# ---- lucas_lehmer_sequencer_flat ----
==> lucas_lehmer_sequencer_flat/clock_nets.png <==
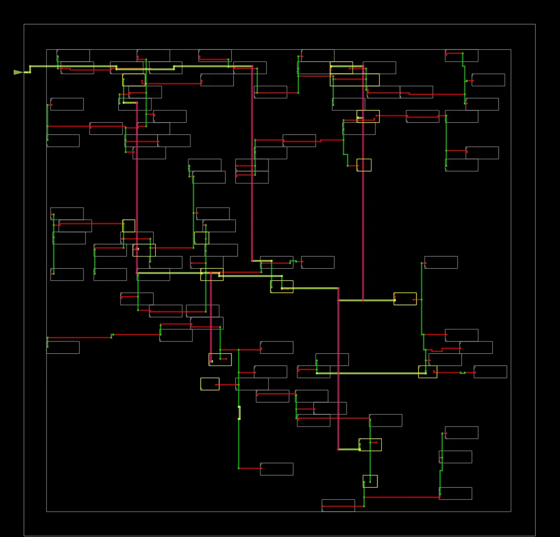

[src/rtl/mersenne_pkg.sv]
// Shared types and constants for the Lucas-Lehmer sequencer
// and its Mersenne reduction datapath.
package mersenne_pkg;

  typedef enum logic [2:0] {
    ST_IDLE   = 3'd0,
    ST_SQUARE = 3'd1,
    ST_FOLD   = 3'd2,
    ST_SUB2   = 3'd3,
    ST_FINISH = 3'd4
  } ll_state_e;

  localparam int unsigned LL_SEED = 4;

  function automatic logic [63:0] mersenne_mask(
    input int unsigned p
  );
    return (64'd1 << p) - 64'd1;
  endfunction

endpackage

[src/rtl/lucas_lehmer_sequencer_if.sv]
// Host-side start/abort/done handshake and result bus
// of the Lucas-Lehmer sequencer.
interface lucas_lehmer_sequencer_if #(
  parameter int unsigned P = 13
);

  logic         start;
  logic         abort;
  logic         busy;
  logic         done;
  logic         is_prime;
  logic [P-1:0] residue;

  modport master (
    output start,
    output abort,
    input  busy,
    input  done,
    input  is_prime,
    input  residue
  );

  modport slave (
    input  start,
    input  abort,
    output busy,
    output done,
    output is_prime,
    output residue
  );

endinterface

[src/rtl/mersenne_fold.sv]
// Combinational reduction of a 2P-bit product modulo 2^P-1,
// returning the canonical residue in [0, 2^P-2].
module mersenne_fold
  import mersenne_pkg::*;
#(
  parameter int unsigned P = 13
) (
  input  logic [2*P-1:0] i_acc,
  output logic [P-1:0]   o_r
);

  localparam logic [P-1:0] MASK = P'(mersenne_mask(P));

  logic [P:0]   w_a;
  logic [P-1:0] w_b;

  // Second fold absorbs the end-around carry; b never exceeds M_P.
  always_comb begin
    w_a = {1'b0, i_acc[P-1:0]} + {1'b0, i_acc[2*P-1:P]};
    w_b = w_a[P-1:0] + P'(w_a[P]);
    o_r = (w_b == MASK) ? '0 : w_b;
  end

endmodule

[src/rtl/lucas_lehmer_sequencer.sv]
// Lucas-Lehmer test controller: bit-serial squaring, Mersenne
// fold and subtract-two, repeated P-2 times from the seed.
module lucas_lehmer_sequencer
  import mersenne_pkg::*;
#(
  parameter int unsigned P = 13
) (
  input logic                     clk,
  input logic                     rst,
  lucas_lehmer_sequencer_if.slave bus
);

  if (P < 3 || P > 31) begin : g_bad_p
    $error("lucas_lehmer_sequencer: P must be in 3..31");
  end

  localparam logic [P-1:0] MASK    = P'(mersenne_mask(P));
  localparam logic [P-1:0] SEED    = P'(LL_SEED);
  localparam logic [P-1:0] TWO     = P'(2);
  localparam logic [P-1:0] MASK_M2 = MASK - TWO;
  localparam logic [4:0]   LAST_BIT  = 5'(P - 1);
  localparam logic [4:0]   LAST_ITER = 5'(P - 3);

  ll_state_e r_state;
  ll_state_e w_next;

  logic [P-1:0]   r_s;
  logic [P-1:0]   r_r;
  logic [2*P-1:0] r_acc;
  logic [4:0]     r_bitcnt;
  logic [4:0]     r_iter;

  logic           r_done;
  logic           r_is_prime;
  logic [P-1:0]   r_residue;

  logic           w_busy;
  logic           w_load;
  logic           w_run;
  logic           w_finish;
  logic [P-1:0]   w_sh;
  logic [2*P-1:0] w_pp;
  logic [P-1:0]   w_fold;

  mersenne_fold #(
    .P (P)
  ) u_fold (
    .i_acc (r_acc),
    .o_r   (w_fold)
  );

  always_ff @(posedge clk) begin
    if (rst) begin
      r_state <= ST_IDLE;
    end else begin
      r_state <= w_next;
    end
  end

  // abort outranks every transition once a test is running
  always_comb begin
    w_next = r_state;
    if (r_state != ST_IDLE && bus.abort) begin
      w_next = ST_IDLE;
    end else begin
      unique case (r_state)
        ST_IDLE: begin
          if (bus.start) w_next = ST_SQUARE;
        end
        ST_SQUARE: begin
          if (r_bitcnt == LAST_BIT) w_next = ST_FOLD;
        end
        ST_FOLD: begin
          w_next = ST_SUB2;
        end
        ST_SUB2: begin
          w_next = (r_iter == LAST_ITER) ? ST_FINISH
                                         : ST_SQUARE;
        end
        ST_FINISH: begin
          w_next = ST_IDLE;
        end
        default: begin
          w_next = ST_IDLE;
        end
      endcase
    end
  end

  always_comb begin
    w_busy   = (r_state != ST_IDLE);
    w_load   = (r_state == ST_IDLE) && bus.start;
    w_run    = w_busy && !bus.abort;
    w_finish = (r_state == ST_FINISH) && !bus.abort;
  end

  always_comb begin
    w_sh = r_s >> r_bitcnt;
    w_pp = {{P{1'b0}}, r_s} << r_bitcnt;
  end

  always_ff @(posedge clk) begin
    if (rst) begin
      r_s      <= '0;
      r_r      <= '0;
      r_acc    <= '0;
      r_bitcnt <= '0;
      r_iter   <= '0;
    end else if (w_load) begin
      r_s      <= SEED;
      r_acc    <= '0;
      r_bitcnt <= '0;
      r_iter   <= '0;
    end else if (w_run) begin
      unique case (r_state)
        ST_SQUARE: begin
          if (w_sh[0]) r_acc <= r_acc + w_pp;
          r_bitcnt <= r_bitcnt + 5'd1;
        end
        ST_FOLD: begin
          r_r <= w_fold;
        end
        ST_SUB2: begin
          r_s      <= (r_r >= TWO) ? r_r - TWO
                                   : r_r + MASK_M2;
          r_iter   <= r_iter + 5'd1;
          r_acc    <= '0;
          r_bitcnt <= '0;
        end
        default: begin
        end
      endcase
    end
  end

  always_ff @(posedge clk) begin
    if (rst) begin
      r_done     <= 1'b0;
      r_is_prime <= 1'b0;
      r_residue  <= '0;
    end else begin
      r_done <= w_finish;
      if (w_finish) begin
        r_residue  <= r_s;
        r_is_prime <= (r_s == '0);
      end
    end
  end

  assign bus.busy     = w_busy;
  assign bus.done     = r_done;
  assign bus.is_prime = r_is_prime;
  assign bus.residue  = r_residue;

endmodule

[src/flat_wrapper.sv]
// flat-port wrapper written by rule: the top's interface ports become plain ports
module lucas_lehmer_sequencer_flat import mersenne_pkg::*;
#(
  parameter int unsigned P = 13
)
  (clk, rst, bus_start, bus_abort, bus_busy, bus_done, bus_is_prime, bus_residue);
  lucas_lehmer_sequencer_if #(.P(P)) bus_i ();
  input logic clk;
  input logic rst;
  input wire logic [$bits(bus_i.start)-1:0] bus_start;
  input wire logic [$bits(bus_i.abort)-1:0] bus_abort;
  output wire logic [$bits(bus_i.busy)-1:0] bus_busy;
  output wire logic [$bits(bus_i.done)-1:0] bus_done;
  output wire logic [$bits(bus_i.is_prime)-1:0] bus_is_prime;
  output wire logic [$bits(bus_i.residue)-1:0] bus_residue;
  assign bus_i.start = bus_start;
  assign bus_i.abort = bus_abort;
  assign bus_busy = bus_i.busy;
  assign bus_done = bus_i.done;
  assign bus_is_prime = bus_i.is_prime;
  assign bus_residue = bus_i.residue;
  lucas_lehmer_sequencer #(.P(P)) u_core (.clk(clk), .rst(rst), .bus(bus_i));
endmodule
[config.mk]
export PLATFORM = sky130hd
export DESIGN_NAME = lucas_lehmer_sequencer_flat
export DESIGN_NICKNAME = d
export VERILOG_FILES = /design/src/rtl/mersenne_pkg.sv /design/src/rtl/lucas_lehmer_sequencer_if.sv /design/src/rtl/mersenne_fold.sv /design/src/rtl/lucas_lehmer_sequencer.sv /design/src/flat_wrapper.sv
export SDC_FILE = /design/constraint.sdc
export NUM_CORES = 1
export LEC_CHECK = 0
export CORE_MARGIN = 5
export CORE_UTILIZATION = 60
export DETAILED_ROUTE_END_ITERATION = 6
export PLACE_DENSITY = 0.77
export SLEW_MARGIN = 10
export SYNTH_ARGS = -nofsm -noshare
export SYNTH_HDL_FRONTEND = slang
export SYNTH_HIERARCHICAL = 1
export SYNTH_SLANG_ARGS = --single-unit
[constraint.sdc]
create_clock -name clk -period 4.9 [get_ports clk]
set_clock_uncertainty 0.1 [all_clocks]
set_input_delay 0.98 -clock clk [delete_from_list [all_inputs] [get_ports clk]]
set_output_delay 0.98 -clock clk [all_outputs]
set_load 0.03 [all_outputs]
# ---- jtag_scan_sequencer_flat ----
[config.mk]
export PLATFORM = sky130hd
export DESIGN_NAME = jtag_scan_sequencer_flat
export DESIGN_NICKNAME = d
export VERILOG_FILES = /design/src/rtl/jtag_pkg.sv /design/src/rtl/jtag_scan_sequencer_if.sv /design/src/rtl/jtag_tap_mirror.sv /design/src/rtl/jtag_scan_sequencer.sv /design/src/flat_wrapper.sv
export SDC_FILE = /design/constraint.sdc
export NUM_CORES = 1
export LEC_CHECK = 0
export CAP_MARGIN = 30
export CORE_ASPECT_RATIO = 1.25
export CORE_MARGIN = 2
export CORE_UTILIZATION = 46
export CTS_CLUSTER_SIZE = 30
export DETAILED_ROUTE_END_ITERATION = 12
export PLACE_DENSITY_LB_ADDON = 0.15
export SLEW_MARGIN = 15
export SYNTH_ARGS = -nofsm -noshare
export SYNTH_HDL_FRONTEND = slang
export SYNTH_HIERARCHICAL = 1
export SYNTH_SLANG_ARGS = --single-unit
[constraint.sdc]
create_clock -name tck -period 2.25 [get_ports tck]
set_input_delay 0.45 -clock tck [delete_from_list [all_inputs] [get_ports tck]]
set_output_delay 0.45 -clock tck [all_outputs]
set_load 0.02 [all_outputs]
[src/rtl/jtag_pkg.sv]
// Shared JTAG definitions: TAP state encodings, command opcodes, sequencer
// phases and the IEEE 1149.1 TAP next-state function.
package jtag_pkg;

  typedef enum logic [4:0] {
    TAP_TEST_LOGIC_RESET = 5'd0,
    TAP_RUN_TEST_IDLE    = 5'd1,
    TAP_SELECT_DR_SCAN   = 5'd2,
    TAP_CAPTURE_DR       = 5'd3,
    TAP_SHIFT_DR         = 5'd4,
    TAP_EXIT1_DR         = 5'd5,
    TAP_PAUSE_DR         = 5'd6,
    TAP_EXIT2_DR         = 5'd7,
    TAP_UPDATE_DR        = 5'd8,
    TAP_SELECT_IR_SCAN   = 5'd9,
    TAP_CAPTURE_IR       = 5'd10,
    TAP_SHIFT_IR         = 5'd11,
    TAP_EXIT1_IR         = 5'd12,
    TAP_PAUSE_IR         = 5'd13,
    TAP_EXIT2_IR         = 5'd14,
    TAP_UPDATE_IR        = 5'd15
  } tap_state_t;

  typedef enum logic [1:0] {
    OP_RESET   = 2'd0,
    OP_IDLE    = 2'd1,
    OP_IR_SCAN = 2'd2,
    OP_DR_SCAN = 2'd3
  } cmd_op_t;

  typedef enum logic [2:0] {
    SEQ_IDLE,
    SEQ_ENTER,
    SEQ_PRE,
    SEQ_SHIFT,
    SEQ_POST,
    SEQ_RUN,
    SEQ_RESP
  } seq_state_t;

  // TMS bits that follow the leading 1 of each preamble, LSB presented first
  localparam logic [4:0] PRE_TAIL_RESET = 5'b01111;
  localparam logic [4:0] PRE_TAIL_IR    = 5'b00001;
  localparam logic [4:0] PRE_TAIL_DR    = 5'b00000;

  function automatic tap_state_t next_tap_state(input tap_state_t state, input logic tms);
    tap_state_t nxt;
    case (state)
      TAP_TEST_LOGIC_RESET: nxt = tms ? TAP_TEST_LOGIC_RESET : TAP_RUN_TEST_IDLE;
      TAP_RUN_TEST_IDLE:    nxt = tms ? TAP_SELECT_DR_SCAN   : TAP_RUN_TEST_IDLE;
      TAP_SELECT_DR_SCAN:   nxt = tms ? TAP_SELECT_IR_SCAN   : TAP_CAPTURE_DR;
      TAP_CAPTURE_DR:       nxt = tms ? TAP_EXIT1_DR         : TAP_SHIFT_DR;
      TAP_SHIFT_DR:         nxt = tms ? TAP_EXIT1_DR         : TAP_SHIFT_DR;
      TAP_EXIT1_DR:         nxt = tms ? TAP_UPDATE_DR        : TAP_PAUSE_DR;
      TAP_PAUSE_DR:         nxt = tms ? TAP_EXIT2_DR         : TAP_PAUSE_DR;
      TAP_EXIT2_DR:         nxt = tms ? TAP_UPDATE_DR        : TAP_SHIFT_DR;
      TAP_UPDATE_DR:        nxt = tms ? TAP_SELECT_DR_SCAN   : TAP_RUN_TEST_IDLE;
      TAP_SELECT_IR_SCAN:   nxt = tms ? TAP_TEST_LOGIC_RESET : TAP_CAPTURE_IR;
      TAP_CAPTURE_IR:       nxt = tms ? TAP_EXIT1_IR         : TAP_SHIFT_IR;
      TAP_SHIFT_IR:         nxt = tms ? TAP_EXIT1_IR         : TAP_SHIFT_IR;
      TAP_EXIT1_IR:         nxt = tms ? TAP_UPDATE_IR        : TAP_PAUSE_IR;
      TAP_PAUSE_IR:         nxt = tms ? TAP_EXIT2_IR         : TAP_PAUSE_IR;
      TAP_EXIT2_IR:         nxt = tms ? TAP_UPDATE_IR        : TAP_SHIFT_IR;
      TAP_UPDATE_IR:        nxt = tms ? TAP_SELECT_DR_SCAN   : TAP_RUN_TEST_IDLE;
      default:              nxt = TAP_TEST_LOGIC_RESET;
    endcase
    return nxt;
  endfunction

endpackage

[src/rtl/jtag_scan_sequencer_if.sv]
// Command/response handshake between a scan command source (master) and the
// scan sequencer (slave).
interface jtag_scan_sequencer_if #(
  parameter int MAX_LEN = 32,
  parameter int LEN_W   = 8
);
  logic               cmd_valid;
  logic               cmd_ready;
  logic [1:0]         cmd_op;
  logic [LEN_W-1:0]   cmd_len;
  logic [MAX_LEN-1:0] cmd_data;
  logic               rsp_valid;
  logic               rsp_ready;
  logic [MAX_LEN-1:0] rsp_data;
  logic               rsp_err;

  modport master (
    output cmd_valid, cmd_op, cmd_len, cmd_data, rsp_ready,
    input  cmd_ready, rsp_valid, rsp_data, rsp_err
  );

  modport slave (
    input  cmd_valid, cmd_op, cmd_len, cmd_data, rsp_ready,
    output cmd_ready, rsp_valid, rsp_data, rsp_err
  );
endinterface

[src/rtl/jtag_tap_mirror.sv]
// Tracks the target TAP state from the TMS value presented each tck cycle.
module jtag_tap_mirror
  import jtag_pkg::*;
(
  input  logic       tck,
  input  logic       trst,
  input  logic       tms,
  output tap_state_t tap_state
);

  always_ff @(posedge tck or negedge trst) begin
    if (!trst) begin
      tap_state <= TAP_TEST_LOGIC_RESET;
    end else begin
      tap_state <= next_tap_state(tap_state, tms);
    end
  end

endmodule

[src/rtl/jtag_scan_sequencer.sv]
// Host-side JTAG scan engine: turns RESET/IDLE/IR/DR commands into registered
// TMS/TDI sequences and returns the captured TDO bits.
module jtag_scan_sequencer
  import jtag_pkg::*;
#(
  parameter int MAX_LEN = 32,
  parameter int LEN_W   = 8
) (
  input  logic                 tck,
  input  logic                 trst,
  jtag_scan_sequencer_if.slave bus,
  output logic                 tms,
  output logic                 tdi,
  input  logic                 tdo,
  output tap_state_t           tap_state,
  output logic                 busy
);

  localparam int               IDX_W   = (MAX_LEN > 1) ? $clog2(MAX_LEN) : 1;
  localparam logic [LEN_W-1:0] LEN_MAX = LEN_W'(MAX_LEN);

  seq_state_t         state;
  cmd_op_t            op_r;
  logic [LEN_W-1:0]   cnt;
  logic [4:0]         pre_tail;
  logic [IDX_W-1:0]   idx;
  logic [IDX_W-1:0]   last_idx;
  logic [MAX_LEN-1:0] shreg;
  logic [MAX_LEN-1:0] cap;
  logic               cmd_ready_r;
  logic               rsp_valid_r;
  logic               rsp_err_r;
  logic [MAX_LEN-1:0] rsp_data_r;

  cmd_op_t            cmd_op_in;
  logic [LEN_W-1:0]   len_m1;
  logic [IDX_W-1:0]   idx_next;
  logic               len_bad;
  logic               in_tlr;

  assign cmd_op_in = cmd_op_t'(bus.cmd_op);
  assign len_m1    = bus.cmd_len - 1'b1;
  assign idx_next  = idx + 1'b1;
  assign len_bad   = (bus.cmd_len == '0) || (bus.cmd_len > LEN_MAX);
  assign in_tlr    = (tap_state == TAP_TEST_LOGIC_RESET);

  assign bus.cmd_ready = cmd_ready_r;
  assign bus.rsp_valid = rsp_valid_r;
  assign bus.rsp_err   = rsp_err_r;
  assign bus.rsp_data  = rsp_data_r;

  jtag_tap_mirror u_tap_mirror (
    .tck       (tck),
    .trst      (trst),
    .tms       (tms),
    .tap_state (tap_state)
  );

  // Each edge decides the TMS/TDI for the coming cycle, so tms always leads the mirror by one cycle
  always_ff @(posedge tck or negedge trst) begin
    if (!trst) begin
      state       <= SEQ_IDLE;
      op_r        <= OP_RESET;
      cnt         <= '0;
      pre_tail    <= '0;
      idx         <= '0;
      last_idx    <= '0;
      shreg       <= '0;
      cap         <= '0;
      cmd_ready_r <= 1'b0;
      rsp_valid_r <= 1'b0;
      rsp_err_r   <= 1'b0;
      rsp_data_r  <= '0;
      tms         <= 1'b1;
      tdi         <= 1'b0;
      busy        <= 1'b0;
    end else begin
      case (state)
        SEQ_IDLE: begin
          cmd_ready_r <= 1'b1;
          if (bus.cmd_valid && cmd_ready_r) begin
            cmd_ready_r <= 1'b0;
            op_r        <= cmd_op_in;
            shreg       <= bus.cmd_data;
            cap         <= '0;
            idx         <= '0;
            last_idx    <= len_m1[IDX_W-1:0];
            rsp_err_r   <= 1'b0;
            rsp_data_r  <= '0;
            case (cmd_op_in)
              OP_RESET: begin
                state    <= SEQ_PRE;
                cnt      <= LEN_W'(6);
                pre_tail <= PRE_TAIL_RESET;
                tms      <= 1'b1;
                busy     <= 1'b1;
              end
              OP_IDLE: begin
                cnt <= bus.cmd_len;
                if (bus.cmd_len == '0) begin
                  state       <= SEQ_RESP;
                  rsp_valid_r <= 1'b1;
                end else begin
                  state <= in_tlr ? SEQ_ENTER : SEQ_RUN;
                  tms   <= 1'b0;
                  busy  <= 1'b1;
                end
              end
              default: begin
                cnt      <= (cmd_op_in == OP_IR_SCAN) ? LEN_W'(4) : LEN_W'(3);
                pre_tail <= (cmd_op_in == OP_IR_SCAN) ? PRE_TAIL_IR : PRE_TAIL_DR;
                // A rejected scan never touches the TAP, so tms keeps its idle value
                if (len_bad) begin
                  state       <= SEQ_RESP;
                  rsp_valid_r <= 1'b1;
                  rsp_err_r   <= 1'b1;
                end else if (in_tlr) begin
                  state <= SEQ_ENTER;
                  tms   <= 1'b0;
                  busy  <= 1'b1;
                end else begin
                  state <= SEQ_PRE;
                  tms   <= 1'b1;
                  busy  <= 1'b1;
                end
              end
            endcase
          end
        end

        SEQ_ENTER: begin
          if (op_r == OP_IDLE) begin
            state <= SEQ_RUN;
            tms   <= 1'b0;
          end else begin
            state <= SEQ_PRE;
            tms   <= 1'b1;
          end
        end

        SEQ_PRE: begin
          if (cnt > LEN_W'(1)) begin
            cnt      <= cnt - 1'b1;
            tms      <= pre_tail[0];
            pre_tail <= pre_tail >> 1;
          end else if (op_r == OP_RESET) begin
            state       <= SEQ_RESP;
            rsp_valid_r <= 1'b1;
            busy        <= 1'b0;
          end else begin
            state <= SEQ_SHIFT;
            tms   <= (last_idx == '0);
            tdi   <= shreg[0];
            shreg <= shreg >> 1;
          end
        end

        SEQ_SHIFT: begin
          cap[idx] <= tdo;
          if (idx == last_idx) begin
            state <= SEQ_POST;
            tms   <= 1'b1;
            tdi   <= 1'b0;
          end else begin
            idx   <= idx_next;
            tdi   <= shreg[0];
            shreg <= shreg >> 1;
            tms   <= (idx_next == last_idx);
          end
        end

        // Two cycles: tms=1 to Update, then tms=0 back to RunTestOrIdle
        SEQ_POST: begin
          if (tms) begin
            tms <= 1'b0;
          end else begin
            state       <= SEQ_RESP;
            rsp_valid_r <= 1'b1;
            rsp_data_r  <= cap;
            busy        <= 1'b0;
          end
        end

        SEQ_RUN: begin
          if (cnt > LEN_W'(1)) begin
            cnt <= cnt - 1'b1;
          end else begin
            state       <= SEQ_RESP;
            rsp_valid_r <= 1'b1;
            busy        <= 1'b0;
          end
        end

        SEQ_RESP: begin
          if (bus.rsp_ready) begin
            rsp_valid_r <= 1'b0;
            cmd_ready_r <= 1'b1;
            state       <= SEQ_IDLE;
          end
        end

        default: begin
          state <= SEQ_IDLE;
        end
      endcase
    end
  end

endmodule

[src/flat_wrapper.sv]
// flat-port wrapper written by rule: the top's interface ports become plain ports
module jtag_scan_sequencer_flat import jtag_pkg::*;
#(
  parameter int MAX_LEN = 32,
  parameter int LEN_W   = 8
)
  (tck, trst, tms, tdi, tdo, tap_state, busy, bus_cmd_valid, bus_cmd_op, bus_cmd_len, bus_cmd_data, bus_rsp_ready, bus_cmd_ready, bus_rsp_valid, bus_rsp_data, bus_rsp_err);
  jtag_scan_sequencer_if #(.MAX_LEN(MAX_LEN), .LEN_W(LEN_W)) bus_i ();
  input  logic tck;
  input  logic trst;
  output logic tms;
  output logic tdi;
  input  logic tdo;
  output tap_state_t tap_state;
  output logic busy;
  input wire logic [$bits(bus_i.cmd_valid)-1:0] bus_cmd_valid;
  input wire logic [$bits(bus_i.cmd_op)-1:0] bus_cmd_op;
  input wire logic [$bits(bus_i.cmd_len)-1:0] bus_cmd_len;
  input wire logic [$bits(bus_i.cmd_data)-1:0] bus_cmd_data;
  input wire logic [$bits(bus_i.rsp_ready)-1:0] bus_rsp_ready;
  output wire logic [$bits(bus_i.cmd_ready)-1:0] bus_cmd_ready;
  output wire logic [$bits(bus_i.rsp_valid)-1:0] bus_rsp_valid;
  output wire logic [$bits(bus_i.rsp_data)-1:0] bus_rsp_data;
  output wire logic [$bits(bus_i.rsp_err)-1:0] bus_rsp_err;
  assign bus_i.cmd_valid = bus_cmd_valid;
  assign bus_i.cmd_op = bus_cmd_op;
  assign bus_i.cmd_len = bus_cmd_len;
  assign bus_i.cmd_data = bus_cmd_data;
  assign bus_i.rsp_ready = bus_rsp_ready;
  assign bus_cmd_ready = bus_i.cmd_ready;
  assign bus_rsp_valid = bus_i.rsp_valid;
  assign bus_rsp_data = bus_i.rsp_data;
  assign bus_rsp_err = bus_i.rsp_err;
  jtag_scan_sequencer #(.MAX_LEN(MAX_LEN), .LEN_W(LEN_W)) u_core (.tck(tck), .trst(trst), .bus(bus_i), .tms(tms), .tdi(tdi), .tdo(tdo), .tap_state(tap_state), .busy(busy));
endmodule

## Gallery

M1 wires.
Drawn at 2 px/µm. Supply wires on this layer in grey.
(a)
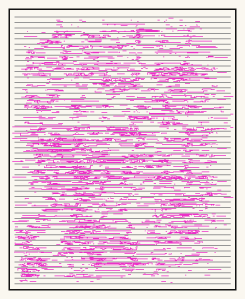
(b)
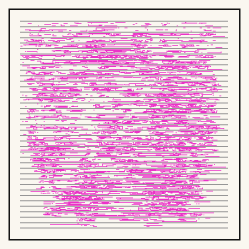
- largest die: (a)
(b) -> lucas_lehmer_sequencer_flat
(a) -> jtag_scan_sequencer_flat

==> jtag_scan_sequencer_flat/util_map.png <==
Drawn at 3 px/µm. The die is cut into 11 by 14 equal tiles; white is low, dark blue is high, 0 to 100% covered.
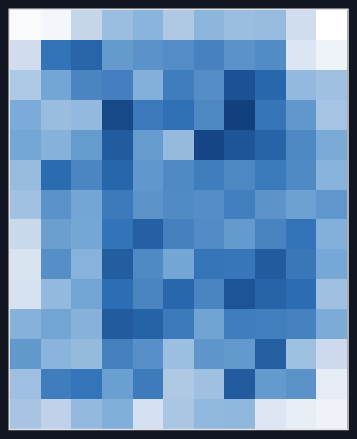
tiles over 75% full: 15%
fullest tile: 94%
nearly empty tiles: 0.60%
mean over tiles: 54%
initial core utilization: 46.9%
Core Region: 14400 µm²
Final Util: 60.8%

==> flow_summary_export.csv, jtag_scan_sequencer_flat <==
group,metric,value,unit
routing,avgRoutedWirePerCell,15.9,µm
final_timing,setup_ws,37.4,ps
final_timing,hold_slack,-18.8,ps
layout,areaGrowthSynthToFinish,29.6,%
layout,signal_buffer_area_fraction,16.3,%
final_timing,hold_viol_final,10,
run_status,status,"complete, but fails checks",
power,clkPwrFrac,21.3,%
run_status,violations,"hold timing",
clock_tree,cts_made_buffers,17,
routing,drtIter0Drc,435,
final_timing,finalMaxSlewViolations,0,
power,p_comb,5.72,mW
final_timing,clock_skew,8.93,ps
grt,antenna_found_initial,0,
final_timing,setup-violations-final,0,
clock_tree,post_cts_buffers,0,
clock_tree,cts_root_buf,"clkbuf_16",
==> jtag_scan_sequencer_flat: flip-flops by register name, indices dropped and copies added, names as in the netlist <==
register / flops
u_core/u_tap_mirror/tap_state: 4
u_core/bus.rsp_err: 1
u_core/state: 3
u_core/tms: 1
u_core/idx: 5
u_core/shreg: 32
u_core/pre_tail: 4
u_core/bus.cmd_ready: 1
u_core/last_idx: 5
u_core/tdi: 1
u_core/cap: 32
u_core/bus.rsp_data: 32
u_core/op_r: 2
u_core/bus.rsp_valid: 1
u_core/cnt: 8
u_core/busy: 1
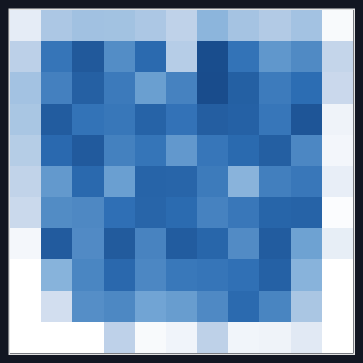
(lucas_lehmer_sequencer_flat/util_map.png)
Drawn at 3 px/µm. The die is cut into 11 by 11 equal tiles; white is low, dark blue is high, 0 to 100% covered.
densest ninth of the die: centre
mean over tiles: 52%
tiles over 75% full: 26%
fullest tile: 89%
nearly empty tiles: 7.4%
Core Region: 10700 µm²
Final Util: 65.2%

Notes on lucas_lehmer_sequencer_flat/clock_nets.png above:
clk sinks: 80
Seq cells: 80

==> flow_summary_export.csv, lucas_lehmer_sequencer_flat <==
group,metric,value,unit
run_status,status,"finished, final reports clean",
routing,detail-route-antenna-nets,0,
clock_tree,ctsResizeCount,0,
setup_path,path_buffers,2,
synth,synth_chip_area,6550,µm²
synth,ys_top_logic_family,"AND-OR/OR-AND gates",
worst_hold_path,min_path_cells,2,
layout,largest_register_ffs,26,
setup_path,max_stage_delay,420,ps
grt,grt_max_degree,33,
layout,drive_above_1_share,7.02,%
synth,top_area_cell,"dfxtp_1",
layout,finalNetCount,890,
clock_tree,cts_tree,"done",
final_timing,finalMaxSlewViolations,0,
final_timing,setup_ws,365,ps
synth,ys_seq_share,24.5,%
setup_path,critical_path.top_delay_family,"AND-OR/OR-AND gates",
clock_tree,cts_root_buf,"clkbuf_8",
layout,mostFrequentLayoutCell,"nand2_1",
routing,drt-met1-wl,7800,µm
power,powerSeq,0.656,mW
final_timing,slew_headroom,26.8,%
routing,vias_per_cell,6.47,
final_timing,tightest_slew,1090,ps
power,maxPowerGroup,"registers",
layout,stdcell_count,981,
final_timing,fin_crit,4530,ps
layout,areaGrowthSynthToFinish,6.92,%
layout,top_register,"u_core/r_acc",
## lucas_lehmer_sequencer_flat: area by class of cell
cell class | instances | share of cell area [%]
clock buffer | 9 | 1.77
clock inverter | 7 | 1.23
inverter | 23 | 1.23
tap | 140 | 2.50
multi-input combinational | 692 | 66.5
timing repair buffer | 30 | 3.90
sequential | 80 | 22.9

# ---- data_pipe_reg ----
### src/rtl/cnn_pkg.sv
// ============================================================================
// Module      : cnn_pkg
// Description : Shared types and limits for the elastic data pipeline.
// Revision    : 1.0 - initial release
// ============================================================================
`default_nettype none

package cnn_pkg;

    localparam int MAX_STAGES = 8;

    typedef enum logic [1:0] {
        ST_EMPTY = 2'd0,
        ST_BUSY  = 2'd1,
        ST_FULL  = 2'd2
    } stage_state_t;

endpackage

`default_nettype wire

### src/rtl/data_skid_stage.sv
// ============================================================================
// Module      : data_skid_stage
// Description : One elastic stage (main + skid register) with a registered
//               ready. Optional flush under DATA_PIPE_REG_FLUSH_EN.
// Revision    : 1.0 - initial release
// ============================================================================
`default_nettype none

module data_skid_stage
    import cnn_pkg::*;
#(
    parameter int DATA_WIDTH = 8
) (
    input  logic                  i_clk,
    input  logic                  i_rst,
`ifdef DATA_PIPE_REG_FLUSH_EN
    input  logic                  i_flush,
`endif
    input  logic [DATA_WIDTH-1:0] i_data,
    input  logic                  i_valid,
    output logic                  o_ready,
    output logic [DATA_WIDTH-1:0] o_data,
    output logic                  o_valid,
    input  logic                  i_ready
);

    stage_state_t          r_state;
    stage_state_t          w_state_nxt;
    logic                  r_ready;
    logic [DATA_WIDTH-1:0] r_main;
    logic [DATA_WIDTH-1:0] r_skid;
    logic                  w_in;
    logic                  w_out;
    logic                  w_load_main;
    logic                  w_load_skid;
    logic                  w_skid_to_main;

    assign w_in    = i_valid && r_ready;
    assign w_out   = (r_state != ST_EMPTY) && i_ready;
    assign o_ready = r_ready;
    assign o_valid = (r_state != ST_EMPTY);
    assign o_data  = r_main;

    always_comb begin
        w_state_nxt    = r_state;
        w_load_main    = 1'b0;
        w_load_skid    = 1'b0;
        w_skid_to_main = 1'b0;
        case (r_state)
            ST_EMPTY: begin
                if (w_in) begin
                    w_state_nxt = ST_BUSY;
                    w_load_main = 1'b1;
                end
            end
            ST_BUSY: begin
                if (w_in && w_out) begin
                    w_load_main = 1'b1;
                end else if (w_in) begin
                    w_state_nxt = ST_FULL;
                    w_load_skid = 1'b1;
                end else if (w_out) begin
                    w_state_nxt = ST_EMPTY;
                end
            end
            ST_FULL: begin
                if (w_out) begin
                    w_state_nxt    = ST_BUSY;
                    w_skid_to_main = 1'b1;
                end
            end
            default: w_state_nxt = ST_EMPTY;
        endcase
    end

    // Ready is registered from the next state so it never depends on i_ready
    // combinationally, and stays low while reset is held.
    always_ff @(posedge i_clk) begin
        if (i_rst) begin
            r_state <= ST_EMPTY;
            r_ready <= 1'b0;
            r_main  <= '0;
            r_skid  <= '0;
        end
`ifdef DATA_PIPE_REG_FLUSH_EN
        else if (i_flush) begin
            r_state <= ST_EMPTY;
            r_ready <= 1'b1;
        end
`endif
        else begin
            r_state <= w_state_nxt;
            r_ready <= (w_state_nxt != ST_FULL);
            if (w_load_main) begin
                r_main <= i_data;
            end else if (w_skid_to_main) begin
                r_main <= r_skid;
            end
            if (w_load_skid) begin
                r_skid <= i_data;
            end
        end
    end

endmodule

`default_nettype wire

### src/rtl/data_pipe_reg.sv
// ============================================================================
// Module      : data_pipe_reg
// Description : Cascade of STAGES elastic skid stages (capacity 2*STAGES).
//               Define DATA_PIPE_REG_FLUSH_EN to add the i_flush port.
// Revision    : 1.0 - initial release
// ============================================================================
`default_nettype none

module data_pipe_reg
    import cnn_pkg::*;
#(
    parameter int DATA_WIDTH = 8,
    parameter int STAGES     = 2
) (
    input  logic                  i_clk,
    input  logic                  i_rst,
`ifdef DATA_PIPE_REG_FLUSH_EN
    input  logic                  i_flush,
`endif
    input  logic [DATA_WIDTH-1:0] i_data,
    input  logic                  i_data_valid,
    output logic                  o_data_ready,
    output logic [DATA_WIDTH-1:0] o_data,
    output logic                  o_data_valid,
    input  logic                  i_data_ready
);

    // Out-of-range STAGES is clamped into the legal 1..MAX_STAGES window.
    localparam int c_NUM_STAGES = (STAGES > MAX_STAGES) ? MAX_STAGES :
                                  ((STAGES < 1) ? 1 : STAGES);

    logic [DATA_WIDTH-1:0] w_data  [0:c_NUM_STAGES];
    logic                  w_valid [0:c_NUM_STAGES];
    logic                  w_ready [0:c_NUM_STAGES];

    assign w_data[0]             = i_data;
    assign w_valid[0]            = i_data_valid;
    assign o_data_ready          = w_ready[0];
    assign o_data                = w_data[c_NUM_STAGES];
    assign o_data_valid          = w_valid[c_NUM_STAGES];
    assign w_ready[c_NUM_STAGES] = i_data_ready;

    genvar gi;
    generate
        for (gi = 0; gi < c_NUM_STAGES; gi++) begin : g_stage
            data_skid_stage #(
                .DATA_WIDTH (DATA_WIDTH)
            ) u_stage (
                .i_clk   (i_clk),
                .i_rst   (i_rst),
`ifdef DATA_PIPE_REG_FLUSH_EN
                .i_flush (i_flush),
`endif
                .i_data  (w_data[gi]),
                .i_valid (w_valid[gi]),
                .o_ready (w_ready[gi]),
                .o_data  (w_data[gi+1]),
                .o_valid (w_valid[gi+1]),
                .i_ready (w_ready[gi+1])
            );
        end
    endgenerate

endmodule

`default_nettype wire
### config.mk
export PLATFORM = sky130hd
export DESIGN_NAME = data_pipe_reg
export DESIGN_NICKNAME = d
export VERILOG_FILES = /design/src/rtl/cnn_pkg.sv /design/src/rtl/data_skid_stage.sv /design/src/rtl/data_pipe_reg.sv
export SDC_FILE = /design/constraint.sdc
export NUM_CORES = 1
export LEC_CHECK = 0
export CAP_MARGIN = 40
export CORE_ASPECT_RATIO = 1.4
export CORE_UTILIZATION = 57
export CTS_CLUSTER_SIZE = 30
export DETAILED_ROUTE_END_ITERATION = 8
export MAX_ROUTING_LAYER = met4
export PLACE_DENSITY = 0.82
export REMOVE_ABC_BUFFERS = 1
export SYNTH_ARGS = -nofsm -noshare
export SYNTH_HDL_FRONTEND = slang
export SYNTH_SLANG_ARGS = --single-unit
### constraint.sdc
create_clock -name i_clk -period 2.2 [get_ports i_clk]
set_input_delay 0.22 -clock i_clk [delete_from_list [all_inputs] [get_ports i_clk]]
set_output_delay 0.22 -clock i_clk [all_outputs]
set_load 0.01 [all_outputs]
# ---- ex_stage_unit ----
`src/rtl/ex_stage_unit.sv`:
```
// ---------------------------------------------------------------------------
// ex_stage_unit
//
// Execute stage of a 5-stage MIPS pipeline. It takes the registered ID/EX
// latch contents, performs the ALU operation, selects the destination
// register, computes the branch target and registers everything into the
// EX/MEM boundary. MUL runs on an iterative shift-add multiplier that holds
// the upstream stages with ex_stall while it works.
//
// Ports
//   clk, rst_n            clock (rising edge), async active-low reset
//   pc_next_in            PC+4 from ID/EX (W bits)
//   r_data1_in/2_in       rs / rt register values
//   sign_ext_in           sign-extended immediate, [5:0] is the funct field
//   inst_20_16_in         rt index
//   inst_15_11_in         rd index
//   wb_*_in, m_*_in       control carried through to EX/MEM
//   ex_RegDst_in          1: destination is rd, 0: destination is rt
//   ex_ALUOp_in           0: ADD, 1: decode funct
//   ex_ALUSrc_in          1: operand B is the immediate
//   ex_flush              squash the instruction currently in EX
//   ex_stall              combinational hold request toward ID/EX
//   pc_branch_out         registered branch target
//   alu_result_out        registered ALU result
//   zero_out              registered (ALU result == 0)
//   r_data2_out           registered store data
//   write_reg_out         registered destination register
//   wb_*_out, m_*_out     registered control (all 0 for a bubble)
//   fsm_state_o           debug view of the multiplier FSM (0 IDLE, 1 BUSY, 2 DONE)
//
// Stall handshake: while ex_stall is high the upstream stage must keep the
// ID/EX contents unchanged and the EX/MEM boundary receives a bubble on every
// edge. When ex_stall drops, the edge at the end of that cycle consumes the
// instruction presented on the inputs.
// ---------------------------------------------------------------------------
module ex_stage_unit #(
   parameter int B = 32,
   parameter int W = 5
) (
   input  logic         clk,
   input  logic         rst_n,
   input  logic [W-1:0] pc_next_in,
   input  logic [B-1:0] r_data1_in,
   input  logic [B-1:0] r_data2_in,
   input  logic [B-1:0] sign_ext_in,
   input  logic [W-1:0] inst_20_16_in,
   input  logic [W-1:0] inst_15_11_in,
   input  logic         wb_RegWrite_in,
   input  logic         wb_MemtoReg_in,
   input  logic         m_Branch_in,
   input  logic         m_MemRead_in,
   input  logic         m_MemWrite_in,
   input  logic         ex_RegDst_in,
   input  logic         ex_ALUOp_in,
   input  logic         ex_ALUSrc_in,
   input  logic         ex_flush,
   output logic         ex_stall,
   output logic [W-1:0] pc_branch_out,
   output logic [B-1:0] alu_result_out,
   output logic         zero_out,
   output logic [B-1:0] r_data2_out,
   output logic [W-1:0] write_reg_out,
   output logic         wb_RegWrite_out,
   output logic         wb_MemtoReg_out,
   output logic         m_Branch_out,
   output logic         m_MemRead_out,
   output logic         m_MemWrite_out,
   output logic [1:0]   fsm_state_o
);

   localparam int CW = $clog2(B);

   localparam logic [5:0] F_ADD = 6'h20;
   localparam logic [5:0] F_SUB = 6'h22;
   localparam logic [5:0] F_AND = 6'h24;
   localparam logic [5:0] F_OR  = 6'h25;
   localparam logic [5:0] F_NOR = 6'h27;
   localparam logic [5:0] F_SLT = 6'h2A;
   localparam logic [5:0] F_MUL = 6'h18;

   typedef enum logic [1:0] {
      S_IDLE = 2'd0,
      S_BUSY = 2'd1,
      S_DONE = 2'd2
   } state_e;

   state_e        state_q, state_d;
   logic [CW-1:0] cnt_q, cnt_d;
   logic [B-1:0]  mcand_q, mcand_d;
   logic [B-1:0]  mplier_q, mplier_d;
   logic [B-1:0]  acc_q, acc_d;

   logic [B-1:0]  alu_result_q, alu_result_d;
   logic          zero_q, zero_d;
   logic [B-1:0]  r_data2_q, r_data2_d;
   logic [W-1:0]  write_reg_q, write_reg_d;
   logic [W-1:0]  pc_branch_q, pc_branch_d;
   logic          reg_write_q, reg_write_d;
   logic          mem_to_reg_q, mem_to_reg_d;
   logic          branch_q, branch_d;
   logic          mem_read_q, mem_read_d;
   logic          mem_write_q, mem_write_d;

   logic [5:0]    funct;
   logic [B-1:0]  op_a;
   logic [B-1:0]  op_b;
   logic          mul_dec;
   logic [B-1:0]  alu_res;
   logic [B-1:0]  br_sum;
   logic          mul_load;
   logic          mul_step;
   logic          capture;

   // ---------------- operand selection and decode ----------------
   assign funct   = sign_ext_in[5:0];
   assign op_a    = r_data1_in;
   assign op_b    = ex_ALUSrc_in ? sign_ext_in : r_data2_in;
   // Branch forces SUB, so a branch with a MUL-like immediate never stalls.
   assign mul_dec = !m_Branch_in && ex_ALUOp_in && (funct == F_MUL);

   // The MUL entry returns the accumulator; it is only consumed in DONE.
   always_comb begin
      alu_res = '0;
      if (m_Branch_in) begin
         alu_res = op_a - op_b;
      end else if (!ex_ALUOp_in) begin
         alu_res = op_a + op_b;
      end else begin
         case (funct)
            F_ADD:   alu_res = op_a + op_b;
            F_SUB:   alu_res = op_a - op_b;
            F_AND:   alu_res = op_a & op_b;
            F_OR:    alu_res = op_a | op_b;
            F_NOR:   alu_res = ~(op_a | op_b);
            F_SLT:   alu_res = {{(B-1){1'b0}}, ($signed(op_a) < $signed(op_b))};
            F_MUL:   alu_res = acc_q;
            default: alu_res = '0;
         endcase
      end
   end

   // Target is formed at full width, then truncated to the latch PC width.
   assign br_sum = B'(pc_next_in) + (sign_ext_in << 2);

   // ---------------- multiplier FSM: state register ----------------
   always_ff @(posedge clk or negedge rst_n) begin
      if (!rst_n) begin
         state_q <= S_IDLE;
      end else begin
         state_q <= state_d;
      end
   end

   // ---------------- multiplier FSM: next state ----------------
   always_comb begin
      state_d = state_q;
      if (ex_flush) begin
         state_d = S_IDLE;
      end else begin
         case (state_q)
            S_IDLE:  if (mul_dec) state_d = S_BUSY;
            S_BUSY:  if (cnt_q == CW'(B-1)) state_d = S_DONE;
            S_DONE:  state_d = S_IDLE;
            default: state_d = S_IDLE;
         endcase
      end
   end

   // ---------------- multiplier FSM: outputs ----------------
   // Stall is gated by rst_n so it reads low while reset is asserted.
   always_comb begin
      ex_stall = 1'b0;
      mul_load = 1'b0;
      mul_step = 1'b0;
      capture  = 1'b0;
      if (rst_n && !ex_flush) begin
         case (state_q)
            S_IDLE: begin
               if (mul_dec) begin
                  ex_stall = 1'b1;
                  mul_load = 1'b1;
               end else begin
                  capture = 1'b1;
               end
            end
            S_BUSY: begin
               ex_stall = 1'b1;
               mul_step = 1'b1;
            end
            S_DONE:  capture = 1'b1;
            default: ;
         endcase
      end
   end

   assign fsm_state_o = state_q;

   // ---------------- shift-add datapath ----------------
   // Only the low B bits of the product are kept, so the multiplicand may
   // shift out of range without affecting the result.
   always_comb begin
      mcand_d  = mcand_q;
      mplier_d = mplier_q;
      acc_d    = acc_q;
      cnt_d    = cnt_q;
      if (mul_load) begin
         mcand_d  = op_a;
         mplier_d = op_b;
         acc_d    = '0;
         cnt_d    = '0;
      end else if (mul_step) begin
         if (mplier_q[0]) acc_d = acc_q + mcand_q;
         mcand_d  = mcand_q << 1;
         mplier_d = mplier_q >> 1;
         cnt_d    = cnt_q + 1'b1;
      end
   end

   always_ff @(posedge clk or negedge rst_n) begin
      if (!rst_n) begin
         cnt_q    <= '0;
         mcand_q  <= '0;
         mplier_q <= '0;
         acc_q    <= '0;
      end else begin
         cnt_q    <= cnt_d;
         mcand_q  <= mcand_d;
         mplier_q <= mplier_d;
         acc_q    <= acc_d;
      end
   end

   // ---------------- EX/MEM boundary ----------------
   // A bubble clears the control bits and leaves the data fields unchanged.
   always_comb begin
      alu_result_d = alu_result_q;
      zero_d       = zero_q;
      r_data2_d    = r_data2_q;
      write_reg_d  = write_reg_q;
      pc_branch_d  = pc_branch_q;
      reg_write_d  = 1'b0;
      mem_to_reg_d = 1'b0;
      branch_d     = 1'b0;
      mem_read_d   = 1'b0;
      mem_write_d  = 1'b0;
      if (capture) begin
         alu_result_d = alu_res;
         zero_d       = (alu_res == '0);
         r_data2_d    = r_data2_in;
         write_reg_d  = ex_RegDst_in ? inst_15_11_in : inst_20_16_in;
         pc_branch_d  = br_sum[W-1:0];
         reg_write_d  = wb_RegWrite_in;
         mem_to_reg_d = wb_MemtoReg_in;
         branch_d     = m_Branch_in;
         mem_read_d   = m_MemRead_in;
         mem_write_d  = m_MemWrite_in;
      end
   end

   always_ff @(posedge clk or negedge rst_n) begin
      if (!rst_n) begin
         alu_result_q <= '0;
         zero_q       <= 1'b0;
         r_data2_q    <= '0;
         write_reg_q  <= '0;
         pc_branch_q  <= '0;
         reg_write_q  <= 1'b0;
         mem_to_reg_q <= 1'b0;
         branch_q     <= 1'b0;
         mem_read_q   <= 1'b0;
         mem_write_q  <= 1'b0;
      end else begin
         alu_result_q <= alu_result_d;
         zero_q       <= zero_d;
         r_data2_q    <= r_data2_d;
         write_reg_q  <= write_reg_d;
         pc_branch_q  <= pc_branch_d;
         reg_write_q  <= reg_write_d;
         mem_to_reg_q <= mem_to_reg_d;
         branch_q     <= branch_d;
         mem_read_q   <= mem_read_d;
         mem_write_q  <= mem_write_d;
      end
   end

   assign alu_result_out  = alu_result_q;
   assign zero_out        = zero_q;
   assign r_data2_out     = r_data2_q;
   assign write_reg_out   = write_reg_q;
   assign pc_branch_out   = pc_branch_q;
   assign wb_RegWrite_out = reg_write_q;
   assign wb_MemtoReg_out = mem_to_reg_q;
   assign m_Branch_out    = branch_q;
   assign m_MemRead_out   = mem_read_q;
   assign m_MemWrite_out  = mem_write_q;

endmodule

```
`config.mk`:
```
export PLATFORM = sky130hd
export DESIGN_NAME = ex_stage_unit
export DESIGN_NICKNAME = d
export VERILOG_FILES = /design/src/rtl/ex_stage_unit.sv
export SDC_FILE = /design/constraint.sdc
export NUM_CORES = 1
export LEC_CHECK = 0
export CAP_MARGIN = 20
export CORE_MARGIN = 4
export CORE_UTILIZATION = 58
export CTS_BUF_LIST = sky130_fd_sc_hd__clkbuf_8
export DETAILED_ROUTE_END_ITERATION = 8
export PLACE_DENSITY = 0.84
export SETUP_SLACK_MARGIN = 0.05
export SLEW_MARGIN = 20
export SYNTH_ARGS = -nofsm -noshare
export SYNTH_HDL_FRONTEND = slang
export SYNTH_SLANG_ARGS = --single-unit
```
`constraint.sdc`:
```
create_clock -name clk -period 4.24 [get_ports clk]
set_input_delay 0.424 -clock clk [delete_from_list [all_inputs] [get_ports clk]]
set_output_delay 0.424 -clock clk [all_outputs]
set_load 0.05 [all_outputs]
```
# ---- rb_unpack_flat ----
## src/rtl/rb_unpack_pkg.sv

```systemverilog
// Shared widths and bit-field ranges of the 144-bit read-buffer word.
package rb_unpack_pkg;

    localparam int unsigned RB_WORD_W  = 144;
    localparam int unsigned RB_DATA_W  = 128;

    // Two 64-bit data halves followed by the check bits.
    localparam int unsigned RB_LO_LSB  = 0;
    localparam int unsigned RB_LO_MSB  = 63;
    localparam int unsigned RB_HI_LSB  = 64;
    localparam int unsigned RB_HI_MSB  = 127;
    localparam int unsigned RB_CHK_LSB = 128;
    localparam int unsigned RB_CHK_MSB = 143;

endpackage

```

## src/rtl/rb_unpack_if.sv

```systemverilog
// Read-buffer side and user-beat side of the unpacker, bundled as one interface.
interface rb_unpack_if #(
    parameter int unsigned BEATS = 4
);
    import rb_unpack_pkg::*;

    localparam int unsigned IW = $clog2(BEATS);

    logic [RB_WORD_W-1:0] RD;
    logic                 Empty;
    logic                 SingleError;
    logic                 DoubleError;
    logic                 RDen;
    logic [RB_DATA_W-1:0] DataOut;
    logic                 DataValid;
    logic                 DataReady;
    logic [IW-1:0]        BeatIdx;
    logic                 LastBeat;
    logic                 LineDErr;

    // Environment side: owns the read buffer and the user consumer.
    modport master (
        output RD, Empty, SingleError, DoubleError, DataReady,
        input  RDen, DataOut, DataValid, BeatIdx, LastBeat, LineDErr
    );

    // Unpacker side.
    modport slave (
        input  RD, Empty, SingleError, DoubleError, DataReady,
        output RDen, DataOut, DataValid, BeatIdx, LastBeat, LineDErr
    );

endinterface

```

## src/rtl/sat_counter.sv

```systemverilog
// Saturating up-counter with synchronous clear; sticks at all-ones.
module sat_counter #(
    parameter int unsigned Width = 16
) (
    input  logic             clk_i,
    input  logic             clear_i,
    input  logic             inc_i,
    output logic [Width-1:0] count_o
);

    logic [Width-1:0] cnt_q, cnt_d;

    // Increment unless already saturated.
    always_comb begin
        cnt_d = cnt_q;
        if (inc_i && (cnt_q != '1)) begin
            cnt_d = cnt_q + Width'(1);
        end
    end

    // Count register, synchronous clear.
    always_ff @(posedge clk_i) begin
        if (clear_i) begin
            cnt_q <= '0;
        end else begin
            cnt_q <= cnt_d;
        end
    end

    assign count_o = cnt_q;

endmodule

```

## src/rtl/rb_unpack.sv

```systemverilog
// Pops ECC-checked words from a FWFT read buffer and presents them as indexed
// line beats with a one-deep output register, per-line double-error flag and
// saturating error totals.
module rb_unpack
    import rb_unpack_pkg::*;
#(
    parameter int unsigned BEATS = 4,
    parameter int unsigned CNTW  = 16
) (
    input  logic            Rclk,
    input  logic            Reset,
    rb_unpack_if.slave      bus,
    output logic [CNTW-1:0] SECount,
    output logic [CNTW-1:0] DECount
);

    localparam int unsigned IW = $clog2(BEATS);

    logic                 pop;
    logic                 at_last;
    logic [RB_DATA_W-1:0] data_q, data_d;
    logic                 valid_q, valid_d;
    logic [IW-1:0]        beat_idx_q, beat_idx_d;
    logic                 last_q, last_d;
    logic                 lderr_q, lderr_d;
    // Line position; together with sticky_q this is the whole line state
    // (counter 0 and no sticky = idle, anything else = inside a line).
    logic [IW-1:0]        cnt_q, cnt_d;
    logic                 sticky_q, sticky_d;

    // Check bits are already consumed by the buffer's ECC logic.
    logic                 unused_chk;
    assign unused_chk = ^bus.RD[RB_CHK_MSB:RB_CHK_LSB];

    // Pop whenever the output register is free or being drained this cycle.
    assign pop      = !Reset && !bus.Empty && (!valid_q || bus.DataReady);
    assign bus.RDen = pop;
    assign at_last  = (cnt_q == IW'(BEATS - 1));

    // Next-state: capture a beat on pop, otherwise drop valid after handshake.
    always_comb begin
        data_d     = data_q;
        valid_d    = valid_q;
        beat_idx_d = beat_idx_q;
        last_d     = last_q;
        lderr_d    = lderr_q;
        cnt_d      = cnt_q;
        sticky_d   = sticky_q;
        if (pop) begin
            data_d     = {bus.RD[RB_HI_MSB:RB_HI_LSB], bus.RD[RB_LO_MSB:RB_LO_LSB]};
            valid_d    = 1'b1;
            beat_idx_d = cnt_q;
            last_d     = at_last;
            lderr_d    = at_last && (sticky_q || bus.DoubleError);
            // BEATS is a power of two, so the increment wraps naturally.
            cnt_d      = cnt_q + IW'(1);
            sticky_d   = !at_last && (sticky_q || bus.DoubleError);
        end else if (valid_q && bus.DataReady) begin
            valid_d    = 1'b0;
        end
    end

    // Output beat register and line state.
    always_ff @(posedge Rclk) begin
        if (Reset) begin
            data_q     <= '0;
            valid_q    <= 1'b0;
            beat_idx_q <= '0;
            last_q     <= 1'b0;
            lderr_q    <= 1'b0;
            cnt_q      <= '0;
            sticky_q   <= 1'b0;
        end else begin
            data_q     <= data_d;
            valid_q    <= valid_d;
            beat_idx_q <= beat_idx_d;
            last_q     <= last_d;
            lderr_q    <= lderr_d;
            cnt_q      <= cnt_d;
            sticky_q   <= sticky_d;
        end
    end

    assign bus.DataOut   = data_q;
    assign bus.DataValid = valid_q;
    assign bus.BeatIdx   = beat_idx_q;
    assign bus.LastBeat  = last_q;
    assign bus.LineDErr  = lderr_q;

    // A double error dominates: both flags high counts as double only.
    sat_counter #(
        .Width (CNTW)
    ) u_se_cnt (
        .clk_i   (Rclk),
        .clear_i (Reset),
        .inc_i   (pop && bus.SingleError && !bus.DoubleError),
        .count_o (SECount)
    );

    sat_counter #(
        .Width (CNTW)
    ) u_de_cnt (
        .clk_i   (Rclk),
        .clear_i (Reset),
        .inc_i   (pop && bus.DoubleError),
        .count_o (DECount)
    );

endmodule

```

## src/flat_wrapper.sv

```systemverilog
// flat-port wrapper written by rule: the top's interface ports become plain ports
module rb_unpack_flat import rb_unpack_pkg::*;
#(
    parameter int unsigned BEATS = 4,
    parameter int unsigned CNTW  = 16
)
  (Rclk, Reset, SECount, DECount, bus_RD, bus_Empty, bus_SingleError, bus_DoubleError, bus_DataReady, bus_RDen, bus_DataOut, bus_DataValid, bus_BeatIdx, bus_LastBeat, bus_LineDErr);
  rb_unpack_if #(.BEATS(BEATS)) bus_i ();
  input  logic Rclk;
  input  logic Reset;
  output logic [CNTW-1:0] SECount;
  output logic [CNTW-1:0] DECount;
  input wire logic [$bits(bus_i.RD)-1:0] bus_RD;
  input wire logic [$bits(bus_i.Empty)-1:0] bus_Empty;
  input wire logic [$bits(bus_i.SingleError)-1:0] bus_SingleError;
  input wire logic [$bits(bus_i.DoubleError)-1:0] bus_DoubleError;
  input wire logic [$bits(bus_i.DataReady)-1:0] bus_DataReady;
  output wire logic [$bits(bus_i.RDen)-1:0] bus_RDen;
  output wire logic [$bits(bus_i.DataOut)-1:0] bus_DataOut;
  output wire logic [$bits(bus_i.DataValid)-1:0] bus_DataValid;
  output wire logic [$bits(bus_i.BeatIdx)-1:0] bus_BeatIdx;
  output wire logic [$bits(bus_i.LastBeat)-1:0] bus_LastBeat;
  output wire logic [$bits(bus_i.LineDErr)-1:0] bus_LineDErr;
  assign bus_i.RD = bus_RD;
  assign bus_i.Empty = bus_Empty;
  assign bus_i.SingleError = bus_SingleError;
  assign bus_i.DoubleError = bus_DoubleError;
  assign bus_i.DataReady = bus_DataReady;
  assign bus_RDen = bus_i.RDen;
  assign bus_DataOut = bus_i.DataOut;
  assign bus_DataValid = bus_i.DataValid;
  assign bus_BeatIdx = bus_i.BeatIdx;
  assign bus_LastBeat = bus_i.LastBeat;
  assign bus_LineDErr = bus_i.LineDErr;
  rb_unpack #(.BEATS(BEATS), .CNTW(CNTW)) u_core (.Rclk(Rclk), .Reset(Reset), .bus(bus_i), .SECount(SECount), .DECount(DECount));
endmodule
```

## config.mk

```make
export PLATFORM = sky130hd
export DESIGN_NAME = rb_unpack_flat
export DESIGN_NICKNAME = d
export VERILOG_FILES = /design/src/rtl/rb_unpack_pkg.sv /design/src/rtl/rb_unpack_if.sv /design/src/rtl/sat_counter.sv /design/src/rtl/rb_unpack.sv /design/src/flat_wrapper.sv
export SDC_FILE = /design/constraint.sdc
export NUM_CORES = 1
export LEC_CHECK = 0
export CAP_MARGIN = 20
export CORE_MARGIN = 2
export CORE_UTILIZATION = 40
export DETAILED_ROUTE_END_ITERATION = 8
export HOLD_SLACK_MARGIN = 0.02
export PLACE_DENSITY = 0.8
export SYNTH_ARGS = -nofsm -noshare
export SYNTH_HDL_FRONTEND = slang
export SYNTH_SLANG_ARGS = --single-unit
```

## constraint.sdc

```tcl
create_clock -name Rclk -period 2.2 [get_ports Rclk]
set_input_delay 0.55 -clock Rclk [delete_from_list [all_inputs] [get_ports Rclk]]
set_output_delay 0.55 -clock Rclk [all_outputs]
set_load 0.01 [all_outputs]
```

# ---- conversor_binario_bcd_flat ----
[src/rtl/conversor_binario_bcd_pkg.sv]
// Shared constants for the binary-to-BCD converter.
// State encoding, digit correction constant and the digit-count helper.
package conversor_binario_bcd_pkg;

    localparam logic [1:0] IDLE = 2'd0;
    localparam logic [1:0] CONV = 2'd1;
    localparam logic [1:0] DONE = 2'd2;

    localparam logic [3:0] BCD_TRES = 4'd3;

    // Decimal digits needed to show the largest N-bit unsigned value.
    function automatic int min_digitos(input int n);
        longint unsigned v;
        int d;
        if (n >= 64) v = '1;
        else v = (64'd1 << n) - 64'd1;
        d = 1;
        while (v >= 64'd10) begin
            v = v / 64'd10;
            d++;
        end
        return d;
    endfunction

endpackage

[src/rtl/conversor_binario_bcd_if.sv]
// Handshake bundle between the ALU result register,
// the converter and the 7-segment decoders.
interface conversor_binario_bcd_if #(
    parameter int N_BITS   = 8,
    parameter int N_DIGITS = 3
);
    logic                  in_valid;
    logic                  in_ready;
    logic [N_BITS-1:0]     in_dado;
    logic                  out_valid;
    logic                  out_ready;
    logic [4*N_DIGITS-1:0] out_bcd;
    logic                  out_sinal;

    modport master (
        output in_valid, in_dado, out_ready,
        input  in_ready, out_valid, out_bcd, out_sinal
    );

    modport slave (
        input  in_valid, in_dado, out_ready,
        output in_ready, out_valid, out_bcd, out_sinal
    );
endinterface

[src/rtl/conversor_binario_bcd_corretor.sv]
// Per-digit double-dabble correction: adds 3 when the digit is >= 5,
// built from the 4-bit adder and 2:1 mux library cells.
module somador4x4 (
    input  logic [3:0] a,
    input  logic [3:0] b,
    output logic [3:0] s
);
    assign s = a + b;
endmodule

module multiplexador2x1 #(
    parameter int W = 4
) (
    input  logic         sel,
    input  logic [W-1:0] a,
    input  logic [W-1:0] b,
    output logic [W-1:0] y
);
    assign y = sel ? b : a;
endmodule

module corretor_digito_bcd
    import conversor_binario_bcd_pkg::*;
(
    input  logic [3:0] d,
    output logic [3:0] y
);
    logic [3:0] soma;
    logic       ge5;

    assign ge5 = (d >= 4'd5);

    somador4x4 u_soma (
        .a (d),
        .b (BCD_TRES),
        .s (soma)
    );

    multiplexador2x1 #(.W(4)) u_mux (
        .sel (ge5),
        .a   (d),
        .b   (soma),
        .y   (y)
    );
endmodule

[src/rtl/conversor_binario_bcd.sv]
// Sequential binary-to-BCD converter, one double-dabble iteration per clock,
// with optional two's-complement input reported as sign + magnitude.
module conversor_binario_bcd
    import conversor_binario_bcd_pkg::*;
#(
    parameter int N_BITS   = 8,
    parameter int N_DIGITS = 3,
    parameter int SIGNED   = 0
) (
    input  logic            clk,
    input  logic            rst_n,
    conversor_binario_bcd_if.slave bus
);
    localparam int CW = $clog2(N_BITS + 1);
    localparam int BW = 4 * N_DIGITS;
    localparam logic [CW-1:0] CONT_INI = CW'(N_BITS);
    localparam logic [CW-1:0] CONT_UM = CW'(1);
    localparam logic [N_BITS-1:0] UM = N_BITS'(1);

    if (N_BITS < 2) begin : g_erro_bits
        $error("conversor_binario_bcd: N_BITS must be >= 2");
    end
    if (N_DIGITS < min_digitos(N_BITS)) begin : g_erro_digitos
        $error("conversor_binario_bcd: N_DIGITS too small for N_BITS");
    end

    logic [1:0]        estado;
    logic [CW-1:0]     cont;
    logic [N_BITS-1:0] desl;
    logic [BW-1:0]     bcd;
    logic [BW-1:0]     bcd_corr;
    logic [BW-1:0]     bcd_nx;
    logic              sinal;
    logic [BW-1:0]     res_bcd;
    logic              res_sinal;
    logic [N_BITS-1:0] mag;
    logic              sinal_in;

    for (genvar i = 0; i < N_DIGITS; i++) begin : g_dig
        corretor_digito_bcd u_corr (
            .d (bcd[4*i +: 4]),
            .y (bcd_corr[4*i +: 4])
        );
    end

    assign bcd_nx = {bcd_corr[BW-2:0], desl[N_BITS-1]};

    // Most-negative input negates to itself, which reads correctly as unsigned.
    assign sinal_in = (SIGNED != 0) ? bus.in_dado[N_BITS-1] : 1'b0;
    assign mag = sinal_in ? (~bus.in_dado + UM) : bus.in_dado;

    always_ff @(posedge clk) begin
        if (!rst_n) begin
            estado    <= IDLE;
            cont      <= '0;
            desl      <= '0;
            bcd       <= '0;
            sinal     <= 1'b0;
            res_bcd   <= '0;
            res_sinal <= 1'b0;
        end else begin
            case (estado)
                IDLE: begin
                    if (bus.in_valid) begin
                        desl   <= mag;
                        bcd    <= '0;
                        sinal  <= sinal_in;
                        cont   <= CONT_INI;
                        estado <= CONV;
                    end
                end
                CONV: begin
                    bcd  <= bcd_nx;
                    desl <= desl << 1;
                    cont <= cont - CONT_UM;
                    if (cont == CONT_UM) begin
                        res_bcd   <= bcd_nx;
                        res_sinal <= sinal;
                        estado    <= DONE;
                    end
                end
                DONE: begin
                    if (bus.out_ready) estado <= IDLE;
                end
                default: estado <= IDLE;
            endcase
        end
    end

    assign bus.in_ready  = (estado == IDLE);
    assign bus.out_valid = (estado == DONE);
    assign bus.out_bcd   = res_bcd;
    assign bus.out_sinal = res_sinal;
endmodule

[src/flat_wrapper.sv]
// flat-port wrapper written by rule: the top's interface ports become plain ports
module conversor_binario_bcd_flat import conversor_binario_bcd_pkg::*;
#(
    parameter int N_BITS   = 8,
    parameter int N_DIGITS = 3,
    parameter int SIGNED   = 0
)
  (clk, rst_n, bus_in_valid, bus_in_dado, bus_out_ready, bus_in_ready, bus_out_valid, bus_out_bcd, bus_out_sinal);
  conversor_binario_bcd_if #(.N_BITS(N_BITS), .N_DIGITS(N_DIGITS)) bus_i ();
  input  logic clk;
  input  logic rst_n;
  input wire logic [$bits(bus_i.in_valid)-1:0] bus_in_valid;
  input wire logic [$bits(bus_i.in_dado)-1:0] bus_in_dado;
  input wire logic [$bits(bus_i.out_ready)-1:0] bus_out_ready;
  output wire logic [$bits(bus_i.in_ready)-1:0] bus_in_ready;
  output wire logic [$bits(bus_i.out_valid)-1:0] bus_out_valid;
  output wire logic [$bits(bus_i.out_bcd)-1:0] bus_out_bcd;
  output wire logic [$bits(bus_i.out_sinal)-1:0] bus_out_sinal;
  assign bus_i.in_valid = bus_in_valid;
  assign bus_i.in_dado = bus_in_dado;
  assign bus_i.out_ready = bus_out_ready;
  assign bus_in_ready = bus_i.in_ready;
  assign bus_out_valid = bus_i.out_valid;
  assign bus_out_bcd = bus_i.out_bcd;
  assign bus_out_sinal = bus_i.out_sinal;
  conversor_binario_bcd #(.N_BITS(N_BITS), .N_DIGITS(N_DIGITS), .SIGNED(SIGNED)) u_core (.clk(clk), .rst_n(rst_n), .bus(bus_i));
endmodule
[config.mk]
export PLATFORM = sky130hd
export DESIGN_NAME = conversor_binario_bcd_flat
export DESIGN_NICKNAME = d
export VERILOG_FILES = /design/src/rtl/conversor_binario_bcd_pkg.sv /design/src/rtl/conversor_binario_bcd_if.sv /design/src/rtl/conversor_binario_bcd_corretor.sv /design/src/rtl/conversor_binario_bcd.sv /design/src/flat_wrapper.sv
export SDC_FILE = /design/constraint.sdc
export NUM_CORES = 1
export LEC_CHECK = 0
export CORE_ASPECT_RATIO = 0.5
export CORE_MARGIN = 1
export CORE_UTILIZATION = 57
export CTS_BUF_LIST = sky130_fd_sc_hd__clkbuf_8 sky130_fd_sc_hd__clkbuf_16
export CTS_CLUSTER_SIZE = 16
export DETAILED_ROUTE_END_ITERATION = 10
export PLACE_DENSITY = 0.93
export SLEW_MARGIN = 10
export SYNTH_ARGS = -nofsm -noshare
export SYNTH_HDL_FRONTEND = slang
export SYNTH_SLANG_ARGS = --single-unit
[constraint.sdc]
create_clock -name clk -period 2.24 [get_ports clk]
set_input_delay 0.336 -clock clk [delete_from_list [all_inputs] [get_ports clk]]
set_output_delay 0.336 -clock clk [all_outputs]
set_load 0.005 [all_outputs]

==> layout pictures side by side <==
Placement density heat map.
Plate I
Drawn at 2 px/µm. The die is cut into 17 by 17 equal tiles; white is low, dark blue is high, 0 to 100% covered.
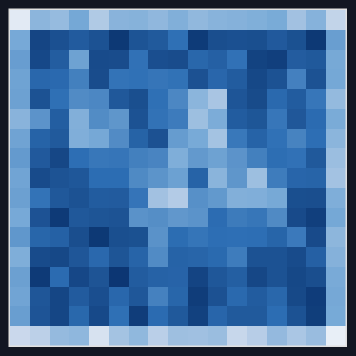
Plate II
Drawn at 3 px/µm. The die is cut into 13 by 13 equal tiles; white is low, dark blue is high, 0 to 100% covered.
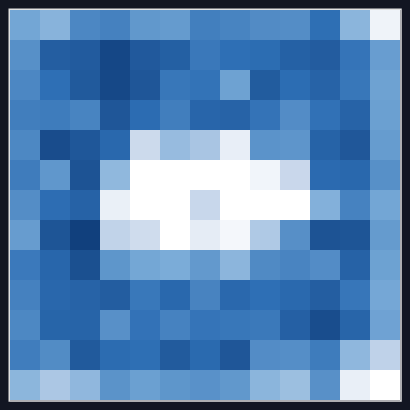
Plate III
Drawn at 6 px/µm. The die is cut into 5 by 7 equal tiles; white is low, dark blue is high, 0 to 100% covered.
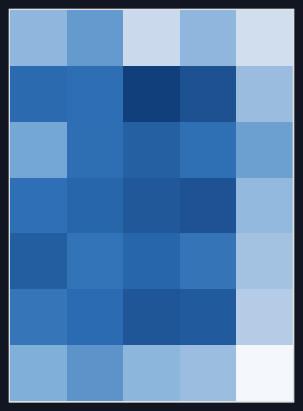
| from | picture |
|---|---|
| data_pipe_reg | Plate III |
| ex_stage_unit | Plate I |
| rb_unpack_flat | Plate II |
The one with the largest die is Plate I.

==> ex_stage_unit/m1.png <==
Drawn at 1.5 px/µm. Supply wires on this layer in grey.
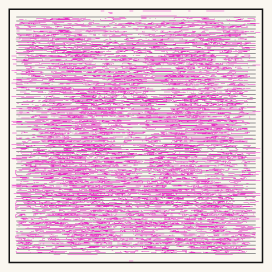
wire length on this layer: 21.9 mm
main direction: horizontal
longest straight run: 58.4 µm
vias post-DR: 15800
Total Wirelength: 56700 µm
met1 Usage GRT: 48.9%

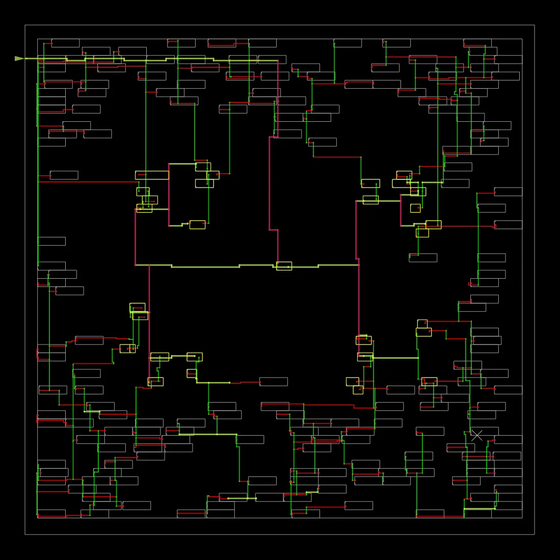
(ex_stage_unit/clock_nets.png)
clk sinks: 183
Clock Skews: 24.5 ps

==> flow_summary_export.csv, ex_stage_unit <==
group,metric,value,unit
synth,avgSynthCellArea,8.37,µm²
layout,buffers_excl_clock,515,
final_timing,setup-violations-final,0,
final_timing,hold_viol_final,0,
power,cellPowerDensity,305,nW/µm²
synth,xor_share,4.91,%
final_timing,tightest_slew,913,ps
layout,finalNetCount,2455,
die,taps,330,
grt,grt-ovfl-total,0,
routing,drc,1,
routing,avgRoutedWirePerCell,22.3,µm
synth,common_cells,"233 x nand2_1, 183 x dfrtp_1, 137 x nor2_1, 131 x ha_1, 113 x inv_1",
die,io_pins,205,
setup_path,path_buffers,5,
run_status,status,"complete, but fails checks",
layout,inverters,114,
layout,final_layout_top_logic_cells,"305 x buf_4, 233 x nand2_1, 200 x clkdlybuf4s50_1, 183 x dfrtp_1, 132 x nor2_1",
run_status,violations,"DRC",
grt,grt_pass1_vias,15800,
clock_tree,cts.clk_slew.worst_paths,130,ps
power,leakage,9.32,nW
layout,signal_buffer_area_fraction,22.2,%
flow_run,warning_count,93,
synth,synthesis.area,14800,µm²
die,die_area,28200,µm²
[ex_stage_unit: metrics by stage]
step	std cells	cell area (µm²)	TNS, ps	total power [mW]
after floorplan	1770	14800	0	3.42
after global placement	2493	19100	-2990	4.57
after detailed placement	2493	19100	-4500	4.62
after CTS	2538	19800	0	6.00
after global routing	2541	19900	0	6.30
final	2541	19900	0	6.07
[ex_stage_unit: report_power, final]
part | internal [mW] | leakage (nW) | switching (mW)
sequential | 1.90 | 2.41 | 0.0911
clock | 0.507 | 0.214 | 0.829
combinational | 1.18 | 6.70 | 1.57
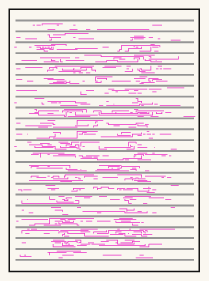
(data_pipe_reg/m1.png)
Drawn at 4 px/µm. Supply wires on this layer in grey.
nets with wire on the layer: 193
wire length on this layer: 1240 µm
met1 Usage GRT: 27.3%
Total Wirelength: 2880 µm
vias post-DR: 1265

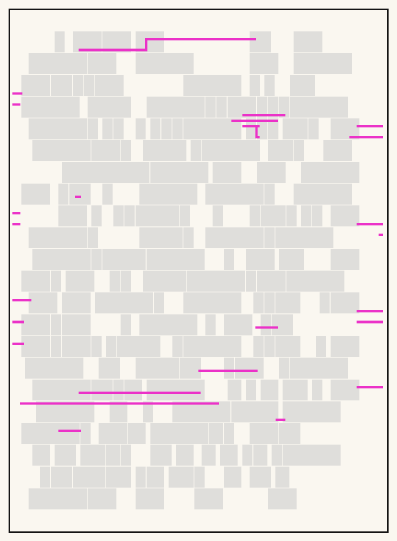
(data_pipe_reg/m3.png)
Drawn at 8 px/µm.
share of all routed wire: 4.1%
main direction: horizontal
longest straight run: 24.6 µm
M3 GR Usage: 8.24%

==> flow_summary_export.csv, data_pipe_reg <==
group,metric,value,unit
run_status,status,"finished, final reports clean",
synth,synth-compound-area-share,14.5,%
clock_tree,cts_root_buf,"clkbuf_4",
synth,synthArstFlopShare,0,%
die,taps,36,
layout,areaGrowthSynthToFinish,18.4,%
final_timing,clock_skew,13.2,ps
synth,netlist_instances,178,
power,leakage,0.654,nW
setup_path,critPathKind,"reg -> out",
layout,drive_above_1_share,10.5,%
routing,wl_met2,1430,µm
setup_path,reg2reg_slack,510,ps
clock_tree,clk_path_buf_depth,2,
final_timing,tns,0,ps
routing,drt-met1-wl,1240,µm
setup_path,path_max_fanout,5,
synth,synthesis.area,1630,µm²
[data_pipe_reg: worst paths after layout]
| path | endpoint |
|---|---|
| worst max-delay path | o_data_valid |
| worst min-delay path | g_stage[1].u_stage.o_data[0] |
| worst max register to register | g_stage[0].u_stage.o_data[7] |
| worst min register to register | g_stage[1].u_stage.o_data[0] |
[data_pipe_reg: through the flow]
stage / hold slack, ps / std cells / area (µm²)
global route: 503 / 236 / 1920
global placement: 465 / 228 / 1840
CTS: 488 / 236 / 1920
finish: 481 / 236 / 1920
detailed placement: 470 / 228 / 1840
floorplan: 288 / 169 / 1570
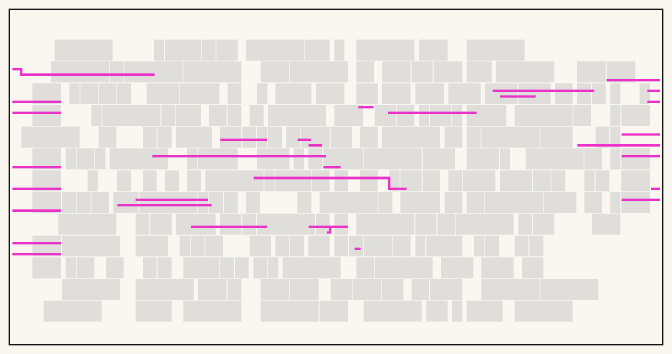
(conversor_binario_bcd_flat/m3.png)
Drawn at 8 px/µm.
wire length on this layer: 208 µm
main direction: horizontal
longest straight run: 21.4 µm
nets with wire on the layer: 28
Total Wirelength: 3750 µm
vias post-DR: 1521
M3 GR Usage: 7.25%

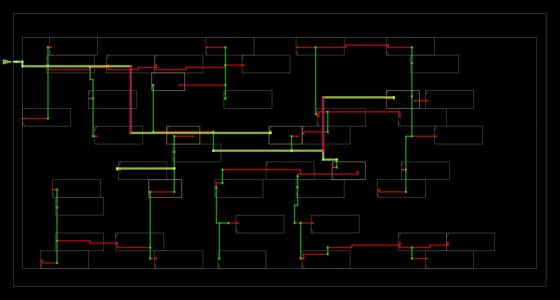
(conversor_binario_bcd_flat/clock_nets.png)
Clk. pwr: 0.454 mW
TritonCTS buffer count: 5
clk sinks: 38
Seq cells: 38
# clk buffers: 6

==> flow_summary_export.csv, conversor_binario_bcd_flat <==
group,metric,value,unit
setup_path,path_cells,"buf_4, nor2_1, clkdlybuf4s50_1",
final_timing,maxClockFrequency,0.554,GHz
grt,grt-busiest-layer,"met2",
place,hpwl,2520,µm
flow_run,warning_count,30,
setup_path,arrival,1470,ps
routing,detail-route-antenna-nets,0,
clock_tree,cts_tree,"done",
layout,final_layout_top_logic_cells,"38 x dfxtp_1, 25 x clkdlybuf4s50_1, 18 x a21oi_1, 12 x nor2b_1",
run_status,status,"finished, final reports clean",
power,total_power,1.34,mW
layout,signal_buffer_area_fraction,13.0,%
setup_path,crit_slowest_cell,"clkdlybuf4s50_1",
final_timing,hold_viol_final,0,
flow_run,drv_cap,0,
layout,clk_share,3.83,%
layout,finalNetCount,247,
synth,netlist.area_leader.share,42.3,%
place,placedCellCount,257,
place,post_dp_cell_area,2070,µm²
clock_tree,cts_root_buf,"clkbuf_8",
setup_path,critPathKind,"reg -> out",
layout,regArea,761,µm²
layout,diodes,0,
synth,synthesis.area,1800,µm²
layout,drive_above_1_share,11.1,%
[conversor_binario_bcd_flat: where the power goes]
part           switching, mW  internal, mW  leakage, nW  total, mW
Combinational         0.0805        0.0847        0.447      0.165
Sequential            0.0224         0.703        0.309      0.725
Clock                  0.217         0.237       0.0431      0.454
Total                  0.320          1.02        0.799       1.34
[conversor_binario_bcd_flat: sequential cells by signal (all words and copies together) (netlist names)]
name	count
u_core.bcd	12
u_core.bus.out_bcd	12
u_core.desl	8
u_core.cont	4
u_core.estado	2
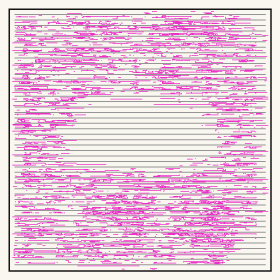
(rb_unpack_flat/m1.png)
Drawn at 2 px/µm. Supply wires on this layer in grey.
nets with wire on the layer: 1076
main direction: horizontal
share of all routed wire: 41%
longest straight run: 30.8 µm
Total Wirelength: 19800 µm
met1 Usage GRT: 27.1%

==> flow_summary_export.csv, rb_unpack_flat <==
group,metric,value,unit
run_status,status,"finished, final reports clean",
power,maxPowerGroup,"registers",
clock_tree,post_cts_buffers,1,
power,p_sw_share,25.5,%
worst_hold_path,hold_class,"reg -> reg",
setup_path,critPathKind,"in -> out",
layout,diodes,0,
grt,grt_pass1_wl,30200,µm
grt,grtUsageMet2,36.5,%
clock_tree,cts.sinks,168,
clock_tree,clk_path_buf_depth,2,
grt,grt_max_degree,75,
synth,common_cells,"283 x nand2_1, 168 x dfxtp_1, 141 x nand3_1, 34 x clkbuf_1, 23 x a21oi_1",
clock_tree,htree_levels,4,
place,hpwl,14100,µm
grt,grt_pass1_vias,6087,
synth,yosys_cells,788,
setup_path,ff2ff_path_depth,6,
clock_tree,clk_latency,430,ps
routing,routed.top_layer,"met4",
die,io_pins,316,
synth,synth_chip_area,6360,µm²
clock_tree,cts.clk_slew.worst_paths,60,ps
setup_path,startpoint,"bus_Empty",
synth,synth_nets,941,
setup_path,path_buffers,3,
grt,gr-usage-all-layers,22.4,%
synth,synthesis.area,6360,µm²
layout,fin_area,10300,µm²
final_timing,maxClockFrequency,0.469,GHz
rb_unpack_flat: through the flow:
step / utilization [%] / TNS [ps] / cells
after floorplan: - / 0 / 788
after global placement: 62.3 / -3490 / 1286
after detailed placement: 62.3 / -4480 / 1286
after CTS: 65.8 / 0 / 1319
after global routing: 65.8 / 0 / 1319
final: 65.8 / 0 / 1319
rb_unpack_flat: area by class of cell:
type / count / area [µm²]
multi-input cells: 560 / 2760
clock inverters: 13 / 97.6
clock buffers: 19 / 443
repair buffers: 335 / 3370
fillers: 1288 / 5370
flip-flops and latches: 168 / 3360
well taps: 216 / 270
inverters: 8 / 35.0

# ---- muldiv_unit ----
File: src/rtl/muldiv_unit.sv
// muldiv_unit: iterative multiply/divide unit for the EX stage.
//
// Executes MULT, MULTU, DIV and DIVU on WIDTH-bit operands. The
// 2*WIDTH-bit result is delivered as a HI/LO write pair for exactly one
// cycle. The unit holds the pipeline through busy while it iterates.
//
// Ports:
//   clk          clock
//   rst_n        asynchronous active-low reset
//   start        request: capture op/opa/opb (accepted only while idle)
//   op           00 MULT, 01 MULTU, 10 DIV, 11 DIVU
//   opa          multiplicand / dividend (rs)
//   opb          multiplier / divisor (rt)
//   cancel       pipeline flush: abort an iterating operation, no write
//   busy         high whenever not idle (EX stall)
//   done         one-cycle completion pulse
//   div_by_zero  pulse with done for a divide by zero
//   wehi/welo    HI/LO write enables (equal to done)
//   wdatahi/lo   HI/LO write data, zero when no write is issued
module muldiv_unit #(
  parameter int WIDTH = 32
) (
  input  logic             clk,
  input  logic             rst_n,
  input  logic             start,
  input  logic [1:0]       op,
  input  logic [WIDTH-1:0] opa,
  input  logic [WIDTH-1:0] opb,
  input  logic             cancel,
  output logic             busy,
  output logic             done,
  output logic             div_by_zero,
  output logic             wehi,
  output logic [WIDTH-1:0] wdatahi,
  output logic             welo,
  output logic [WIDTH-1:0] wdatalo
);

  localparam int CW = (WIDTH > 1) ? $clog2(WIDTH) : 1;

  typedef enum logic [1:0] {
    S_IDLE = 2'd0,
    S_RUN  = 2'd1,
    S_DONE = 2'd2
  } state_e;

  // Two's complement negation of v when neg is set.
  function automatic logic [WIDTH-1:0] neg_if(input logic [WIDTH-1:0] v,
                                              input logic neg);
    if (neg) begin
      neg_if = ~v + {{(WIDTH-1){1'b0}}, 1'b1};
    end else begin
      neg_if = v;
    end
  endfunction

  state_e           state_q, state_d;
  logic             is_div_q, is_div_d;
  logic             sgn_a_q, sgn_a_d;
  logic             sgn_b_q, sgn_b_d;
  logic [CW-1:0]    cnt_q, cnt_d;
  logic             fin_q, fin_d;     // all iterations done, sign fix-up pending
  logic [2*WIDTH-1:0] acc_q, acc_d;   // mul: {partial, multiplier}; div: {rem, quo}
  logic [WIDTH-1:0] opnd_q, opnd_d;   // mul: |multiplicand|; div: |divisor|
  logic [WIDTH-1:0] hi_q, hi_d;
  logic [WIDTH-1:0] lo_q, lo_d;
  logic             dbz_q, dbz_d;

  logic               sgn_a_s, sgn_b_s;
  logic [WIDTH-1:0]   mag_a_s, mag_b_s;
  logic [WIDTH:0]     mul_sum_s;
  logic [2*WIDTH-1:0] mul_next_s;
  logic [WIDTH:0]     div_sh_s;
  logic [WIDTH:0]     div_trial_s;
  logic               div_ge_s;
  logic [2*WIDTH-1:0] div_next_s;
  logic [2*WIDTH-1:0] prod_s;
  logic [WIDTH-1:0]   quo_s, rem_s;

  // Operand signs only matter for the signed opcodes (op[0] == 0).
  assign sgn_a_s = ~op[0] & opa[WIDTH-1];
  assign sgn_b_s = ~op[0] & opb[WIDTH-1];
  assign mag_a_s = neg_if(opa, sgn_a_s);
  assign mag_b_s = neg_if(opb, sgn_b_s);

  // Shift-add step: add multiplicand into the upper half when the current
  // multiplier LSB is set, then shift the whole accumulator right by one.
  assign mul_sum_s  = {1'b0, acc_q[2*WIDTH-1:WIDTH]}
                    + (acc_q[0] ? {1'b0, opnd_q} : {(WIDTH+1){1'b0}});
  assign mul_next_s = {mul_sum_s, acc_q[WIDTH-1:1]};

  // Restoring step: shift next dividend bit into the remainder, trial
  // subtract, keep the difference and set the quotient bit if non-negative.
  assign div_sh_s    = {acc_q[2*WIDTH-1:WIDTH], acc_q[WIDTH-1]};
  assign div_trial_s = div_sh_s - {1'b0, opnd_q};
  assign div_ge_s    = ~div_trial_s[WIDTH];
  assign div_next_s  = {(div_ge_s ? div_trial_s[WIDTH-1:0] : div_sh_s[WIDTH-1:0]),
                        acc_q[WIDTH-2:0], div_ge_s};

  // Sign fix-up of the magnitude results. Most-negative / -1 falls out
  // naturally: quotient magnitude 2^(WIDTH-1) negates to itself.
  assign prod_s = (sgn_a_q ^ sgn_b_q) ? (~acc_q + {{(2*WIDTH-1){1'b0}}, 1'b1}) : acc_q;
  assign quo_s  = neg_if(acc_q[WIDTH-1:0], sgn_a_q ^ sgn_b_q);
  assign rem_s  = neg_if(acc_q[2*WIDTH-1:WIDTH], sgn_a_q);

  // Next-state and datapath update.
  always_comb begin
    state_d  = state_q;
    is_div_d = is_div_q;
    sgn_a_d  = sgn_a_q;
    sgn_b_d  = sgn_b_q;
    cnt_d    = cnt_q;
    fin_d    = fin_q;
    acc_d    = acc_q;
    opnd_d   = opnd_q;
    hi_d     = hi_q;
    lo_d     = lo_q;
    dbz_d    = dbz_q;
    case (state_q)
      S_IDLE: begin
        if (start) begin
          is_div_d = op[1];
          sgn_a_d  = sgn_a_s;
          sgn_b_d  = sgn_b_s;
          cnt_d    = CW'(WIDTH - 1);
          fin_d    = 1'b0;
          if (op[1] && (opb == {WIDTH{1'b0}})) begin
            // Divide by zero completes without iterating.
            state_d = S_DONE;
            hi_d    = opa;
            lo_d    = {WIDTH{1'b1}};
            dbz_d   = 1'b1;
          end else if (op[1]) begin
            state_d = S_RUN;
            acc_d   = {{WIDTH{1'b0}}, mag_a_s};
            opnd_d  = mag_b_s;
            dbz_d   = 1'b0;
          end else begin
            state_d = S_RUN;
            acc_d   = {{WIDTH{1'b0}}, mag_b_s};
            opnd_d  = mag_a_s;
            dbz_d   = 1'b0;
          end
        end else begin
          state_d = S_IDLE;
        end
      end
      S_RUN: begin
        if (cancel) begin
          state_d = S_IDLE;
        end else if (fin_q) begin
          state_d = S_DONE;
          if (is_div_q) begin
            hi_d = rem_s;
            lo_d = quo_s;
          end else begin
            hi_d = prod_s[2*WIDTH-1:WIDTH];
            lo_d = prod_s[WIDTH-1:0];
          end
        end else begin
          acc_d = is_div_q ? div_next_s : mul_next_s;
          if (cnt_q == {CW{1'b0}}) begin
            fin_d = 1'b1;
          end else begin
            cnt_d = cnt_q - {{(CW-1){1'b0}}, 1'b1};
          end
        end
      end
      S_DONE: begin
        // cancel is ignored here: the instruction has already retired.
        state_d = S_IDLE;
        dbz_d   = 1'b0;
      end
      default: begin
        state_d = S_IDLE;
      end
    endcase
  end

  // State and datapath registers with asynchronous clear.
  always_ff @(posedge clk or negedge rst_n) begin
    if (!rst_n) begin
      state_q  <= S_IDLE;
      is_div_q <= 1'b0;
      sgn_a_q  <= 1'b0;
      sgn_b_q  <= 1'b0;
      cnt_q    <= {CW{1'b0}};
      fin_q    <= 1'b0;
      acc_q    <= {(2*WIDTH){1'b0}};
      opnd_q   <= {WIDTH{1'b0}};
      hi_q     <= {WIDTH{1'b0}};
      lo_q     <= {WIDTH{1'b0}};
      dbz_q    <= 1'b0;
    end else begin
      state_q  <= state_d;
      is_div_q <= is_div_d;
      sgn_a_q  <= sgn_a_d;
      sgn_b_q  <= sgn_b_d;
      cnt_q    <= cnt_d;
      fin_q    <= fin_d;
      acc_q    <= acc_d;
      opnd_q   <= opnd_d;
      hi_q     <= hi_d;
      lo_q     <= lo_d;
      dbz_q    <= dbz_d;
    end
  end

  // Outputs are pure decodes of registered state.
  assign done        = (state_q == S_DONE);
  assign busy        = (state_q != S_IDLE);
  assign wehi        = done;
  assign welo        = done;
  assign div_by_zero = done & dbz_q;
  assign wdatahi     = done ? hi_q : {WIDTH{1'b0}};
  assign wdatalo     = done ? lo_q : {WIDTH{1'b0}};

endmodule
File: config.mk
export PLATFORM = sky130hd
export DESIGN_NAME = muldiv_unit
export DESIGN_NICKNAME = d
export VERILOG_FILES = /design/src/rtl/muldiv_unit.sv
export SDC_FILE = /design/constraint.sdc
export NUM_CORES = 1
export LEC_CHECK = 0
export ABC_AREA = 1
export CAP_MARGIN = 20
export CORE_ASPECT_RATIO = 1.5
export CORE_MARGIN = 10
export CORE_UTILIZATION = 40
export CTS_BUF_LIST = sky130_fd_sc_hd__clkbuf_16
export DETAILED_ROUTE_END_ITERATION = 8
export GPL_ROUTABILITY_DRIVEN = 0
export SYNTH_ARGS = -nofsm -noshare
export SYNTH_HDL_FRONTEND = slang
export SYNTH_SLANG_ARGS = --single-unit
File: constraint.sdc
create_clock -name clk -period 7 [get_ports clk]
set_input_delay 1.05 -clock clk [delete_from_list [all_inputs] [get_ports clk]]
set_output_delay 1.05 -clock clk [all_outputs]
set_load 0.01 [all_outputs]
# ---- i2c_master_ctrl ----
--- config.mk ---
export PLATFORM = sky130hd
export DESIGN_NAME = i2c_master_ctrl
export DESIGN_NICKNAME = d
export VERILOG_FILES = /design/src/rtl/i2c_pkg.sv /design/src/rtl/i2c_tick_gen.sv /design/src/rtl/i2c_master_ctrl.sv
export SDC_FILE = /design/constraint.sdc
export NUM_CORES = 1
export LEC_CHECK = 0
export CORE_AREA = 8 8 141 110
export CTS_BUF_LIST = sky130_fd_sc_hd__clkbuf_16
export CTS_CLUSTER_DIAMETER = 200
export DETAILED_ROUTE_END_ITERATION = 12
export DIE_AREA = 0 0 149 118
export PLACE_DENSITY_LB_ADDON = 0.1
export SLEW_MARGIN = 20
export SYNTH_ARGS = -nofsm -noshare
export SYNTH_HDL_FRONTEND = slang
export SYNTH_HIERARCHICAL = 1
export SYNTH_SLANG_ARGS = --single-unit
--- constraint.sdc ---
create_clock -name clk -period 2.45 [get_ports clk]
set_input_delay 0.3675 -clock clk [delete_from_list [all_inputs] [get_ports clk]]
set_output_delay 0.3675 -clock clk [all_outputs]
set_load 0.1 [all_outputs]
--- src/rtl/i2c_pkg.sv ---
// Shared types and constants for the i2c_master_ctrl codebase slice.
package i2c_pkg;

    typedef enum logic [3:0] {
        IDLE, START, ADDR, ADDR_ACK, REG, REG_ACK, WDATA, WDATA_ACK,
        RSTART, RADDR, RADDR_ACK, RDATA, MACK, STOP
    } i2c_state_t;

    localparam logic I2C_WRITE = 1'b0;
    localparam logic I2C_READ  = 1'b1;
    localparam logic I2C_ACK   = 1'b0;
    localparam logic I2C_NACK  = 1'b1;

    localparam int PHASES = 4;

endpackage

--- src/rtl/i2c_tick_gen.sv ---
// Quarter-bit tick generator: pulses every CLK_DIV clk and advances a 2-bit bit phase.
module i2c_tick_gen
    import i2c_pkg::*;
#(
    parameter int CLK_DIV = 25
) (
    input  logic                        clk,
    input  logic                        rst,
    input  logic                        clr,
    input  logic                        stall,
    output logic                        tick,
    output logic [$clog2(PHASES)-1:0]   phase
);

    localparam int CW = $clog2(CLK_DIV);
    localparam logic [CW-1:0] LAST = CW'(CLK_DIV - 1);

    logic [CW-1:0] cnt;

    assign tick = !clr && !stall && (cnt == LAST);

    always_ff @(posedge clk or negedge rst) begin
        if (!rst) begin
            cnt   <= '0;
            phase <= '0;
        end else if (clr) begin
            cnt   <= '0;
            phase <= '0;
        end else if (!stall) begin
            if (cnt == LAST) begin
                cnt   <= '0;
                phase <= phase + 1'b1;
            end else begin
                cnt <= cnt + 1'b1;
            end
        end
    end

endmodule

--- src/rtl/i2c_master_ctrl.sv ---
// Register-addressed I2C master (write, or read via repeated START) with NACK reporting.
// Optional macro I2C_CLOCK_STRETCH_EN: honour slave clock stretching during SCL-high phases.
module i2c_master_ctrl
    import i2c_pkg::*;
#(
    parameter  int CLK_DIV    = 25,
    parameter  int DATA_BYTES = 4,
    localparam int DW         = 8 * DATA_BYTES
) (
    input  logic          clk,
    input  logic          rst,
    input  logic          en,
    input  logic [6:0]    ext_slave_address_in,
    input  logic          ext_read_write_in,
    input  logic [7:0]    ext_register_address_in,
    input  logic [DW-1:0] ext_data_in,
    output logic [DW-1:0] ext_data_out,
    output logic          busy,
    output logic          done,
    output logic          ack_error,
    output logic          scl_oe,
    output logic          sda_oe,
    input  logic          scl_i,
    input  logic          sda_i
);

    localparam logic [2:0] LAST_BYTE = 3'(DATA_BYTES - 1);

    i2c_state_t    state, state_n;
    logic          tick, stall, bit_end, samp_en, samp, last_byte;
    logic [1:0]    phase;
    logic [6:0]    addr_q;
    logic          rw_q;
    logic [7:0]    reg_q, tx_byte;
    logic [DW-1:0] wdata_q, rdata_q;
    logic [2:0]    bit_cnt, byte_cnt;

    i2c_tick_gen #(.CLK_DIV(CLK_DIV)) u_tick (
        .clk   (clk),
        .rst   (rst),
        .clr   (state == IDLE),
        .stall (stall),
        .tick  (tick),
        .phase (phase)
    );

`ifdef I2C_CLOCK_STRETCH_EN
    // Released SCL still reads low: the slave is stretching, so freeze the bit timing.
    assign stall = phase[1] && !scl_oe && !scl_i;
`else
    logic unused_scl;
    assign unused_scl = scl_i;
    assign stall      = 1'b0;
`endif

    assign bit_end   = tick && (phase == 2'd3);
    assign samp_en   = tick && (phase == 2'd2);
    assign last_byte = (byte_cnt == LAST_BYTE);
    assign busy      = (state != IDLE);

    always_comb begin
        tx_byte = 8'hff;
        case (state)
            ADDR:    tx_byte = {addr_q, I2C_WRITE};
            REG:     tx_byte = reg_q;
            WDATA:   tx_byte = wdata_q[DW-1 -: 8];
            RADDR:   tx_byte = {addr_q, I2C_READ};
            default: tx_byte = 8'hff;
        endcase
    end

    always_ff @(posedge clk or negedge rst) begin
        if (!rst) state <= IDLE;
        else      state <= state_n;
    end

    always_comb begin
        state_n = state;
        case (state)
            IDLE:      if (en) state_n = START;
            START:     if (bit_end) state_n = ADDR;
            ADDR:      if (bit_end && bit_cnt == 3'd0) state_n = ADDR_ACK;
            ADDR_ACK:  if (bit_end) state_n = (samp == I2C_NACK) ? STOP : REG;
            REG:       if (bit_end && bit_cnt == 3'd0) state_n = REG_ACK;
            REG_ACK:   if (bit_end) state_n = (samp == I2C_NACK) ? STOP :
                                              (rw_q == I2C_READ) ? RSTART : WDATA;
            WDATA:     if (bit_end && bit_cnt == 3'd0) state_n = WDATA_ACK;
            WDATA_ACK: if (bit_end) state_n = (samp == I2C_NACK || last_byte) ? STOP : WDATA;
            RSTART:    if (bit_end) state_n = RADDR;
            RADDR:     if (bit_end && bit_cnt == 3'd0) state_n = RADDR_ACK;
            RADDR_ACK: if (bit_end) state_n = (samp == I2C_NACK) ? STOP : RDATA;
            RDATA:     if (bit_end && bit_cnt == 3'd0) state_n = MACK;
            MACK:      if (bit_end) state_n = last_byte ? STOP : RDATA;
            STOP:      if (bit_end) state_n = IDLE;
            default:   state_n = IDLE;
        endcase
    end

    // SCL is low in phases 0-1 of every bit except START, which follows an idle (high) bus.
    always_comb begin
        scl_oe = 1'b0;
        sda_oe = 1'b0;
        case (state)
            START:  sda_oe = phase[1];
            RSTART: begin scl_oe = !phase[1]; sda_oe = (phase == 2'd3); end
            STOP:   begin scl_oe = !phase[1]; sda_oe = (phase != 2'd3); end
            ADDR, REG, WDATA, RADDR: begin
                scl_oe = !phase[1];
                sda_oe = !tx_byte[bit_cnt];
            end
            MACK:   begin scl_oe = !phase[1]; sda_oe = !last_byte; end
            ADDR_ACK, REG_ACK, WDATA_ACK, RADDR_ACK, RDATA: scl_oe = !phase[1];
            default: ;
        endcase
    end

    always_ff @(posedge clk or negedge rst) begin
        if (!rst) begin
            addr_q       <= '0;
            rw_q         <= 1'b0;
            reg_q        <= '0;
            wdata_q      <= '0;
            rdata_q      <= '0;
            bit_cnt      <= '0;
            byte_cnt     <= '0;
            samp         <= 1'b0;
            ack_error    <= 1'b0;
            done         <= 1'b0;
            ext_data_out <= '0;
        end else begin
            done <= 1'b0;
            if (state == IDLE && en) begin
                addr_q    <= ext_slave_address_in;
                rw_q      <= ext_read_write_in;
                reg_q     <= ext_register_address_in;
                wdata_q   <= ext_data_in;
                ack_error <= 1'b0;
                bit_cnt   <= 3'd7;
                byte_cnt  <= '0;
            end
            if (samp_en) samp <= sda_i;
            if (samp_en && state == RDATA) rdata_q <= {rdata_q[DW-2:0], sda_i};
            if (bit_end) begin
                case (state)
                    // Down-counter wraps 0 -> 7, ready for the next byte.
                    ADDR, REG, WDATA, RADDR, RDATA: bit_cnt <= bit_cnt - 3'd1;
                    ADDR_ACK, REG_ACK, RADDR_ACK:   if (samp == I2C_NACK) ack_error <= 1'b1;
                    WDATA_ACK: begin
                        if (samp == I2C_NACK) begin
                            ack_error <= 1'b1;
                        end else begin
                            wdata_q  <= wdata_q << 8;
                            byte_cnt <= byte_cnt + 3'd1;
                        end
                    end
                    MACK: byte_cnt <= byte_cnt + 3'd1;
                    STOP: begin
                        done <= 1'b1;
                        if (rw_q == I2C_READ && !ack_error) ext_data_out <= rdata_q;
                    end
                    default: ;
                endcase
            end
        end
    end

endmodule

==> muldiv_unit/clock_wires.png <==
Drawn at 1.5 px/µm.
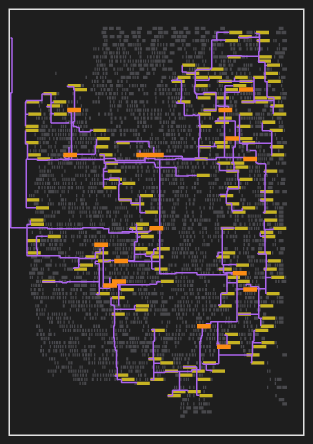
[yellow] flip-flops | count: 172
[orange] clock-net drivers | count: 17
[purple] clock wires | length: 2950 µm
routed clock nets: 18
Clk. pwr: 1.05 mW
clock latency on the worst-skew pair: 490 ps
Clock Skews: 15.4 ps
clock network fraction of total power: 10.3%

==> flow_summary_export.csv, muldiv_unit <==
group,metric,value,unit
run_status,status,"finished, final reports clean",
place,post_dp_cell_area,20200,µm²
layout,logic_gates,2438,
routing,routed.top_layer,"met4",
layout,largest_class,"multi-input combinational cells",
place,placedCellCount,3850,
place,io_buffers,138,
worst_hold_path,worstHoldStart,"hi_q[4]",
routing,detail-route-antenna-nets,0,
synth,top_cell,"nand2_1",
layout,regArea,4310,µm²
final_timing,finalMaxSlewViolations,0,
layout,fin_util,45.7,%
worst_hold_path,min_path_cells,2,
synth,synthesis.area,18400,µm²
routing,first_pass_iters,6,
die,dieWidth,195,µm
die,core,45600,µm²
setup_path,reg2reg_slack,3380,ps
layout,finalNetCount,3424,
routing,met3_wirelength,6000,µm
## muldiv_unit: where the power goes
part / total, mW / internal [mW] / switching [mW]
clock network: 1.05 / 0.520 / 0.530
logic: 7.12 / 2.14 / 4.98
registers: 1.98 / 1.43 / 0.547
## muldiv_unit: logic make-up (layout without fill, tap and decap cells)
| logic type | Yosys count | after routing |
|---|---|---|
| compound gates | 480 | 480 |
| xor+xnor | 64 | 64 |
| fa+ha+maj | 72 | 72 |
| buf+inv | 604 | 685 |
| flops | 172 | 172 |
| other cells | 0 | 5 |
| simple gates | 1822 | 1822 |
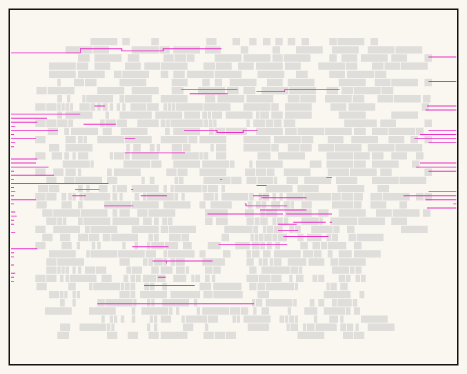
(i2c_master_ctrl/m3.png)
Drawn at 3 px/µm.
main direction: horizontal
longest straight run: 52.0 µm
M3 GR Usage: 4.69%
vias post-DR: 4476

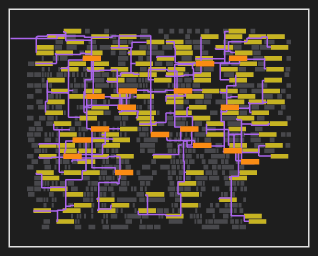
(i2c_master_ctrl/clock_wires.png)
Drawn at 2 px/µm.
[yellow] flip-flops | count: 132
[purple] clock wires | length: 1770 µm
[orange] clock-net drivers | count: 17
flops lie: widely spread
clock latency on the worst-skew pair: 420 ps
Clk. pwr: 2.69 mW
Clock Skews: 9.53 ps

==> flow_summary_export.csv, i2c_master_ctrl <==
group,metric,value,unit
run_status,status,"complete, but fails checks",
run_status,violations,"setup timing",
final_timing,finalMaxSlewViolations,0,
synth,synthArstFlopShare,100,%
worst_hold_path,hold_class,"in -> async",
synth,ys_sh_adder,1.19,%
final_timing,maxClockFrequency,0.370,GHz
layout,largest_class,"flip-flops and latches",
layout,finalNetCount,723,
final_timing,fin_crit,2700,ps
layout,fillers,1059,
power,p_comb,0.972,mW
synth,flop_cell,"dfrtp_1",
final_timing,setup-violations-final,1,
routing,avgRoutedWirePerCell,16.8,µm
place,post_dp_cell_area,7440,µm²
routing,vias_per_cell,5.25,
power,leakage,3.94,nW
power,power.switching,1.72,mW
final_timing,setup_ws,-251,ps
final_timing,hold_viol_final,0,
layout,stdcell_count,852,
die,die.size.y,118,µm
power,p_sw_share,28.4,%
[i2c_master_ctrl: cells in the mapped netlist, drive strengths merged, types with 3 or more instances]
| library cell | number |
|---|---|
| mux2 | 67 |
| dfrtp | 132 |
| mux2i | 36 |
| nor4 | 3 |
| or3 | 6 |
| nor2 | 12 |
| buf | 31 |
| ha | 6 |
| a21oi | 34 |
| o21ai | 44 |
| nand3b | 5 |
| clkbuf | 4 |
| nor2b | 3 |
| nand3 | 6 |
| a21o | 3 |
| nand2b | 4 |
| inv | 12 |
| nor3 | 5 |
| a31oi | 3 |
| nand2 | 102 |

# ---- ram_burst_reader_flat ----
==> ram_burst_reader_flat/clock_wires.png <==
Drawn at 3 px/µm.
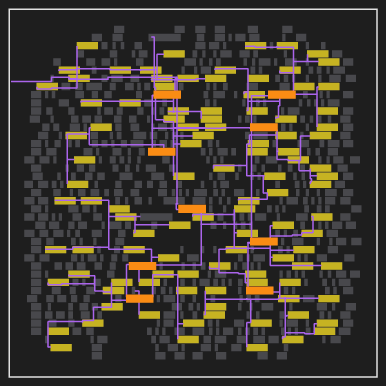

<file path="src/rtl/ram_burst_reader_if.sv">
// Valid/ready word stream carrying burst read data plus an end-of-command marker.
// Latency: none, wires only.
// Backpressure: the slave holds m_ready low to stall; the master keeps m_data/m_last stable while stalled.
interface ram_burst_reader_if #(
   parameter int DATA_WIDTH = 32
);
   logic [DATA_WIDTH-1:0] m_data;
   logic                  m_valid;
   logic                  m_last;
   logic                  m_ready;

   modport master (
      output m_data,
      output m_valid,
      output m_last,
      input  m_ready
   );

   modport slave (
      input  m_data,
      input  m_valid,
      input  m_last,
      output m_ready
   );
endinterface

</file>
<file path="src/rtl/ram_burst_reader.sv">
// Burst reader: on start, reads length consecutive RAM words from base_addr and streams them out.
// Latency: start accepted at cycle 0 -> first RAM read at cycle 1 -> first m_valid at cycle 3; 1 word/cycle sustained.
// Backpressure: reads are credit-limited so occupancy plus the in-flight read never exceeds the 2-entry FIFO.
module ram_burst_reader #(
   parameter int DATA_WIDTH = 32,
   parameter int ADDR_WIDTH = 14
) (
   input  logic                  clk,
   input  logic                  rst,
   input  logic                  start,
   input  logic [ADDR_WIDTH-1:0] base_addr,
   input  logic [ADDR_WIDTH:0]   length,
   output logic                  busy,
   output logic                  done,
   output logic                  ram_r_ena,
   output logic [ADDR_WIDTH-1:0] ram_r_addr,
   input  logic [DATA_WIDTH-1:0] ram_r_data,
   ram_burst_reader_if.master    m
);

   localparam logic [1:0] S_IDLE  = 2'd0;
   localparam logic [1:0] S_RUN   = 2'd1;
   localparam logic [1:0] S_DRAIN = 2'd2;

   localparam logic [ADDR_WIDTH:0] REMAIN_ZERO = '0;
   localparam logic [ADDR_WIDTH:0] REMAIN_ONE  = {{ADDR_WIDTH{1'b0}}, 1'b1};

   logic [1:0]            state;
   logic [ADDR_WIDTH:0]   remain;
   logic [ADDR_WIDTH-1:0] addr;
   logic                  inflight;
   logic                  inflight_last;

   // 2-entry output FIFO storage
   logic [DATA_WIDTH-1:0] fifo_dat0;
   logic [DATA_WIDTH-1:0] fifo_dat1;
   logic                  fifo_lst0;
   logic                  fifo_lst1;
   logic                  rd_ptr;
   logic                  wr_ptr;
   logic [1:0]            occ;

   logic                  push;
   logic                  pop;
   logic                  issue;
   logic [2:0]            in_use;

   // The read issued last cycle returns data now; that is the only FIFO write source.
   assign push = inflight;
   assign pop  = m.m_valid & m.m_ready;

   // Slots committed after this cycle: stored words plus the returning read, minus the one leaving.
   // pop implies occ >= 1, so this never underflows.
   assign in_use = {1'b0, occ} + {2'b00, inflight} - {2'b00, pop};

   assign issue      = (state == S_RUN) && (remain != REMAIN_ZERO) && (in_use < 3'd2);
   assign ram_r_ena  = issue;
   assign ram_r_addr = addr;
   assign busy       = (state != S_IDLE);

   assign m.m_valid = (occ != 2'd0);
   assign m.m_data  = rd_ptr ? fifo_dat1 : fifo_dat0;
   assign m.m_last  = m.m_valid & (rd_ptr ? fifo_lst1 : fifo_lst0);

   // Command FSM, read address/count tracking, in-flight tag and done pulse.
   always_ff @(posedge clk) begin
      if (rst) begin
         state         <= S_IDLE;
         remain        <= '0;
         addr          <= '0;
         inflight      <= 1'b0;
         inflight_last <= 1'b0;
         done          <= 1'b0;
      end else begin
         done          <= 1'b0;
         inflight      <= issue;
         inflight_last <= issue && (remain == REMAIN_ONE);
         if (issue) begin
            addr   <= addr + 1'b1;
            remain <= remain - REMAIN_ONE;
         end
         case (state)
            S_IDLE: begin
               if (start) begin
                  addr   <= base_addr;
                  remain <= length;
                  if (length == REMAIN_ZERO) begin
                     done <= 1'b1;
                  end else begin
                     state <= S_RUN;
                  end
               end
            end
            S_RUN: begin
               if (issue && (remain == REMAIN_ONE)) begin
                  state <= S_DRAIN;
               end
            end
            S_DRAIN: begin
               if (pop && m.m_last) begin
                  state <= S_IDLE;
                  done  <= 1'b1;
               end
            end
            default: begin
               state <= S_IDLE;
            end
         endcase
      end
   end

   // FIFO write/read pointers and occupancy; the credit rule keeps occ <= 1 whenever a push lands.
   always_ff @(posedge clk) begin
      if (rst) begin
         fifo_dat0 <= '0;
         fifo_dat1 <= '0;
         fifo_lst0 <= 1'b0;
         fifo_lst1 <= 1'b0;
         rd_ptr    <= 1'b0;
         wr_ptr    <= 1'b0;
         occ       <= 2'd0;
      end else begin
         if (push) begin
            if (wr_ptr) begin
               fifo_dat1 <= ram_r_data;
               fifo_lst1 <= inflight_last;
            end else begin
               fifo_dat0 <= ram_r_data;
               fifo_lst0 <= inflight_last;
            end
            wr_ptr <= ~wr_ptr;
         end
         if (pop) begin
            rd_ptr <= ~rd_ptr;
         end
         occ <= occ + {1'b0, push} - {1'b0, pop};
      end
   end

endmodule
</file>
<file path="src/flat_wrapper.sv">
// flat-port wrapper written by rule: the top's interface ports become plain ports
module ram_burst_reader_flat 
#(
   parameter int DATA_WIDTH = 32,
   parameter int ADDR_WIDTH = 14
)
  (clk, rst, start, base_addr, length, busy, done, ram_r_ena, ram_r_addr, ram_r_data, m_m_data, m_m_valid, m_m_last, m_m_ready);
  ram_burst_reader_if #(.DATA_WIDTH(DATA_WIDTH)) m_i ();
  input  logic clk;
  input  logic rst;
  input  logic start;
  input  logic [ADDR_WIDTH-1:0] base_addr;
  input  logic [ADDR_WIDTH:0] length;
  output logic busy;
  output logic done;
  output logic ram_r_ena;
  output logic [ADDR_WIDTH-1:0] ram_r_addr;
  input  logic [DATA_WIDTH-1:0] ram_r_data;
  output wire logic [$bits(m_i.m_data)-1:0] m_m_data;
  output wire logic [$bits(m_i.m_valid)-1:0] m_m_valid;
  output wire logic [$bits(m_i.m_last)-1:0] m_m_last;
  input wire logic [$bits(m_i.m_ready)-1:0] m_m_ready;
  assign m_m_data = m_i.m_data;
  assign m_m_valid = m_i.m_valid;
  assign m_m_last = m_i.m_last;
  assign m_i.m_ready = m_m_ready;
  ram_burst_reader #(.DATA_WIDTH(DATA_WIDTH), .ADDR_WIDTH(ADDR_WIDTH)) u_core (.clk(clk), .rst(rst), .start(start), .base_addr(base_addr), .length(length), .busy(busy), .done(done), .ram_r_ena(ram_r_ena), .ram_r_addr(ram_r_addr), .ram_r_data(ram_r_data), .m(m_i));
endmodule
</file>
<file path="config.mk">
export PLATFORM = sky130hd
export DESIGN_NAME = ram_burst_reader_flat
export DESIGN_NICKNAME = d
export VERILOG_FILES = /design/src/rtl/ram_burst_reader_if.sv /design/src/rtl/ram_burst_reader.sv /design/src/flat_wrapper.sv
export SDC_FILE = /design/constraint.sdc
export NUM_CORES = 1
export LEC_CHECK = 0
export CELL_PAD_IN_SITES_DETAIL_PLACEMENT = 1
export CELL_PAD_IN_SITES_GLOBAL_PLACEMENT = 1
export CORE_MARGIN = 4
export CORE_UTILIZATION = 36
export DETAILED_ROUTE_END_ITERATION = 6
export PLACE_DENSITY = 0.8
export RECOVER_POWER = 100
export SYNTH_ARGS = -nofsm -noshare
export SYNTH_HDL_FRONTEND = slang
export SYNTH_SLANG_ARGS = --single-unit
</file>
<file path="constraint.sdc">
create_clock -name clk -period 3.6 [get_ports clk]
set_input_delay 0.54 -clock clk [delete_from_list [all_inputs] [get_ports clk]]
set_output_delay 0.54 -clock clk [all_outputs]
set_load 0.01 [all_outputs]
</file>
# ---- key_debounce_n ----
--- src/rtl/key_debounce_n_pkg.sv ---
// Shared types and sizing helpers for the key debouncer.
package key_debounce_n_pkg;

  typedef enum logic [2:0] {
    ST_IDLE      = 3'd0,
    ST_PRESS_DB  = 3'd1,
    ST_HELD      = 3'd2,
    ST_LONG_HELD = 3'd3,
    ST_REL_DB    = 3'd4
  } key_state_e;

  localparam int DB_CNT_W = 8;

  function automatic int ms_divisor(input int clk_hz);
    return clk_hz / 1000;
  endfunction

  function automatic int cnt_width(input int n);
    return (n > 1) ? $clog2(n) : 1;
  endfunction

endpackage

--- src/rtl/key_debounce_n_ch.sv ---
// One key channel: two-flop synchronizer, debounce/hold FSM and its counters.
// Hold and repeat counters keep running through a release debounce so a short glitch keeps the cadence.
module key_debounce_ch
  import key_debounce_n_pkg::*;
#(
  parameter int DEBOUNCE_MS = 20,
  parameter int LONG_MS     = 1000,
  parameter int REPEAT_MS   = 200,
  parameter int ACTIVE_LOW  = 1
) (
  input  logic i_clk,
  input  logic i_rst,
  input  logic i_tick,
  input  logic i_raw,
  output logic o_level,
  output logic o_level_nxt,
  output logic o_press,
  output logic o_release,
  output logic o_long,
  output logic o_repeat
);
  localparam int HOLD_W = cnt_width(LONG_MS + 1);
  localparam int REP_W  = cnt_width(REPEAT_MS + 1);
  localparam logic [DB_CNT_W-1:0] DB_LAST  = DB_CNT_W'(DEBOUNCE_MS - 1);
  localparam logic [HOLD_W-1:0]   HOLD_MAX = HOLD_W'(LONG_MS);
  localparam logic [REP_W-1:0]    REP_MAX  = REP_W'(REPEAT_MS);
  localparam logic                RAW_IDLE = (ACTIVE_LOW != 0) ? 1'b1 : 1'b0;

  key_state_e          r_state, w_state_nxt;
  logic                r_sync1, r_sync2, w_key;
  logic                r_back_long, w_back_nxt;
  logic [DB_CNT_W-1:0] r_db, w_db_nxt;
  logic [HOLD_W-1:0]   r_hold, w_hold_nxt, w_hold_inc;
  logic [REP_W-1:0]    r_rep, w_rep_nxt, w_rep_inc;
  logic                r_level, r_press, r_release, r_long, r_repeat;
  logic                w_level_nxt, w_press, w_release, w_long, w_repeat;

  assign w_key      = r_sync2 ^ RAW_IDLE;
  assign w_hold_inc = (r_hold == HOLD_MAX) ? r_hold : r_hold + HOLD_W'(1);
  assign w_rep_inc  = (r_rep == REP_MAX) ? r_rep : r_rep + REP_W'(1);

  always_ff @(posedge i_clk) begin
    if (i_rst) begin
      r_sync1 <= RAW_IDLE;
      r_sync2 <= RAW_IDLE;
    end else begin
      r_sync1 <= i_raw;
      r_sync2 <= r_sync1;
    end
  end

  always_comb begin
    w_state_nxt = r_state;
    w_back_nxt  = r_back_long;
    w_db_nxt    = r_db;
    w_hold_nxt  = r_hold;
    w_rep_nxt   = r_rep;
    w_level_nxt = r_level;
    w_press     = 1'b0;
    w_release   = 1'b0;
    w_long      = 1'b0;
    w_repeat    = 1'b0;
    case (r_state)
      ST_IDLE: begin
        if (w_key) begin
          w_state_nxt = ST_PRESS_DB;
          w_db_nxt    = '0;
        end else begin
          w_db_nxt    = '0;
        end
      end
      ST_PRESS_DB: begin
        if (!w_key) begin
          w_state_nxt = ST_IDLE;
          w_db_nxt    = '0;
        end else if (i_tick && (r_db == DB_LAST)) begin
          w_state_nxt = ST_HELD;
          w_db_nxt    = '0;
          w_hold_nxt  = '0;
          w_rep_nxt   = '0;
          w_level_nxt = 1'b1;
          w_press     = 1'b1;
        end else if (i_tick) begin
          w_db_nxt    = r_db + DB_CNT_W'(1);
        end else begin
          w_db_nxt    = r_db;
        end
      end
      ST_HELD: begin
        w_hold_nxt = i_tick ? w_hold_inc : r_hold;
        if (!w_key) begin
          w_state_nxt = ST_REL_DB;
          w_back_nxt  = 1'b0;
          w_db_nxt    = '0;
        end else if (i_tick && (w_hold_inc == HOLD_MAX)) begin
          w_state_nxt = ST_LONG_HELD;
          w_rep_nxt   = '0;
          w_long      = 1'b1;
        end else begin
          w_state_nxt = ST_HELD;
        end
      end
      ST_LONG_HELD: begin
        w_hold_nxt = i_tick ? w_hold_inc : r_hold;
        w_rep_nxt  = i_tick ? w_rep_inc : r_rep;
        if (!w_key) begin
          w_state_nxt = ST_REL_DB;
          w_back_nxt  = 1'b1;
          w_db_nxt    = '0;
        end else if (i_tick && (w_rep_inc == REP_MAX)) begin
          w_rep_nxt   = '0;
          w_repeat    = 1'b1;
        end else begin
          w_state_nxt = ST_LONG_HELD;
        end
      end
      ST_REL_DB: begin
        w_hold_nxt = i_tick ? w_hold_inc : r_hold;
        w_rep_nxt  = (i_tick && r_back_long) ? w_rep_inc : r_rep;
        if (w_key) begin
          w_state_nxt = r_back_long ? ST_LONG_HELD : ST_HELD;
          w_db_nxt    = '0;
        end else if (i_tick && (r_db == DB_LAST)) begin
          w_state_nxt = ST_IDLE;
          w_back_nxt  = 1'b0;
          w_db_nxt    = '0;
          w_hold_nxt  = '0;
          w_rep_nxt   = '0;
          w_level_nxt = 1'b0;
          w_release   = 1'b1;
        end else if (i_tick) begin
          w_db_nxt    = r_db + DB_CNT_W'(1);
        end else begin
          w_db_nxt    = r_db;
        end
      end
      default: begin
        w_state_nxt = ST_IDLE;
        w_db_nxt    = '0;
      end
    endcase
  end

  always_ff @(posedge i_clk) begin
    if (i_rst) begin
      r_state     <= ST_IDLE;
      r_back_long <= 1'b0;
      r_db        <= '0;
      r_hold      <= '0;
      r_rep       <= '0;
      r_level     <= 1'b0;
      r_press     <= 1'b0;
      r_release   <= 1'b0;
      r_long      <= 1'b0;
      r_repeat    <= 1'b0;
    end else begin
      r_state     <= w_state_nxt;
      r_back_long <= w_back_nxt;
      r_db        <= w_db_nxt;
      r_hold      <= w_hold_nxt;
      r_rep       <= w_rep_nxt;
      r_level     <= w_level_nxt;
      r_press     <= w_press;
      r_release   <= w_release;
      r_long      <= w_long;
      r_repeat    <= w_repeat;
    end
  end

  assign o_level     = r_level;
  assign o_level_nxt = w_level_nxt;
  assign o_press     = r_press;
  assign o_release   = r_release;
  assign o_long      = r_long;
  assign o_repeat    = r_repeat;

endmodule

--- src/rtl/key_debounce_n.sv ---
// Multi-key debouncer: shared 1 ms prescaler plus one key_debounce_ch per key.
module key_debounce_n
  import key_debounce_n_pkg::*;
#(
  parameter int N_KEYS      = 4,
  parameter int CLK_HZ      = 50_000_000,
  parameter int DEBOUNCE_MS = 20,
  parameter int LONG_MS     = 1000,
  parameter int REPEAT_MS   = 200,
  parameter int ACTIVE_LOW  = 1
) (
  input  logic              CLK_50,
  input  logic              rst,
  input  logic [N_KEYS-1:0] key_raw,
  output logic [N_KEYS-1:0] key_level,
  output logic [N_KEYS-1:0] key_press,
  output logic [N_KEYS-1:0] key_release,
  output logic [N_KEYS-1:0] key_long,
  output logic [N_KEYS-1:0] key_repeat,
  output logic              key_any
);
  localparam int DIV     = ms_divisor(CLK_HZ);
  localparam int PRESC_W = cnt_width(DIV);
  localparam logic [PRESC_W-1:0] PRESC_LAST = PRESC_W'(DIV - 1);

  logic [PRESC_W-1:0] r_presc;
  logic               w_ms_tick;
  logic [N_KEYS-1:0]  w_level_nxt;
  logic               r_any;

  assign w_ms_tick = (r_presc == PRESC_LAST);

  always_ff @(posedge CLK_50) begin
    if (rst) begin
      r_presc <= '0;
    end else if (w_ms_tick) begin
      r_presc <= '0;
    end else begin
      r_presc <= r_presc + PRESC_W'(1);
    end
  end

  for (genvar g = 0; g < N_KEYS; g++) begin : g_ch
    key_debounce_ch #(
      .DEBOUNCE_MS (DEBOUNCE_MS),
      .LONG_MS     (LONG_MS),
      .REPEAT_MS   (REPEAT_MS),
      .ACTIVE_LOW  (ACTIVE_LOW)
    ) u_ch (
      .i_clk       (CLK_50),
      .i_rst       (rst),
      .i_tick      (w_ms_tick),
      .i_raw       (key_raw[g]),
      .o_level     (key_level[g]),
      .o_level_nxt (w_level_nxt[g]),
      .o_press     (key_press[g]),
      .o_release   (key_release[g]),
      .o_long      (key_long[g]),
      .o_repeat    (key_repeat[g])
    );
  end

  // key_any is registered from the channels' next levels so it lines up with key_level.
  always_ff @(posedge CLK_50) begin
    if (rst) begin
      r_any <= 1'b0;
    end else begin
      r_any <= |w_level_nxt;
    end
  end

  assign key_any = r_any;

endmodule

--- config.mk ---
export PLATFORM = sky130hd
export DESIGN_NAME = key_debounce_n
export DESIGN_NICKNAME = d
export VERILOG_FILES = /design/src/rtl/key_debounce_n_pkg.sv /design/src/rtl/key_debounce_n_ch.sv /design/src/rtl/key_debounce_n.sv
export SDC_FILE = /design/constraint.sdc
export NUM_CORES = 1
export LEC_CHECK = 0
export ABC_CLOCK_PERIOD_IN_PS = 7150
export CAP_MARGIN = 20
export CORE_MARGIN = 1
export CORE_UTILIZATION = 45
export DETAILED_ROUTE_END_ITERATION = 12
export PLACE_DENSITY = 0.7
export SETUP_SLACK_MARGIN = 0.1
export SLEW_MARGIN = 40
export SYNTH_ARGS = -nofsm -noshare
export SYNTH_HDL_FRONTEND = slang
export SYNTH_SLANG_ARGS = --single-unit
--- constraint.sdc ---
create_clock -name CLK_50 -period 7.15 [get_ports CLK_50]
set_clock_uncertainty 0.2 [all_clocks]
set_input_delay 1.0725 -clock CLK_50 [delete_from_list [all_inputs] [get_ports CLK_50]]
set_output_delay 1.0725 -clock CLK_50 [all_outputs]
set_load 0.02 [all_outputs]
# ---- chess_move_executor ----
File: config.mk
export PLATFORM = sky130hd
export DESIGN_NAME = chess_move_executor
export DESIGN_NICKNAME = d
export VERILOG_FILES = /design/src/rtl/chess_move_executor.sv
export SDC_FILE = /design/constraint.sdc
export NUM_CORES = 1
export LEC_CHECK = 0
export CORE_MARGIN = 3
export CORE_UTILIZATION = 52
export CTS_CLUSTER_SIZE = 16
export DETAILED_ROUTE_END_ITERATION = 6
export PLACE_DENSITY = 0.88
export SYNTH_ARGS = -nofsm -noshare
export SYNTH_HDL_FRONTEND = slang
export SYNTH_SLANG_ARGS = --single-unit
File: constraint.sdc
create_clock -name clk -period 4.79 [get_ports clk]
set_input_delay 0.479 -clock clk [delete_from_list [all_inputs] [get_ports clk]]
set_output_delay 0.479 -clock clk [all_outputs]
set_load 0.1 [all_outputs]
File: src/rtl/chess_move_executor.sv
// -----------------------------------------------------------------------------
// chess_move_executor
//
// Owns the 8x8 board and executes moves chosen by two clicks: a source click
// that selects a figure of the side to move, then a destination click. The
// selected figure and its square are presented to an external combinational
// move generator. Its 64-bit possible-moves mask is sampled MASK_LATENCY+1
// edges after the selection. A destination inside that mask commits the move,
// records any capture, toggles the turn and flags game over when a king falls.
//
// Optional feature: define PAWN_PROMOTION_EN to promote a pawn that reaches the
// last rank to a queen of its colour (white 1 -> 5 on row 7, black 7 -> 11 on
// row 0). Without the macro the pawn code is written unchanged.
//
// Parameters
//   MASK_LATENCY   cycles from driving sel_figure/sel_pos to sampling the mask (1..7)
//
// Ports
//   clk             system clock
//   rst_n           synchronous reset, active low
//   click_valid     one-cycle strobe qualifying click_pos
//   click_pos       clicked square, [2:0] column, [5:3] row
//   possible_moves  mask from the move generator, bit row*8+col
//   sel_figure      selected figure code (0 when nothing is selected)
//   sel_pos         square of the selected figure
//   board_flat      board contents, square p at bits [p*4 +: 4]
//   turn            side to move, 0 white / 1 black
//   sel_valid       selection made and its mask captured
//   move_mask       captured mask (0 when sel_valid=0)
//   move_done       one-cycle pulse when a move commits
//   move_err        one-cycle pulse when a destination is rejected
//   captured_code   figure removed by the last committed move (0 if none)
//   game_over       sticky, set when a king is captured
// -----------------------------------------------------------------------------
module chess_move_executor #(
  parameter int MASK_LATENCY = 1
) (
  input  logic         clk,
  input  logic         rst_n,
  input  logic         click_valid,
  input  logic [5:0]   click_pos,
  input  logic [63:0]  possible_moves,
  output logic [3:0]   sel_figure,
  output logic [5:0]   sel_pos,
  output logic [255:0] board_flat,
  output logic         turn,
  output logic         sel_valid,
  output logic [63:0]  move_mask,
  output logic         move_done,
  output logic         move_err,
  output logic [3:0]   captured_code,
  output logic         game_over
);

  // Rows listed top (row 7) to bottom (row 0); square 0 is the low nibble.
  localparam logic [255:0] INIT_BOARD = {32'hA98CB89A, 32'h77777777, 128'h0,
                                         32'h11111111, 32'h43265234};
  localparam logic [2:0]   LAT        = 3'(MASK_LATENCY);

  typedef enum logic [1:0] {S_IDLE, S_MASK, S_ARMED, S_COMMIT} state_t;

  state_t         r_state, w_next;
  logic [2:0]     r_cnt;
  logic [255:0]   r_board;
  logic [5:0]     r_sel_pos, r_dst;
  logic [3:0]     r_sel_figure, r_captured;
  logic [63:0]    r_move_mask;
  logic           r_sel_valid, r_turn, r_move_done, r_move_err, r_game_over;

  logic [3:0]     w_click_code, w_dst_code, w_put_code;
  logic           w_click_own, w_mask_done;
  logic           w_load, w_capture, w_arm_dst, w_commit, w_reject, w_clear;

  function automatic logic owned_by(input logic [3:0] code, input logic side);
    return side ? (code >= 4'd7 && code <= 4'd12) : (code >= 4'd1 && code <= 4'd6);
  endfunction

  assign w_click_code = r_board[{click_pos, 2'b00} +: 4];
  assign w_dst_code   = r_board[{r_dst, 2'b00} +: 4];
  assign w_click_own  = owned_by(w_click_code, r_turn);
  assign w_mask_done  = (r_state == S_MASK) && (r_cnt == 3'd0);

`ifdef PAWN_PROMOTION_EN
  always_comb begin
    w_put_code = r_sel_figure;
    if (r_sel_figure == 4'd1 && r_dst[5:3] == 3'd7) w_put_code = 4'd5;
    if (r_sel_figure == 4'd7 && r_dst[5:3] == 3'd0) w_put_code = 4'd11;
  end
`else
  assign w_put_code = r_sel_figure;
`endif

  // State register
  always_ff @(posedge clk) begin
    if (!rst_n) r_state <= S_IDLE;
    else        r_state <= w_next;
  end

  // Next-state logic
  always_comb begin
    // NOTE: every combinational output gets a default first so no path leaves it unassigned (no latch).
    w_next = r_state;
    case (r_state)
      S_IDLE:   if (click_valid && !r_game_over && w_click_own) w_next = S_MASK;
      S_MASK:   if (w_mask_done) w_next = S_ARMED;
      S_ARMED:
        if (click_valid) begin
          if (click_pos == r_sel_pos)        w_next = S_IDLE;
          else if (w_click_own)              w_next = S_MASK;
          else if (r_move_mask[click_pos])   w_next = S_COMMIT;
          else                               w_next = S_IDLE;
        end
      S_COMMIT: w_next = S_IDLE;
      default:  w_next = S_IDLE;
    endcase
  end

  // Per-state actions driving the datapath registers
  always_comb begin
    w_load    = 1'b0;
    w_capture = 1'b0;
    w_arm_dst = 1'b0;
    w_commit  = 1'b0;
    w_reject  = 1'b0;
    w_clear   = 1'b0;
    case (r_state)
      S_IDLE:   w_load = click_valid && !r_game_over && w_click_own;
      S_MASK:   w_capture = w_mask_done;
      S_ARMED:
        if (click_valid) begin
          if (click_pos == r_sel_pos)        w_clear = 1'b1;
          else if (w_click_own)              w_load = 1'b1;
          else if (r_move_mask[click_pos])   w_arm_dst = 1'b1;
          else begin
            w_reject = 1'b1;
            w_clear  = 1'b1;
          end
        end
      S_COMMIT: begin
        w_commit = 1'b1;
        w_clear  = 1'b1;
      end
      default: ;
    endcase
  end

  // Datapath registers
  always_ff @(posedge clk) begin
    if (!rst_n) begin
      // NOTE: the board is game state, not a RAM, so it is reset to the opening position.
      r_board      <= INIT_BOARD;
      r_cnt        <= 3'd0;
      r_sel_pos    <= 6'd0;
      r_dst        <= 6'd0;
      r_sel_figure <= 4'd0;
      r_sel_valid  <= 1'b0;
      r_move_mask  <= 64'd0;
      r_turn       <= 1'b0;
      r_move_done  <= 1'b0;
      r_move_err   <= 1'b0;
      r_captured   <= 4'd0;
      r_game_over  <= 1'b0;
    end else begin
      r_move_done <= w_commit;
      r_move_err  <= w_reject;

      // A new selection (first pick or reselect) restarts the mask wait.
      if (w_load) begin
        r_sel_pos    <= click_pos;
        r_sel_figure <= w_click_code;
        r_cnt        <= LAT;
        r_sel_valid  <= 1'b0;
        r_move_mask  <= 64'd0;
      end else if (r_state == S_MASK && r_cnt != 3'd0) begin
        r_cnt <= r_cnt - 3'd1;
      end

      if (w_capture) begin
        r_move_mask <= possible_moves;
        r_sel_valid <= 1'b1;
      end

      if (w_arm_dst) r_dst <= click_pos;

      if (w_commit) begin
        r_board[{r_dst, 2'b00} +: 4]     <= w_put_code;
        r_board[{r_sel_pos, 2'b00} +: 4] <= 4'd0;
        r_captured                       <= w_dst_code;
        r_turn                           <= ~r_turn;
        if (w_dst_code == 4'd6 || w_dst_code == 4'd12) r_game_over <= 1'b1;
      end

      if (w_clear) begin
        r_sel_figure <= 4'd0;
        r_sel_valid  <= 1'b0;
        r_move_mask  <= 64'd0;
      end
    end
  end

  assign sel_figure    = r_sel_figure;
  assign sel_pos       = r_sel_pos;
  assign board_flat    = r_board;
  assign turn          = r_turn;
  assign sel_valid     = r_sel_valid;
  assign move_mask     = r_move_mask;
  assign move_done     = r_move_done;
  assign move_err      = r_move_err;
  assign captured_code = r_captured;
  assign game_over     = r_game_over;

endmodule


## Gallery

Signal wires on met3.
panel A
Drawn at 3 px/µm.
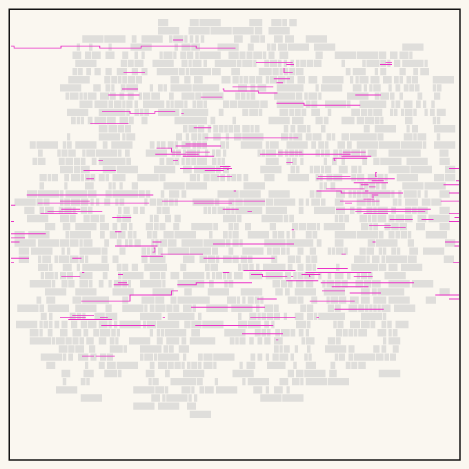
panel B
Drawn at 2 px/µm.
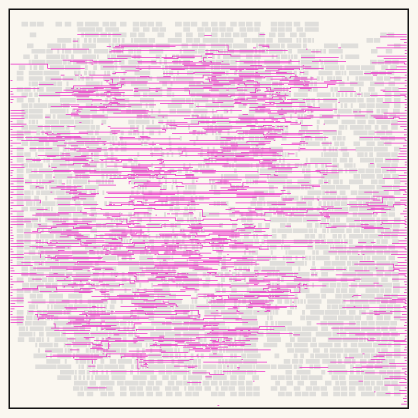
panel C
Drawn at 4 px/µm.
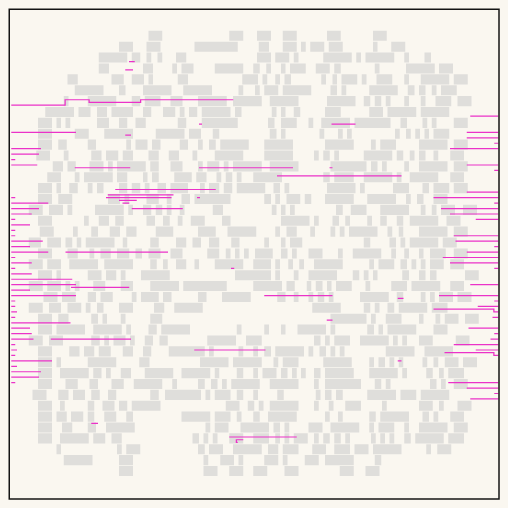
- panel C = ram_burst_reader_flat
- panel A = key_debounce_n
- panel B = chess_move_executor
Of these, smallest die: panel C
Of these, largest die: panel B

==> chess_move_executor/util_map.png <==
Drawn at 2 px/µm. The die is cut into 20 by 20 equal tiles; white is low, dark blue is high, 0 to 100% covered.
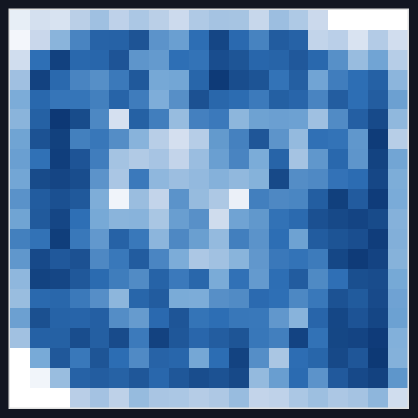
nearly empty tiles: 2.2%
tiles over 75% full: 38%
mean over tiles: 62%
fullest tile: 97%
Core Region: 36100 µm²
initial core utilization: 53.6%
Final Util: 69.8%

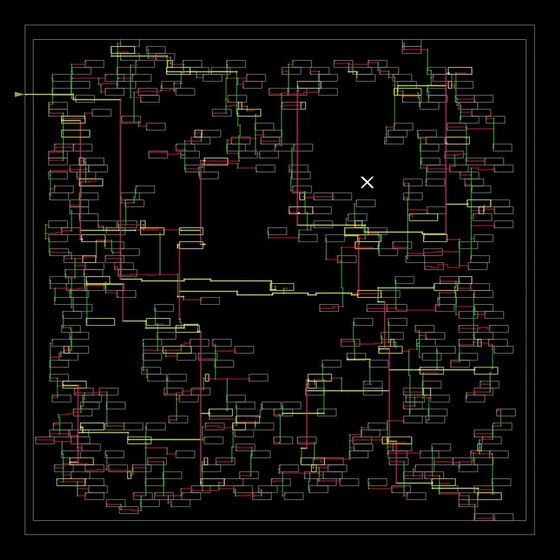
(chess_move_executor/clock_nets.png)
clk sinks: 350
Clock Skews: 14.9 ps
clock latency on the worst-skew pair: 530 ps
Seq cells: 350
# clk buffers: 53

==> flow_summary_export.csv, chess_move_executor <==
group,metric,value,unit
clock_tree,post_cts_buffers,0,
run_status,violations,"DRC",
flow_run,drv_cap,0,
routing,vias_per_cell,7.22,
setup_path,path_max_fanout,33,
synth,yosys_cells,2022,
power,total_power,7.20,mW
synth,synth-compound-area-share,15.5,%
place,post_dp_cell_area,23900,µm²
layout,fillers,2680,
run_status,status,"complete, but fails checks",
die,io_pins,412,
synth,netlist_instances,2022,
layout,fin_area,25200,µm²
synth,simple_gate_share,17.9,%
routing,drc,14,
synth,synth_chip_area,19300,µm²
final_timing,finalMaxSlewViolations,0,
## chess_move_executor: sequential cells by signal, indices dropped and copies added, names as in the netlist
name,flops
sel_figure,4
turn,1
game_over,1
move_err,1
captured_code,4
move_mask,64
move_done,1
r_cnt,3
sel_pos,6
r_state,2
r_dst,6
board_flat,256
sel_valid,1
## chess_move_executor: layout make-up
cell class                      count  share of cell area, %
Multi-Input combinational cell   1466                   45.5
Timing Repair Buffer              473                   18.4
Tap cell                          461                   2.29
Clock inverter                     18                  0.899
Sequential cell                   350                   27.8
Inverter                           49                  0.750
Antenna cell                        1                0.00993
Clock buffer                       53                   4.37
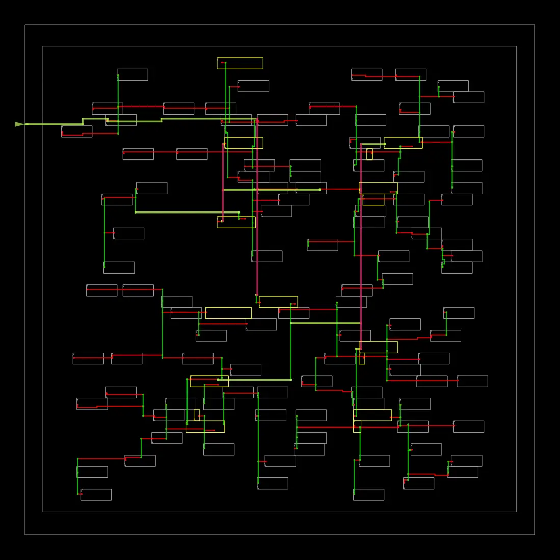
(ram_burst_reader_flat/clock_nets.png)
clk sinks: 104
Clock Skews: 6.30 ps
# clk buffers: 13
Seq cells: 104
clock latency on the worst-skew pair: 340 ps

## Picture notes: ram_burst_reader_flat/clock_wires.png
[orange] clock-net drivers | count: 9
[purple] clock wires | length: 1300 µm
[yellow] flip-flops | count: 104
flops lie: widely spread
Clk. pwr: 1.05 mW
clock network fraction of total power: 31.9%

==> flow_summary_export.csv, ram_burst_reader_flat <==
group,metric,value,unit
run_status,status,"finished, final reports clean",
routing,drt-met1-wl,6290,µm
clock_tree,cts.clk_slew.worst_paths,70,ps
routing,first_pass_iters,4,
setup_path,startpoint,"m_m_ready",
final_timing,slew_headroom,19.3,%
layout,buffers_excl_clock,131,
setup_path,critical_path.top_delay_family,"adder cells",
synth,yosys_cells,573,
clock_tree,cts_made_buffers,9,
layout,fin_area,6310,µm²
worst_hold_path,min_path_cells,2,
layout,combAreaFraction,38.4,%
grt,gr-usage-all-layers,19.0,%
die,die.size.y,122,µm
die,die_area,14900,µm²
routing,met3_wirelength,799,µm
routing,drtIter0Drc,165,
die,taps,172,
grt,grt_max_degree,88,
setup_path,path_buffers,4,
power,seqPwrFrac,40.8,%
[ram_burst_reader_flat: power groups by stage]
stage	combinational [mW]	sequential (mW)	clock [mW]
global placement	0.912	1.36	0
global route	0.986	1.36	1.11
floorplan	0.523	1.35	0
CTS	0.948	1.34	1.07
finish	0.896	1.34	1.05
detailed placement	0.940	1.37	0
[ram_burst_reader_flat: cell usage in the layout (no fill, tap or decap), drive strengths merged, types with 13 or more instances in the layout]
cell type	count
a211oi	24
a21oi	69
clkbuf	24
clkdlybuf4s50	69
dfxtp	104
dlygate4sd3	44
mux2	32
nand2	142
nor2	42
xor2	13
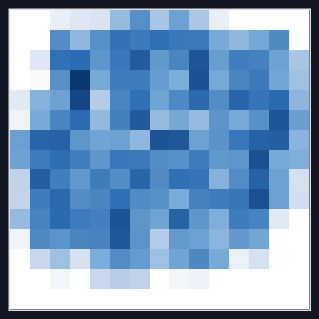
(key_debounce_n/util_map.png)
Drawn at 2 px/µm. The die is cut into 15 by 15 equal tiles; white is low, dark blue is high, 0 to 100% covered.
mean over tiles: 46%
emptiest ninth of the die: lower right
nearly empty tiles: 18%
tiles over 75% full: 13%
fullest tile: 97%
initial core utilization: 46.3%
Final Util: 50.2%

==> flow_summary_export.csv, key_debounce_n <==
group,metric,value,unit
layout,signal_buffer_area_fraction,2.61,%
synth,yosys_cells,1260,
run_status,status,"finished, final reports clean",
layout,design.seq.count,165,
power,power.switching,0.511,mW
power,clkPwrFrac,48.0,%
synth,ys_sh_adder,2.68,%
routing,routed_wl,22700,µm
synth,netlist_instances,1260,
routing,vias_per_cell,5.83,
synth,flop_cell,"dfxtp_1",
clock_tree,cts.sinks,165,
power,pg_clk,0.983,mW
die,die_area,22400,µm²
setup_path,crit_path_start_kind,"flip-flop",
worst_hold_path,hold_class,"reg -> reg",
setup_path,path_max_fanout,13,
layout,buffers_excl_clock,29,
routing,avgRoutedWirePerCell,15.1,µm
synth,synth_nets,1287,
synth,synthArstFlopShare,0,%
key_debounce_n: routing by layer:
| layer | routed length, µm | GRT usage (%) |
|---|---|---|
| met1 | 10800 | 29.2 |
| met2 | 10200 | 31.7 |
| met3 | 1410 | 3.72 |
| met4 | 246 | 5.76 |
| met5 | 0 | 0 |
key_debounce_n: worst max-delay path, delay by kind of cell, from the launching register on:
kind	cells	cell delay (ps)
compound gates	2	370
fa+ha+maj	1	200
simple gates	4	2050
flops	1	360

# ---- spi_reg_bridge ----
==> spi_reg_bridge/clock_nets.png <==
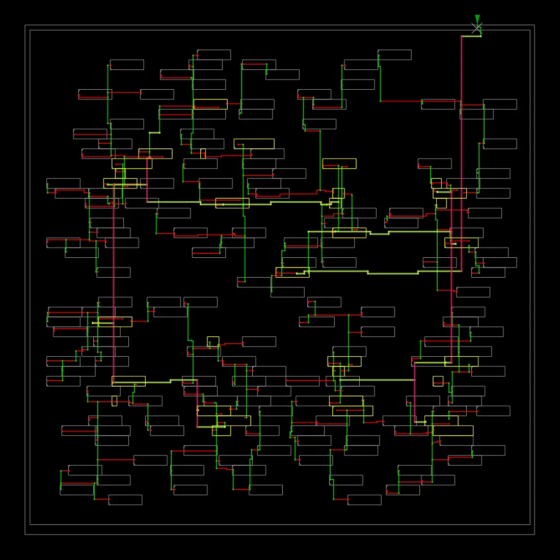

File: config.mk
export PLATFORM = sky130hd
export DESIGN_NAME = spi_reg_bridge
export DESIGN_NICKNAME = d
export VERILOG_FILES = /design/src/rtl/spi_reg_pkg.sv /design/src/rtl/spi_reg_bank.sv /design/src/rtl/spi_reg_bridge.sv
export SDC_FILE = /design/constraint.sdc
export NUM_CORES = 1
export LEC_CHECK = 0
export ABC_AREA = 1
export CORE_UTILIZATION = 40
export DETAILED_ROUTE_END_ITERATION = 12
export SYNTH_ARGS = -nofsm -noshare
export SYNTH_HDL_FRONTEND = slang
export SYNTH_SLANG_ARGS = --single-unit
File: constraint.sdc
create_clock -name clk -period 8.3 [get_ports clk]
set_input_delay 2.49 -clock clk [delete_from_list [all_inputs] [get_ports clk]]
set_output_delay 2.49 -clock clk [all_outputs]
set_load 0.005 [all_outputs]
File: src/rtl/spi_reg_pkg.sv
// -----------------------------------------------------------------------------
// spi_reg_pkg
// Shared types and constants for the SPI register bridge:
//   - state_t       : bridge FSM states
//   - CMD_*         : command byte field positions
//   - ST_*          : status byte field positions
// -----------------------------------------------------------------------------
package spi_reg_pkg;

  typedef enum logic [2:0] {
    IDLE,
    CMD,
    WRITE,
    READ,
    ERR
  } state_t;

  // Command byte: {rd, addr[6:0]}
  localparam int CMD_RD_BIT   = 7;
  localparam int CMD_ADDR_MSB = 6;

  // Status byte: {addr_err, underrun, xact_cnt[5:0]}
  localparam int ST_ADDR_ERR  = 7;
  localparam int ST_UNDERRUN  = 6;
  localparam int ST_CNT_MSB   = 5;

endpackage

File: src/rtl/spi_reg_bank.sv
// -----------------------------------------------------------------------------
// spi_reg_bank
// Register array behind the SPI bridge. Register 0 is a read-only ID value;
// writes addressed to it are dropped and produce no strobe.
// Ports:
//   clk, reset   : clock, asynchronous active-high reset
//   wr_en        : write request (one clk)
//   wr_addr      : register address for the write
//   wr_data      : data to write
//   rd_addr      : combinational read address
//   rd_data      : combinational read data
//   reg_q        : flattened register contents, register k at [8k+7:8k]
//   wr_stb       : registered strobe, one clk per accepted write
//   wr_stb_addr  : address of the accepted write, valid with wr_stb
// -----------------------------------------------------------------------------
module spi_reg_bank
  import spi_reg_pkg::*;
#(
  parameter int         NREGS    = 16,
  parameter int         DATA_WDT = 8,
  parameter logic [7:0] ID_VALUE = 8'hA2,
  parameter int         AW       = $clog2(NREGS)
) (
  input  logic                      clk,
  input  logic                      reset,
  input  logic                      wr_en,
  input  logic [AW-1:0]             wr_addr,
  input  logic [DATA_WDT-1:0]       wr_data,
  input  logic [AW-1:0]             rd_addr,
  output logic [DATA_WDT-1:0]       rd_data,
  output logic [NREGS*DATA_WDT-1:0] reg_q,
  output logic                      wr_stb,
  output logic [AW-1:0]             wr_stb_addr
);

  logic [DATA_WDT-1:0] regs [NREGS];

  // NOTE: the array is reset like any other state, because the register bank
  // has architecturally defined reset contents; it is small and built from
  // flops, not a RAM macro, so a reset costs nothing in inference.
  // NOTE: sequential state uses non-blocking assignments so every register
  // samples the pre-edge values regardless of statement order.
  always_ff @(posedge clk or posedge reset) begin
    if (reset) begin
      for (int k = 0; k < NREGS; k++) regs[k] <= '0;
      regs[0]     <= ID_VALUE;
      wr_stb      <= 1'b0;
      wr_stb_addr <= '0;
    end else begin
      wr_stb <= 1'b0;
      if (wr_en && (wr_addr != '0)) begin
        regs[wr_addr] <= wr_data;
        wr_stb        <= 1'b1;
        wr_stb_addr   <= wr_addr;
      end
    end
  end

  assign rd_data = regs[rd_addr];

  for (genvar k = 0; k < NREGS; k++) begin : g_flat
    assign reg_q[k*DATA_WDT +: DATA_WDT] = regs[k];
  end

endmodule

File: src/rtl/spi_reg_bridge.sv
// -----------------------------------------------------------------------------
// spi_reg_bridge
// Byte-protocol register bridge on the receive/transmit word interface of an
// 8-bit SPI slave. The first word of a transaction is a command
// {rd, addr[6:0]}; subsequent words are auto-incrementing burst writes or
// reads of the internal register bank. Between commands the slave is handed
// a status byte {addr_err, underrun, xact_cnt[5:0]} (flags read-to-clear).
//
// Build option: define SPI_REG_BRIDGE_ECHO_EN to make write bursts return the
// previous contents of each overwritten register one word later; otherwise
// write bursts transmit 0x00.
//
// Ports:
//   clk, reset   : clock, asynchronous active-high reset
//   spi_start    : one-clk pulse at transaction start (ssel fall)
//   spi_end      : one-clk pulse, spi_rx_data holds a complete word
//   spi_rx_data  : received word
//   spi_tx_load  : one-clk pulse, slave consumed spi_tx_data
//   spi_tx_data  : registered word for the slave to send next
//   reg_q        : flattened register contents, register k at [8k+7:8k]
//   reg_wr_stb   : one-clk pulse per register write
//   reg_wr_addr  : address of the written register, valid with reg_wr_stb
// -----------------------------------------------------------------------------
module spi_reg_bridge
  import spi_reg_pkg::*;
#(
  parameter int         NREGS    = 16,
  parameter int         DATA_WDT = 8,
  parameter logic [7:0] ID_VALUE = 8'hA2
) (
  input  logic                      clk,
  input  logic                      reset,
  input  logic                      spi_start,
  input  logic                      spi_end,
  input  logic [DATA_WDT-1:0]       spi_rx_data,
  input  logic                      spi_tx_load,
  output logic [DATA_WDT-1:0]       spi_tx_data,
  output logic [NREGS*DATA_WDT-1:0] reg_q,
  output logic                      reg_wr_stb,
  output logic [$clog2(NREGS)-1:0]  reg_wr_addr
);

  localparam int AW = $clog2(NREGS);

  state_t              state;
  logic [AW-1:0]       addr;
  logic                addr_err;
  logic                underrun;
  logic [ST_CNT_MSB:0] xact_cnt;
  logic                fresh;     // spi_tx_data updated since the last load
  logic                clr_done;  // status already consumed this transaction

  // spi_start takes priority; a coincident spi_end is dropped.
  logic          end_ev;
  logic [AW-1:0] cmd_addr;
  logic          cmd_bad;
  logic          cmd_rd;
  logic          flag_clr;
  logic          aerr_set;
  logic          under_set;

  assign end_ev   = spi_end && !spi_start;
  assign cmd_addr = spi_rx_data[AW-1:0];
  assign cmd_bad  = {1'b0, spi_rx_data[CMD_ADDR_MSB:0]} >= 8'(NREGS);
  assign cmd_rd   = spi_rx_data[CMD_RD_BIT];
  assign flag_clr = (state == CMD) && spi_tx_load && !clr_done && !spi_start;
  assign aerr_set = (state == CMD) && end_ev && cmd_bad;
  // A load coinciding with a word end counts as freshly supplied data.
  assign under_set = (state == READ) && spi_tx_load && !fresh && !end_ev &&
                     !spi_start;

  logic [DATA_WDT-1:0] status_next;
  logic                aerr_next;
  logic                under_next;
  logic [ST_CNT_MSB:0] cnt_next;

  // NOTE: every signal assigned in this block gets a default first, so no
  // path through it can leave a value held and infer a latch.
  always_comb begin
    aerr_next   = aerr_set  | (addr_err & ~flag_clr);
    under_next  = under_set | (underrun & ~flag_clr);
    cnt_next    = spi_start ? xact_cnt + 1'b1 : xact_cnt;
    status_next = '0;
    status_next[ST_ADDR_ERR]    = aerr_next;
    status_next[ST_UNDERRUN]    = under_next;
    status_next[ST_CNT_MSB:0]   = cnt_next;
  end

  // Register bank: in CMD the read port looks at the incoming command so the
  // first read word is available on the decode edge.
  logic                wr_en;
  logic [AW-1:0]       rd_addr;
  logic [DATA_WDT-1:0] rd_data;

  assign wr_en   = (state == WRITE) && end_ev;
  assign rd_addr = (state == CMD) ? cmd_addr : addr;

  spi_reg_bank #(
    .NREGS    (NREGS),
    .DATA_WDT (DATA_WDT),
    .ID_VALUE (ID_VALUE),
    .AW       (AW)
  ) u_bank (
    .clk         (clk),
    .reset       (reset),
    .wr_en       (wr_en),
    .wr_addr     (addr),
    .wr_data     (spi_rx_data),
    .rd_addr     (rd_addr),
    .rd_data     (rd_data),
    .reg_q       (reg_q),
    .wr_stb      (reg_wr_stb),
    .wr_stb_addr (reg_wr_addr)
  );

  always_ff @(posedge clk or posedge reset) begin
    if (reset) begin
      state       <= IDLE;
      addr        <= '0;
      spi_tx_data <= '0;
      addr_err    <= 1'b0;
      underrun    <= 1'b0;
      xact_cnt    <= '0;
      fresh       <= 1'b0;
      clr_done    <= 1'b0;
    end else begin
      addr_err <= aerr_next;
      underrun <= under_next;
      xact_cnt <= cnt_next;

      if (flag_clr) clr_done <= 1'b1;

      if (spi_start || (end_ev && (state != IDLE) && (state != ERR)))
        fresh <= 1'b1;
      else if (spi_tx_load)
        fresh <= 1'b0;

      if (spi_start) begin
        state       <= CMD;
        spi_tx_data <= status_next;
        clr_done    <= 1'b0;
      end else begin
        case (state)
          IDLE: spi_tx_data <= status_next;
          CMD: begin
            if (end_ev) begin
              addr <= cmd_addr;
              if (cmd_bad) begin
                state       <= ERR;
                spi_tx_data <= '0;
              end else if (cmd_rd) begin
                state       <= READ;
                spi_tx_data <= rd_data;
                addr        <= cmd_addr + 1'b1;
              end else begin
                state       <= WRITE;
                spi_tx_data <= '0;
              end
            end else begin
              spi_tx_data <= status_next;
            end
          end
          WRITE: begin
            if (end_ev) begin
              addr <= addr + 1'b1;
`ifdef SPI_REG_BRIDGE_ECHO_EN
              spi_tx_data <= rd_data;  // contents before this write lands
`else
              spi_tx_data <= '0;
`endif
            end
          end
          READ: begin
            if (end_ev) begin
              spi_tx_data <= rd_data;
              addr        <= addr + 1'b1;
            end
          end
          ERR:     spi_tx_data <= '0;
          default: state <= IDLE;
        endcase
      end
    end
  end

endmodule

# ---- program_feeder ----
--- src/rtl/program_feeder.sv ---
// program_feeder: packs a byte-stream program into word memory and replays
// it as one instruction per clock for the 16-bit core.
//
// Ports:
//   clk, rst           clock; asynchronous active-high reset
//   load_start         pulse, begins a new program load
//   load_valid/ready   byte handshake, load_data high byte of a word first
//   load_last          final byte of the program, qualified by load_valid
//   run                pulse, start execution from word 0
//   instruction        word presented to the core
//   instr_valid        instruction is a program word rather than filler
//   halted             stopped on a HLT word (only with halt detect)
//   prog_len           words stored by the last load (saturates at DEPTH)
//   overflow           the last load supplied more than DEPTH words
//
// Build option: define FEEDER_HALT_DETECT_EN to freeze on HLT (opcode 4).
module program_feeder #(
    parameter int N     = 16,
    parameter int DEPTH = 64,
    parameter int AW    = 6
) (
    input  logic          clk,
    input  logic          rst,
    input  logic          load_start,
    input  logic          load_valid,
    input  logic [7:0]    load_data,
    input  logic          load_last,
    output logic          load_ready,
    input  logic          run,
    output logic [N-1:0]  instruction,
    output logic          instr_valid,
    output logic          halted,
    output logic [AW:0]   prog_len,
    output logic          overflow
);

    typedef enum logic [2:0] {
        IDLE,
        LOAD,
        RUN,
        HALT,
        DONE
    } state_t;

    localparam logic [AW:0] DEPTH_W = (AW+1)'(DEPTH);
    localparam logic [AW:0] ONE     = (AW+1)'(1);

    state_t        state_q, state_d;
    logic          ready_q, ready_d;
    logic [N-1:0]  instr_q, instr_d;
    logic          valid_q, valid_d;
    logic [AW:0]   wr_ptr_q, wr_ptr_d;
    logic [AW:0]   fetch_pc_q, fetch_pc_d;
    logic          ovf_q, ovf_d;
    logic          phase_q, phase_d;
    logic [7:0]    hi_q, hi_d;

    logic [N-1:0]  mem_q [DEPTH];
    logic          word_done;
    logic          mem_we;
    logic [N-1:0]  mem_wdata;
    logic          start_load;
    logic          start_run;

`ifdef FEEDER_HALT_DETECT_EN
    logic          halted_q, halted_d;
`endif

    always_comb begin
        state_d    = state_q;
        ready_d    = ready_q;
        instr_d    = instr_q;
        valid_d    = valid_q;
        wr_ptr_d   = wr_ptr_q;
        fetch_pc_d = fetch_pc_q;
        ovf_d      = ovf_q;
        phase_d    = phase_q;
        hi_d       = hi_q;
        word_done  = 1'b0;
        mem_we     = 1'b0;
        mem_wdata  = '0;

        // load_start outranks run; both are ignored while loading
        start_load = load_start && (state_q != LOAD);
        start_run  = run && !load_start && (state_q != LOAD);

        if (start_load) begin
            state_d  = LOAD;
            ready_d  = 1'b1;
            instr_d  = '0;
            valid_d  = 1'b0;
            wr_ptr_d = '0;
            phase_d  = 1'b0;
            ovf_d    = 1'b0;
        end else if (start_run) begin
            instr_d    = '0;
            valid_d    = 1'b0;
            fetch_pc_d = '0;
            state_d    = (wr_ptr_q == '0) ? DONE : RUN;
        end else begin
            unique case (state_q)
                LOAD: begin
                    if (load_valid && ready_q) begin
                        if (!phase_q) begin
                            hi_d      = load_data;
                            phase_d   = 1'b1;
                            // a final high byte is padded with 0x00
                            word_done = load_last;
                            mem_wdata = N'({load_data, 8'h00});
                        end else begin
                            phase_d   = 1'b0;
                            word_done = 1'b1;
                            mem_wdata = N'({hi_q, load_data});
                        end
                        if (word_done) begin
                            if (wr_ptr_q == DEPTH_W) begin
                                ovf_d = 1'b1;
                            end else begin
                                mem_we   = 1'b1;
                                wr_ptr_d = wr_ptr_q + ONE;
                            end
                        end
                        if (load_last) begin
                            state_d = IDLE;
                            ready_d = 1'b0;
                        end
                    end
                end
                RUN: begin
`ifdef FEEDER_HALT_DETECT_EN
                    // the word already on the bus is checked, so it stays put
                    if (valid_q && (instr_q[N-1 -: 4] == 4'd4)) begin
                        state_d = HALT;
                    end else
`endif
                    if (fetch_pc_q == wr_ptr_q) begin
                        state_d = DONE;
                        instr_d = '0;
                        valid_d = 1'b0;
                    end else begin
                        instr_d    = mem_q[fetch_pc_q[AW-1:0]];
                        valid_d    = 1'b1;
                        fetch_pc_d = fetch_pc_q + ONE;
                    end
                end
                default: ;
            endcase
        end

`ifdef FEEDER_HALT_DETECT_EN
        halted_d = (state_d == HALT);
`endif
    end

    always_ff @(posedge clk or posedge rst) begin
        if (rst) begin
            state_q    <= IDLE;
            ready_q    <= 1'b0;
            instr_q    <= '0;
            valid_q    <= 1'b0;
            wr_ptr_q   <= '0;
            fetch_pc_q <= '0;
            ovf_q      <= 1'b0;
            phase_q    <= 1'b0;
            hi_q       <= '0;
        end else begin
            state_q    <= state_d;
            ready_q    <= ready_d;
            instr_q    <= instr_d;
            valid_q    <= valid_d;
            wr_ptr_q   <= wr_ptr_d;
            fetch_pc_q <= fetch_pc_d;
            ovf_q      <= ovf_d;
            phase_q    <= phase_d;
            hi_q       <= hi_d;
        end
    end

`ifdef FEEDER_HALT_DETECT_EN
    always_ff @(posedge clk or posedge rst) begin
        if (rst) begin
            halted_q <= 1'b0;
        end else begin
            halted_q <= halted_d;
        end
    end

    assign halted = halted_q;
`else
    assign halted = 1'b0;
`endif

    // program memory survives reset
    always_ff @(posedge clk) begin
        if (mem_we) begin
            mem_q[wr_ptr_q[AW-1:0]] <= mem_wdata;
        end
    end

    assign load_ready  = ready_q;
    assign instruction = instr_q;
    assign instr_valid = valid_q;
    assign prog_len    = wr_ptr_q;
    assign overflow    = ovf_q;

endmodule

--- config.mk ---
export PLATFORM = sky130hd
export DESIGN_NAME = program_feeder
export DESIGN_NICKNAME = d
export VERILOG_FILES = /design/src/rtl/program_feeder.sv
export SDC_FILE = /design/constraint.sdc
export NUM_CORES = 1
export LEC_CHECK = 0
export CAP_MARGIN = 30
export CORE_UTILIZATION = 43
export DETAILED_ROUTE_END_ITERATION = 10
export GPL_TIMING_DRIVEN = 1
export HOLD_SLACK_MARGIN = 0.02
export PLACE_DENSITY_LB_ADDON = 0.2
export SYNTH_ARGS = -nofsm -noshare
export SYNTH_HDL_FRONTEND = slang
export SYNTH_SLANG_ARGS = --single-unit
--- constraint.sdc ---
create_clock -name clk -period 3.8 [get_ports clk]
set_clock_uncertainty 0.2 [all_clocks]
set_input_delay 0.57 -clock clk [delete_from_list [all_inputs] [get_ports clk]]
set_output_delay 0.57 -clock clk [all_outputs]
set_load 0.02 [all_outputs]
==> program_feeder/util_map.png <==
Drawn at 1 px/µm. The die is cut into 31 by 31 equal tiles; white is low, dark blue is high, 0 to 100% covered.
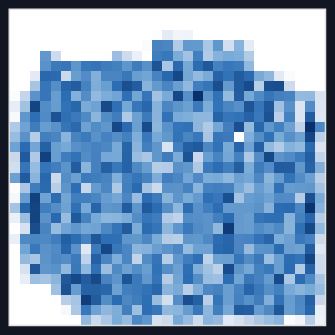
mean over tiles: 48%
fullest tile: 100%
tiles over 75% full: 15%
nearly empty tiles: 18%
initial core utilization: 43.4%
Core Region: 96900 µm²
Final Util: 50.2%

==> flow_summary_export.csv, program_feeder <==
group,metric,value,unit
flow_run,drv_cap,0,
run_status,violations,"DRC",
grt,grt-ovfl-total,0,
final_timing,rsz0062_at_grt,"false",
synth,ys_sh_adder,0.0892,%
routing,met3_wirelength,7880,µm
die,io_pins,41,
clock_tree,htree_levels,3,
setup_path,critPathKind,"reg -> reg",
place,hpwl,67900,µm
setup_path,worst_ep_required_time,4160,ps
routing,wl_met2,51500,µm
grt,grt-busiest-layer,"met2",
routing,first_pass_iters,9,
layout,areaGrowthSynthToFinish,15.6,%
grt,grt_pass1_vias,21900,
routing,drc,20,
synth,synth_warnings,0,
run_status,status,"complete, but fails checks",
place,io_buffers,39,
## program_feeder: cell type report
type / instances / share of cell area, %
antenna: 1 / 0.00514
clock buffer: 127 / 5.79
clock inverter: 73 / 1.36
inverter: 8 / 0.0617
multi-input combinational: 909 / 19.6
sequential: 1069 / 65.5
tap: 1276 / 3.28
timing repair buffer: 221 / 4.33
## program_feeder: registers in the layout, summed over array words and instances (netlist names)
register / count
prog_len: 7
state_q: 3
load_ready: 1
fetch_pc_q: 7
phase_q: 1
mem_q: 1024
overflow: 1
instruction: 16
instr_valid: 1
hi_q: 8
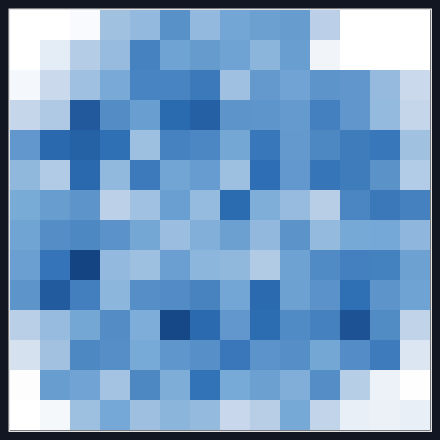
(spi_reg_bridge/util_map.png)
Drawn at 3 px/µm. The die is cut into 14 by 14 equal tiles; white is low, dark blue is high, 0 to 100% covered.
tiles over 75% full: 7.1%
nearly empty tiles: 6.1%
mean over tiles: 49%
Final Util: 52.5%
initial core utilization: 40.8%

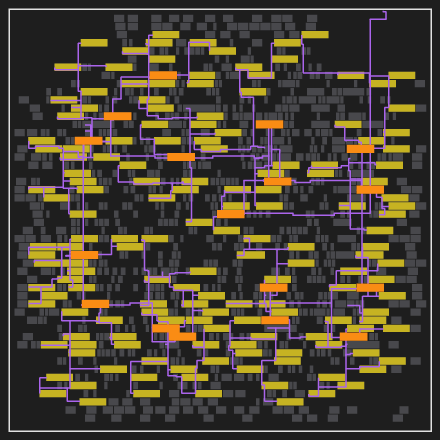
(spi_reg_bridge/clock_wires.png)
Drawn at 3 px/µm.
[yellow] flip-flops | count: 158
[purple] clock wires | length: 2050 µm
[orange] clock-net drivers | count: 17
routed clock nets: 18
flops lie: widely spread
clock network fraction of total power: 38.1%
clock latency on the worst-skew pair: 440 ps
Clock Skews: 7.22 ps
Clk. pwr: 0.846 mW

About spi_reg_bridge/clock_nets.png:
clk sinks: 158
# clk buffers: 20
TritonCTS buffer count: 17
Seq cells: 158

==> flow_summary_export.csv, spi_reg_bridge <==
group,metric,value,unit
layout,stdcell_count,1277,
setup_path,critPathKind,"in -> reg",
setup_path,reg2reg_slack,5310,ps
power,powerSeq,0.873,mW
grt,grtUsageMet1,34.6,%
setup_path,max_stage_delay,660,ps
grt,grtUsageMet2,42.0,%
run_status,status,"complete, but fails checks",
routing,wl_met2,11600,µm
power,p_comb,0.503,mW
routing,avgRoutedWirePerCell,19.0,µm
routing,drc,1,
run_status,violations,"DRC",
worst_hold_path,worstHoldStart,"u_bank.reg_q[1]",
routing,via_count,6802,
place,placedCellCount,1245,
power,cellPowerDensity,226,nW/µm²
flow_run,warning_count,33,
clock_tree,cts_tree,"done",
power,vdd_drop_max,0.149,mV
setup_path,cp-endpoint,"spi_tx_data[7]",
setup_path,crit_slowest_cell,"nand2_2",
place,post-place-ws,2790,ps
synth,common_cells,"295 x nand2_1, 155 x dfrtp_1, 132 x nand3_1, 71 x o21ai_1, 65 x o21ai_0",
final_timing,hold_viol_final,0,
synth,top_cell,"nand2_1",
synth,synthArstFlopShare,100,%
synth,xor_share,0.574,%
synth,ys_seq_share,51.9,%
-- spi_reg_bridge: final cells by class --
type,count,share of cell area (%)
Tap cell,234,2.98
Inverter,42,1.66
Multi-Input combinational cell,654,32.7
Clock inverter,12,1.89
Sequential cell,158,40.3
Timing Repair Buffer,157,15.9
Clock buffer,20,4.55
-- spi_reg_bridge: critical path: cells and delay by family --
family | cells | cell delay (ps)
buffers and inverters | 2 | 1090
and+or+nand+nor | 10 | 1800

# ---- ula_multiciclo ----
## src/rtl/ula_multiciclo.sv

```systemverilog
// ula_multiciclo: handshaked ALU with single-cycle logic/arithmetic operations
// and a WIDTH-cycle shift-and-add multiplier. Results and flags are registered
// and held until the consumer takes them.
module ula_multiciclo #(
  parameter int WIDTH  = 6,
  parameter int MUL_EN = 1
) (
  input  logic             clk,
  input  logic             reset_n,
  input  logic             in_valid,
  output logic             in_ready,
  input  logic [WIDTH-1:0] A,
  input  logic [WIDTH-1:0] B,
  input  logic             modo,
  input  logic [2:0]       op_sel,
  output logic             out_valid,
  input  logic             out_ready,
  output logic [WIDTH-1:0] O,
  output logic             carry_out,
  output logic             zero,
  output logic             overflow,
  output logic             busy
);

  localparam logic [1:0] S_IDLE = 2'd0;
  localparam logic [1:0] S_CALC = 2'd1;
  localparam logic [1:0] S_DONE = 2'd2;

  localparam int CW = $clog2(WIDTH);
  localparam logic [CW-1:0] CNT_LAST = CW'(WIDTH - 1);
  localparam int MSB = WIDTH - 1;

  logic [1:0]         state_q, state_d;
  logic [WIDTH-1:0]   o_q, o_d;
  logic               c_q, c_d, z_q, z_d, v_q, v_d;
  logic [2*WIDTH-1:0] prod_q, prod_d;
  logic [WIDTH-1:0]   mcand_q, mcand_d;
  logic [CW-1:0]      cnt_q, cnt_d;

  logic               accept, is_mul;
  logic [WIDTH:0]     add_ext, sub_ext, inc_ext, dec_ext, mul_sum;
  logic [2*WIDTH-1:0] mul_next;
  logic [WIDTH-1:0]   alu_o;
  logic               alu_c, alu_v;

  assign in_ready  = (state_q == S_IDLE) || ((state_q == S_DONE) && out_ready);
  assign accept    = in_valid && in_ready;
  assign is_mul    = !modo && (op_sel == 3'b110) && (MUL_EN != 0);
  assign out_valid = (state_q == S_DONE);
  assign busy      = (state_q == S_CALC);
  assign O         = o_q;
  assign carry_out = c_q;
  assign zero      = z_q;
  assign overflow  = v_q;

  // Extended-width add/subtract; bit WIDTH is the carry or borrow.
  assign add_ext = {1'b0, A} + {1'b0, B};
  assign sub_ext = {1'b0, A} - {1'b0, B};
  assign inc_ext = {1'b0, A} + {{WIDTH{1'b0}}, 1'b1};
  assign dec_ext = {1'b0, A} - {{WIDTH{1'b0}}, 1'b1};

  // One shift-and-add step: low half holds the remaining multiplier bits,
  // high half accumulates; the pair shifts right each step.
  assign mul_sum  = {1'b0, prod_q[2*WIDTH-1:WIDTH]} +
                    (prod_q[0] ? {1'b0, mcand_q} : {(WIDTH+1){1'b0}});
  assign mul_next = {mul_sum, prod_q[WIDTH-1:1]};

  // Single-cycle result and carry/overflow flags from the live operands.
  always_comb begin
    alu_o = '0;
    alu_c = 1'b0;
    alu_v = 1'b0;
    if (modo) begin
      case (op_sel)
        3'b000: alu_o = A & B;
        3'b001: alu_o = A | B;
        3'b010: alu_o = A ^ B;
        3'b011: alu_o = ~A;
        3'b100: alu_o = ~(A & B);
        3'b101: alu_o = ~(A | B);
        3'b110: alu_o = ~(A ^ B);
        3'b111: alu_o = A;
      endcase
    end else begin
      case (op_sel)
        3'b000, 3'b110: begin
          alu_o = add_ext[WIDTH-1:0];
          alu_c = add_ext[WIDTH];
          alu_v = (A[MSB] == B[MSB]) && (add_ext[MSB] != A[MSB]);
        end
        3'b001: begin
          alu_o = sub_ext[WIDTH-1:0];
          alu_c = sub_ext[WIDTH];
          alu_v = (A[MSB] != B[MSB]) && (sub_ext[MSB] != A[MSB]);
        end
        3'b010: begin
          alu_o = inc_ext[WIDTH-1:0];
          alu_c = inc_ext[WIDTH];
          alu_v = !A[MSB] && inc_ext[MSB];
        end
        3'b011: begin
          alu_o = dec_ext[WIDTH-1:0];
          alu_c = dec_ext[WIDTH];
          alu_v = A[MSB] && !dec_ext[MSB];
        end
        3'b100: begin
          alu_o = {A[WIDTH-2:0], 1'b0};
          alu_c = A[MSB];
        end
        3'b101: begin
          alu_o = {1'b0, A[WIDTH-1:1]};
          alu_c = A[0];
        end
        3'b111: alu_o[0] = $signed(A) < $signed(B);
      endcase
    end
  end

  // FSM, operand capture, multiply sequencing and result registers.
  always_comb begin
    state_d = state_q;
    o_d     = o_q;
    c_d     = c_q;
    z_d     = z_q;
    v_d     = v_q;
    prod_d  = prod_q;
    mcand_d = mcand_q;
    cnt_d   = cnt_q;
    case (state_q)
      S_CALC: begin
        prod_d = mul_next;
        cnt_d  = cnt_q + CW'(1);
        if (cnt_q == CNT_LAST) begin
          state_d = S_DONE;
          o_d     = mul_next[WIDTH-1:0];
          c_d     = |mul_next[2*WIDTH-1:WIDTH];
          z_d     = ~|mul_next[WIDTH-1:0];
          v_d     = 1'b0;
        end
      end
      S_IDLE, S_DONE: begin
        if (accept) begin
          if (is_mul) begin
            state_d = S_CALC;
            prod_d  = {{WIDTH{1'b0}}, B};
            mcand_d = A;
            cnt_d   = '0;
          end else begin
            state_d = S_DONE;
            o_d     = alu_o;
            c_d     = alu_c;
            z_d     = ~|alu_o;
            v_d     = alu_v;
          end
        end else if (state_q == S_DONE && out_ready) begin
          state_d = S_IDLE;
        end
      end
      default: state_d = S_IDLE;
    endcase
  end

  // State registers with asynchronous active-low reset.
  always_ff @(posedge clk or negedge reset_n) begin
    if (!reset_n) begin
      state_q <= S_IDLE;
      o_q     <= '0;
      c_q     <= 1'b0;
      z_q     <= 1'b0;
      v_q     <= 1'b0;
      prod_q  <= '0;
      mcand_q <= '0;
      cnt_q   <= '0;
    end else begin
      state_q <= state_d;
      o_q     <= o_d;
      c_q     <= c_d;
      z_q     <= z_d;
      v_q     <= v_d;
      prod_q  <= prod_d;
      mcand_q <= mcand_d;
      cnt_q   <= cnt_d;
    end
  end

endmodule
```

## config.mk

```make
export PLATFORM = sky130hd
export DESIGN_NAME = ula_multiciclo
export DESIGN_NICKNAME = d
export VERILOG_FILES = /design/src/rtl/ula_multiciclo.sv
export SDC_FILE = /design/constraint.sdc
export NUM_CORES = 1
export LEC_CHECK = 0
export CORE_MARGIN = 2
export CORE_UTILIZATION = 63
export DETAILED_ROUTE_END_ITERATION = 8
export PLACE_DENSITY = 0.95
export SLEW_MARGIN = 20
export SYNTH_ARGS = -nofsm -noshare
export SYNTH_HDL_FRONTEND = slang
export SYNTH_SLANG_ARGS = --single-unit
```

## constraint.sdc

```tcl
create_clock -name clk -period 4.29 [get_ports clk]
set_input_delay 0.858 -clock clk [delete_from_list [all_inputs] [get_ports clk]]
set_output_delay 0.858 -clock clk [all_outputs]
set_load 0.005 [all_outputs]
```

# ---- uart_rx ----
`config.mk`:
```
export PLATFORM = sky130hd
export DESIGN_NAME = uart_rx
export DESIGN_NICKNAME = d
export VERILOG_FILES = /design/src/rtl/uart_pkg.sv /design/src/rtl/uart_sync2.sv /design/src/rtl/uart_rx.sv
export SDC_FILE = /design/constraint.sdc
export NUM_CORES = 1
export LEC_CHECK = 0
export ABC_AREA = 1
export CAP_MARGIN = 30
export CORE_MARGIN = 3
export CORE_UTILIZATION = 61
export DETAILED_ROUTE_END_ITERATION = 10
export GPL_ROUTABILITY_DRIVEN = 0
export PLACE_DENSITY = 0.84
export SLEW_MARGIN = 0
export SYNTH_ARGS = -nofsm -noshare
export SYNTH_HDL_FRONTEND = slang
export SYNTH_SLANG_ARGS = --single-unit
```
`constraint.sdc`:
```
create_clock -name clk -period 3 [get_ports clk]
set_input_delay 0.45 -clock clk [delete_from_list [all_inputs] [get_ports clk]]
set_output_delay 0.45 -clock clk [all_outputs]
set_load 0.05 [all_outputs]
```
`src/rtl/uart_pkg.sv`:
```
// Shared UART definitions: receiver/transmitter state encodings, oversampling
// constants and the 2-of-3 vote helper.
package uart_pkg;

    localparam int TICKS_PER_BIT = 16;
    localparam int MID_TICK      = 7;

    localparam logic PAR_EVEN = 1'b0;
    localparam logic PAR_ODD  = 1'b1;

    typedef enum logic [2:0] {
        RX_IDLE   = 3'd0,
        RX_START  = 3'd1,
        RX_DATA   = 3'd2,
        RX_PARITY = 3'd3,
        RX_STOP   = 3'd4
    } rx_state_e;

    typedef enum logic [2:0] {
        TX_IDLE   = 3'd0,
        TX_START  = 3'd1,
        TX_DATA   = 3'd2,
        TX_PARITY = 3'd3,
        TX_STOP   = 3'd4
    } tx_state_e;

    function automatic logic maj3(input logic a, input logic b, input logic c);
        return (a & b) | (a & c) | (b & c);
    endfunction

endpackage

```
`src/rtl/uart_sync2.sv`:
```
// Two-flop synchronizer for a single asynchronous level; RESET_VAL sets the
// value both flops take in reset (1 for an idle-high serial line).
module uart_sync2 #(
    parameter logic RESET_VAL = 1'b1
) (
    input  logic clk,
    input  logic rst_n,
    input  logic d,
    output logic q
);

    logic meta;

    always_ff @(posedge clk or negedge rst_n) begin
        if (!rst_n) begin
            meta <= RESET_VAL;
            q    <= RESET_VAL;
        end else begin
            meta <= d;
            q    <= meta;
        end
    end

endmodule

```
`src/rtl/uart_rx.sv`:
```
// 16x-oversampled UART receiver: start, DATA_BITS data (LSB first), parity, stop.
// Define UART_RX_MAJORITY_EN for 2-of-3 majority sampling of every bit.
module uart_rx
    import uart_pkg::*;
#(
    parameter int DATA_BITS = 8,
    parameter int PAR_TYP   = 0,
    parameter int SB_TICK   = 16
) (
    input  logic                 clk,
    input  logic                 rst_n,
    input  logic                 tick,
    input  logic                 rx,
    output logic [DATA_BITS-1:0] rx_data,
    output logic                 rx_done,
    output logic                 parity_err,
    output logic                 frame_err,
    output logic                 busy
);

    localparam int                BW        = $clog2(DATA_BITS) + 1;
    localparam logic [BW-1:0]     LAST_BIT  = BW'(DATA_BITS - 1);
    localparam logic [3:0]        BIT_END   = 4'(TICKS_PER_BIT - 1);
    localparam logic [3:0]        STOP_END  = 4'(SB_TICK - 1);
    localparam logic              PAR_BIT   = (PAR_TYP != 0) ? PAR_ODD : PAR_EVEN;
`ifdef UART_RX_MAJORITY_EN
    localparam logic [3:0]        START_END = 4'(MID_TICK + 2);
`else
    localparam logic [3:0]        START_END = 4'(MID_TICK);
`endif

    rx_state_e            state;
    logic [3:0]           tick_cnt;
    logic [BW-1:0]        bit_cnt;
    logic [DATA_BITS-1:0] sh;
    logic                 par_bit;
    logic                 rx_s;
    logic                 sample;
    logic [DATA_BITS:0]   sh_cat;

    uart_sync2 #(.RESET_VAL(1'b1)) u_sync (
        .clk   (clk),
        .rst_n (rst_n),
        .d     (rx),
        .q     (rx_s)
    );

`ifdef UART_RX_MAJORITY_EN
    // The two votes are taken on the two ticks before each decision tick; the
    // decision tick supplies the third sample, so the window sits on mid-bit.
    logic [3:0] dec_tick;
    logic [1:0] vote;

    always_comb begin
        dec_tick = BIT_END;
        if (state == RX_START)
            dec_tick = START_END;
        else if (state == RX_STOP)
            dec_tick = STOP_END;
    end

    always_ff @(posedge clk or negedge rst_n) begin
        if (!rst_n) begin
            vote <= 2'b11;
        end else if (tick) begin
            if (tick_cnt == dec_tick - 4'd2)
                vote[0] <= rx_s;
            if (tick_cnt == dec_tick - 4'd1)
                vote[1] <= rx_s;
        end
    end

    assign sample = maj3(vote[0], vote[1], rx_s);
`else
    assign sample = rx_s;
`endif

    assign sh_cat = {sample, sh};

    // rx_done is a one-cycle valid strobe with no back-pressure; rx_data,
    // parity_err and frame_err are loaded with it and hold until the next one.
    always_ff @(posedge clk or negedge rst_n) begin
        if (!rst_n) begin
            state      <= RX_IDLE;
            tick_cnt   <= '0;
            bit_cnt    <= '0;
            sh         <= '0;
            par_bit    <= 1'b0;
            rx_data    <= '0;
            rx_done    <= 1'b0;
            parity_err <= 1'b0;
            frame_err  <= 1'b0;
            busy       <= 1'b0;
        end else begin
            rx_done <= 1'b0;
            case (state)
                RX_IDLE: begin
                    if (!rx_s) begin
                        state    <= RX_START;
                        tick_cnt <= '0;
                        busy     <= 1'b1;
                    end
                end

                RX_START: begin
                    if (tick) begin
                        if (tick_cnt == START_END) begin
                            tick_cnt <= '0;
                            if (!sample) begin
                                state   <= RX_DATA;
                                bit_cnt <= '0;
                            end else begin
                                state <= RX_IDLE;
                                busy  <= 1'b0;
                            end
                        end else begin
                            tick_cnt <= tick_cnt + 4'd1;
                        end
                    end
                end

                RX_DATA: begin
                    if (tick) begin
                        if (tick_cnt == BIT_END) begin
                            tick_cnt <= '0;
                            sh       <= sh_cat[DATA_BITS:1];
                            if (bit_cnt == LAST_BIT)
                                state <= RX_PARITY;
                            else
                                bit_cnt <= bit_cnt + 1'b1;
                        end else begin
                            tick_cnt <= tick_cnt + 4'd1;
                        end
                    end
                end

                RX_PARITY: begin
                    if (tick) begin
                        if (tick_cnt == BIT_END) begin
                            tick_cnt <= '0;
                            par_bit  <= sample;
                            state    <= RX_STOP;
                        end else begin
                            tick_cnt <= tick_cnt + 4'd1;
                        end
                    end
                end

                RX_STOP: begin
                    if (tick) begin
                        if (tick_cnt == STOP_END) begin
                            // A low stop sample still delivers the frame; with
                            // the line held low IDLE restarts at once (break).
                            tick_cnt   <= '0;
                            state      <= RX_IDLE;
                            busy       <= 1'b0;
                            rx_done    <= 1'b1;
                            rx_data    <= sh;
                            parity_err <= par_bit ^ (^sh) ^ PAR_BIT;
                            frame_err  <= ~sample;
                        end else begin
                            tick_cnt <= tick_cnt + 4'd1;
                        end
                    end
                end

                default: begin
                    state    <= RX_IDLE;
                    tick_cnt <= '0;
                    bit_cnt  <= '0;
                    busy     <= 1'b0;
                end
            endcase
        end
    end

endmodule

```
# ---- oled_refresh_scheduler ----
**src/rtl/oled_refresh_scheduler.sv**
```systemverilog
// AHB-Lite slave that queues OLED block updates in a coalescing FIFO, keeps a shadow RAM
// of the last resource per block, and runs a periodic refresh sweep over all blocks.
module oled_refresh_scheduler #(
    parameter int unsigned Depth      = 8,
    parameter int unsigned BlockWidth = 5,
    parameter int unsigned ResWidth   = 5
) (
    input  logic                  HCLK,
    input  logic                  HRESETn,
    input  logic                  HSEL,
    input  logic                  HREADY,
    input  logic                  HWRITE,
    input  logic [1:0]            HTRANS,
    input  logic [31:0]           HADDR,
    input  logic [31:0]           HWDATA,
    input  logic [2:0]            HSIZE,
    output logic [31:0]           HRDATA,
    output logic                  HREADYOUT,
    output logic                  upd_valid,
    output logic [BlockWidth-1:0] upd_block,
    output logic [ResWidth-1:0]   upd_resource,
    input  logic                  upd_ready
);
    localparam int unsigned PtrW      = $clog2(Depth);
    localparam int unsigned CntW      = PtrW + 1;
    localparam int unsigned NumBlocks = 1 << BlockWidth;

    localparam logic [5:0] AddrCtrl   = 6'h00;
    localparam logic [5:0] AddrPeriod = 6'h01;
    localparam logic [5:0] AddrStatus = 6'h02;
    localparam logic [5:0] AddrPush   = 6'h03;
    localparam logic [5:0] AddrFlush  = 6'h04;

    localparam logic [BlockWidth-1:0] LastBlock = '1;

    typedef enum logic [1:0] {
        StIdle,
        StQueue,
        StSweep
    } state_e;

    state_e                state_q, state_d;
    logic                  rd_q, rd_d, wr_q, wr_d;
    logic [5:0]            addr_q, addr_d;
    logic                  enable_q, enable_d;
    logic                  refresh_en_q, refresh_en_d;
    logic [15:0]           period_q, period_d;
    logic [15:0]           timer_q, timer_d;
    logic                  overflow_q, overflow_d;
    logic                  pending_q, pending_d;
    logic [BlockWidth-1:0] fifo_blk_q [Depth];
    logic [BlockWidth-1:0] fifo_blk_d [Depth];
    logic [ResWidth-1:0]   fifo_res_q [Depth];
    logic [ResWidth-1:0]   fifo_res_d [Depth];
    logic [PtrW-1:0]       head_q, head_d;
    logic [CntW-1:0]       count_q, count_d;
    logic [ResWidth-1:0]   shadow_q [NumBlocks];
    logic [ResWidth-1:0]   shadow_d [NumBlocks];
    logic [BlockWidth-1:0] sweep_idx_q, sweep_idx_d;
    logic                  upd_valid_q, upd_valid_d;
    logic [BlockWidth-1:0] upd_block_q, upd_block_d;
    logic [ResWidth-1:0]   upd_res_q, upd_res_d;

    logic                  sel_c, push_c, flush_c, hs_c, pop_c;
    logic                  pend_set_c, pend_clr_c, match_c;
    logic [PtrW-1:0]       head_pop_c, slot_c, match_idx_c, tail_c;
    logic [CntW-1:0]       cnt_pop_c;
    logic [BlockWidth-1:0] push_blk_c;
    logic [ResWidth-1:0]   push_res_c;
    logic                  sweep_active_c;
    logic                  unused_c;

    always_ff @(posedge HCLK or negedge HRESETn) begin
        if (!HRESETn) begin
            state_q      <= StIdle;
            rd_q         <= 1'b0;
            wr_q         <= 1'b0;
            addr_q       <= '0;
            enable_q     <= 1'b0;
            refresh_en_q <= 1'b0;
            period_q     <= 16'hFFFF;
            timer_q      <= '0;
            overflow_q   <= 1'b0;
            pending_q    <= 1'b0;
            fifo_blk_q   <= '{default: '0};
            fifo_res_q   <= '{default: '0};
            head_q       <= '0;
            count_q      <= '0;
            shadow_q     <= '{default: '0};
            sweep_idx_q  <= '0;
            upd_valid_q  <= 1'b0;
            upd_block_q  <= '0;
            upd_res_q    <= '0;
        end else begin
            state_q      <= state_d;
            rd_q         <= rd_d;
            wr_q         <= wr_d;
            addr_q       <= addr_d;
            enable_q     <= enable_d;
            refresh_en_q <= refresh_en_d;
            period_q     <= period_d;
            timer_q      <= timer_d;
            overflow_q   <= overflow_d;
            pending_q    <= pending_d;
            fifo_blk_q   <= fifo_blk_d;
            fifo_res_q   <= fifo_res_d;
            head_q       <= head_d;
            count_q      <= count_d;
            shadow_q     <= shadow_d;
            sweep_idx_q  <= sweep_idx_d;
            upd_valid_q  <= upd_valid_d;
            upd_block_q  <= upd_block_d;
            upd_res_q    <= upd_res_d;
        end
    end

    always_comb begin
        state_d      = state_q;
        rd_d         = 1'b0;
        wr_d         = 1'b0;
        addr_d       = addr_q;
        enable_d     = enable_q;
        refresh_en_d = refresh_en_q;
        period_d     = period_q;
        timer_d      = timer_q;
        overflow_d   = overflow_q;
        fifo_blk_d   = fifo_blk_q;
        fifo_res_d   = fifo_res_q;
        shadow_d     = shadow_q;
        sweep_idx_d  = sweep_idx_q;
        upd_valid_d  = upd_valid_q;
        upd_block_d  = upd_block_q;
        upd_res_d    = upd_res_q;
        pop_c        = 1'b0;
        pend_set_c   = 1'b0;
        pend_clr_c   = 1'b0;
        match_c      = 1'b0;
        match_idx_c  = '0;
        slot_c       = '0;
        tail_c       = '0;

        sel_c = HSEL && HREADY && (HTRANS != 2'b00);
        if (sel_c) begin
            rd_d   = !HWRITE;
            wr_d   = HWRITE;
            addr_d = HADDR[7:2];
        end

        push_c     = wr_q && (addr_q == AddrPush);
        flush_c    = wr_q && (addr_q == AddrFlush);
        push_blk_c = HWDATA[BlockWidth-1:0];
        push_res_c = HWDATA[8 +: ResWidth];
        if (wr_q && (addr_q == AddrCtrl)) begin
            enable_d     = HWDATA[0];
            refresh_en_d = HWDATA[1];
        end
        if (wr_q && (addr_q == AddrPeriod)) begin
            period_d = HWDATA[15:0];
        end

        // >= rather than == so a PERIOD shrunk below the running count still wraps
        if (!refresh_en_q) begin
            timer_d = '0;
        end else if (period_q != 16'd0) begin
            if (timer_q >= period_q - 16'd1) begin
                timer_d    = '0;
                pend_set_c = 1'b1;
            end else begin
                timer_d = timer_q + 16'd1;
            end
        end

        hs_c = upd_valid_q && upd_ready;
        case (state_q)
            StIdle: begin
                if (enable_q && (count_q != '0)) begin
                    state_d     = StQueue;
                    pop_c       = 1'b1;
                    upd_valid_d = 1'b1;
                    upd_block_d = fifo_blk_q[head_q];
                    upd_res_d   = fifo_res_q[head_q];
                end else if (enable_q && pending_q) begin
                    state_d     = StSweep;
                    upd_valid_d = 1'b1;
                    upd_block_d = sweep_idx_q;
                    upd_res_d   = shadow_q[sweep_idx_q];
                end
            end
            StQueue: begin
                if (hs_c) begin
                    state_d     = StIdle;
                    upd_valid_d = 1'b0;
                end
            end
            StSweep: begin
                if (hs_c) begin
                    state_d     = StIdle;
                    upd_valid_d = 1'b0;
                    sweep_idx_d = sweep_idx_q + BlockWidth'(1);
                    pend_clr_c  = (sweep_idx_q == LastBlock);
                end
            end
            default: state_d = StIdle;
        endcase
        pending_d = (pending_q && !pend_clr_c) || pend_set_c;

        // Pop first, then the push sees only the entries that remain queued
        head_pop_c = pop_c ? head_q + PtrW'(1) : head_q;
        cnt_pop_c  = pop_c ? count_q - CntW'(1) : count_q;
        head_d     = head_pop_c;
        count_d    = cnt_pop_c;
        if (push_c) begin
            shadow_d[push_blk_c] = push_res_c;
            for (int k = 0; k < int'(Depth); k++) begin
                slot_c = head_pop_c + PtrW'(k);
                if ((CntW'(k) < cnt_pop_c) && (fifo_blk_q[slot_c] == push_blk_c)) begin
                    match_c     = 1'b1;
                    match_idx_c = slot_c;
                end
            end
            if (match_c) begin
                fifo_res_d[match_idx_c] = push_res_c;
            end else if (cnt_pop_c < CntW'(Depth)) begin
                tail_c             = head_pop_c + PtrW'(cnt_pop_c);
                fifo_blk_d[tail_c] = push_blk_c;
                fifo_res_d[tail_c] = push_res_c;
                count_d            = cnt_pop_c + CntW'(1);
            end else begin
                overflow_d = 1'b1;
            end
        end
        if (flush_c) begin
            count_d    = '0;
            overflow_d = 1'b0;
        end
    end

    assign sweep_active_c = (pending_q && (sweep_idx_q != '0)) || (state_q == StSweep);

    // Read mux driven from the registered data-phase address
    always_comb begin
        HRDATA = '0;
        if (rd_q) begin
            case (addr_q)
                AddrCtrl:   HRDATA = {30'd0, refresh_en_q, enable_q};
                AddrPeriod: HRDATA = {16'd0, period_q};
                AddrStatus: HRDATA = {22'd0, overflow_q, sweep_active_c, 4'(count_q), 2'b00,
                                      (count_q == CntW'(Depth)), (count_q == '0)};
                default:    HRDATA = '0;
            endcase
        end
    end

    assign HREADYOUT    = 1'b1;
    assign upd_valid    = upd_valid_q;
    assign upd_block    = upd_block_q;
    assign upd_resource = upd_res_q;
    assign unused_c     = ^{HSIZE, HADDR[31:8], HADDR[1:0], HWDATA[31:16]};

endmodule

```
**config.mk**
```make
export PLATFORM = sky130hd
export DESIGN_NAME = oled_refresh_scheduler
export DESIGN_NICKNAME = d
export VERILOG_FILES = /design/src/rtl/oled_refresh_scheduler.sv
export SDC_FILE = /design/constraint.sdc
export NUM_CORES = 1
export LEC_CHECK = 0
export ABC_CLOCK_PERIOD_IN_PS = 8100
export CAP_MARGIN = 20
export CORE_ASPECT_RATIO = 1.1
export CORE_MARGIN = 5
export CORE_UTILIZATION = 30
export CTS_CLUSTER_SIZE = 10
export DETAILED_ROUTE_END_ITERATION = 10
export GPL_TIMING_DRIVEN = 0
export PLACE_DENSITY = 0.5
export SLEW_MARGIN = 20
export SYNTH_ARGS = -nofsm -noshare
export SYNTH_HDL_FRONTEND = slang
export SYNTH_SLANG_ARGS = --single-unit
```
**constraint.sdc**
```tcl
create_clock -name HCLK -period 8.1 [get_ports HCLK]
set_clock_uncertainty 0.15 [all_clocks]
set_input_delay 1.62 -clock HCLK [delete_from_list [all_inputs] [get_ports HCLK]]
set_output_delay 1.62 -clock HCLK [all_outputs]
set_load 0.03 [all_outputs]
```
# ---- joycon_pad_reader ----
==> src/rtl/joycon_pad_reader.sv <==
// joycon_pad_reader: polls an NES pad (4021 shift register) through its
// latch/clock/data wires and publishes a qualified 8-bit button state.
// Bit order of buttons: A, B, Select, Start, Up, Down, Left, Right (0..7),
// raw level (1 = released).
module joycon_pad_reader #(
  parameter int unsigned TICK_DIV      = 128,
  parameter int unsigned POLL_TICKS    = 2048,
  parameter int unsigned REQUIRE_MATCH = 1
) (
  input  logic       clk,
  input  logic       rst,
  input  logic       poll_req,
  input  logic       pad_data,
  output logic       pad_latch,
  output logic       pad_clk,
  output logic [7:0] buttons,
  output logic       frame_valid,
  output logic       busy
);

  localparam int TW = $clog2(TICK_DIV);
  localparam int PW = $clog2(POLL_TICKS);

  typedef enum logic [2:0] {
    S_IDLE, S_LATCH, S_SETTLE, S_CLK_HI, S_CLK_LO, S_DONE
  } state_t;

  state_t        state_q;
  logic [1:0]    sync_q;
  logic [TW-1:0] tick_cnt_q;
  logic [PW-1:0] poll_cnt_q;
  logic          pend_q;
  logic          ph_q;
  logic [2:0]    bit_q;
  logic [7:0]    rx_q;
  logic [7:0]    prev_q;
  logic [7:0]    buttons_q;
  logic          latch_q;
  logic          pclk_q;
  logic          fv_q;
  logic          busy_q;

  logic tick;
  logic auto_hit;
  logic idle;
  logic want;
  logic sdat;

  assign tick     = (tick_cnt_q == TW'(TICK_DIV - 1));
  assign auto_hit = tick && (poll_cnt_q == PW'(POLL_TICKS - 1));
  assign idle     = (state_q == S_IDLE);
  // A start is wanted if one is already pending, the poll timer fires now,
  // or software asks while idle. Coinciding sources merge into one read.
  assign want     = pend_q | auto_hit | (poll_req & idle);
  assign sdat     = sync_q[1];

  // Two-flop synchroniser for the asynchronous pad data line.
  always_ff @(posedge clk or posedge rst) begin
    if (rst) sync_q <= 2'b11;
    else     sync_q <= {sync_q[0], pad_data};
  end

  // Free-running phase tick and the automatic poll interval counter.
  always_ff @(posedge clk or posedge rst) begin
    if (rst) begin
      tick_cnt_q <= '0;
      poll_cnt_q <= '0;
    end else if (tick) begin
      tick_cnt_q <= '0;
      poll_cnt_q <= auto_hit ? '0 : poll_cnt_q + 1'b1;
    end else begin
      tick_cnt_q <= tick_cnt_q + 1'b1;
    end
  end

  // Read sequencer: latch, settle, 7 clock pulses, then an atomic publish.
  always_ff @(posedge clk or posedge rst) begin
    if (rst) begin
      state_q   <= S_IDLE;
      pend_q    <= 1'b0;
      ph_q      <= 1'b0;
      bit_q     <= '0;
      rx_q      <= '0;
      prev_q    <= 8'hFF;
      buttons_q <= 8'hFF;
      latch_q   <= 1'b0;
      pclk_q    <= 1'b0;
      fv_q      <= 1'b0;
      busy_q    <= 1'b0;
    end else begin
      pend_q <= want;
      case (state_q)
        S_IDLE: begin
          if (tick && want) begin
            pend_q  <= 1'b0;
            state_q <= S_LATCH;
            latch_q <= 1'b1;
            busy_q  <= 1'b1;
            ph_q    <= 1'b0;
          end
        end
        S_LATCH: begin
          if (tick) begin
            if (ph_q) begin
              state_q <= S_SETTLE;
              latch_q <= 1'b0;
            end else begin
              ph_q <= 1'b1;
            end
          end
        end
        S_SETTLE: begin
          if (tick) begin
            rx_q[0] <= sdat;
            bit_q   <= 3'd1;
            state_q <= S_CLK_HI;
            pclk_q  <= 1'b1;
          end
        end
        S_CLK_HI: begin
          if (tick) begin
            state_q <= S_CLK_LO;
            pclk_q  <= 1'b0;
          end
        end
        S_CLK_LO: begin
          if (tick) begin
            rx_q[bit_q] <= sdat;
            if (bit_q == 3'd7) begin
              state_q <= S_DONE;
              fv_q    <= 1'b1;
            end else begin
              bit_q   <= bit_q + 1'b1;
              state_q <= S_CLK_HI;
              pclk_q  <= 1'b1;
            end
          end
        end
        S_DONE: begin
          fv_q    <= 1'b0;
          busy_q  <= 1'b0;
          prev_q  <= rx_q;
          if (REQUIRE_MATCH == 0 || rx_q == prev_q) buttons_q <= rx_q;
          state_q <= S_IDLE;
        end
        default: state_q <= S_IDLE;
      endcase
    end
  end

  assign pad_latch   = latch_q;
  assign pad_clk     = pclk_q;
  assign buttons     = buttons_q;
  assign frame_valid = fv_q;
  assign busy        = busy_q;

endmodule

==> config.mk <==
export PLATFORM = sky130hd
export DESIGN_NAME = joycon_pad_reader
export DESIGN_NICKNAME = d
export VERILOG_FILES = /design/src/rtl/joycon_pad_reader.sv
export SDC_FILE = /design/constraint.sdc
export NUM_CORES = 1
export LEC_CHECK = 0
export CORE_ASPECT_RATIO = 0.6
export CORE_MARGIN = 3
export CORE_UTILIZATION = 55
export CTS_CLUSTER_SIZE = 8
export DETAILED_ROUTE_END_ITERATION = 10
export GPL_TIMING_DRIVEN = 0
export PLACE_DENSITY = 0.83
export SETUP_SLACK_MARGIN = 0.3
export SLEW_MARGIN = 10
export SYNTH_ARGS = -nofsm -noshare
export SYNTH_HDL_FRONTEND = slang
export SYNTH_SLANG_ARGS = --single-unit
==> constraint.sdc <==
create_clock -name clk -period 2.1 [get_ports clk]
set_clock_uncertainty 0.2 [all_clocks]
set_input_delay 0.21 -clock clk [delete_from_list [all_inputs] [get_ports clk]]
set_output_delay 0.21 -clock clk [all_outputs]
set_load 0.01 [all_outputs]

==> gallery <==
Clock network drawn from the DEF.
shot_01.png
Drawn at 4 px/µm.
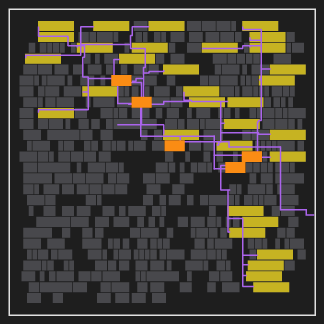
shot_02.png
Drawn at 1.5 px/µm.
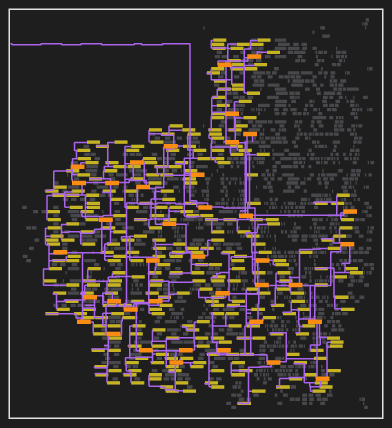
shot_03.png
Drawn at 4 px/µm.
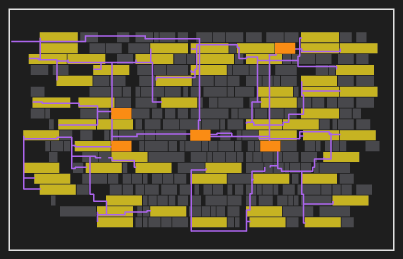
shot_04.png
Drawn at 6 px/µm.
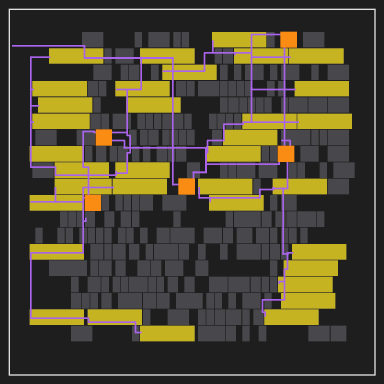
ula_multiciclo -> shot_01.png
joycon_pad_reader -> shot_03.png
uart_rx -> shot_04.png
oled_refresh_scheduler -> shot_02.png

Key to shot_01.png:
[orange] clock-net drivers | count: 5
[yellow] flip-flops | count: 32
[purple] clock wires | length: 463 µm
flops lie: widely spread

==> oled_refresh_scheduler/util_map.png <==
Drawn at 1.5 px/µm. The die is cut into 25 by 27 equal tiles; white is low, dark blue is high, 0 to 100% covered.
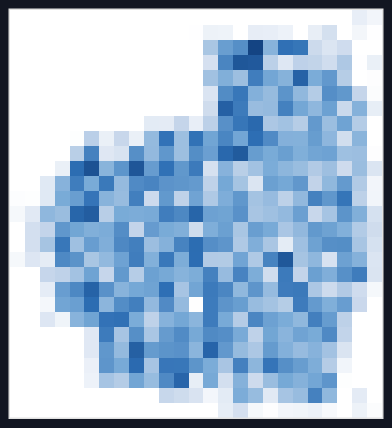
fullest tile: 92%
tiles over 75% full: 3.4%
densest ninth of the die: centre
emptiest ninth of the die: upper left
Core Region: 62100 µm²
initial core utilization: 30.1%

==> flow_summary_export.csv, oled_refresh_scheduler <==
group,metric,value,unit
flow_run,drv_cap,0,
setup_path,crit_path_start_kind,"flip-flop",
die,die.size.y,272,µm
grt,antenna_found_initial,0,
setup_path,arrival,8180,ps
synth,top_cell,"dfrtp_1",
routing,drc,0,
synth,netlist_instances,1542,
synth,synth_chip_area,18700,µm²
routing,detail-route-antenna-nets,0,
clock_tree,cts.sinks,309,
synth,common_cells,"293 x dfrtp_1, 268 x mux2_2, 112 x nand2_1, 100 x mux4_2, 78 x mux2i_1",
setup_path,max_stage_delay,660,ps
setup_path,startpoint,"count_q[0]",
synth,synth_warnings,0,
clock_tree,clk_latency,550,ps
layout,n_clock_buffer,53,
power,leakage,9.67,nW
layout,fin_util,34.8,%
setup_path,critical_path.top_delay_family,"simple AND/OR/NAND/NOR gates",
clock_tree,cts_tree,"done",
final_timing,rsz0062_at_grt,"false",
final_timing,setup_ws,202,ps
die,io_pins,119,
layout,mostFrequentLayoutCell,"dfrtp_1",
run_status,status,"finished, final reports clean",
==> oled_refresh_scheduler: what timing repair did <==
action	CTS	global route
buffers inserted	0	0
gates resized	0	4
endpoints found under the hold margin	0	0
setup endpoints to repair	0	25
hold buffers	0	0
==> oled_refresh_scheduler: layer usage <==
layer  global-route usage (%)  routed length [µm]  vias to the layer above
li1                         -                   -                     5906
met1                     22.5               24800                     6873
met2                     27.0               26900                      334
met3                     2.43                2570                       94
met4                     5.77                1820                        0
met5                        0                   0                        -
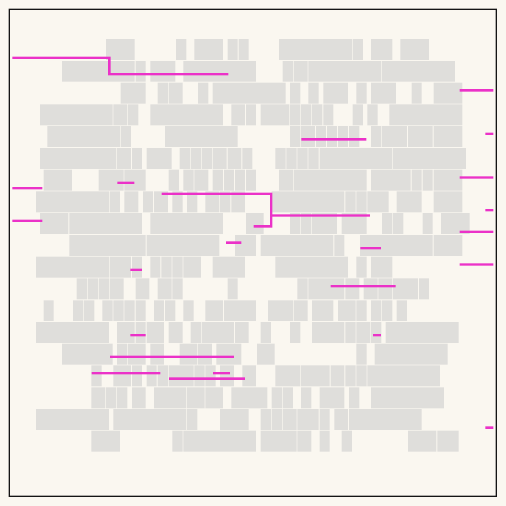
(uart_rx/m3.png)
Drawn at 8 px/µm.
main direction: horizontal
wire length on this layer: 145 µm
longest straight run: 15.2 µm
vias post-DR: 1473
M3 GR Usage: 7.02%

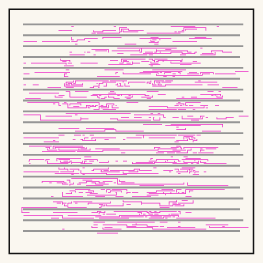
(uart_rx/m1.png)
Drawn at 4 px/µm. Supply wires on this layer in grey.
main direction: horizontal
wire length on this layer: 1620 µm
share of all routed wire: 50%
Total Wirelength: 3240 µm
met1 Usage GRT: 29.8%

==> flow_summary_export.csv, uart_rx <==
group,metric,value,unit
synth,edf_count,0,
power,clkPwrFrac,26.3,%
final_timing,tightest_slew,502,ps
layout,combAreaFraction,40.9,%
setup_path,worst_setup_path_end_kind,"output pin",
synth,netlist.area_leader.share,43.9,%
run_status,status,"finished, final reports clean",
setup_path,reg2reg_slack,1440,ps
worst_hold_path,min_path_cells,0,
final_timing,setup-violations-final,0,
synth,ys_seq_share,46.7,%
synth,yosys_cells,222,
power,p_sw_share,30.0,%
layout,clk_share,2.92,%
routing,avgRoutedWirePerCell,11.8,µm
synth,yosys-top-cells-area,"dfrtp_1 44%, nand2_1 16%, inv_1 4.5%",
setup_path,worst-path-stages,1,
place,post_dp_cell_area,2000,µm²
[uart_rx: cell families (layout without fill, tap and decap cells)]
group / count (synthesis) / after routing / synth area share (%)
simple gates: 123 / 123 / 31.9
buf+inv: 29 / 51 / 7.06
xor+xnor: 5 / 5 / 2.40
flops: 34 / 34 / 46.7
fa+ha+maj: 2 / 2 / 1.37
compound gates: 29 / 29 / 10.6
[uart_rx: sequential cells by signal, summed over array words and instances (netlist names)]
register     count
rx_data          8
sh               8
bit_cnt          4
tick_cnt         4
state            3
busy             1
frame_err        1
par_bit          1
parity_err       1
rx_done          1
u_sync.meta      1
u_sync.q         1
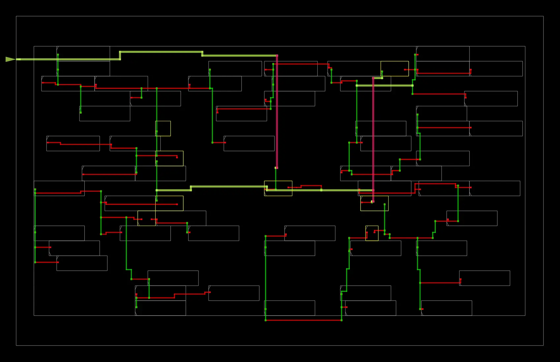
(joycon_pad_reader/clock_nets.png)
clk sinks: 56
clock latency on the worst-skew pair: 320 ps
Clk. pwr: 0.612 mW
TritonCTS buffer count: 5
Seq cells: 56

==> flow_summary_export.csv, joycon_pad_reader <==
group,metric,value,unit
routing,detail-route-antenna-nets,0,
setup_path,critical_path.top_delay_family,"simple AND/OR/NAND/NOR gates",
synth,synth_chip_area,2660,µm²
clock_tree,holdBufCountCts,0,
run_status,status,"complete, but fails checks",
clock_tree,clk_path_buf_depth,2,
layout,n_clock_buffer,5,
final_timing,fin_crit,2100,ps
final_timing,setup-violations-final,2,
run_status,violations,"setup timing",
final_timing,setup_ws,-3.41,ps
setup_path,max_stage_delay,400,ps
place,hpwl,3490,µm
routing,avgRoutedWirePerCell,21.3,µm
setup_path,critPathKind,"reg -> reg",
setup_path,path_max_fanout,10,
layout,comb_area,1420,µm²
grt,grt_pass1_vias,1915,
clock_tree,cts_root_buf,"clkbuf_8",
synth,netlist_instances,226,
place,io_buffers,15,
layout,largest_class,"flip-flops and latches",
-- joycon_pad_reader: flip-flops by register name, indices dropped and copies added, names as in the netlist, 2 cells and up --
| name | count |
|---|---|
| bit_q | 3 |
| buttons | 8 |
| poll_cnt_q | 11 |
| prev_q | 8 |
| rx_q | 8 |
| state_q | 3 |
| sync_q | 2 |
| tick_cnt_q | 7 |
-- joycon_pad_reader: stage by stage --
step                      hold slack [ps]  worst slack, ps
after global placement                145             -664
after floorplan                      14.5              246
after global routing                 81.6            -17.7
after CTS                            92.8              112
final                                95.8            -3.41
after detailed placement              149            -2.06
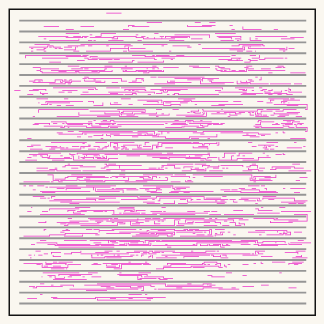
(ula_multiciclo/m1.png)
Drawn at 4 px/µm. Supply wires on this layer in grey.
main direction: horizontal
wire length on this layer: 3690 µm
share of all routed wire: 41%
nets with wire on the layer: 405
Total Wirelength: 9030 µm
met1 Usage GRT: 39.0%
vias post-DR: 2992

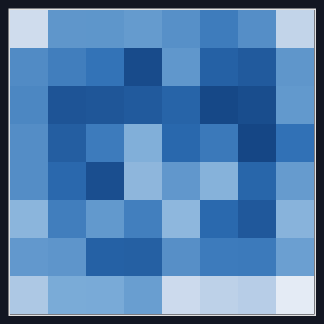
(ula_multiciclo/util_map.png)
Drawn at 4 px/µm. The die is cut into 8 by 8 equal tiles; white is low, dark blue is high, 0 to 100% covered.
tiles over 75% full: 30%
mean over tiles: 63%
fullest tile: 91%
Core Region: 5070 µm²
Final Util: 73.1%
initial core utilization: 64.5%

==> flow_summary_export.csv, ula_multiciclo <==
group,metric,value,unit
power,leakage,1.70,nW
clock_tree,holdBufCountCts,0,
routing,wl_met2,4440,µm
die,taps,70,
place,post-place-ws,679,ps
clock_tree,cts.clk_slew.worst_paths,80,ps
clock_tree,cts_tree,"done",
layout,top_register,"prod_q",
place,post_dp_cell_area,3590,µm²
power,cellPowerDensity,352,nW/µm²
layout,fillers,410,
setup_path,ff2ff_path_depth,9,
clock_tree,ctsResizeCount,0,
final_timing,setup-violations-final,0,
setup_path,critical_path.top_delay_family,"buffers and inverters",
synth,top_cell,"nand2_1",
clock_tree,clk_latency,290,ps
synth,synth_flops,32,
clock_tree,post_cts_buffers,0,
run_status,status,"finished, final reports clean",
setup_path,worst-path-stages,10,
die,io_pins,32,
layout,combAreaFraction,59.2,%
layout,inverters,28,
final_timing,tightest_slew,798,ps
## ula_multiciclo: power breakdown
part	total (mW)	internal, mW	switching [mW]
Sequential	0.478	0.399	0.0788
Combinational	0.533	0.251	0.282
Clock	0.296	0.172	0.124
## ula_multiciclo: logic make-up (layout without fill, tap and decap cells)
family,Yosys count,after routing,share of synthesized area [%]
AOI/OAI and AO/OA,99,99,21.1
buffers and inverters,51,80,8.71
adders and majority gates,33,33,13.3
and+or+nand+nor,118,118,18.5
DFF,32,32,24.5
muxes,20,20,7.76
xor gates and xnor gates,23,23,6.15

# ---- multi_pulser ----
==> src/rtl/multi_pulser.sv <==
// multi_pulser: N_CH independent programmable pulse-train generators with shadow/active config and one-shot mode
module multi_pulser #(
  parameter int unsigned N_CH       = 4,
  parameter int unsigned CNT_W      = 32,
  parameter int unsigned DEF_PERIOD = 25000000,
  parameter int unsigned DEF_WIDTH  = 10000000,
  localparam int unsigned CH_W      = (N_CH > 1) ? $clog2(N_CH) : 1
) (
  input  logic             clk,
  input  logic             rst,
  input  logic             cfg_we,
  input  logic [CH_W-1:0]  cfg_ch,
  input  logic [CNT_W-1:0] cfg_period,
  input  logic [CNT_W-1:0] cfg_width,
  input  logic             cfg_oneshot,
  input  logic [N_CH-1:0]  start,
  input  logic [N_CH-1:0]  stop,
  output logic [N_CH-1:0]  p,
  output logic [N_CH-1:0]  busy,
  output logic [N_CH-1:0]  done
);
  for (genvar c = 0; c < N_CH; c++) begin : g_ch
    logic [CNT_W-1:0] r_sp, r_sw, r_ap, r_aw, r_cnt, w_np, w_nw;
    logic             r_so, r_ao, r_run, r_p, r_done, w_no;
    logic             w_we, w_start, w_last, w_wrap;
    assign w_we    = cfg_we && (cfg_ch == CH_W'(c));
    assign w_np    = w_we ? cfg_period  : r_sp;
    assign w_nw    = w_we ? cfg_width   : r_sw;
    assign w_no    = w_we ? cfg_oneshot : r_so;
    assign w_start = start[c] && !stop[c];
    // period 0 behaves as period 1, so the last count is 0 in both cases
    assign w_last  = r_cnt == ((r_ap == '0) ? '0 : r_ap - 1'b1);
    assign w_wrap  = r_run && w_last && !start[c] && !stop[c];
    assign p[c]    = r_p;
    assign busy[c] = r_run;
    assign done[c] = r_done;
    always_ff @(posedge clk or posedge rst) begin
      if (rst) begin
        r_sp   <= CNT_W'(DEF_PERIOD);
        r_sw   <= CNT_W'(DEF_WIDTH);
        r_so   <= 1'b0;
        r_ap   <= CNT_W'(DEF_PERIOD);
        r_aw   <= CNT_W'(DEF_WIDTH);
        r_ao   <= 1'b0;
        r_cnt  <= '0;
        r_run  <= 1'b0;
        r_p    <= 1'b0;
        r_done <= 1'b0;
      end else begin
        r_sp   <= w_np;
        r_sw   <= w_nw;
        r_so   <= w_no;
        r_p    <= r_run && (r_cnt < r_aw);
        r_done <= w_wrap && r_ao;
        if (stop[c]) begin
          r_run <= 1'b0;
          r_cnt <= '0;
        end else if (w_start || (w_wrap && !r_ao)) begin
          r_run <= 1'b1;
          r_cnt <= '0;
          r_ap  <= w_np;
          r_aw  <= w_nw;
          r_ao  <= w_no;
        end else if (w_wrap) begin
          r_run <= 1'b0;
          r_cnt <= '0;
        end else if (r_run) begin
          r_cnt <= r_cnt + 1'b1;
        end
      end
    end
  end
endmodule
==> config.mk <==
export PLATFORM = sky130hd
export DESIGN_NAME = multi_pulser
export DESIGN_NICKNAME = d
export VERILOG_FILES = /design/src/rtl/multi_pulser.sv
export SDC_FILE = /design/constraint.sdc
export NUM_CORES = 2
export LEC_CHECK = 0
export CAP_MARGIN = 20
export CORE_UTILIZATION = 37
export CTS_CLUSTER_SIZE = 16
export DETAILED_ROUTE_END_ITERATION = 10
export GPL_TIMING_DRIVEN = 0
export PLACE_DENSITY = 0.59
export SYNTH_ARGS = -nofsm -noshare
export SYNTH_HDL_FRONTEND = slang
export SYNTH_SLANG_ARGS = --single-unit
==> constraint.sdc <==
create_clock -name clk -period 54.3 [get_ports clk]
set_clock_uncertainty 0.2 [all_clocks]
set_input_delay 5.43 -clock clk [delete_from_list [all_inputs] [get_ports clk]]
set_output_delay 5.43 -clock clk [all_outputs]
set_load 0.1 [all_outputs]
# ---- uart_apb_master ----
--- src/rtl/uart_apb_master.sv ---
// -----------------------------------------------------------------------------
// uart_apb_master
//
// Turns framed command bytes from a UART receiver into single APB transfers
// and returns a short response over the UART transmitter.
//
//   Write frame : 'W'(0x57) ADDR_LO ADDR_HI D0 D1 D2 D3   (data LSB first)
//   Read frame  : 'R'(0x52) ADDR_LO ADDR_HI
//   Response    : 'E'(0x45) on slave error, 'K'(0x4B) on write success,
//                 or the 4 read-data bytes LSB first.
//
// Ports
//   clk_apb, rst_apb_n        : clock, asynchronous active-low reset
//   rx_valid, rx_data         : received byte strobe (no backpressure)
//   tx_valid, tx_data,tx_ready: response byte stream (valid/ready)
//   apb_uart_* / uart_apb_*   : APB requester side (psel/penable/paddr/
//                               pwrite/pwdata out, prdata/pready/pslverr in)
//   busy                      : high whenever the FSM is not IDLE
//   frame_err                 : one-cycle pulse when a frame times out
//   rx_drop                   : one-cycle pulse when a byte is discarded
//   dbg_state_o               : current FSM state, for observation only
//
// Handshake semantics: a tx byte transfers on any rising edge where
// tx_valid=1 and tx_ready=1; tx_data is held until that edge and the next
// byte (if any) appears the following cycle. The rx side has no ready: a
// byte exists only in the cycle rx_valid=1. APB follows the usual
// SETUP (psel=1, penable=0) then ACCESS (psel=1, penable=1 until pready=1).
// -----------------------------------------------------------------------------
module uart_apb_master #(
   parameter logic [15:0] TIMEOUT_CYCLES = 16'd65535
) (
   input  logic        clk_apb,
   input  logic        rst_apb_n,
   input  logic        rx_valid,
   input  logic [7:0]  rx_data,
   output logic        tx_valid,
   output logic [7:0]  tx_data,
   input  logic        tx_ready,
   output logic        apb_uart_psel,
   output logic [11:0] apb_uart_paddr,
   output logic        apb_uart_penable,
   output logic        apb_uart_pwrite,
   output logic [31:0] apb_uart_pwdata,
   input  logic [31:0] uart_apb_prdata,
   input  logic        uart_apb_pready,
   input  logic        uart_apb_pslverr,
   output logic        busy,
   output logic        frame_err,
   output logic        rx_drop,
   output logic [2:0]  dbg_state_o
);

   localparam logic [7:0] CMD_WRITE = 8'h57;
   localparam logic [7:0] CMD_READ  = 8'h52;
   localparam logic [7:0] RESP_ERR  = 8'h45;
   localparam logic [7:0] RESP_OK   = 8'h4B;

   typedef enum logic [2:0] {
      S_IDLE   = 3'd0,
      S_ADDR0  = 3'd1,
      S_ADDR1  = 3'd2,
      S_DATA   = 3'd3,
      S_SETUP  = 3'd4,
      S_ACCESS = 3'd5,
      S_RESP   = 3'd6
   } state_t;

   state_t      state_q, state_d;
   logic        is_write_q, is_write_d;
   logic [11:0] addr_q, addr_d;
   logic [31:0] wdata_q, wdata_d;
   logic [31:0] rdata_q, rdata_d;
   logic        err_q, err_d;
   // Byte index: data byte while collecting D0..D3, response byte in RESP.
   logic [1:0]  idx_q, idx_d;
   logic [15:0] cnt_q, cnt_d;

   logic in_frame;
   logic apb_phase;
   logic timeout;
   logic last_resp;

   always_ff @(posedge clk_apb or negedge rst_apb_n) begin
      if (!rst_apb_n) begin
         state_q    <= S_IDLE;
         is_write_q <= 1'b0;
         addr_q     <= 12'h0;
         wdata_q    <= 32'h0;
         rdata_q    <= 32'h0;
         err_q      <= 1'b0;
         idx_q      <= 2'd0;
         cnt_q      <= 16'h0;
      end else begin
         state_q    <= state_d;
         is_write_q <= is_write_d;
         addr_q     <= addr_d;
         wdata_q    <= wdata_d;
         rdata_q    <= rdata_d;
         err_q      <= err_d;
         idx_q      <= idx_d;
         cnt_q      <= cnt_d;
      end
   end

   always_comb begin
      in_frame  = (state_q == S_ADDR0) || (state_q == S_ADDR1) || (state_q == S_DATA);
      apb_phase = (state_q == S_SETUP) || (state_q == S_ACCESS);
      // The counter reaches TIMEOUT_CYCLES on this edge; a byte arriving in
      // the same cycle wins and the frame carries on.
      timeout   = in_frame && !rx_valid && (cnt_q == TIMEOUT_CYCLES - 16'd1);
      // Error and write responses are a single byte; reads return four.
      last_resp = err_q || is_write_q || (idx_q == 2'd3);
   end

   always_comb begin
      state_d    = state_q;
      is_write_d = is_write_q;
      addr_d     = addr_q;
      wdata_d    = wdata_q;
      rdata_d    = rdata_q;
      err_d      = err_q;
      idx_d      = idx_q;
      cnt_d      = 16'h0;
      frame_err  = 1'b0;

      if (in_frame) begin
         cnt_d = rx_valid ? 16'h0 : cnt_q + 16'd1;
      end

      case (state_q)
         S_IDLE: begin
            if (rx_valid && ((rx_data == CMD_WRITE) || (rx_data == CMD_READ))) begin
               state_d    = S_ADDR0;
               is_write_d = (rx_data == CMD_WRITE);
               addr_d     = 12'h0;
               wdata_d    = 32'h0;
               rdata_d    = 32'h0;
               err_d      = 1'b0;
               idx_d      = 2'd0;
            end
         end
         S_ADDR0: begin
            if (rx_valid) begin
               addr_d[7:0] = rx_data;
               state_d     = S_ADDR1;
            end else if (timeout) begin
               state_d   = S_IDLE;
               cnt_d     = 16'h0;
               frame_err = 1'b1;
            end
         end
         S_ADDR1: begin
            if (rx_valid) begin
               // Upper nibble of ADDR_HI is outside the 12-bit APB space.
               addr_d[11:8] = rx_data[3:0];
               idx_d        = 2'd0;
               state_d      = is_write_q ? S_DATA : S_SETUP;
            end else if (timeout) begin
               state_d   = S_IDLE;
               cnt_d     = 16'h0;
               frame_err = 1'b1;
            end
         end
         S_DATA: begin
            if (rx_valid) begin
               wdata_d[{idx_q, 3'b000} +: 8] = rx_data;
               idx_d = idx_q + 2'd1;
               if (idx_q == 2'd3) begin
                  state_d = S_SETUP;
               end
            end else if (timeout) begin
               state_d   = S_IDLE;
               cnt_d     = 16'h0;
               frame_err = 1'b1;
            end
         end
         S_SETUP: begin
            state_d = S_ACCESS;
         end
         S_ACCESS: begin
            if (uart_apb_pready) begin
               if (!is_write_q) begin
                  rdata_d = uart_apb_prdata;
               end
               err_d   = uart_apb_pslverr;
               idx_d   = 2'd0;
               state_d = S_RESP;
            end
         end
         S_RESP: begin
            if (tx_ready) begin
               if (last_resp) begin
                  state_d = S_IDLE;
               end else begin
                  idx_d = idx_q + 2'd1;
               end
            end
         end
         default: begin
            state_d = S_IDLE;
         end
      endcase
   end

   // Outputs decode straight from registered state, so an asynchronous reset
   // silences the APB and tx sides in the same instant.
   always_comb begin
      apb_uart_psel    = apb_phase;
      apb_uart_penable = (state_q == S_ACCESS);
      apb_uart_pwrite  = apb_phase && is_write_q;
      apb_uart_paddr   = apb_phase ? addr_q : 12'h0;
      apb_uart_pwdata  = (apb_phase && is_write_q) ? wdata_q : 32'h0;

      tx_valid = (state_q == S_RESP);
      tx_data  = 8'h0;
      if (state_q == S_RESP) begin
         if (err_q) begin
            tx_data = RESP_ERR;
         end else if (is_write_q) begin
            tx_data = RESP_OK;
         end else begin
            tx_data = rdata_q[{idx_q, 3'b000} +: 8];
         end
      end

      busy        = (state_q != S_IDLE);
      // Includes the RESP->IDLE cycle: that byte is never decoded.
      rx_drop     = rx_valid && (apb_phase || (state_q == S_RESP));
      dbg_state_o = state_q;
   end

endmodule

--- config.mk ---
export PLATFORM = sky130hd
export DESIGN_NAME = uart_apb_master
export DESIGN_NICKNAME = d
export VERILOG_FILES = /design/src/rtl/uart_apb_master.sv
export SDC_FILE = /design/constraint.sdc
export NUM_CORES = 1
export LEC_CHECK = 0
export ABC_AREA = 0
export CAP_MARGIN = 20
export CORE_MARGIN = 5
export CORE_UTILIZATION = 40
export CTS_BUF_LIST = sky130_fd_sc_hd__clkbuf_4
export DETAILED_ROUTE_END_ITERATION = 7
export GPL_TIMING_DRIVEN = 1
export PLACE_DENSITY = 0.65
export SLEW_MARGIN = 20
export SYNTH_ARGS = -nofsm -noshare
export SYNTH_HDL_FRONTEND = slang
export SYNTH_SLANG_ARGS = --single-unit
export TNS_END_PERCENT = 30
--- constraint.sdc ---
create_clock -name clk_apb -period 6.6 [get_ports clk_apb]
set_input_delay 1.32 -clock clk_apb [delete_from_list [all_inputs] [get_ports clk_apb]]
set_output_delay 1.32 -clock clk_apb [all_outputs]
set_load 0.005 [all_outputs]
# ---- comp4_search_ctrl ----
[src/rtl/comp4_search_ctrl.sv]
// Key-search controller that time-shares one external 4-bit equality comparator
// across a DEPTH-entry table and reports the lowest matching index.
//
// state | meaning
// IDLE  | table writable, waiting for start
// SCAN  | one table entry compared per cycle via cmp_a/cmp_b/cmp_eq
// DONE  | one-cycle completion pulse, result registers already updated
module comp4_search_ctrl #(
  parameter int DEPTH = 8,
  parameter int IDX_W = 3
) (
  input  logic             clk,
  input  logic             rst,
  input  logic             wr_en,
  input  logic [IDX_W-1:0] wr_addr,
  input  logic [3:0]       wr_data,
  input  logic             start,
  input  logic [3:0]       key,
  output logic             busy,
  output logic             done,
  output logic             hit,
  output logic [IDX_W-1:0] match_idx,
  output logic [3:0]       cmp_a,
  output logic [3:0]       cmp_b,
  input  logic             cmp_eq
);

  typedef enum logic [1:0] {
    IDLE = 2'd0,
    SCAN = 2'd1,
    DONE = 2'd2,
    RSVD = 2'd3
  } state_t;

  localparam logic [IDX_W:0]   DEPTH_V  = (IDX_W + 1)'(DEPTH);
  localparam logic [IDX_W-1:0] LAST_IDX = IDX_W'(DEPTH - 1);

  state_t           state_q, state_d;
  logic [3:0]       tbl [DEPTH];
  logic [3:0]       key_r;
  logic [IDX_W-1:0] idx_q;
  logic             wr_ok;
  logic             last;

  assign wr_ok = ({1'b0, wr_addr} < DEPTH_V);
  assign last  = (idx_q == LAST_IDX);

  always_ff @(posedge clk or posedge rst) begin
    if (rst) state_q <= IDLE;
    else     state_q <= state_d;
  end

  always_comb begin
    state_d = state_q;
    case (state_q)
      IDLE:    if (start) state_d = SCAN;
      SCAN:    if (cmp_eq || last) state_d = DONE;
      DONE:    state_d = IDLE;
      default: state_d = IDLE;
    endcase
  end

  // Comparator operands come only from registered state, never from start/key.
  assign busy  = (state_q == SCAN) || (state_q == DONE);
  assign done  = (state_q == DONE);
  assign cmp_a = (state_q == SCAN) ? tbl[idx_q] : 4'd0;
  assign cmp_b = (state_q == SCAN) ? key_r      : 4'd0;

  always_ff @(posedge clk or posedge rst) begin
    if (rst) begin
      idx_q     <= '0;
      key_r     <= '0;
      hit       <= 1'b0;
      match_idx <= '0;
      for (int i = 0; i < DEPTH; i++) tbl[i] <= 4'd0;
    end else begin
      case (state_q)
        IDLE: begin
          if (wr_en && wr_ok) tbl[wr_addr] <= wr_data;
          if (start) begin
            key_r <= key;
            idx_q <= '0;
          end
        end
        SCAN: begin
          if (cmp_eq) begin
            hit       <= 1'b1;
            match_idx <= idx_q;
          end else if (last) begin
            hit       <= 1'b0;
            match_idx <= '0;
          end else begin
            idx_q <= idx_q + 1'b1;
          end
        end
        default: ;
      endcase
    end
  end

endmodule
[config.mk]
export PLATFORM = sky130hd
export DESIGN_NAME = comp4_search_ctrl
export DESIGN_NICKNAME = d
export VERILOG_FILES = /design/src/rtl/comp4_search_ctrl.sv
export SDC_FILE = /design/constraint.sdc
export NUM_CORES = 1
export LEC_CHECK = 0
export CORE_MARGIN = 2
export CORE_UTILIZATION = 30
export DETAILED_ROUTE_END_ITERATION = 12
export GPL_TIMING_DRIVEN = 0
export SYNTH_ARGS = -nofsm -noshare
export SYNTH_HDL_FRONTEND = slang
export SYNTH_SLANG_ARGS = --single-unit
[constraint.sdc]
create_clock -name clk -period 1.8 [get_ports clk]
set_clock_uncertainty 0.05 [all_clocks]
set_input_delay 0.18 -clock clk [delete_from_list [all_inputs] [get_ports clk]]
set_output_delay 0.18 -clock clk [all_outputs]
set_load 0.005 [all_outputs]
# ---- sha256_bus_initiator ----
==> config.mk <==
export PLATFORM = sky130hd
export DESIGN_NAME = sha256_bus_initiator
export DESIGN_NICKNAME = d
export VERILOG_FILES = /design/src/rtl/sha256_bus_initiator.sv
export SDC_FILE = /design/constraint.sdc
export NUM_CORES = 2
export LEC_CHECK = 0
export ABC_AREA = 1
export CAP_MARGIN = 30
export CORE_AREA = 2 2 372 374
export CTS_CLUSTER_DIAMETER = 120
export DETAILED_ROUTE_END_ITERATION = 7
export DIE_AREA = 0 0 374 376
export MAX_ROUTING_LAYER = met4
export SETUP_SLACK_MARGIN = 0.4
export SYNTH_ARGS = -nofsm -noshare
export SYNTH_HDL_FRONTEND = slang
export SYNTH_SLANG_ARGS = --single-unit
==> constraint.sdc <==
create_clock -name clk_i -period 2.4 [get_ports clk_i]
set_clock_uncertainty 0.1 [all_clocks]
set_input_delay 0.6 -clock clk_i [delete_from_list [all_inputs] [get_ports clk_i]]
set_output_delay 0.6 -clock clk_i [all_outputs]
set_load 0.1 [all_outputs]
==> src/rtl/sha256_bus_initiator.sv <==
// Bus master that feeds 512-bit message blocks into the SHA-256 register slave.
// For each block it writes the block words and CTRL, then polls STATUS. On the
// last block of a message it also reads back the 256-bit digest and offers it
// downstream. Only one bus transaction is outstanding at any time.
//
// state      | meaning
// -----------+-------------------------------------------------------------
// ST_IDLE    | waiting for an upstream block (blk_ready_o high)
// ST_WR_BLK  | writing the block words, ascending addresses
// ST_WR_CTRL | writing {last, first, enable} to CTRL
// ST_POLL    | reading STATUS until idle (or digest_valid on the last block)
// ST_RD_DIG  | reading the digest words, ascending addresses
// ST_OUT     | digest presented downstream until it is consumed
module sha256_bus_initiator #(
    parameter int unsigned          DataWidth = 64,  // 32 or 64
    parameter int unsigned          AddrWidth = 32,
    parameter int unsigned          DataBytes = DataWidth >> 3,
    parameter logic [AddrWidth-1:0] BaseAddr  = '0,
    parameter int unsigned          PollLimit = 1024
) (
    input  logic                 clk_i,
    input  logic                 rst_ni,
    // upstream block stream
    input  logic                 blk_valid_i,
    output logic                 blk_ready_o,
    input  logic [511:0]         blk_data_i,
    input  logic                 blk_first_i,
    input  logic                 blk_last_i,
    // downstream digest
    output logic                 digest_valid_o,
    input  logic                 digest_ready_i,
    output logic [255:0]         digest_o,
    output logic                 error_o,
    // request/response bus
    output logic [DataWidth-1:0] m_reqdata_o,
    output logic [AddrWidth-1:0] m_reqaddr_o,
    output logic                 m_reqvalid_o,
    output logic                 m_reqwrite_o,
    input  logic                 m_reqready_i,
    output logic [DataBytes-1:0] m_reqstrobe_o,
    output logic                 m_rspready_o,
    input  logic                 m_rspvalid_i,
    input  logic [DataWidth-1:0] m_rspdata_i,
    input  logic                 m_rsperror_i
);

    localparam int unsigned NumBlkWords = 512 / DataWidth;
    localparam int unsigned NumDigWords = 256 / DataWidth;
    localparam int unsigned AddrShift   = $clog2(DataBytes);
    localparam int unsigned PollW       = $clog2(PollLimit + 1);

    localparam logic [AddrWidth-1:0] OffsCtrl   = AddrWidth'(32'h40);
    localparam logic [AddrWidth-1:0] OffsStatus = AddrWidth'(32'h48);
    localparam logic [AddrWidth-1:0] OffsDigest = AddrWidth'(32'h50);

    typedef enum logic [2:0] {
        ST_IDLE,
        ST_WR_BLK,
        ST_WR_CTRL,
        ST_POLL,
        ST_RD_DIG,
        ST_OUT
    } state_e;

    state_e state_q, state_d;

    logic [3:0]           beat_q, beat_d;
    logic [PollW-1:0]     poll_q, poll_d;
    logic [511:0]         blk_q, blk_d;
    logic                 first_q, first_d;
    logic                 last_q, last_d;
    logic [255:0]         dig_q, dig_d;
    logic                 err_q, err_d;
    logic                 req_valid_q, req_valid_d;
    logic                 req_write_q, req_write_d;
    logic [AddrWidth-1:0] req_addr_q, req_addr_d;
    logic [DataWidth-1:0] req_data_q, req_data_d;
    logic                 rsp_wait_q, rsp_wait_d;
    logic                 rdy_en_q;

    logic                 bus_free;
    logic                 req_fire;
    logic                 rsp_fire;
    logic                 poll_done;
    logic [AddrWidth-1:0] beat_offs;

    assign bus_free  = !req_valid_q && !rsp_wait_q;
    assign req_fire  = req_valid_q && m_reqready_i;
    assign rsp_fire  = rsp_wait_q && m_rspvalid_i;
    assign poll_done = last_q ? m_rspdata_i[1] : m_rspdata_i[0];
    assign beat_offs = AddrWidth'(beat_q) << AddrShift;

    // State register.
    always_ff @(posedge clk_i or negedge rst_ni) begin
        if (!rst_ni) begin
            state_q <= ST_IDLE;
        end else begin
            state_q <= state_d;
        end
    end

    // Datapath and bus request registers.
    always_ff @(posedge clk_i or negedge rst_ni) begin
        if (!rst_ni) begin
            beat_q      <= '0;
            poll_q      <= '0;
            blk_q       <= '0;
            first_q     <= 1'b0;
            last_q      <= 1'b0;
            dig_q       <= '0;
            err_q       <= 1'b0;
            req_valid_q <= 1'b0;
            req_write_q <= 1'b0;
            req_addr_q  <= '0;
            req_data_q  <= '0;
            rsp_wait_q  <= 1'b0;
        end else begin
            beat_q      <= beat_d;
            poll_q      <= poll_d;
            blk_q       <= blk_d;
            first_q     <= first_d;
            last_q      <= last_d;
            dig_q       <= dig_d;
            err_q       <= err_d;
            req_valid_q <= req_valid_d;
            req_write_q <= req_write_d;
            req_addr_q  <= req_addr_d;
            req_data_q  <= req_data_d;
            rsp_wait_q  <= rsp_wait_d;
        end
    end

    // Keeps blk_ready_o low while reset is asserted and for the first cycle after.
    always_ff @(posedge clk_i or negedge rst_ni) begin
        if (!rst_ni) begin
            rdy_en_q <= 1'b0;
        end else begin
            rdy_en_q <= 1'b1;
        end
    end

    // Next-state, request issue and response handling.
    always_comb begin
        state_d     = state_q;
        beat_d      = beat_q;
        poll_d      = poll_q;
        blk_d       = blk_q;
        first_d     = first_q;
        last_d      = last_q;
        dig_d       = dig_q;
        err_d       = err_q;
        req_valid_d = req_valid_q;
        req_write_d = req_write_q;
        req_addr_d  = req_addr_q;
        req_data_d  = req_data_q;
        rsp_wait_d  = rsp_wait_q;

        // Request accepted: drop valid, start waiting for the response.
        if (req_fire) begin
            req_valid_d = 1'b0;
            rsp_wait_d  = 1'b1;
        end
        if (rsp_fire) begin
            rsp_wait_d = 1'b0;
        end

        unique case (state_q)
            ST_IDLE: begin
                if (blk_valid_i && rdy_en_q) begin
                    blk_d   = blk_data_i;
                    first_d = blk_first_i;
                    last_d  = blk_last_i;
                    err_d   = 1'b0;
                    beat_d  = '0;
                    state_d = ST_WR_BLK;
                end
            end

            ST_WR_BLK: begin
                if (bus_free) begin
                    req_valid_d = 1'b1;
                    req_write_d = 1'b1;
                    req_addr_d  = BaseAddr + beat_offs;
                    req_data_d  = blk_q[511 -: DataWidth];
                end
                if (rsp_fire) begin
                    if (m_rsperror_i) begin
                        err_d   = 1'b1;
                        beat_d  = '0;
                        state_d = ST_IDLE;
                    end else begin
                        // Shift so the next word is always at the top.
                        blk_d = blk_q << DataWidth;
                        if (beat_q == 4'(NumBlkWords - 1)) begin
                            beat_d  = '0;
                            state_d = ST_WR_CTRL;
                        end else begin
                            beat_d = beat_q + 4'd1;
                        end
                    end
                end
            end

            ST_WR_CTRL: begin
                if (bus_free) begin
                    req_valid_d = 1'b1;
                    req_write_d = 1'b1;
                    req_addr_d  = BaseAddr + OffsCtrl;
                    req_data_d  = DataWidth'({last_q, first_q, 1'b1});
                end
                if (rsp_fire) begin
                    if (m_rsperror_i) begin
                        err_d   = 1'b1;
                        state_d = ST_IDLE;
                    end else begin
                        poll_d  = '0;
                        state_d = ST_POLL;
                    end
                end
            end

            ST_POLL: begin
                if (bus_free) begin
                    req_valid_d = 1'b1;
                    req_write_d = 1'b0;
                    req_addr_d  = BaseAddr + OffsStatus;
                    req_data_d  = '0;
                end
                if (rsp_fire) begin
                    if (m_rsperror_i) begin
                        err_d   = 1'b1;
                        state_d = ST_IDLE;
                    end else if (poll_done) begin
                        beat_d  = '0;
                        state_d = last_q ? ST_RD_DIG : ST_IDLE;
                    end else if (poll_q >= PollW'(PollLimit - 1)) begin
                        // This was the PollLimit-th unsuccessful read.
                        err_d   = 1'b1;
                        state_d = ST_IDLE;
                    end else if (poll_q != PollW'(PollLimit)) begin
                        poll_d = poll_q + 1'b1;
                    end
                end
            end

            ST_RD_DIG: begin
                if (bus_free) begin
                    req_valid_d = 1'b1;
                    req_write_d = 1'b0;
                    req_addr_d  = BaseAddr + OffsDigest + beat_offs;
                    req_data_d  = '0;
                end
                if (rsp_fire) begin
                    if (m_rsperror_i) begin
                        err_d   = 1'b1;
                        beat_d  = '0;
                        state_d = ST_IDLE;
                    end else begin
                        // Words arrive first-to-last; shifting in from the
                        // bottom leaves word 0 in the top slice.
                        dig_d = {dig_q[255-DataWidth:0], m_rspdata_i};
                        if (beat_q == 4'(NumDigWords - 1)) begin
                            beat_d  = '0;
                            state_d = ST_OUT;
                        end else begin
                            beat_d = beat_q + 4'd1;
                        end
                    end
                end
            end

            ST_OUT: begin
                if (digest_ready_i) begin
                    state_d = ST_IDLE;
                end
            end

            default: begin
                state_d = ST_IDLE;
            end
        endcase
    end

    assign blk_ready_o    = (state_q == ST_IDLE) && rdy_en_q;
    assign digest_valid_o = (state_q == ST_OUT);
    assign digest_o       = dig_q;
    assign error_o        = err_q;
    assign m_reqdata_o    = req_data_q;
    assign m_reqaddr_o    = req_addr_q;
    assign m_reqvalid_o   = req_valid_q;
    assign m_reqwrite_o   = req_write_q;
    assign m_reqstrobe_o  = {DataBytes{req_valid_q & req_write_q}};
    assign m_rspready_o   = rsp_wait_q;

endmodule


## Gallery

Placement density heat map.
image #1
Drawn at 3 px/µm. The die is cut into 12 by 12 equal tiles; white is low, dark blue is high, 0 to 100% covered.
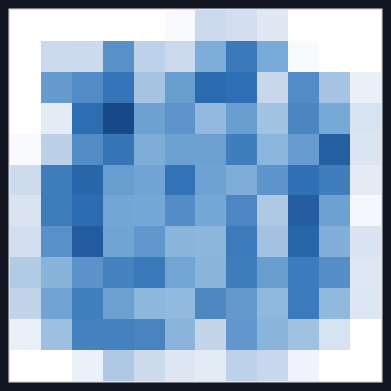
image #2
Drawn at 1 px/µm. The die is cut into 37 by 38 equal tiles; white is low, dark blue is high, 0 to 100% covered.
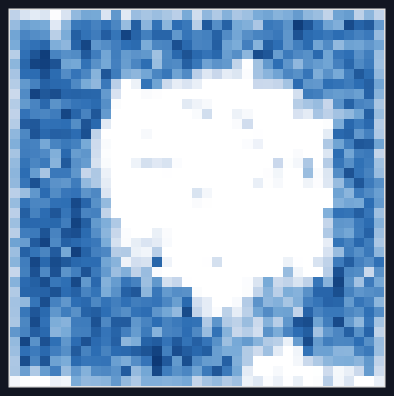
image #3
Drawn at 1 px/µm. The die is cut into 31 by 31 equal tiles; white is low, dark blue is high, 0 to 100% covered.
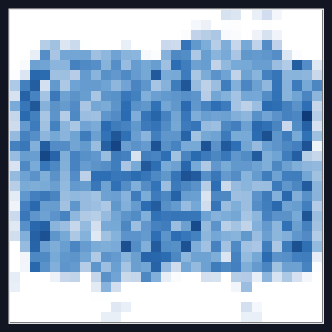
image #4
Drawn at 4 px/µm. The die is cut into 9 by 9 equal tiles; white is low, dark blue is high, 0 to 100% covered.
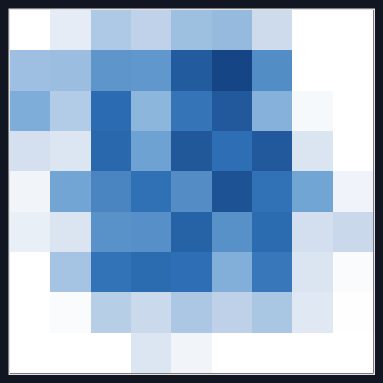
For comp4_search_ctrl, see image #4.
For multi_pulser, see image #3.
For sha256_bus_initiator, see image #2.
For uart_apb_master, see image #1.
The one with the smallest die is image #4.

Key to image #1:
nearly empty tiles: 13%
mean over tiles: 41%
densest ninth of the die: centre

==> multi_pulser/m1.png <==
Drawn at 1 px/µm. Supply wires on this layer in grey.
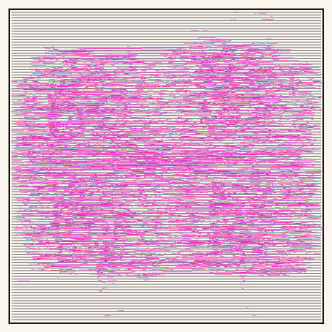
longest straight run: 108 µm
share of all routed wire: 48%
main direction: horizontal
wire length on this layer: 49.4 mm
met1 Usage GRT: 30.9%
vias post-DR: 25700
Total Wirelength: 103000 µm

==> flow_summary_export.csv, multi_pulser <==
group,metric,value,unit
routing,drt-met1-wl,49400,µm
setup_path,worst-path-stages,11,
final_timing,rsz0062_at_grt,"false",
setup_path,startpoint,"start[3]",
power,p_comb,0.327,mW
synth,top_area_cell,"dfrtp_1",
power,leakage,16.8,nW
worst_hold_path,hold_class,"reg -> reg",
die,dieWidth,312,µm
grt,grtUsageMet2,31.9,%
clock_tree,clk_path_buf_depth,3,
clock_tree,holdBufCountCts,0,
synth,netlist.area_leader.share,35.1,%
grt,grtUsageMet3,3.80,%
setup_path,crit_slowest_cell,"o31ai_4",
setup_path,worst_ep_required_time,54610,ps
grt,grt-busiest-layer,"met2",
setup_path,ff2ff_path_depth,13,
run_status,status,"finished, final reports clean",
[multi_pulser: final cells by class]
type | instances | area, µm² | area share [%]
Clock buffer | 106 | 2050 | 5.04
Buffer | 146 | 669 | 1.65
Tap cell | 1265 | 1580 | 3.89
Timing Repair Buffer | 99 | 1090 | 2.68
Sequential cell | 660 | 16700 | 41.1
Antenna cell | 11 | 27.5 | 0.0677
Inverter | 168 | 638 | 1.57
Clock inverter | 26 | 250 | 0.615
Multi-Input combinational cell | 2244 | 17600 | 43.4
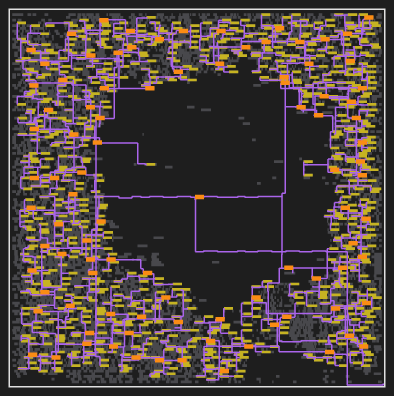
(sha256_bus_initiator/clock_wires.png)
Drawn at 1 px/µm.
[yellow] flip-flops | count: 862
[orange] clock-net drivers | count: 95
[purple] clock wires | length: 12100 µm
flops lie: widely spread
routed clock nets: 96
clock latency on the worst-skew pair: 700 ps
Clk. pwr: 15.4 mW

==> flow_summary_export.csv, sha256_bus_initiator <==
group,metric,value,unit
run_status,status,"complete, but fails checks",
run_status,violations,"setup timing",
synth,ys_top_logic_family,"AND-OR/OR-AND gates",
routing,avgRoutedWirePerCell,21.0,µm
final_timing,setup-violations-final,104,
clock_tree,cts.sinks,862,
layout,buffers_excl_clock,1405,
final_timing,hold_viol_final,0,
setup_path,startpoint,"state_q[1]",
final_timing,setup_ws,-115,ps
layout,fillers,12900,
layout,drive_above_1_share,21.9,%
setup_path,worst_setup_path_end_kind,"output pin",
layout,finalNetCount,6008,
die,taps,1794,
routing,vias_per_cell,4.70,
setup_path,cp-endpoint,"digest_valid_o",
final_timing,rsz0062_at_grt,"true",
power,p_comb,52.6,mW
## sha256_bus_initiator: cell families after synthesis
family                   after synthesis
AND-OR/OR-AND                       1304
XOR/XNOR                               8
adder cells (fa/ha/maj)                4
buffers and inverters                972
flip-flops                           862
multiplexers                           1
other                                  2
AND/OR/NAND/NOR                     1065
## sha256_bus_initiator: registers in the layout, indices dropped and copies added (netlist names)
register and count:
m_reqvalid_o 1, m_reqwrite_o 1, rdy_en_q 1, digest_o 256, first_q 1, poll_q 11
m_reqdata_o 64, m_reqaddr_o 5, state_q 3, beat_q 4, m_rspready_o 1, blk_q 512
last_q 1, error_o 1
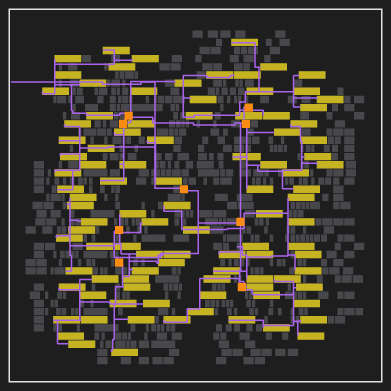
(uart_apb_master/clock_wires.png)
Drawn at 3 px/µm.
[orange] clock-net drivers | count: 9
[purple] clock wires | length: 1230 µm
[yellow] flip-flops | count: 99
flops lie: widely spread
routed clock nets: 10
clock latency on the worst-skew pair: 450 ps
Clk. pwr: 0.312 mW
Clock Skews: 13.1 ps
clock network fraction of total power: 16.0%

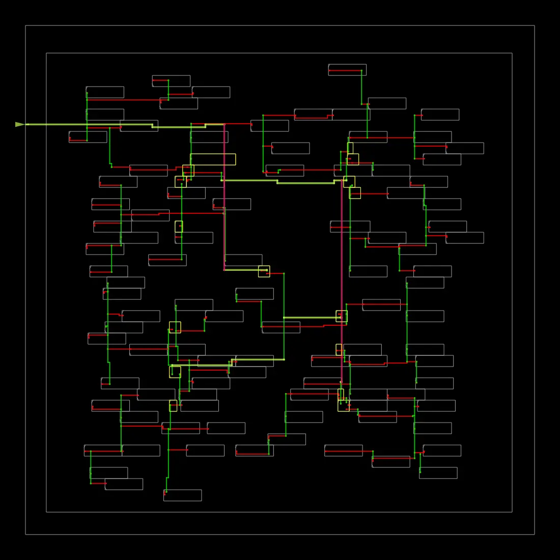
(uart_apb_master/clock_nets.png)
# clk buffers: 9
clk sinks: 99
TritonCTS buffer count: 9
Seq cells: 99

==> flow_summary_export.csv, uart_apb_master <==
group,metric,value,unit
run_status,status,"finished, final reports clean",
layout,combAreaFraction,38.4,%
setup_path,reg2reg_from,"idx_q[0]",
setup_path,path_common_cell,"clkdlybuf4s50_1",
synth,flop_cell,"dfrtp_1",
grt,gr-usage-all-layers,17.5,%
place,hpwl,9110,µm
synth,netlist_instances,572,
synth,synth_warnings,0,
grt,grtUsageMet2,27.9,%
routing,avgRoutedWirePerCell,15.4,µm
flow_run,drv_cap,0,
final_timing,tns,0,ps
place,gp_congestion,0.801,
power,powerSeq,0.886,mW
grt,grt_pass1_vias,4145,
place,post_dp_cell_area,6300,µm²
final_timing,hold_viol_final,0,
power,leakage,2.72,nW
setup_path,crit_slowest_cell,"clkdlybuf4s50_1",
setup_path,crit_path_start_kind,"input port",
synth,ys_types,54,
die,fp_util,40.9,%
clock_tree,htree_levels,3,
routing,detail-route-antenna-nets,0,
grt,grtUsageMet3,4.18,%
synth,ys_seq_share,47.9,%
layout,mostFrequentLayoutCell,"nand2_1",
==> uart_apb_master: how the worst max path moves through the flow <==
stage	start	endpoint	slack [ps]	depth (start not counted)
after floorplan	rx_valid	rx_drop	3380	3
after global placement	rx_valid	frame_err	2110	4
after detailed placement	rx_valid	frame_err	2120	4
after CTS	rx_valid	frame_err	2110	4
after global routing	rx_valid	frame_err	1980	4
final	rx_valid	frame_err	2110	4
==> uart_apb_master: worst register-to-register path: stages (launching register included) <==
cell and delay, ps:
dfrtp_1 910, inv_1 220, ha_1 410, nor4_1 880, nand2_1 120, o21ai_0 190
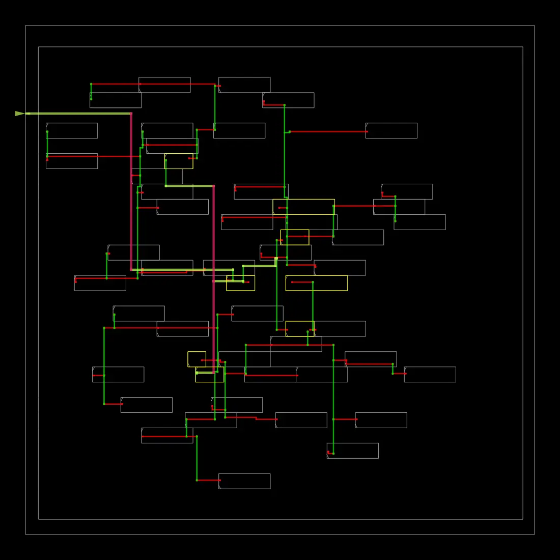
(comp4_search_ctrl/clock_nets.png)
# clk buffers: 5
TritonCTS buffer count: 5
clk sinks: 45
clock latency on the worst-skew pair: 300 ps
Clk. pwr: 0.930 mW

==> flow_summary_export.csv, comp4_search_ctrl <==
group,metric,value,unit
place,placedCellCount,292,
clock_tree,ctsResizeCount,64,
layout,drive_above_1_share,49.3,%
synth,simple_gate_share,9.18,%
power,power.switching,1.46,mW
run_status,status,"complete, but fails checks",
synth,synth_warnings,0,
setup_path,crit_slowest_cell,"dfrtp_2",
final_timing,setup_ws,-172,ps
clock_tree,cts.clk_slew.worst_paths,90,ps
final_timing,setup-violations-final,5,
power,p_comb,2.24,mW
grt,grtUsageMet1,18.8,%
routing,first_pass_iters,4,
synth,yosys_cells,163,
run_status,violations,"setup timing",
setup_path,startpoint,"idx_q[0]",
routing,drc,0,
clock_tree,cts_root_buf,"clkbuf_8",
clock_tree,holdBufCountCts,0,
setup_path,path_cells,"buf_8, buf_12, mux4_2, mux2i_1, nor2_1, buf_2",
grt,grt_max_degree,39,
setup_path,critical_path.top_delay_family,"multiplexers",
==> comp4_search_ctrl: area by class of cell <==
class / instances / area (µm²) / share of cell area, %
Buffer: 6 / 71.3 / 2.31
Clock buffer: 5 / 68.8 / 2.23
Clock inverter: 3 / 68.8 / 2.23
Inverter: 5 / 18.8 / 0.607
Multi-Input combinational cell: 106 / 1190 / 38.5
Sequential cell: 45 / 1130 / 36.5
Tap cell: 99 / 124 / 4.01
Timing Repair Buffer: 47 / 420 / 13.6
==> comp4_search_ctrl: flip-flops by register name, indices dropped and copies added (netlist names) <==
name       cells
match_idx      3
tbl           32
key_r          4
hit            1
idx_q          3
state_q        2

# ---- down_counter_load ----
==> down_counter_load/util_map.png <==
Drawn at 8 px/µm. The die is cut into 8 by 9 equal tiles; white is low, dark blue is high, 0 to 100% covered.
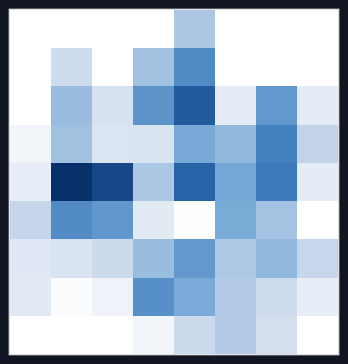

$ cat src/rtl/down_counter_load_pkg.sv
// Shared definitions for the down counter: default width, the all-ones wrap value,
// the WRAP_VAL range check and the JK cell operation encoding.
package down_counter_load_pkg;

    localparam int unsigned DEFAULT_WIDTH = 32'd3;

    typedef enum logic [1:0] {
        JK_HOLD   = 2'b00,
        JK_RESET  = 2'b01,
        JK_SET    = 2'b10,
        JK_TOGGLE = 2'b11
    } jk_op_e;

    function automatic int unsigned all_ones(input int unsigned width);
        return int'((64'd1 << width) - 64'd1);
    endfunction

    function automatic logic wrap_val_ok(input int unsigned width, input int unsigned wrap);
        return (64'(wrap) < (64'd1 << width));
    endfunction

endpackage

$ cat src/rtl/jk_ff_cell.sv
// Rising-edge JK flip-flop with asynchronous active-low clear; one per counter bit.
module jk_ff_cell
    import down_counter_load_pkg::*;
(
    input  logic clk,
    input  logic clrbar,
    input  logic j,
    input  logic k,
    output logic q,
    output logic qbar
);

    logic q_r;

    // JK state update; clear overrides the clock edge
    always_ff @(posedge clk or negedge clrbar) begin
        if (!clrbar) begin
            q_r <= 1'b0;
        end else begin
            case (jk_op_e'({j, k}))
                JK_HOLD:   q_r <= q_r;
                JK_RESET:  q_r <= 1'b0;
                JK_SET:    q_r <= 1'b1;
                JK_TOGGLE: q_r <= ~q_r;
                default:   q_r <= q_r;
            endcase
        end
    end

    assign q    = q_r;
    assign qbar = ~q_r;

endmodule

$ cat src/rtl/down_counter_load.sv
// W-bit down counter with parallel load, count enable, programmable wrap value and
// combinational borrow output, built from one JK cell per bit.
module down_counter_load
    import down_counter_load_pkg::*;
#(
    parameter int unsigned WIDTH    = DEFAULT_WIDTH,
    parameter int unsigned WRAP_VAL = all_ones(WIDTH)
) (
    input  logic             clk,
    input  logic             clrbar,
    input  logic             load,
    input  logic             en,
    input  logic [WIDTH-1:0] d,
    output logic [WIDTH-1:0] q,
    output logic [WIDTH-1:0] qbar,
    output logic             zero,
    output logic             tc
);

    localparam logic [WIDTH-1:0] WRAP_BITS = WIDTH'(WRAP_VAL);

    if (WIDTH < 32'd1) begin : g_bad_width
        $error("down_counter_load: WIDTH must be at least 1");
    end
    if (!wrap_val_ok(WIDTH, WRAP_VAL)) begin : g_bad_wrap
        $error("down_counter_load: WRAP_VAL must be below 2**WIDTH");
    end

    logic [WIDTH-1:0] borrow_s;
    logic [WIDTH-1:0] next_s;
    logic [WIDTH-1:0] j_s;
    logic [WIDTH-1:0] k_s;
    logic             underflow_s;

    assign zero        = (q == {WIDTH{1'b0}});
    assign underflow_s = en & ~load & zero;
    assign tc          = underflow_s;

    assign borrow_s[0] = 1'b1;

    genvar i;
    generate
        // A bit borrows (toggles on decrement) only when every lower bit is zero
        for (i = 1; i < WIDTH; i++) begin : g_borrow
            assign borrow_s[i] = &qbar[i-1:0];
        end

        for (i = 0; i < WIDTH; i++) begin : g_bit
            assign next_s[i] = load        ? d[i] :
                               underflow_s ? WRAP_BITS[i] :
                               en          ? (q[i] ^ borrow_s[i]) :
                                             q[i];
            assign j_s[i] = next_s[i] & qbar[i];
            assign k_s[i] = ~next_s[i] & q[i];

            jk_ff_cell u_cell (
                .clk    (clk),
                .clrbar (clrbar),
                .j      (j_s[i]),
                .k      (k_s[i]),
                .q      (q[i]),
                .qbar   (qbar[i])
            );
        end
    endgenerate

endmodule

$ cat config.mk
export PLATFORM = sky130hd
export DESIGN_NAME = down_counter_load
export DESIGN_NICKNAME = d
export VERILOG_FILES = /design/src/rtl/down_counter_load_pkg.sv /design/src/rtl/jk_ff_cell.sv /design/src/rtl/down_counter_load.sv
export SDC_FILE = /design/constraint.sdc
export NUM_CORES = 1
export LEC_CHECK = 0
export CAP_MARGIN = 10
export CORE_AREA = 2 2 39 41
export CTS_BUF_LIST = sky130_fd_sc_hd__clkbuf_4 sky130_fd_sc_hd__clkbuf_8
export DETAILED_ROUTE_END_ITERATION = 6
export DIE_AREA = 0 0 41 43
export PLACE_DENSITY_LB_ADDON = 0.15
export SYNTH_ARGS = -nofsm -noshare
export SYNTH_HDL_FRONTEND = slang
export SYNTH_HIERARCHICAL = 1
export SYNTH_SLANG_ARGS = --single-unit
$ cat constraint.sdc
create_clock -name clk -period 1.6 [get_ports clk]
set_clock_uncertainty 0.05 [all_clocks]
set_input_delay 0.16 -clock clk [delete_from_list [all_inputs] [get_ports clk]]
set_output_delay 0.16 -clock clk [all_outputs]
set_load 0.02 [all_outputs]
# ---- uart_tdr_fifo ----
$ cat config.mk
export PLATFORM = sky130hd
export DESIGN_NAME = uart_tdr_fifo
export DESIGN_NICKNAME = d
export VERILOG_FILES = /design/src/rtl/uart_tdr_fifo.sv
export SDC_FILE = /design/constraint.sdc
export NUM_CORES = 1
export LEC_CHECK = 0
export CAP_MARGIN = 15
export CORE_MARGIN = 4
export CORE_UTILIZATION = 53
export CTS_BUF_LIST = sky130_fd_sc_hd__clkbuf_16
export DETAILED_ROUTE_END_ITERATION = 7
export PLACE_DENSITY = 0.86
export REMOVE_ABC_BUFFERS = 1
export SYNTH_ARGS = -nofsm -noshare
export SYNTH_HDL_FRONTEND = slang
export SYNTH_SLANG_ARGS = --single-unit
$ cat constraint.sdc
create_clock -name clk -period 2.8 [get_ports clk]
set_clock_uncertainty 0.05 [all_clocks]
set_input_delay 0.28 -clock clk [delete_from_list [all_inputs] [get_ports clk]]
set_output_delay 0.28 -clock clk [all_outputs]
set_load 0.1 [all_outputs]
$ cat src/rtl/uart_tdr_fifo.sv
// uart_tdr_fifo: CPU-mapped TX FIFO behind the legacy TDR address, show-ahead pop port to the transmitter.
// Define TDR_THR_IRQ_EN to add the TTHR register and the fill-threshold interrupt.
module uart_tdr_fifo #(
  parameter int DATA_W = 8,
  parameter int ADDR_W = 8,
  parameter int DEPTH = 16,
  parameter logic [ADDR_W-1:0] TDR_ADDR = 'h00,
  parameter logic [ADDR_W-1:0] TSR_ADDR = 'h01,
  parameter logic [ADDR_W-1:0] TCNT_ADDR = 'h02,
  parameter logic [ADDR_W-1:0] TTHR_ADDR = 'h03
) (
  input  logic              clk,
  input  logic              rst,
  input  logic              cpu_cs,
  input  logic              cpu_we,
  input  logic              cpu_re,
  input  logic [ADDR_W-1:0] cpu_addr,
  input  logic [DATA_W-1:0] cpu_wdata,
  output logic [DATA_W-1:0] cpu_rdata,
  input  logic              tx_pop,
  output logic [DATA_W-1:0] tx_data,
  output logic              tx_valid,
  output logic              fifo_full,
  output logic              ovf_err,
  output logic              irq
);
  localparam int AW = $clog2(DEPTH);
  localparam logic [AW:0] FULL_CNT = (AW+1)'(DEPTH);
  logic [DATA_W-1:0] mem [DEPTH];
  logic [AW-1:0] rd_ptr, wr_ptr;
  logic [AW:0] count, count_next, thr;
  logic [DATA_W-1:0] shadow, rdata_next;
  logic wr, rd, tdr_wr, tsr_wr, empty, pop, push, ovf, flush, clr;
  assign wr = cpu_cs && cpu_we;
  assign rd = cpu_cs && cpu_re;
  assign tdr_wr = wr && cpu_addr == TDR_ADDR;
  assign tsr_wr = wr && cpu_addr == TSR_ADDR;
  assign empty = count == '0;
  assign fifo_full = count == FULL_CNT;
  assign tx_valid = !empty;
  assign tx_data = mem[rd_ptr];
  assign pop = tx_pop && !empty;
  // a pop in the same cycle frees the slot, so a full FIFO still accepts the push
  assign push = tdr_wr && (!fifo_full || pop);
  assign ovf = tdr_wr && fifo_full && !pop;
  assign flush = tsr_wr && cpu_wdata[7];
  assign clr = tsr_wr && cpu_wdata[2];
  assign count_next = flush ? '0 : count + (AW+1)'(push) - (AW+1)'(pop);
  assign rdata_next = (cpu_addr == TDR_ADDR)  ? shadow :
                      (cpu_addr == TSR_ADDR)  ? DATA_W'({ovf_err, fifo_full, empty}) :
                      (cpu_addr == TCNT_ADDR) ? DATA_W'(count) :
                      (cpu_addr == TTHR_ADDR) ? DATA_W'(thr) : '0;
  always_ff @(posedge clk)
    if (rst) begin
      rd_ptr <= '0;
      wr_ptr <= '0;
      count <= '0;
      shadow <= '0;
      ovf_err <= 1'b0;
      cpu_rdata <= '0;
    end else begin
      if (tdr_wr) shadow <= cpu_wdata;
      if (rd) cpu_rdata <= rdata_next;
      ovf_err <= ovf || (ovf_err && !clr);
      count <= count_next;
      rd_ptr <= flush ? '0 : rd_ptr + AW'(pop);
      wr_ptr <= flush ? '0 : wr_ptr + AW'(push);
    end
  always_ff @(posedge clk)
    if (push) mem[wr_ptr] <= cpu_wdata;
`ifdef TDR_THR_IRQ_EN
  always_ff @(posedge clk)
    if (rst) begin
      thr <= '0;
      irq <= 1'b0;
    end else begin
      if (wr && cpu_addr == TTHR_ADDR) thr <= cpu_wdata[AW:0];
      irq <= count_next <= thr;
    end
`else
  assign thr = '0;
  assign irq = 1'b0;
`endif
endmodule

# ---- axis_spi_master ----
<file path="src/rtl/axis_spi_master.sv">
// SPI bus master: one full-duplex DATA_WIDTH-bit transfer per accepted s_axis word,
// MSB first, with the word received on MISO returned on m_axis. All outputs registered.
//
// state | meaning
// IDLE  | CS high, waiting for an s_axis word (only while no rx word is pending)
// SETUP | CS low, MSB on MOSI, first SCLK half-period before edge 1
// SHIFT | SCLK edges 1..2W, MISO sampled / MOSI advanced per CPHA
// HOLD  | one half-period after the last edge before CS rises
// GAP   | CS high for CLK_DIV cycles before the next word may start
module axis_spi_master #(
  parameter int SPI_MODE   = 1,
  parameter int DATA_WIDTH = 8,
  parameter int CLK_DIV    = 4
) (
  input  logic                  clk_i,
  input  logic                  rst_i,
  output logic                  spi_clk_o,
  output logic                  spi_cs_o,
  output logic                  spi_mosi_o,
  input  logic                  spi_miso_i,
  input  logic [DATA_WIDTH-1:0] s_axis_tdata,
  input  logic                  s_axis_tvalid,
  output logic                  s_axis_tready,
  output logic [DATA_WIDTH-1:0] m_axis_tdata,
  output logic                  m_axis_tvalid,
  input  logic                  m_axis_tready
);

  localparam logic CPOL = (SPI_MODE == 2) || (SPI_MODE == 3);
  localparam logic CPHA = (SPI_MODE == 1) || (SPI_MODE == 3);
  localparam int   CW   = $clog2(CLK_DIV);
  localparam int   EW   = $clog2(2 * DATA_WIDTH + 1);
  localparam logic [CW-1:0] DIV_LAST  = CW'(CLK_DIV - 1);
  localparam logic [EW-1:0] EDGE_LAST = EW'(2 * DATA_WIDTH);
  localparam logic [EW-1:0] EDGE_ONE  = EW'(1);

  typedef enum logic [2:0] {S_IDLE, S_SETUP, S_SHIFT, S_HOLD, S_GAP} state_t;

  state_t                state_q, state_d;
  logic [CW-1:0]         cnt_q, cnt_d;
  logic [EW-1:0]         edge_q, edge_d;
  logic [DATA_WIDTH-2:0] tx_q, tx_d;
  logic [DATA_WIDTH-1:0] rx_q, rx_d;
  logic                  sclk_q, sclk_d;
  logic                  cs_q, cs_d;
  logic                  mosi_q, mosi_d;
  logic                  m_valid_q, m_valid_d;
  logic [DATA_WIDTH-1:0] m_data_q, m_data_d;
  logic                  s_ready_q, s_ready_d;

  logic          tc;
  logic [EW-1:0] edge_nxt;
  logic          lead;
  logic          smp;
  logic          adv;

  assign tc       = (cnt_q == '0);
  assign edge_nxt = edge_q + 1'b1;
  assign lead     = edge_nxt[0];
  assign smp      = lead ^ CPHA;
  // The first bit is already on MOSI from CS fall, so neither mode advances before it is sampled.
  assign adv      = CPHA ? (lead && (edge_nxt != EDGE_ONE)) : (!lead && (edge_nxt != EDGE_LAST));

  always_comb begin
    state_d   = state_q;
    cnt_d     = cnt_q;
    edge_d    = edge_q;
    tx_d      = tx_q;
    rx_d      = rx_q;
    sclk_d    = sclk_q;
    cs_d      = cs_q;
    mosi_d    = mosi_q;
    m_valid_d = m_valid_q;
    m_data_d  = m_data_q;

    if (m_valid_q && m_axis_tready) m_valid_d = 1'b0;

    case (state_q)
      S_IDLE: begin
        if (s_axis_tvalid && s_ready_q) begin
          state_d = S_SETUP;
          cnt_d   = DIV_LAST;
          edge_d  = '0;
          tx_d    = s_axis_tdata[DATA_WIDTH-2:0];
          rx_d    = '0;
          cs_d    = 1'b0;
          mosi_d  = s_axis_tdata[DATA_WIDTH-1];
        end
      end
      S_SETUP, S_SHIFT: begin
        if (tc) begin
          cnt_d  = DIV_LAST;
          edge_d = edge_nxt;
          sclk_d = ~sclk_q;
          if (smp) rx_d = {rx_q[DATA_WIDTH-2:0], spi_miso_i};
          if (adv) begin
            mosi_d = tx_q[DATA_WIDTH-2];
            tx_d   = tx_q << 1;
          end
          state_d = (edge_nxt == EDGE_LAST) ? S_HOLD : S_SHIFT;
        end else begin
          cnt_d = cnt_q - 1'b1;
        end
      end
      S_HOLD: begin
        if (tc) begin
          cnt_d     = DIV_LAST;
          cs_d      = 1'b1;
          mosi_d    = 1'b0;
          m_data_d  = rx_q;
          m_valid_d = 1'b1;
          state_d   = S_GAP;
        end else begin
          cnt_d = cnt_q - 1'b1;
        end
      end
      S_GAP: begin
        if (tc) begin
          state_d = S_IDLE;
          edge_d  = '0;
        end else begin
          cnt_d = cnt_q - 1'b1;
        end
      end
      default: state_d = S_IDLE;
    endcase

    // Registered ready, computed from next state so it matches the state it is presented with.
    s_ready_d = (state_d == S_IDLE) && !m_valid_d;
  end

  always_ff @(posedge clk_i) begin
    if (rst_i) begin
      state_q   <= S_IDLE;
      cnt_q     <= '0;
      edge_q    <= '0;
      tx_q      <= '0;
      rx_q      <= '0;
      sclk_q    <= CPOL;
      cs_q      <= 1'b1;
      mosi_q    <= 1'b0;
      m_valid_q <= 1'b0;
      m_data_q  <= '0;
      s_ready_q <= 1'b0;
    end else begin
      state_q   <= state_d;
      cnt_q     <= cnt_d;
      edge_q    <= edge_d;
      tx_q      <= tx_d;
      rx_q      <= rx_d;
      sclk_q    <= sclk_d;
      cs_q      <= cs_d;
      mosi_q    <= mosi_d;
      m_valid_q <= m_valid_d;
      m_data_q  <= m_data_d;
      s_ready_q <= s_ready_d;
    end
  end

  assign spi_clk_o     = sclk_q;
  assign spi_cs_o      = cs_q;
  assign spi_mosi_o    = mosi_q;
  assign s_axis_tready = s_ready_q;
  assign m_axis_tvalid = m_valid_q;
  assign m_axis_tdata  = m_data_q;

endmodule
</file>
<file path="config.mk">
export PLATFORM = sky130hd
export DESIGN_NAME = axis_spi_master
export DESIGN_NICKNAME = d
export VERILOG_FILES = /design/src/rtl/axis_spi_master.sv
export SDC_FILE = /design/constraint.sdc
export NUM_CORES = 1
export LEC_CHECK = 0
export CORE_MARGIN = 1
export CORE_UTILIZATION = 50
export CTS_CLUSTER_DIAMETER = 40
export CTS_CLUSTER_SIZE = 40
export DETAILED_ROUTE_END_ITERATION = 8
export PLACE_DENSITY = 0.78
export SKIP_CTS_REPAIR_TIMING = 1
export SLEW_MARGIN = 20
export SYNTH_ARGS = -nofsm -noshare
export SYNTH_HDL_FRONTEND = slang
export SYNTH_SLANG_ARGS = --single-unit
</file>
<file path="constraint.sdc">
create_clock -name clk_i -period 4.9 [get_ports clk_i]
set_clock_uncertainty 0.05 [all_clocks]
set_input_delay 0.98 -clock clk_i [delete_from_list [all_inputs] [get_ports clk_i]]
set_output_delay 0.98 -clock clk_i [all_outputs]
set_load 0.05 [all_outputs]
</file>
==> down_counter_load/m3.png <==
Drawn at 12 px/µm.
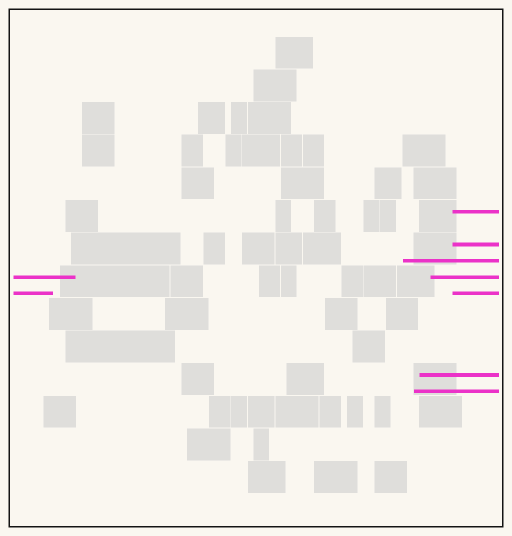
wire length on this layer: 44.8 µm
nets with wire on the layer: 9
longest straight run: 7.70 µm
M3 GR Usage: 0%
vias post-DR: 300
Total Wirelength: 672 µm

About down_counter_load/util_map.png:
fullest tile: 100%
nearly empty tiles: 26%
tiles over 75% full: 5.6%
mean over tiles: 27%
densest ninth of the die: middle left
Final Util: 35.5%
initial core utilization: 18.4%
Core Region: 1380 µm²

==> flow_summary_export.csv, down_counter_load <==
group,metric,value,unit
power,leakage,0.242,nW
layout,final_layout_top_logic_cells,"9 x clkdlybuf4s50_1, 7 x buf_4, 6 x a21oi_1",
grt,antenna_found_initial,0,
synth,netlist_instances,34,
routing,wl_met2,334,µm
layout,signal_buffer_area_fraction,38.2,%
setup_path,r2r_end,"g_bit[1].u_cell/q",
routing,met3_wirelength,44,µm
final_timing,setup-violations-final,0,
die,taps,16,
clock_tree,cts.sinks,3,
clock_tree,ctsResizeCount,5,
setup_path,arrival,1320,ps
clock_tree,cts_root_buf,"clkbuf_4",
power,p_comb,0.577,mW
run_status,status,"finished, final reports clean",
[down_counter_load: critical path, cell delays in order, from the launching register on]
cell and delay, ps:
dfrtp_1 350, buf_4 140, clkdlybuf4s50_1 600
[down_counter_load: synthesized netlist by cell type (all sizes together), types with 2 or more instances]
cell type	instances	area, µm²
xor2	2	17.5
dfrtp	3	75.1
inv	4	15.0
nand2	3	11.3
and2	2	12.5
a21oi	6	30.0
nor2	3	11.3
o21ai	2	10.0
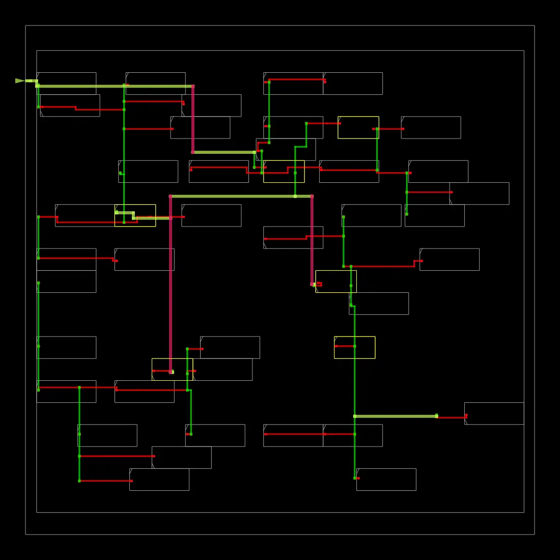
(axis_spi_master/clock_nets.png)
clock latency on the worst-skew pair: 280 ps
clk sinks: 38
Clk. pwr: 0.206 mW
Seq cells: 38
TritonCTS buffer count: 5

==> flow_summary_export.csv, axis_spi_master <==
group,metric,value,unit
layout,clk_share,3.77,%
synth,mux_area_share,8.69,%
run_status,status,"finished, final reports clean",
setup_path,critical_path.top_delay_family,"buffers and inverters",
setup_path,r2r_end,"spi_mosi_o",
power,clkPwrFrac,30.1,%
setup_path,worst_ep_required_time,3870,ps
layout,fillers,298,
layout,diodes,0,
layout,finalNetCount,255,
layout,areaGrowthSynthToFinish,17.9,%
synth,avgSynthCellArea,8.52,µm²
routing,detail-route-antenna-nets,0,
synth,yosys_cells,218,
die,fp_util,53.9,%
setup_path,cp-endpoint,"s_axis_tready",
synth,synthesis.area,1860,µm²
grt,grt_pass1_vias,1414,
setup_path,path_max_fanout,4,
setup_path,arrival,1480,ps
synth,yosys-top-cells-area,"dfxtp_1 41%, mux2i_1 8.1%, a21oi_1 5.9%",
axis_spi_master: cells in the mapped netlist, types with 3 or more instances:
master and number:
ha_1 4, nand2_1 27, xnor2_1 3, and3_1 4, a21oi_1 22, o21ai_0 4, mux2i_1 15, a21oi_2 3
dfxtp_1 38, nand3b_1 3, nand3_1 12, nor2_1 19, a311oi_1 3, clkbuf_1 6, nor2b_1 11, inv_1 9
buf_2 3, a21o_1 6
axis_spi_master: per-layer routing:
layer  vias to the layer above  track usage, %
met3                         7            4.56
met1                       697            25.3
met4                         0            7.85
met2                        34            32.1
li1                        784               -
met5                         -               0
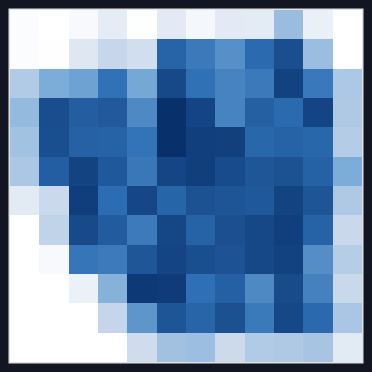
(uart_tdr_fifo/util_map.png)
Drawn at 3 px/µm. The die is cut into 12 by 12 equal tiles; white is low, dark blue is high, 0 to 100% covered.
mean over tiles: 56%
emptiest ninth of the die: lower left
tiles over 75% full: 44%
fullest tile: 100%
nearly empty tiles: 12%
densest ninth of the die: centre
initial core utilization: 54.8%
Final Util: 67.8%
Core Region: 11600 µm²

==> flow_summary_export.csv, uart_tdr_fifo <==
group,metric,value,unit
layout,largest_class,"flip-flops and latches",
layout,drive_above_1_share,29.7,%
power,seqPwrFrac,38.4,%
power,vdd_drop_max,0.703,mV
synth,top_cell,"edfxtp_1",
routing,via_count,3654,
layout,diodes,0,
final_timing,setup-violations-final,1,
routing,met3_wirelength,1040,µm
die,taps,143,
run_status,status,"complete, but fails checks",
routing,avgRoutedWirePerCell,22.3,µm
power,p_sw_share,29.5,%
layout,inverters,9,
final_timing,rsz0062_at_grt,"true",
layout,final_layout_top_logic_cells,"128 x edfxtp_1, 50 x buf_4, 39 x nor2_1, 32 x mux4_2, 27 x dfxtp_1",
layout,top_register,"mem",
routing,drc,0,
routing,first_pass_iters,5,
final_timing,setup_ws,-56.7,ps
layout,seq-cell-share,56.8,%
run_status,violations,"setup timing",
setup_path,max_stage_delay,380,ps
synth,yosys_cells,378,
## uart_tdr_fifo: worst paths after layout
check,startpoint,to,slack (ps),cells past startpoint
setup reg to reg,count[2],count[4],-60,13
hold / removal,cpu_cs,cpu_rdata[0],400,5
setup / recovery,count[2],count[4],-60,13
hold reg to reg,cpu_rdata[0],cpu_rdata[0],420,2
## uart_tdr_fifo: what timing repair did
action                                  4_1_cts  5_1_grt
setup buffers                                 2        0
endpoints found under the hold margin         0        0
gates resized                                12        2
pin swaps                                     9        2
endpoints found under the setup margin        1        2

==> gallery <==
M1 wires.
picture 1
Drawn at 4 px/µm. Supply wires on this layer in grey.
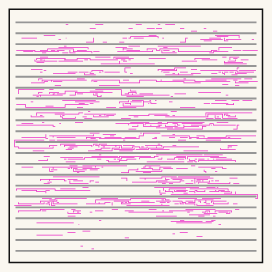
picture 2
Drawn at 6 px/µm. Supply wires on this layer in grey.
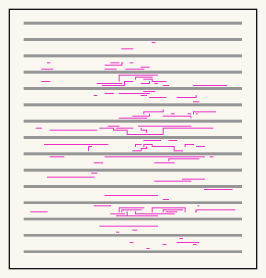
picture 3
Drawn at 2 px/µm. Supply wires on this layer in grey.
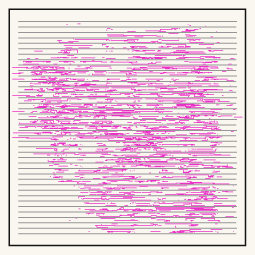
- smallest die: picture 2
For axis_spi_master, see picture 1.
For uart_tdr_fifo, see picture 3.
For down_counter_load, see picture 2.

Key to picture 1:
nets with wire on the layer: 232
longest straight run: 21.6 µm
main direction: horizontal
wire length on this layer: 1800 µm



==> screenshots <==
Clock routing.
shot_01.png
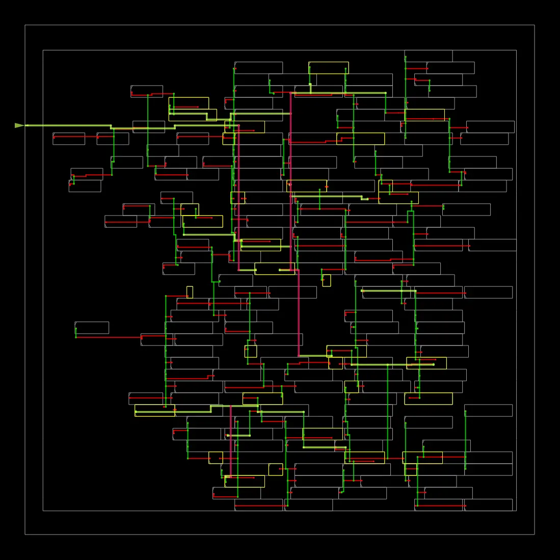
shot_02.png
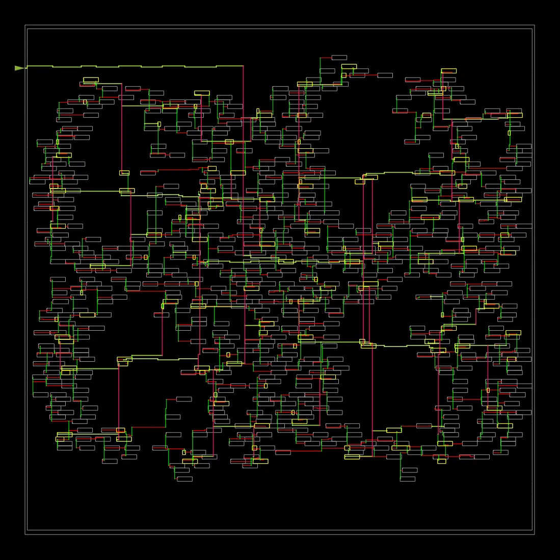
shot_03.png
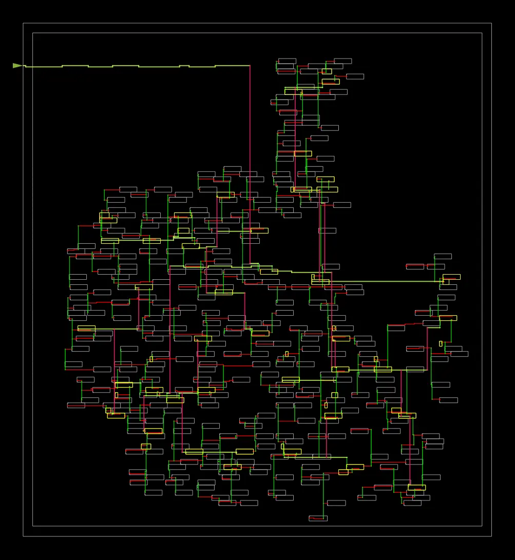
shot_04.png
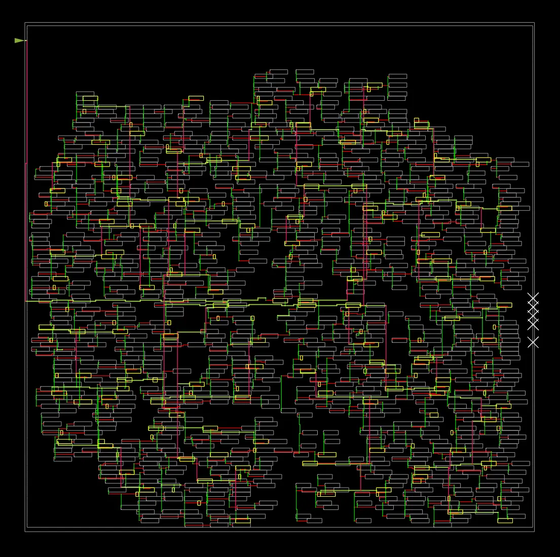
shot_05.png
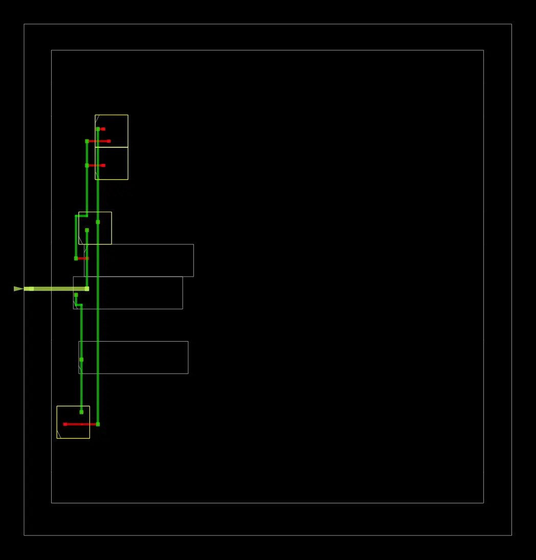
shot_06.png
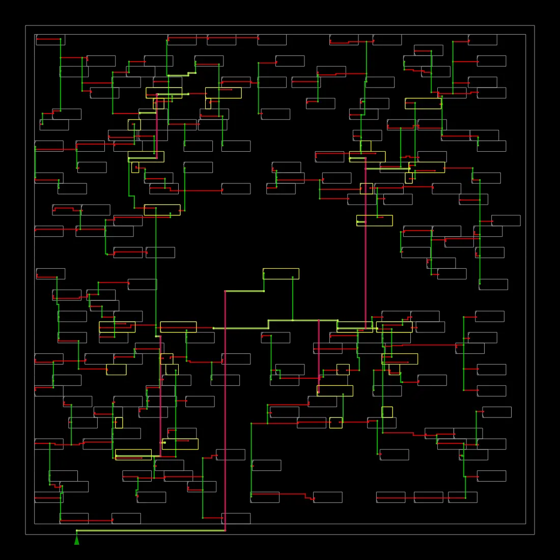
program_feeder is shot_04.png.
down_counter_load is shot_05.png.
rb_unpack_flat is shot_06.png.
uart_tdr_fifo is shot_01.png.
oled_refresh_scheduler is shot_03.png.
multi_pulser is shot_02.png.
Of these, fewest clock buffers: shot_05.png
Of these, most sequential cells: shot_04.png


==> layout pictures side by side <==
Placement density heat map.
shot_01.png
Drawn at 6 px/µm. The die is cut into 6 by 6 equal tiles; white is low, dark blue is high, 0 to 100% covered.
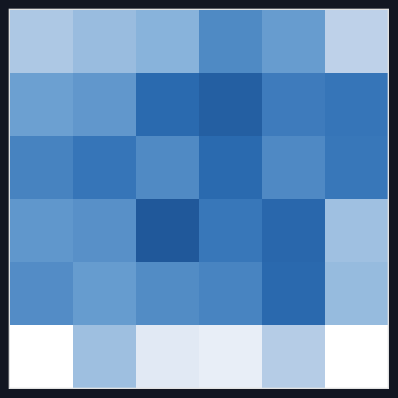
shot_02.png
Drawn at 6 px/µm. The die is cut into 6 by 6 equal tiles; white is low, dark blue is high, 0 to 100% covered.
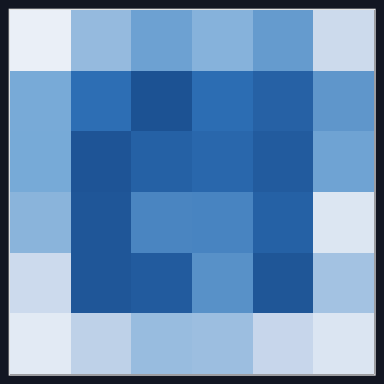
shot_03.png
Drawn at 2 px/µm. The die is cut into 15 by 12 equal tiles; white is low, dark blue is high, 0 to 100% covered.
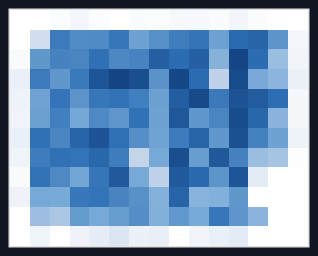
shot_04.png
Drawn at 1.5 px/µm. The die is cut into 20 by 28 equal tiles; white is low, dark blue is high, 0 to 100% covered.
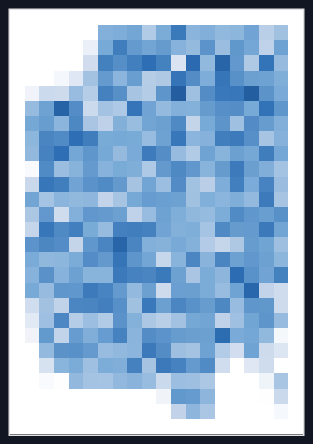
shot_05.png
Drawn at 3 px/µm. The die is cut into 12 by 12 equal tiles; white is low, dark blue is high, 0 to 100% covered.
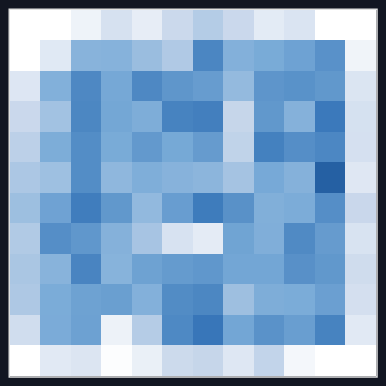
shot_06.png
Drawn at 4 px/µm. The die is cut into 10 by 6 equal tiles; white is low, dark blue is high, 0 to 100% covered.
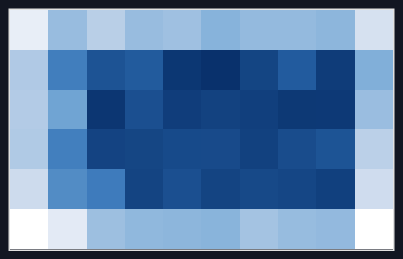
shot_03.png is i2c_master_ctrl.
shot_05.png is ram_burst_reader_flat.
shot_06.png is joycon_pad_reader.
shot_02.png is uart_rx.
shot_04.png is muldiv_unit.
shot_01.png is axis_spi_master.
- largest die: shot_04.png

Power and IR drop assume default switching activity.
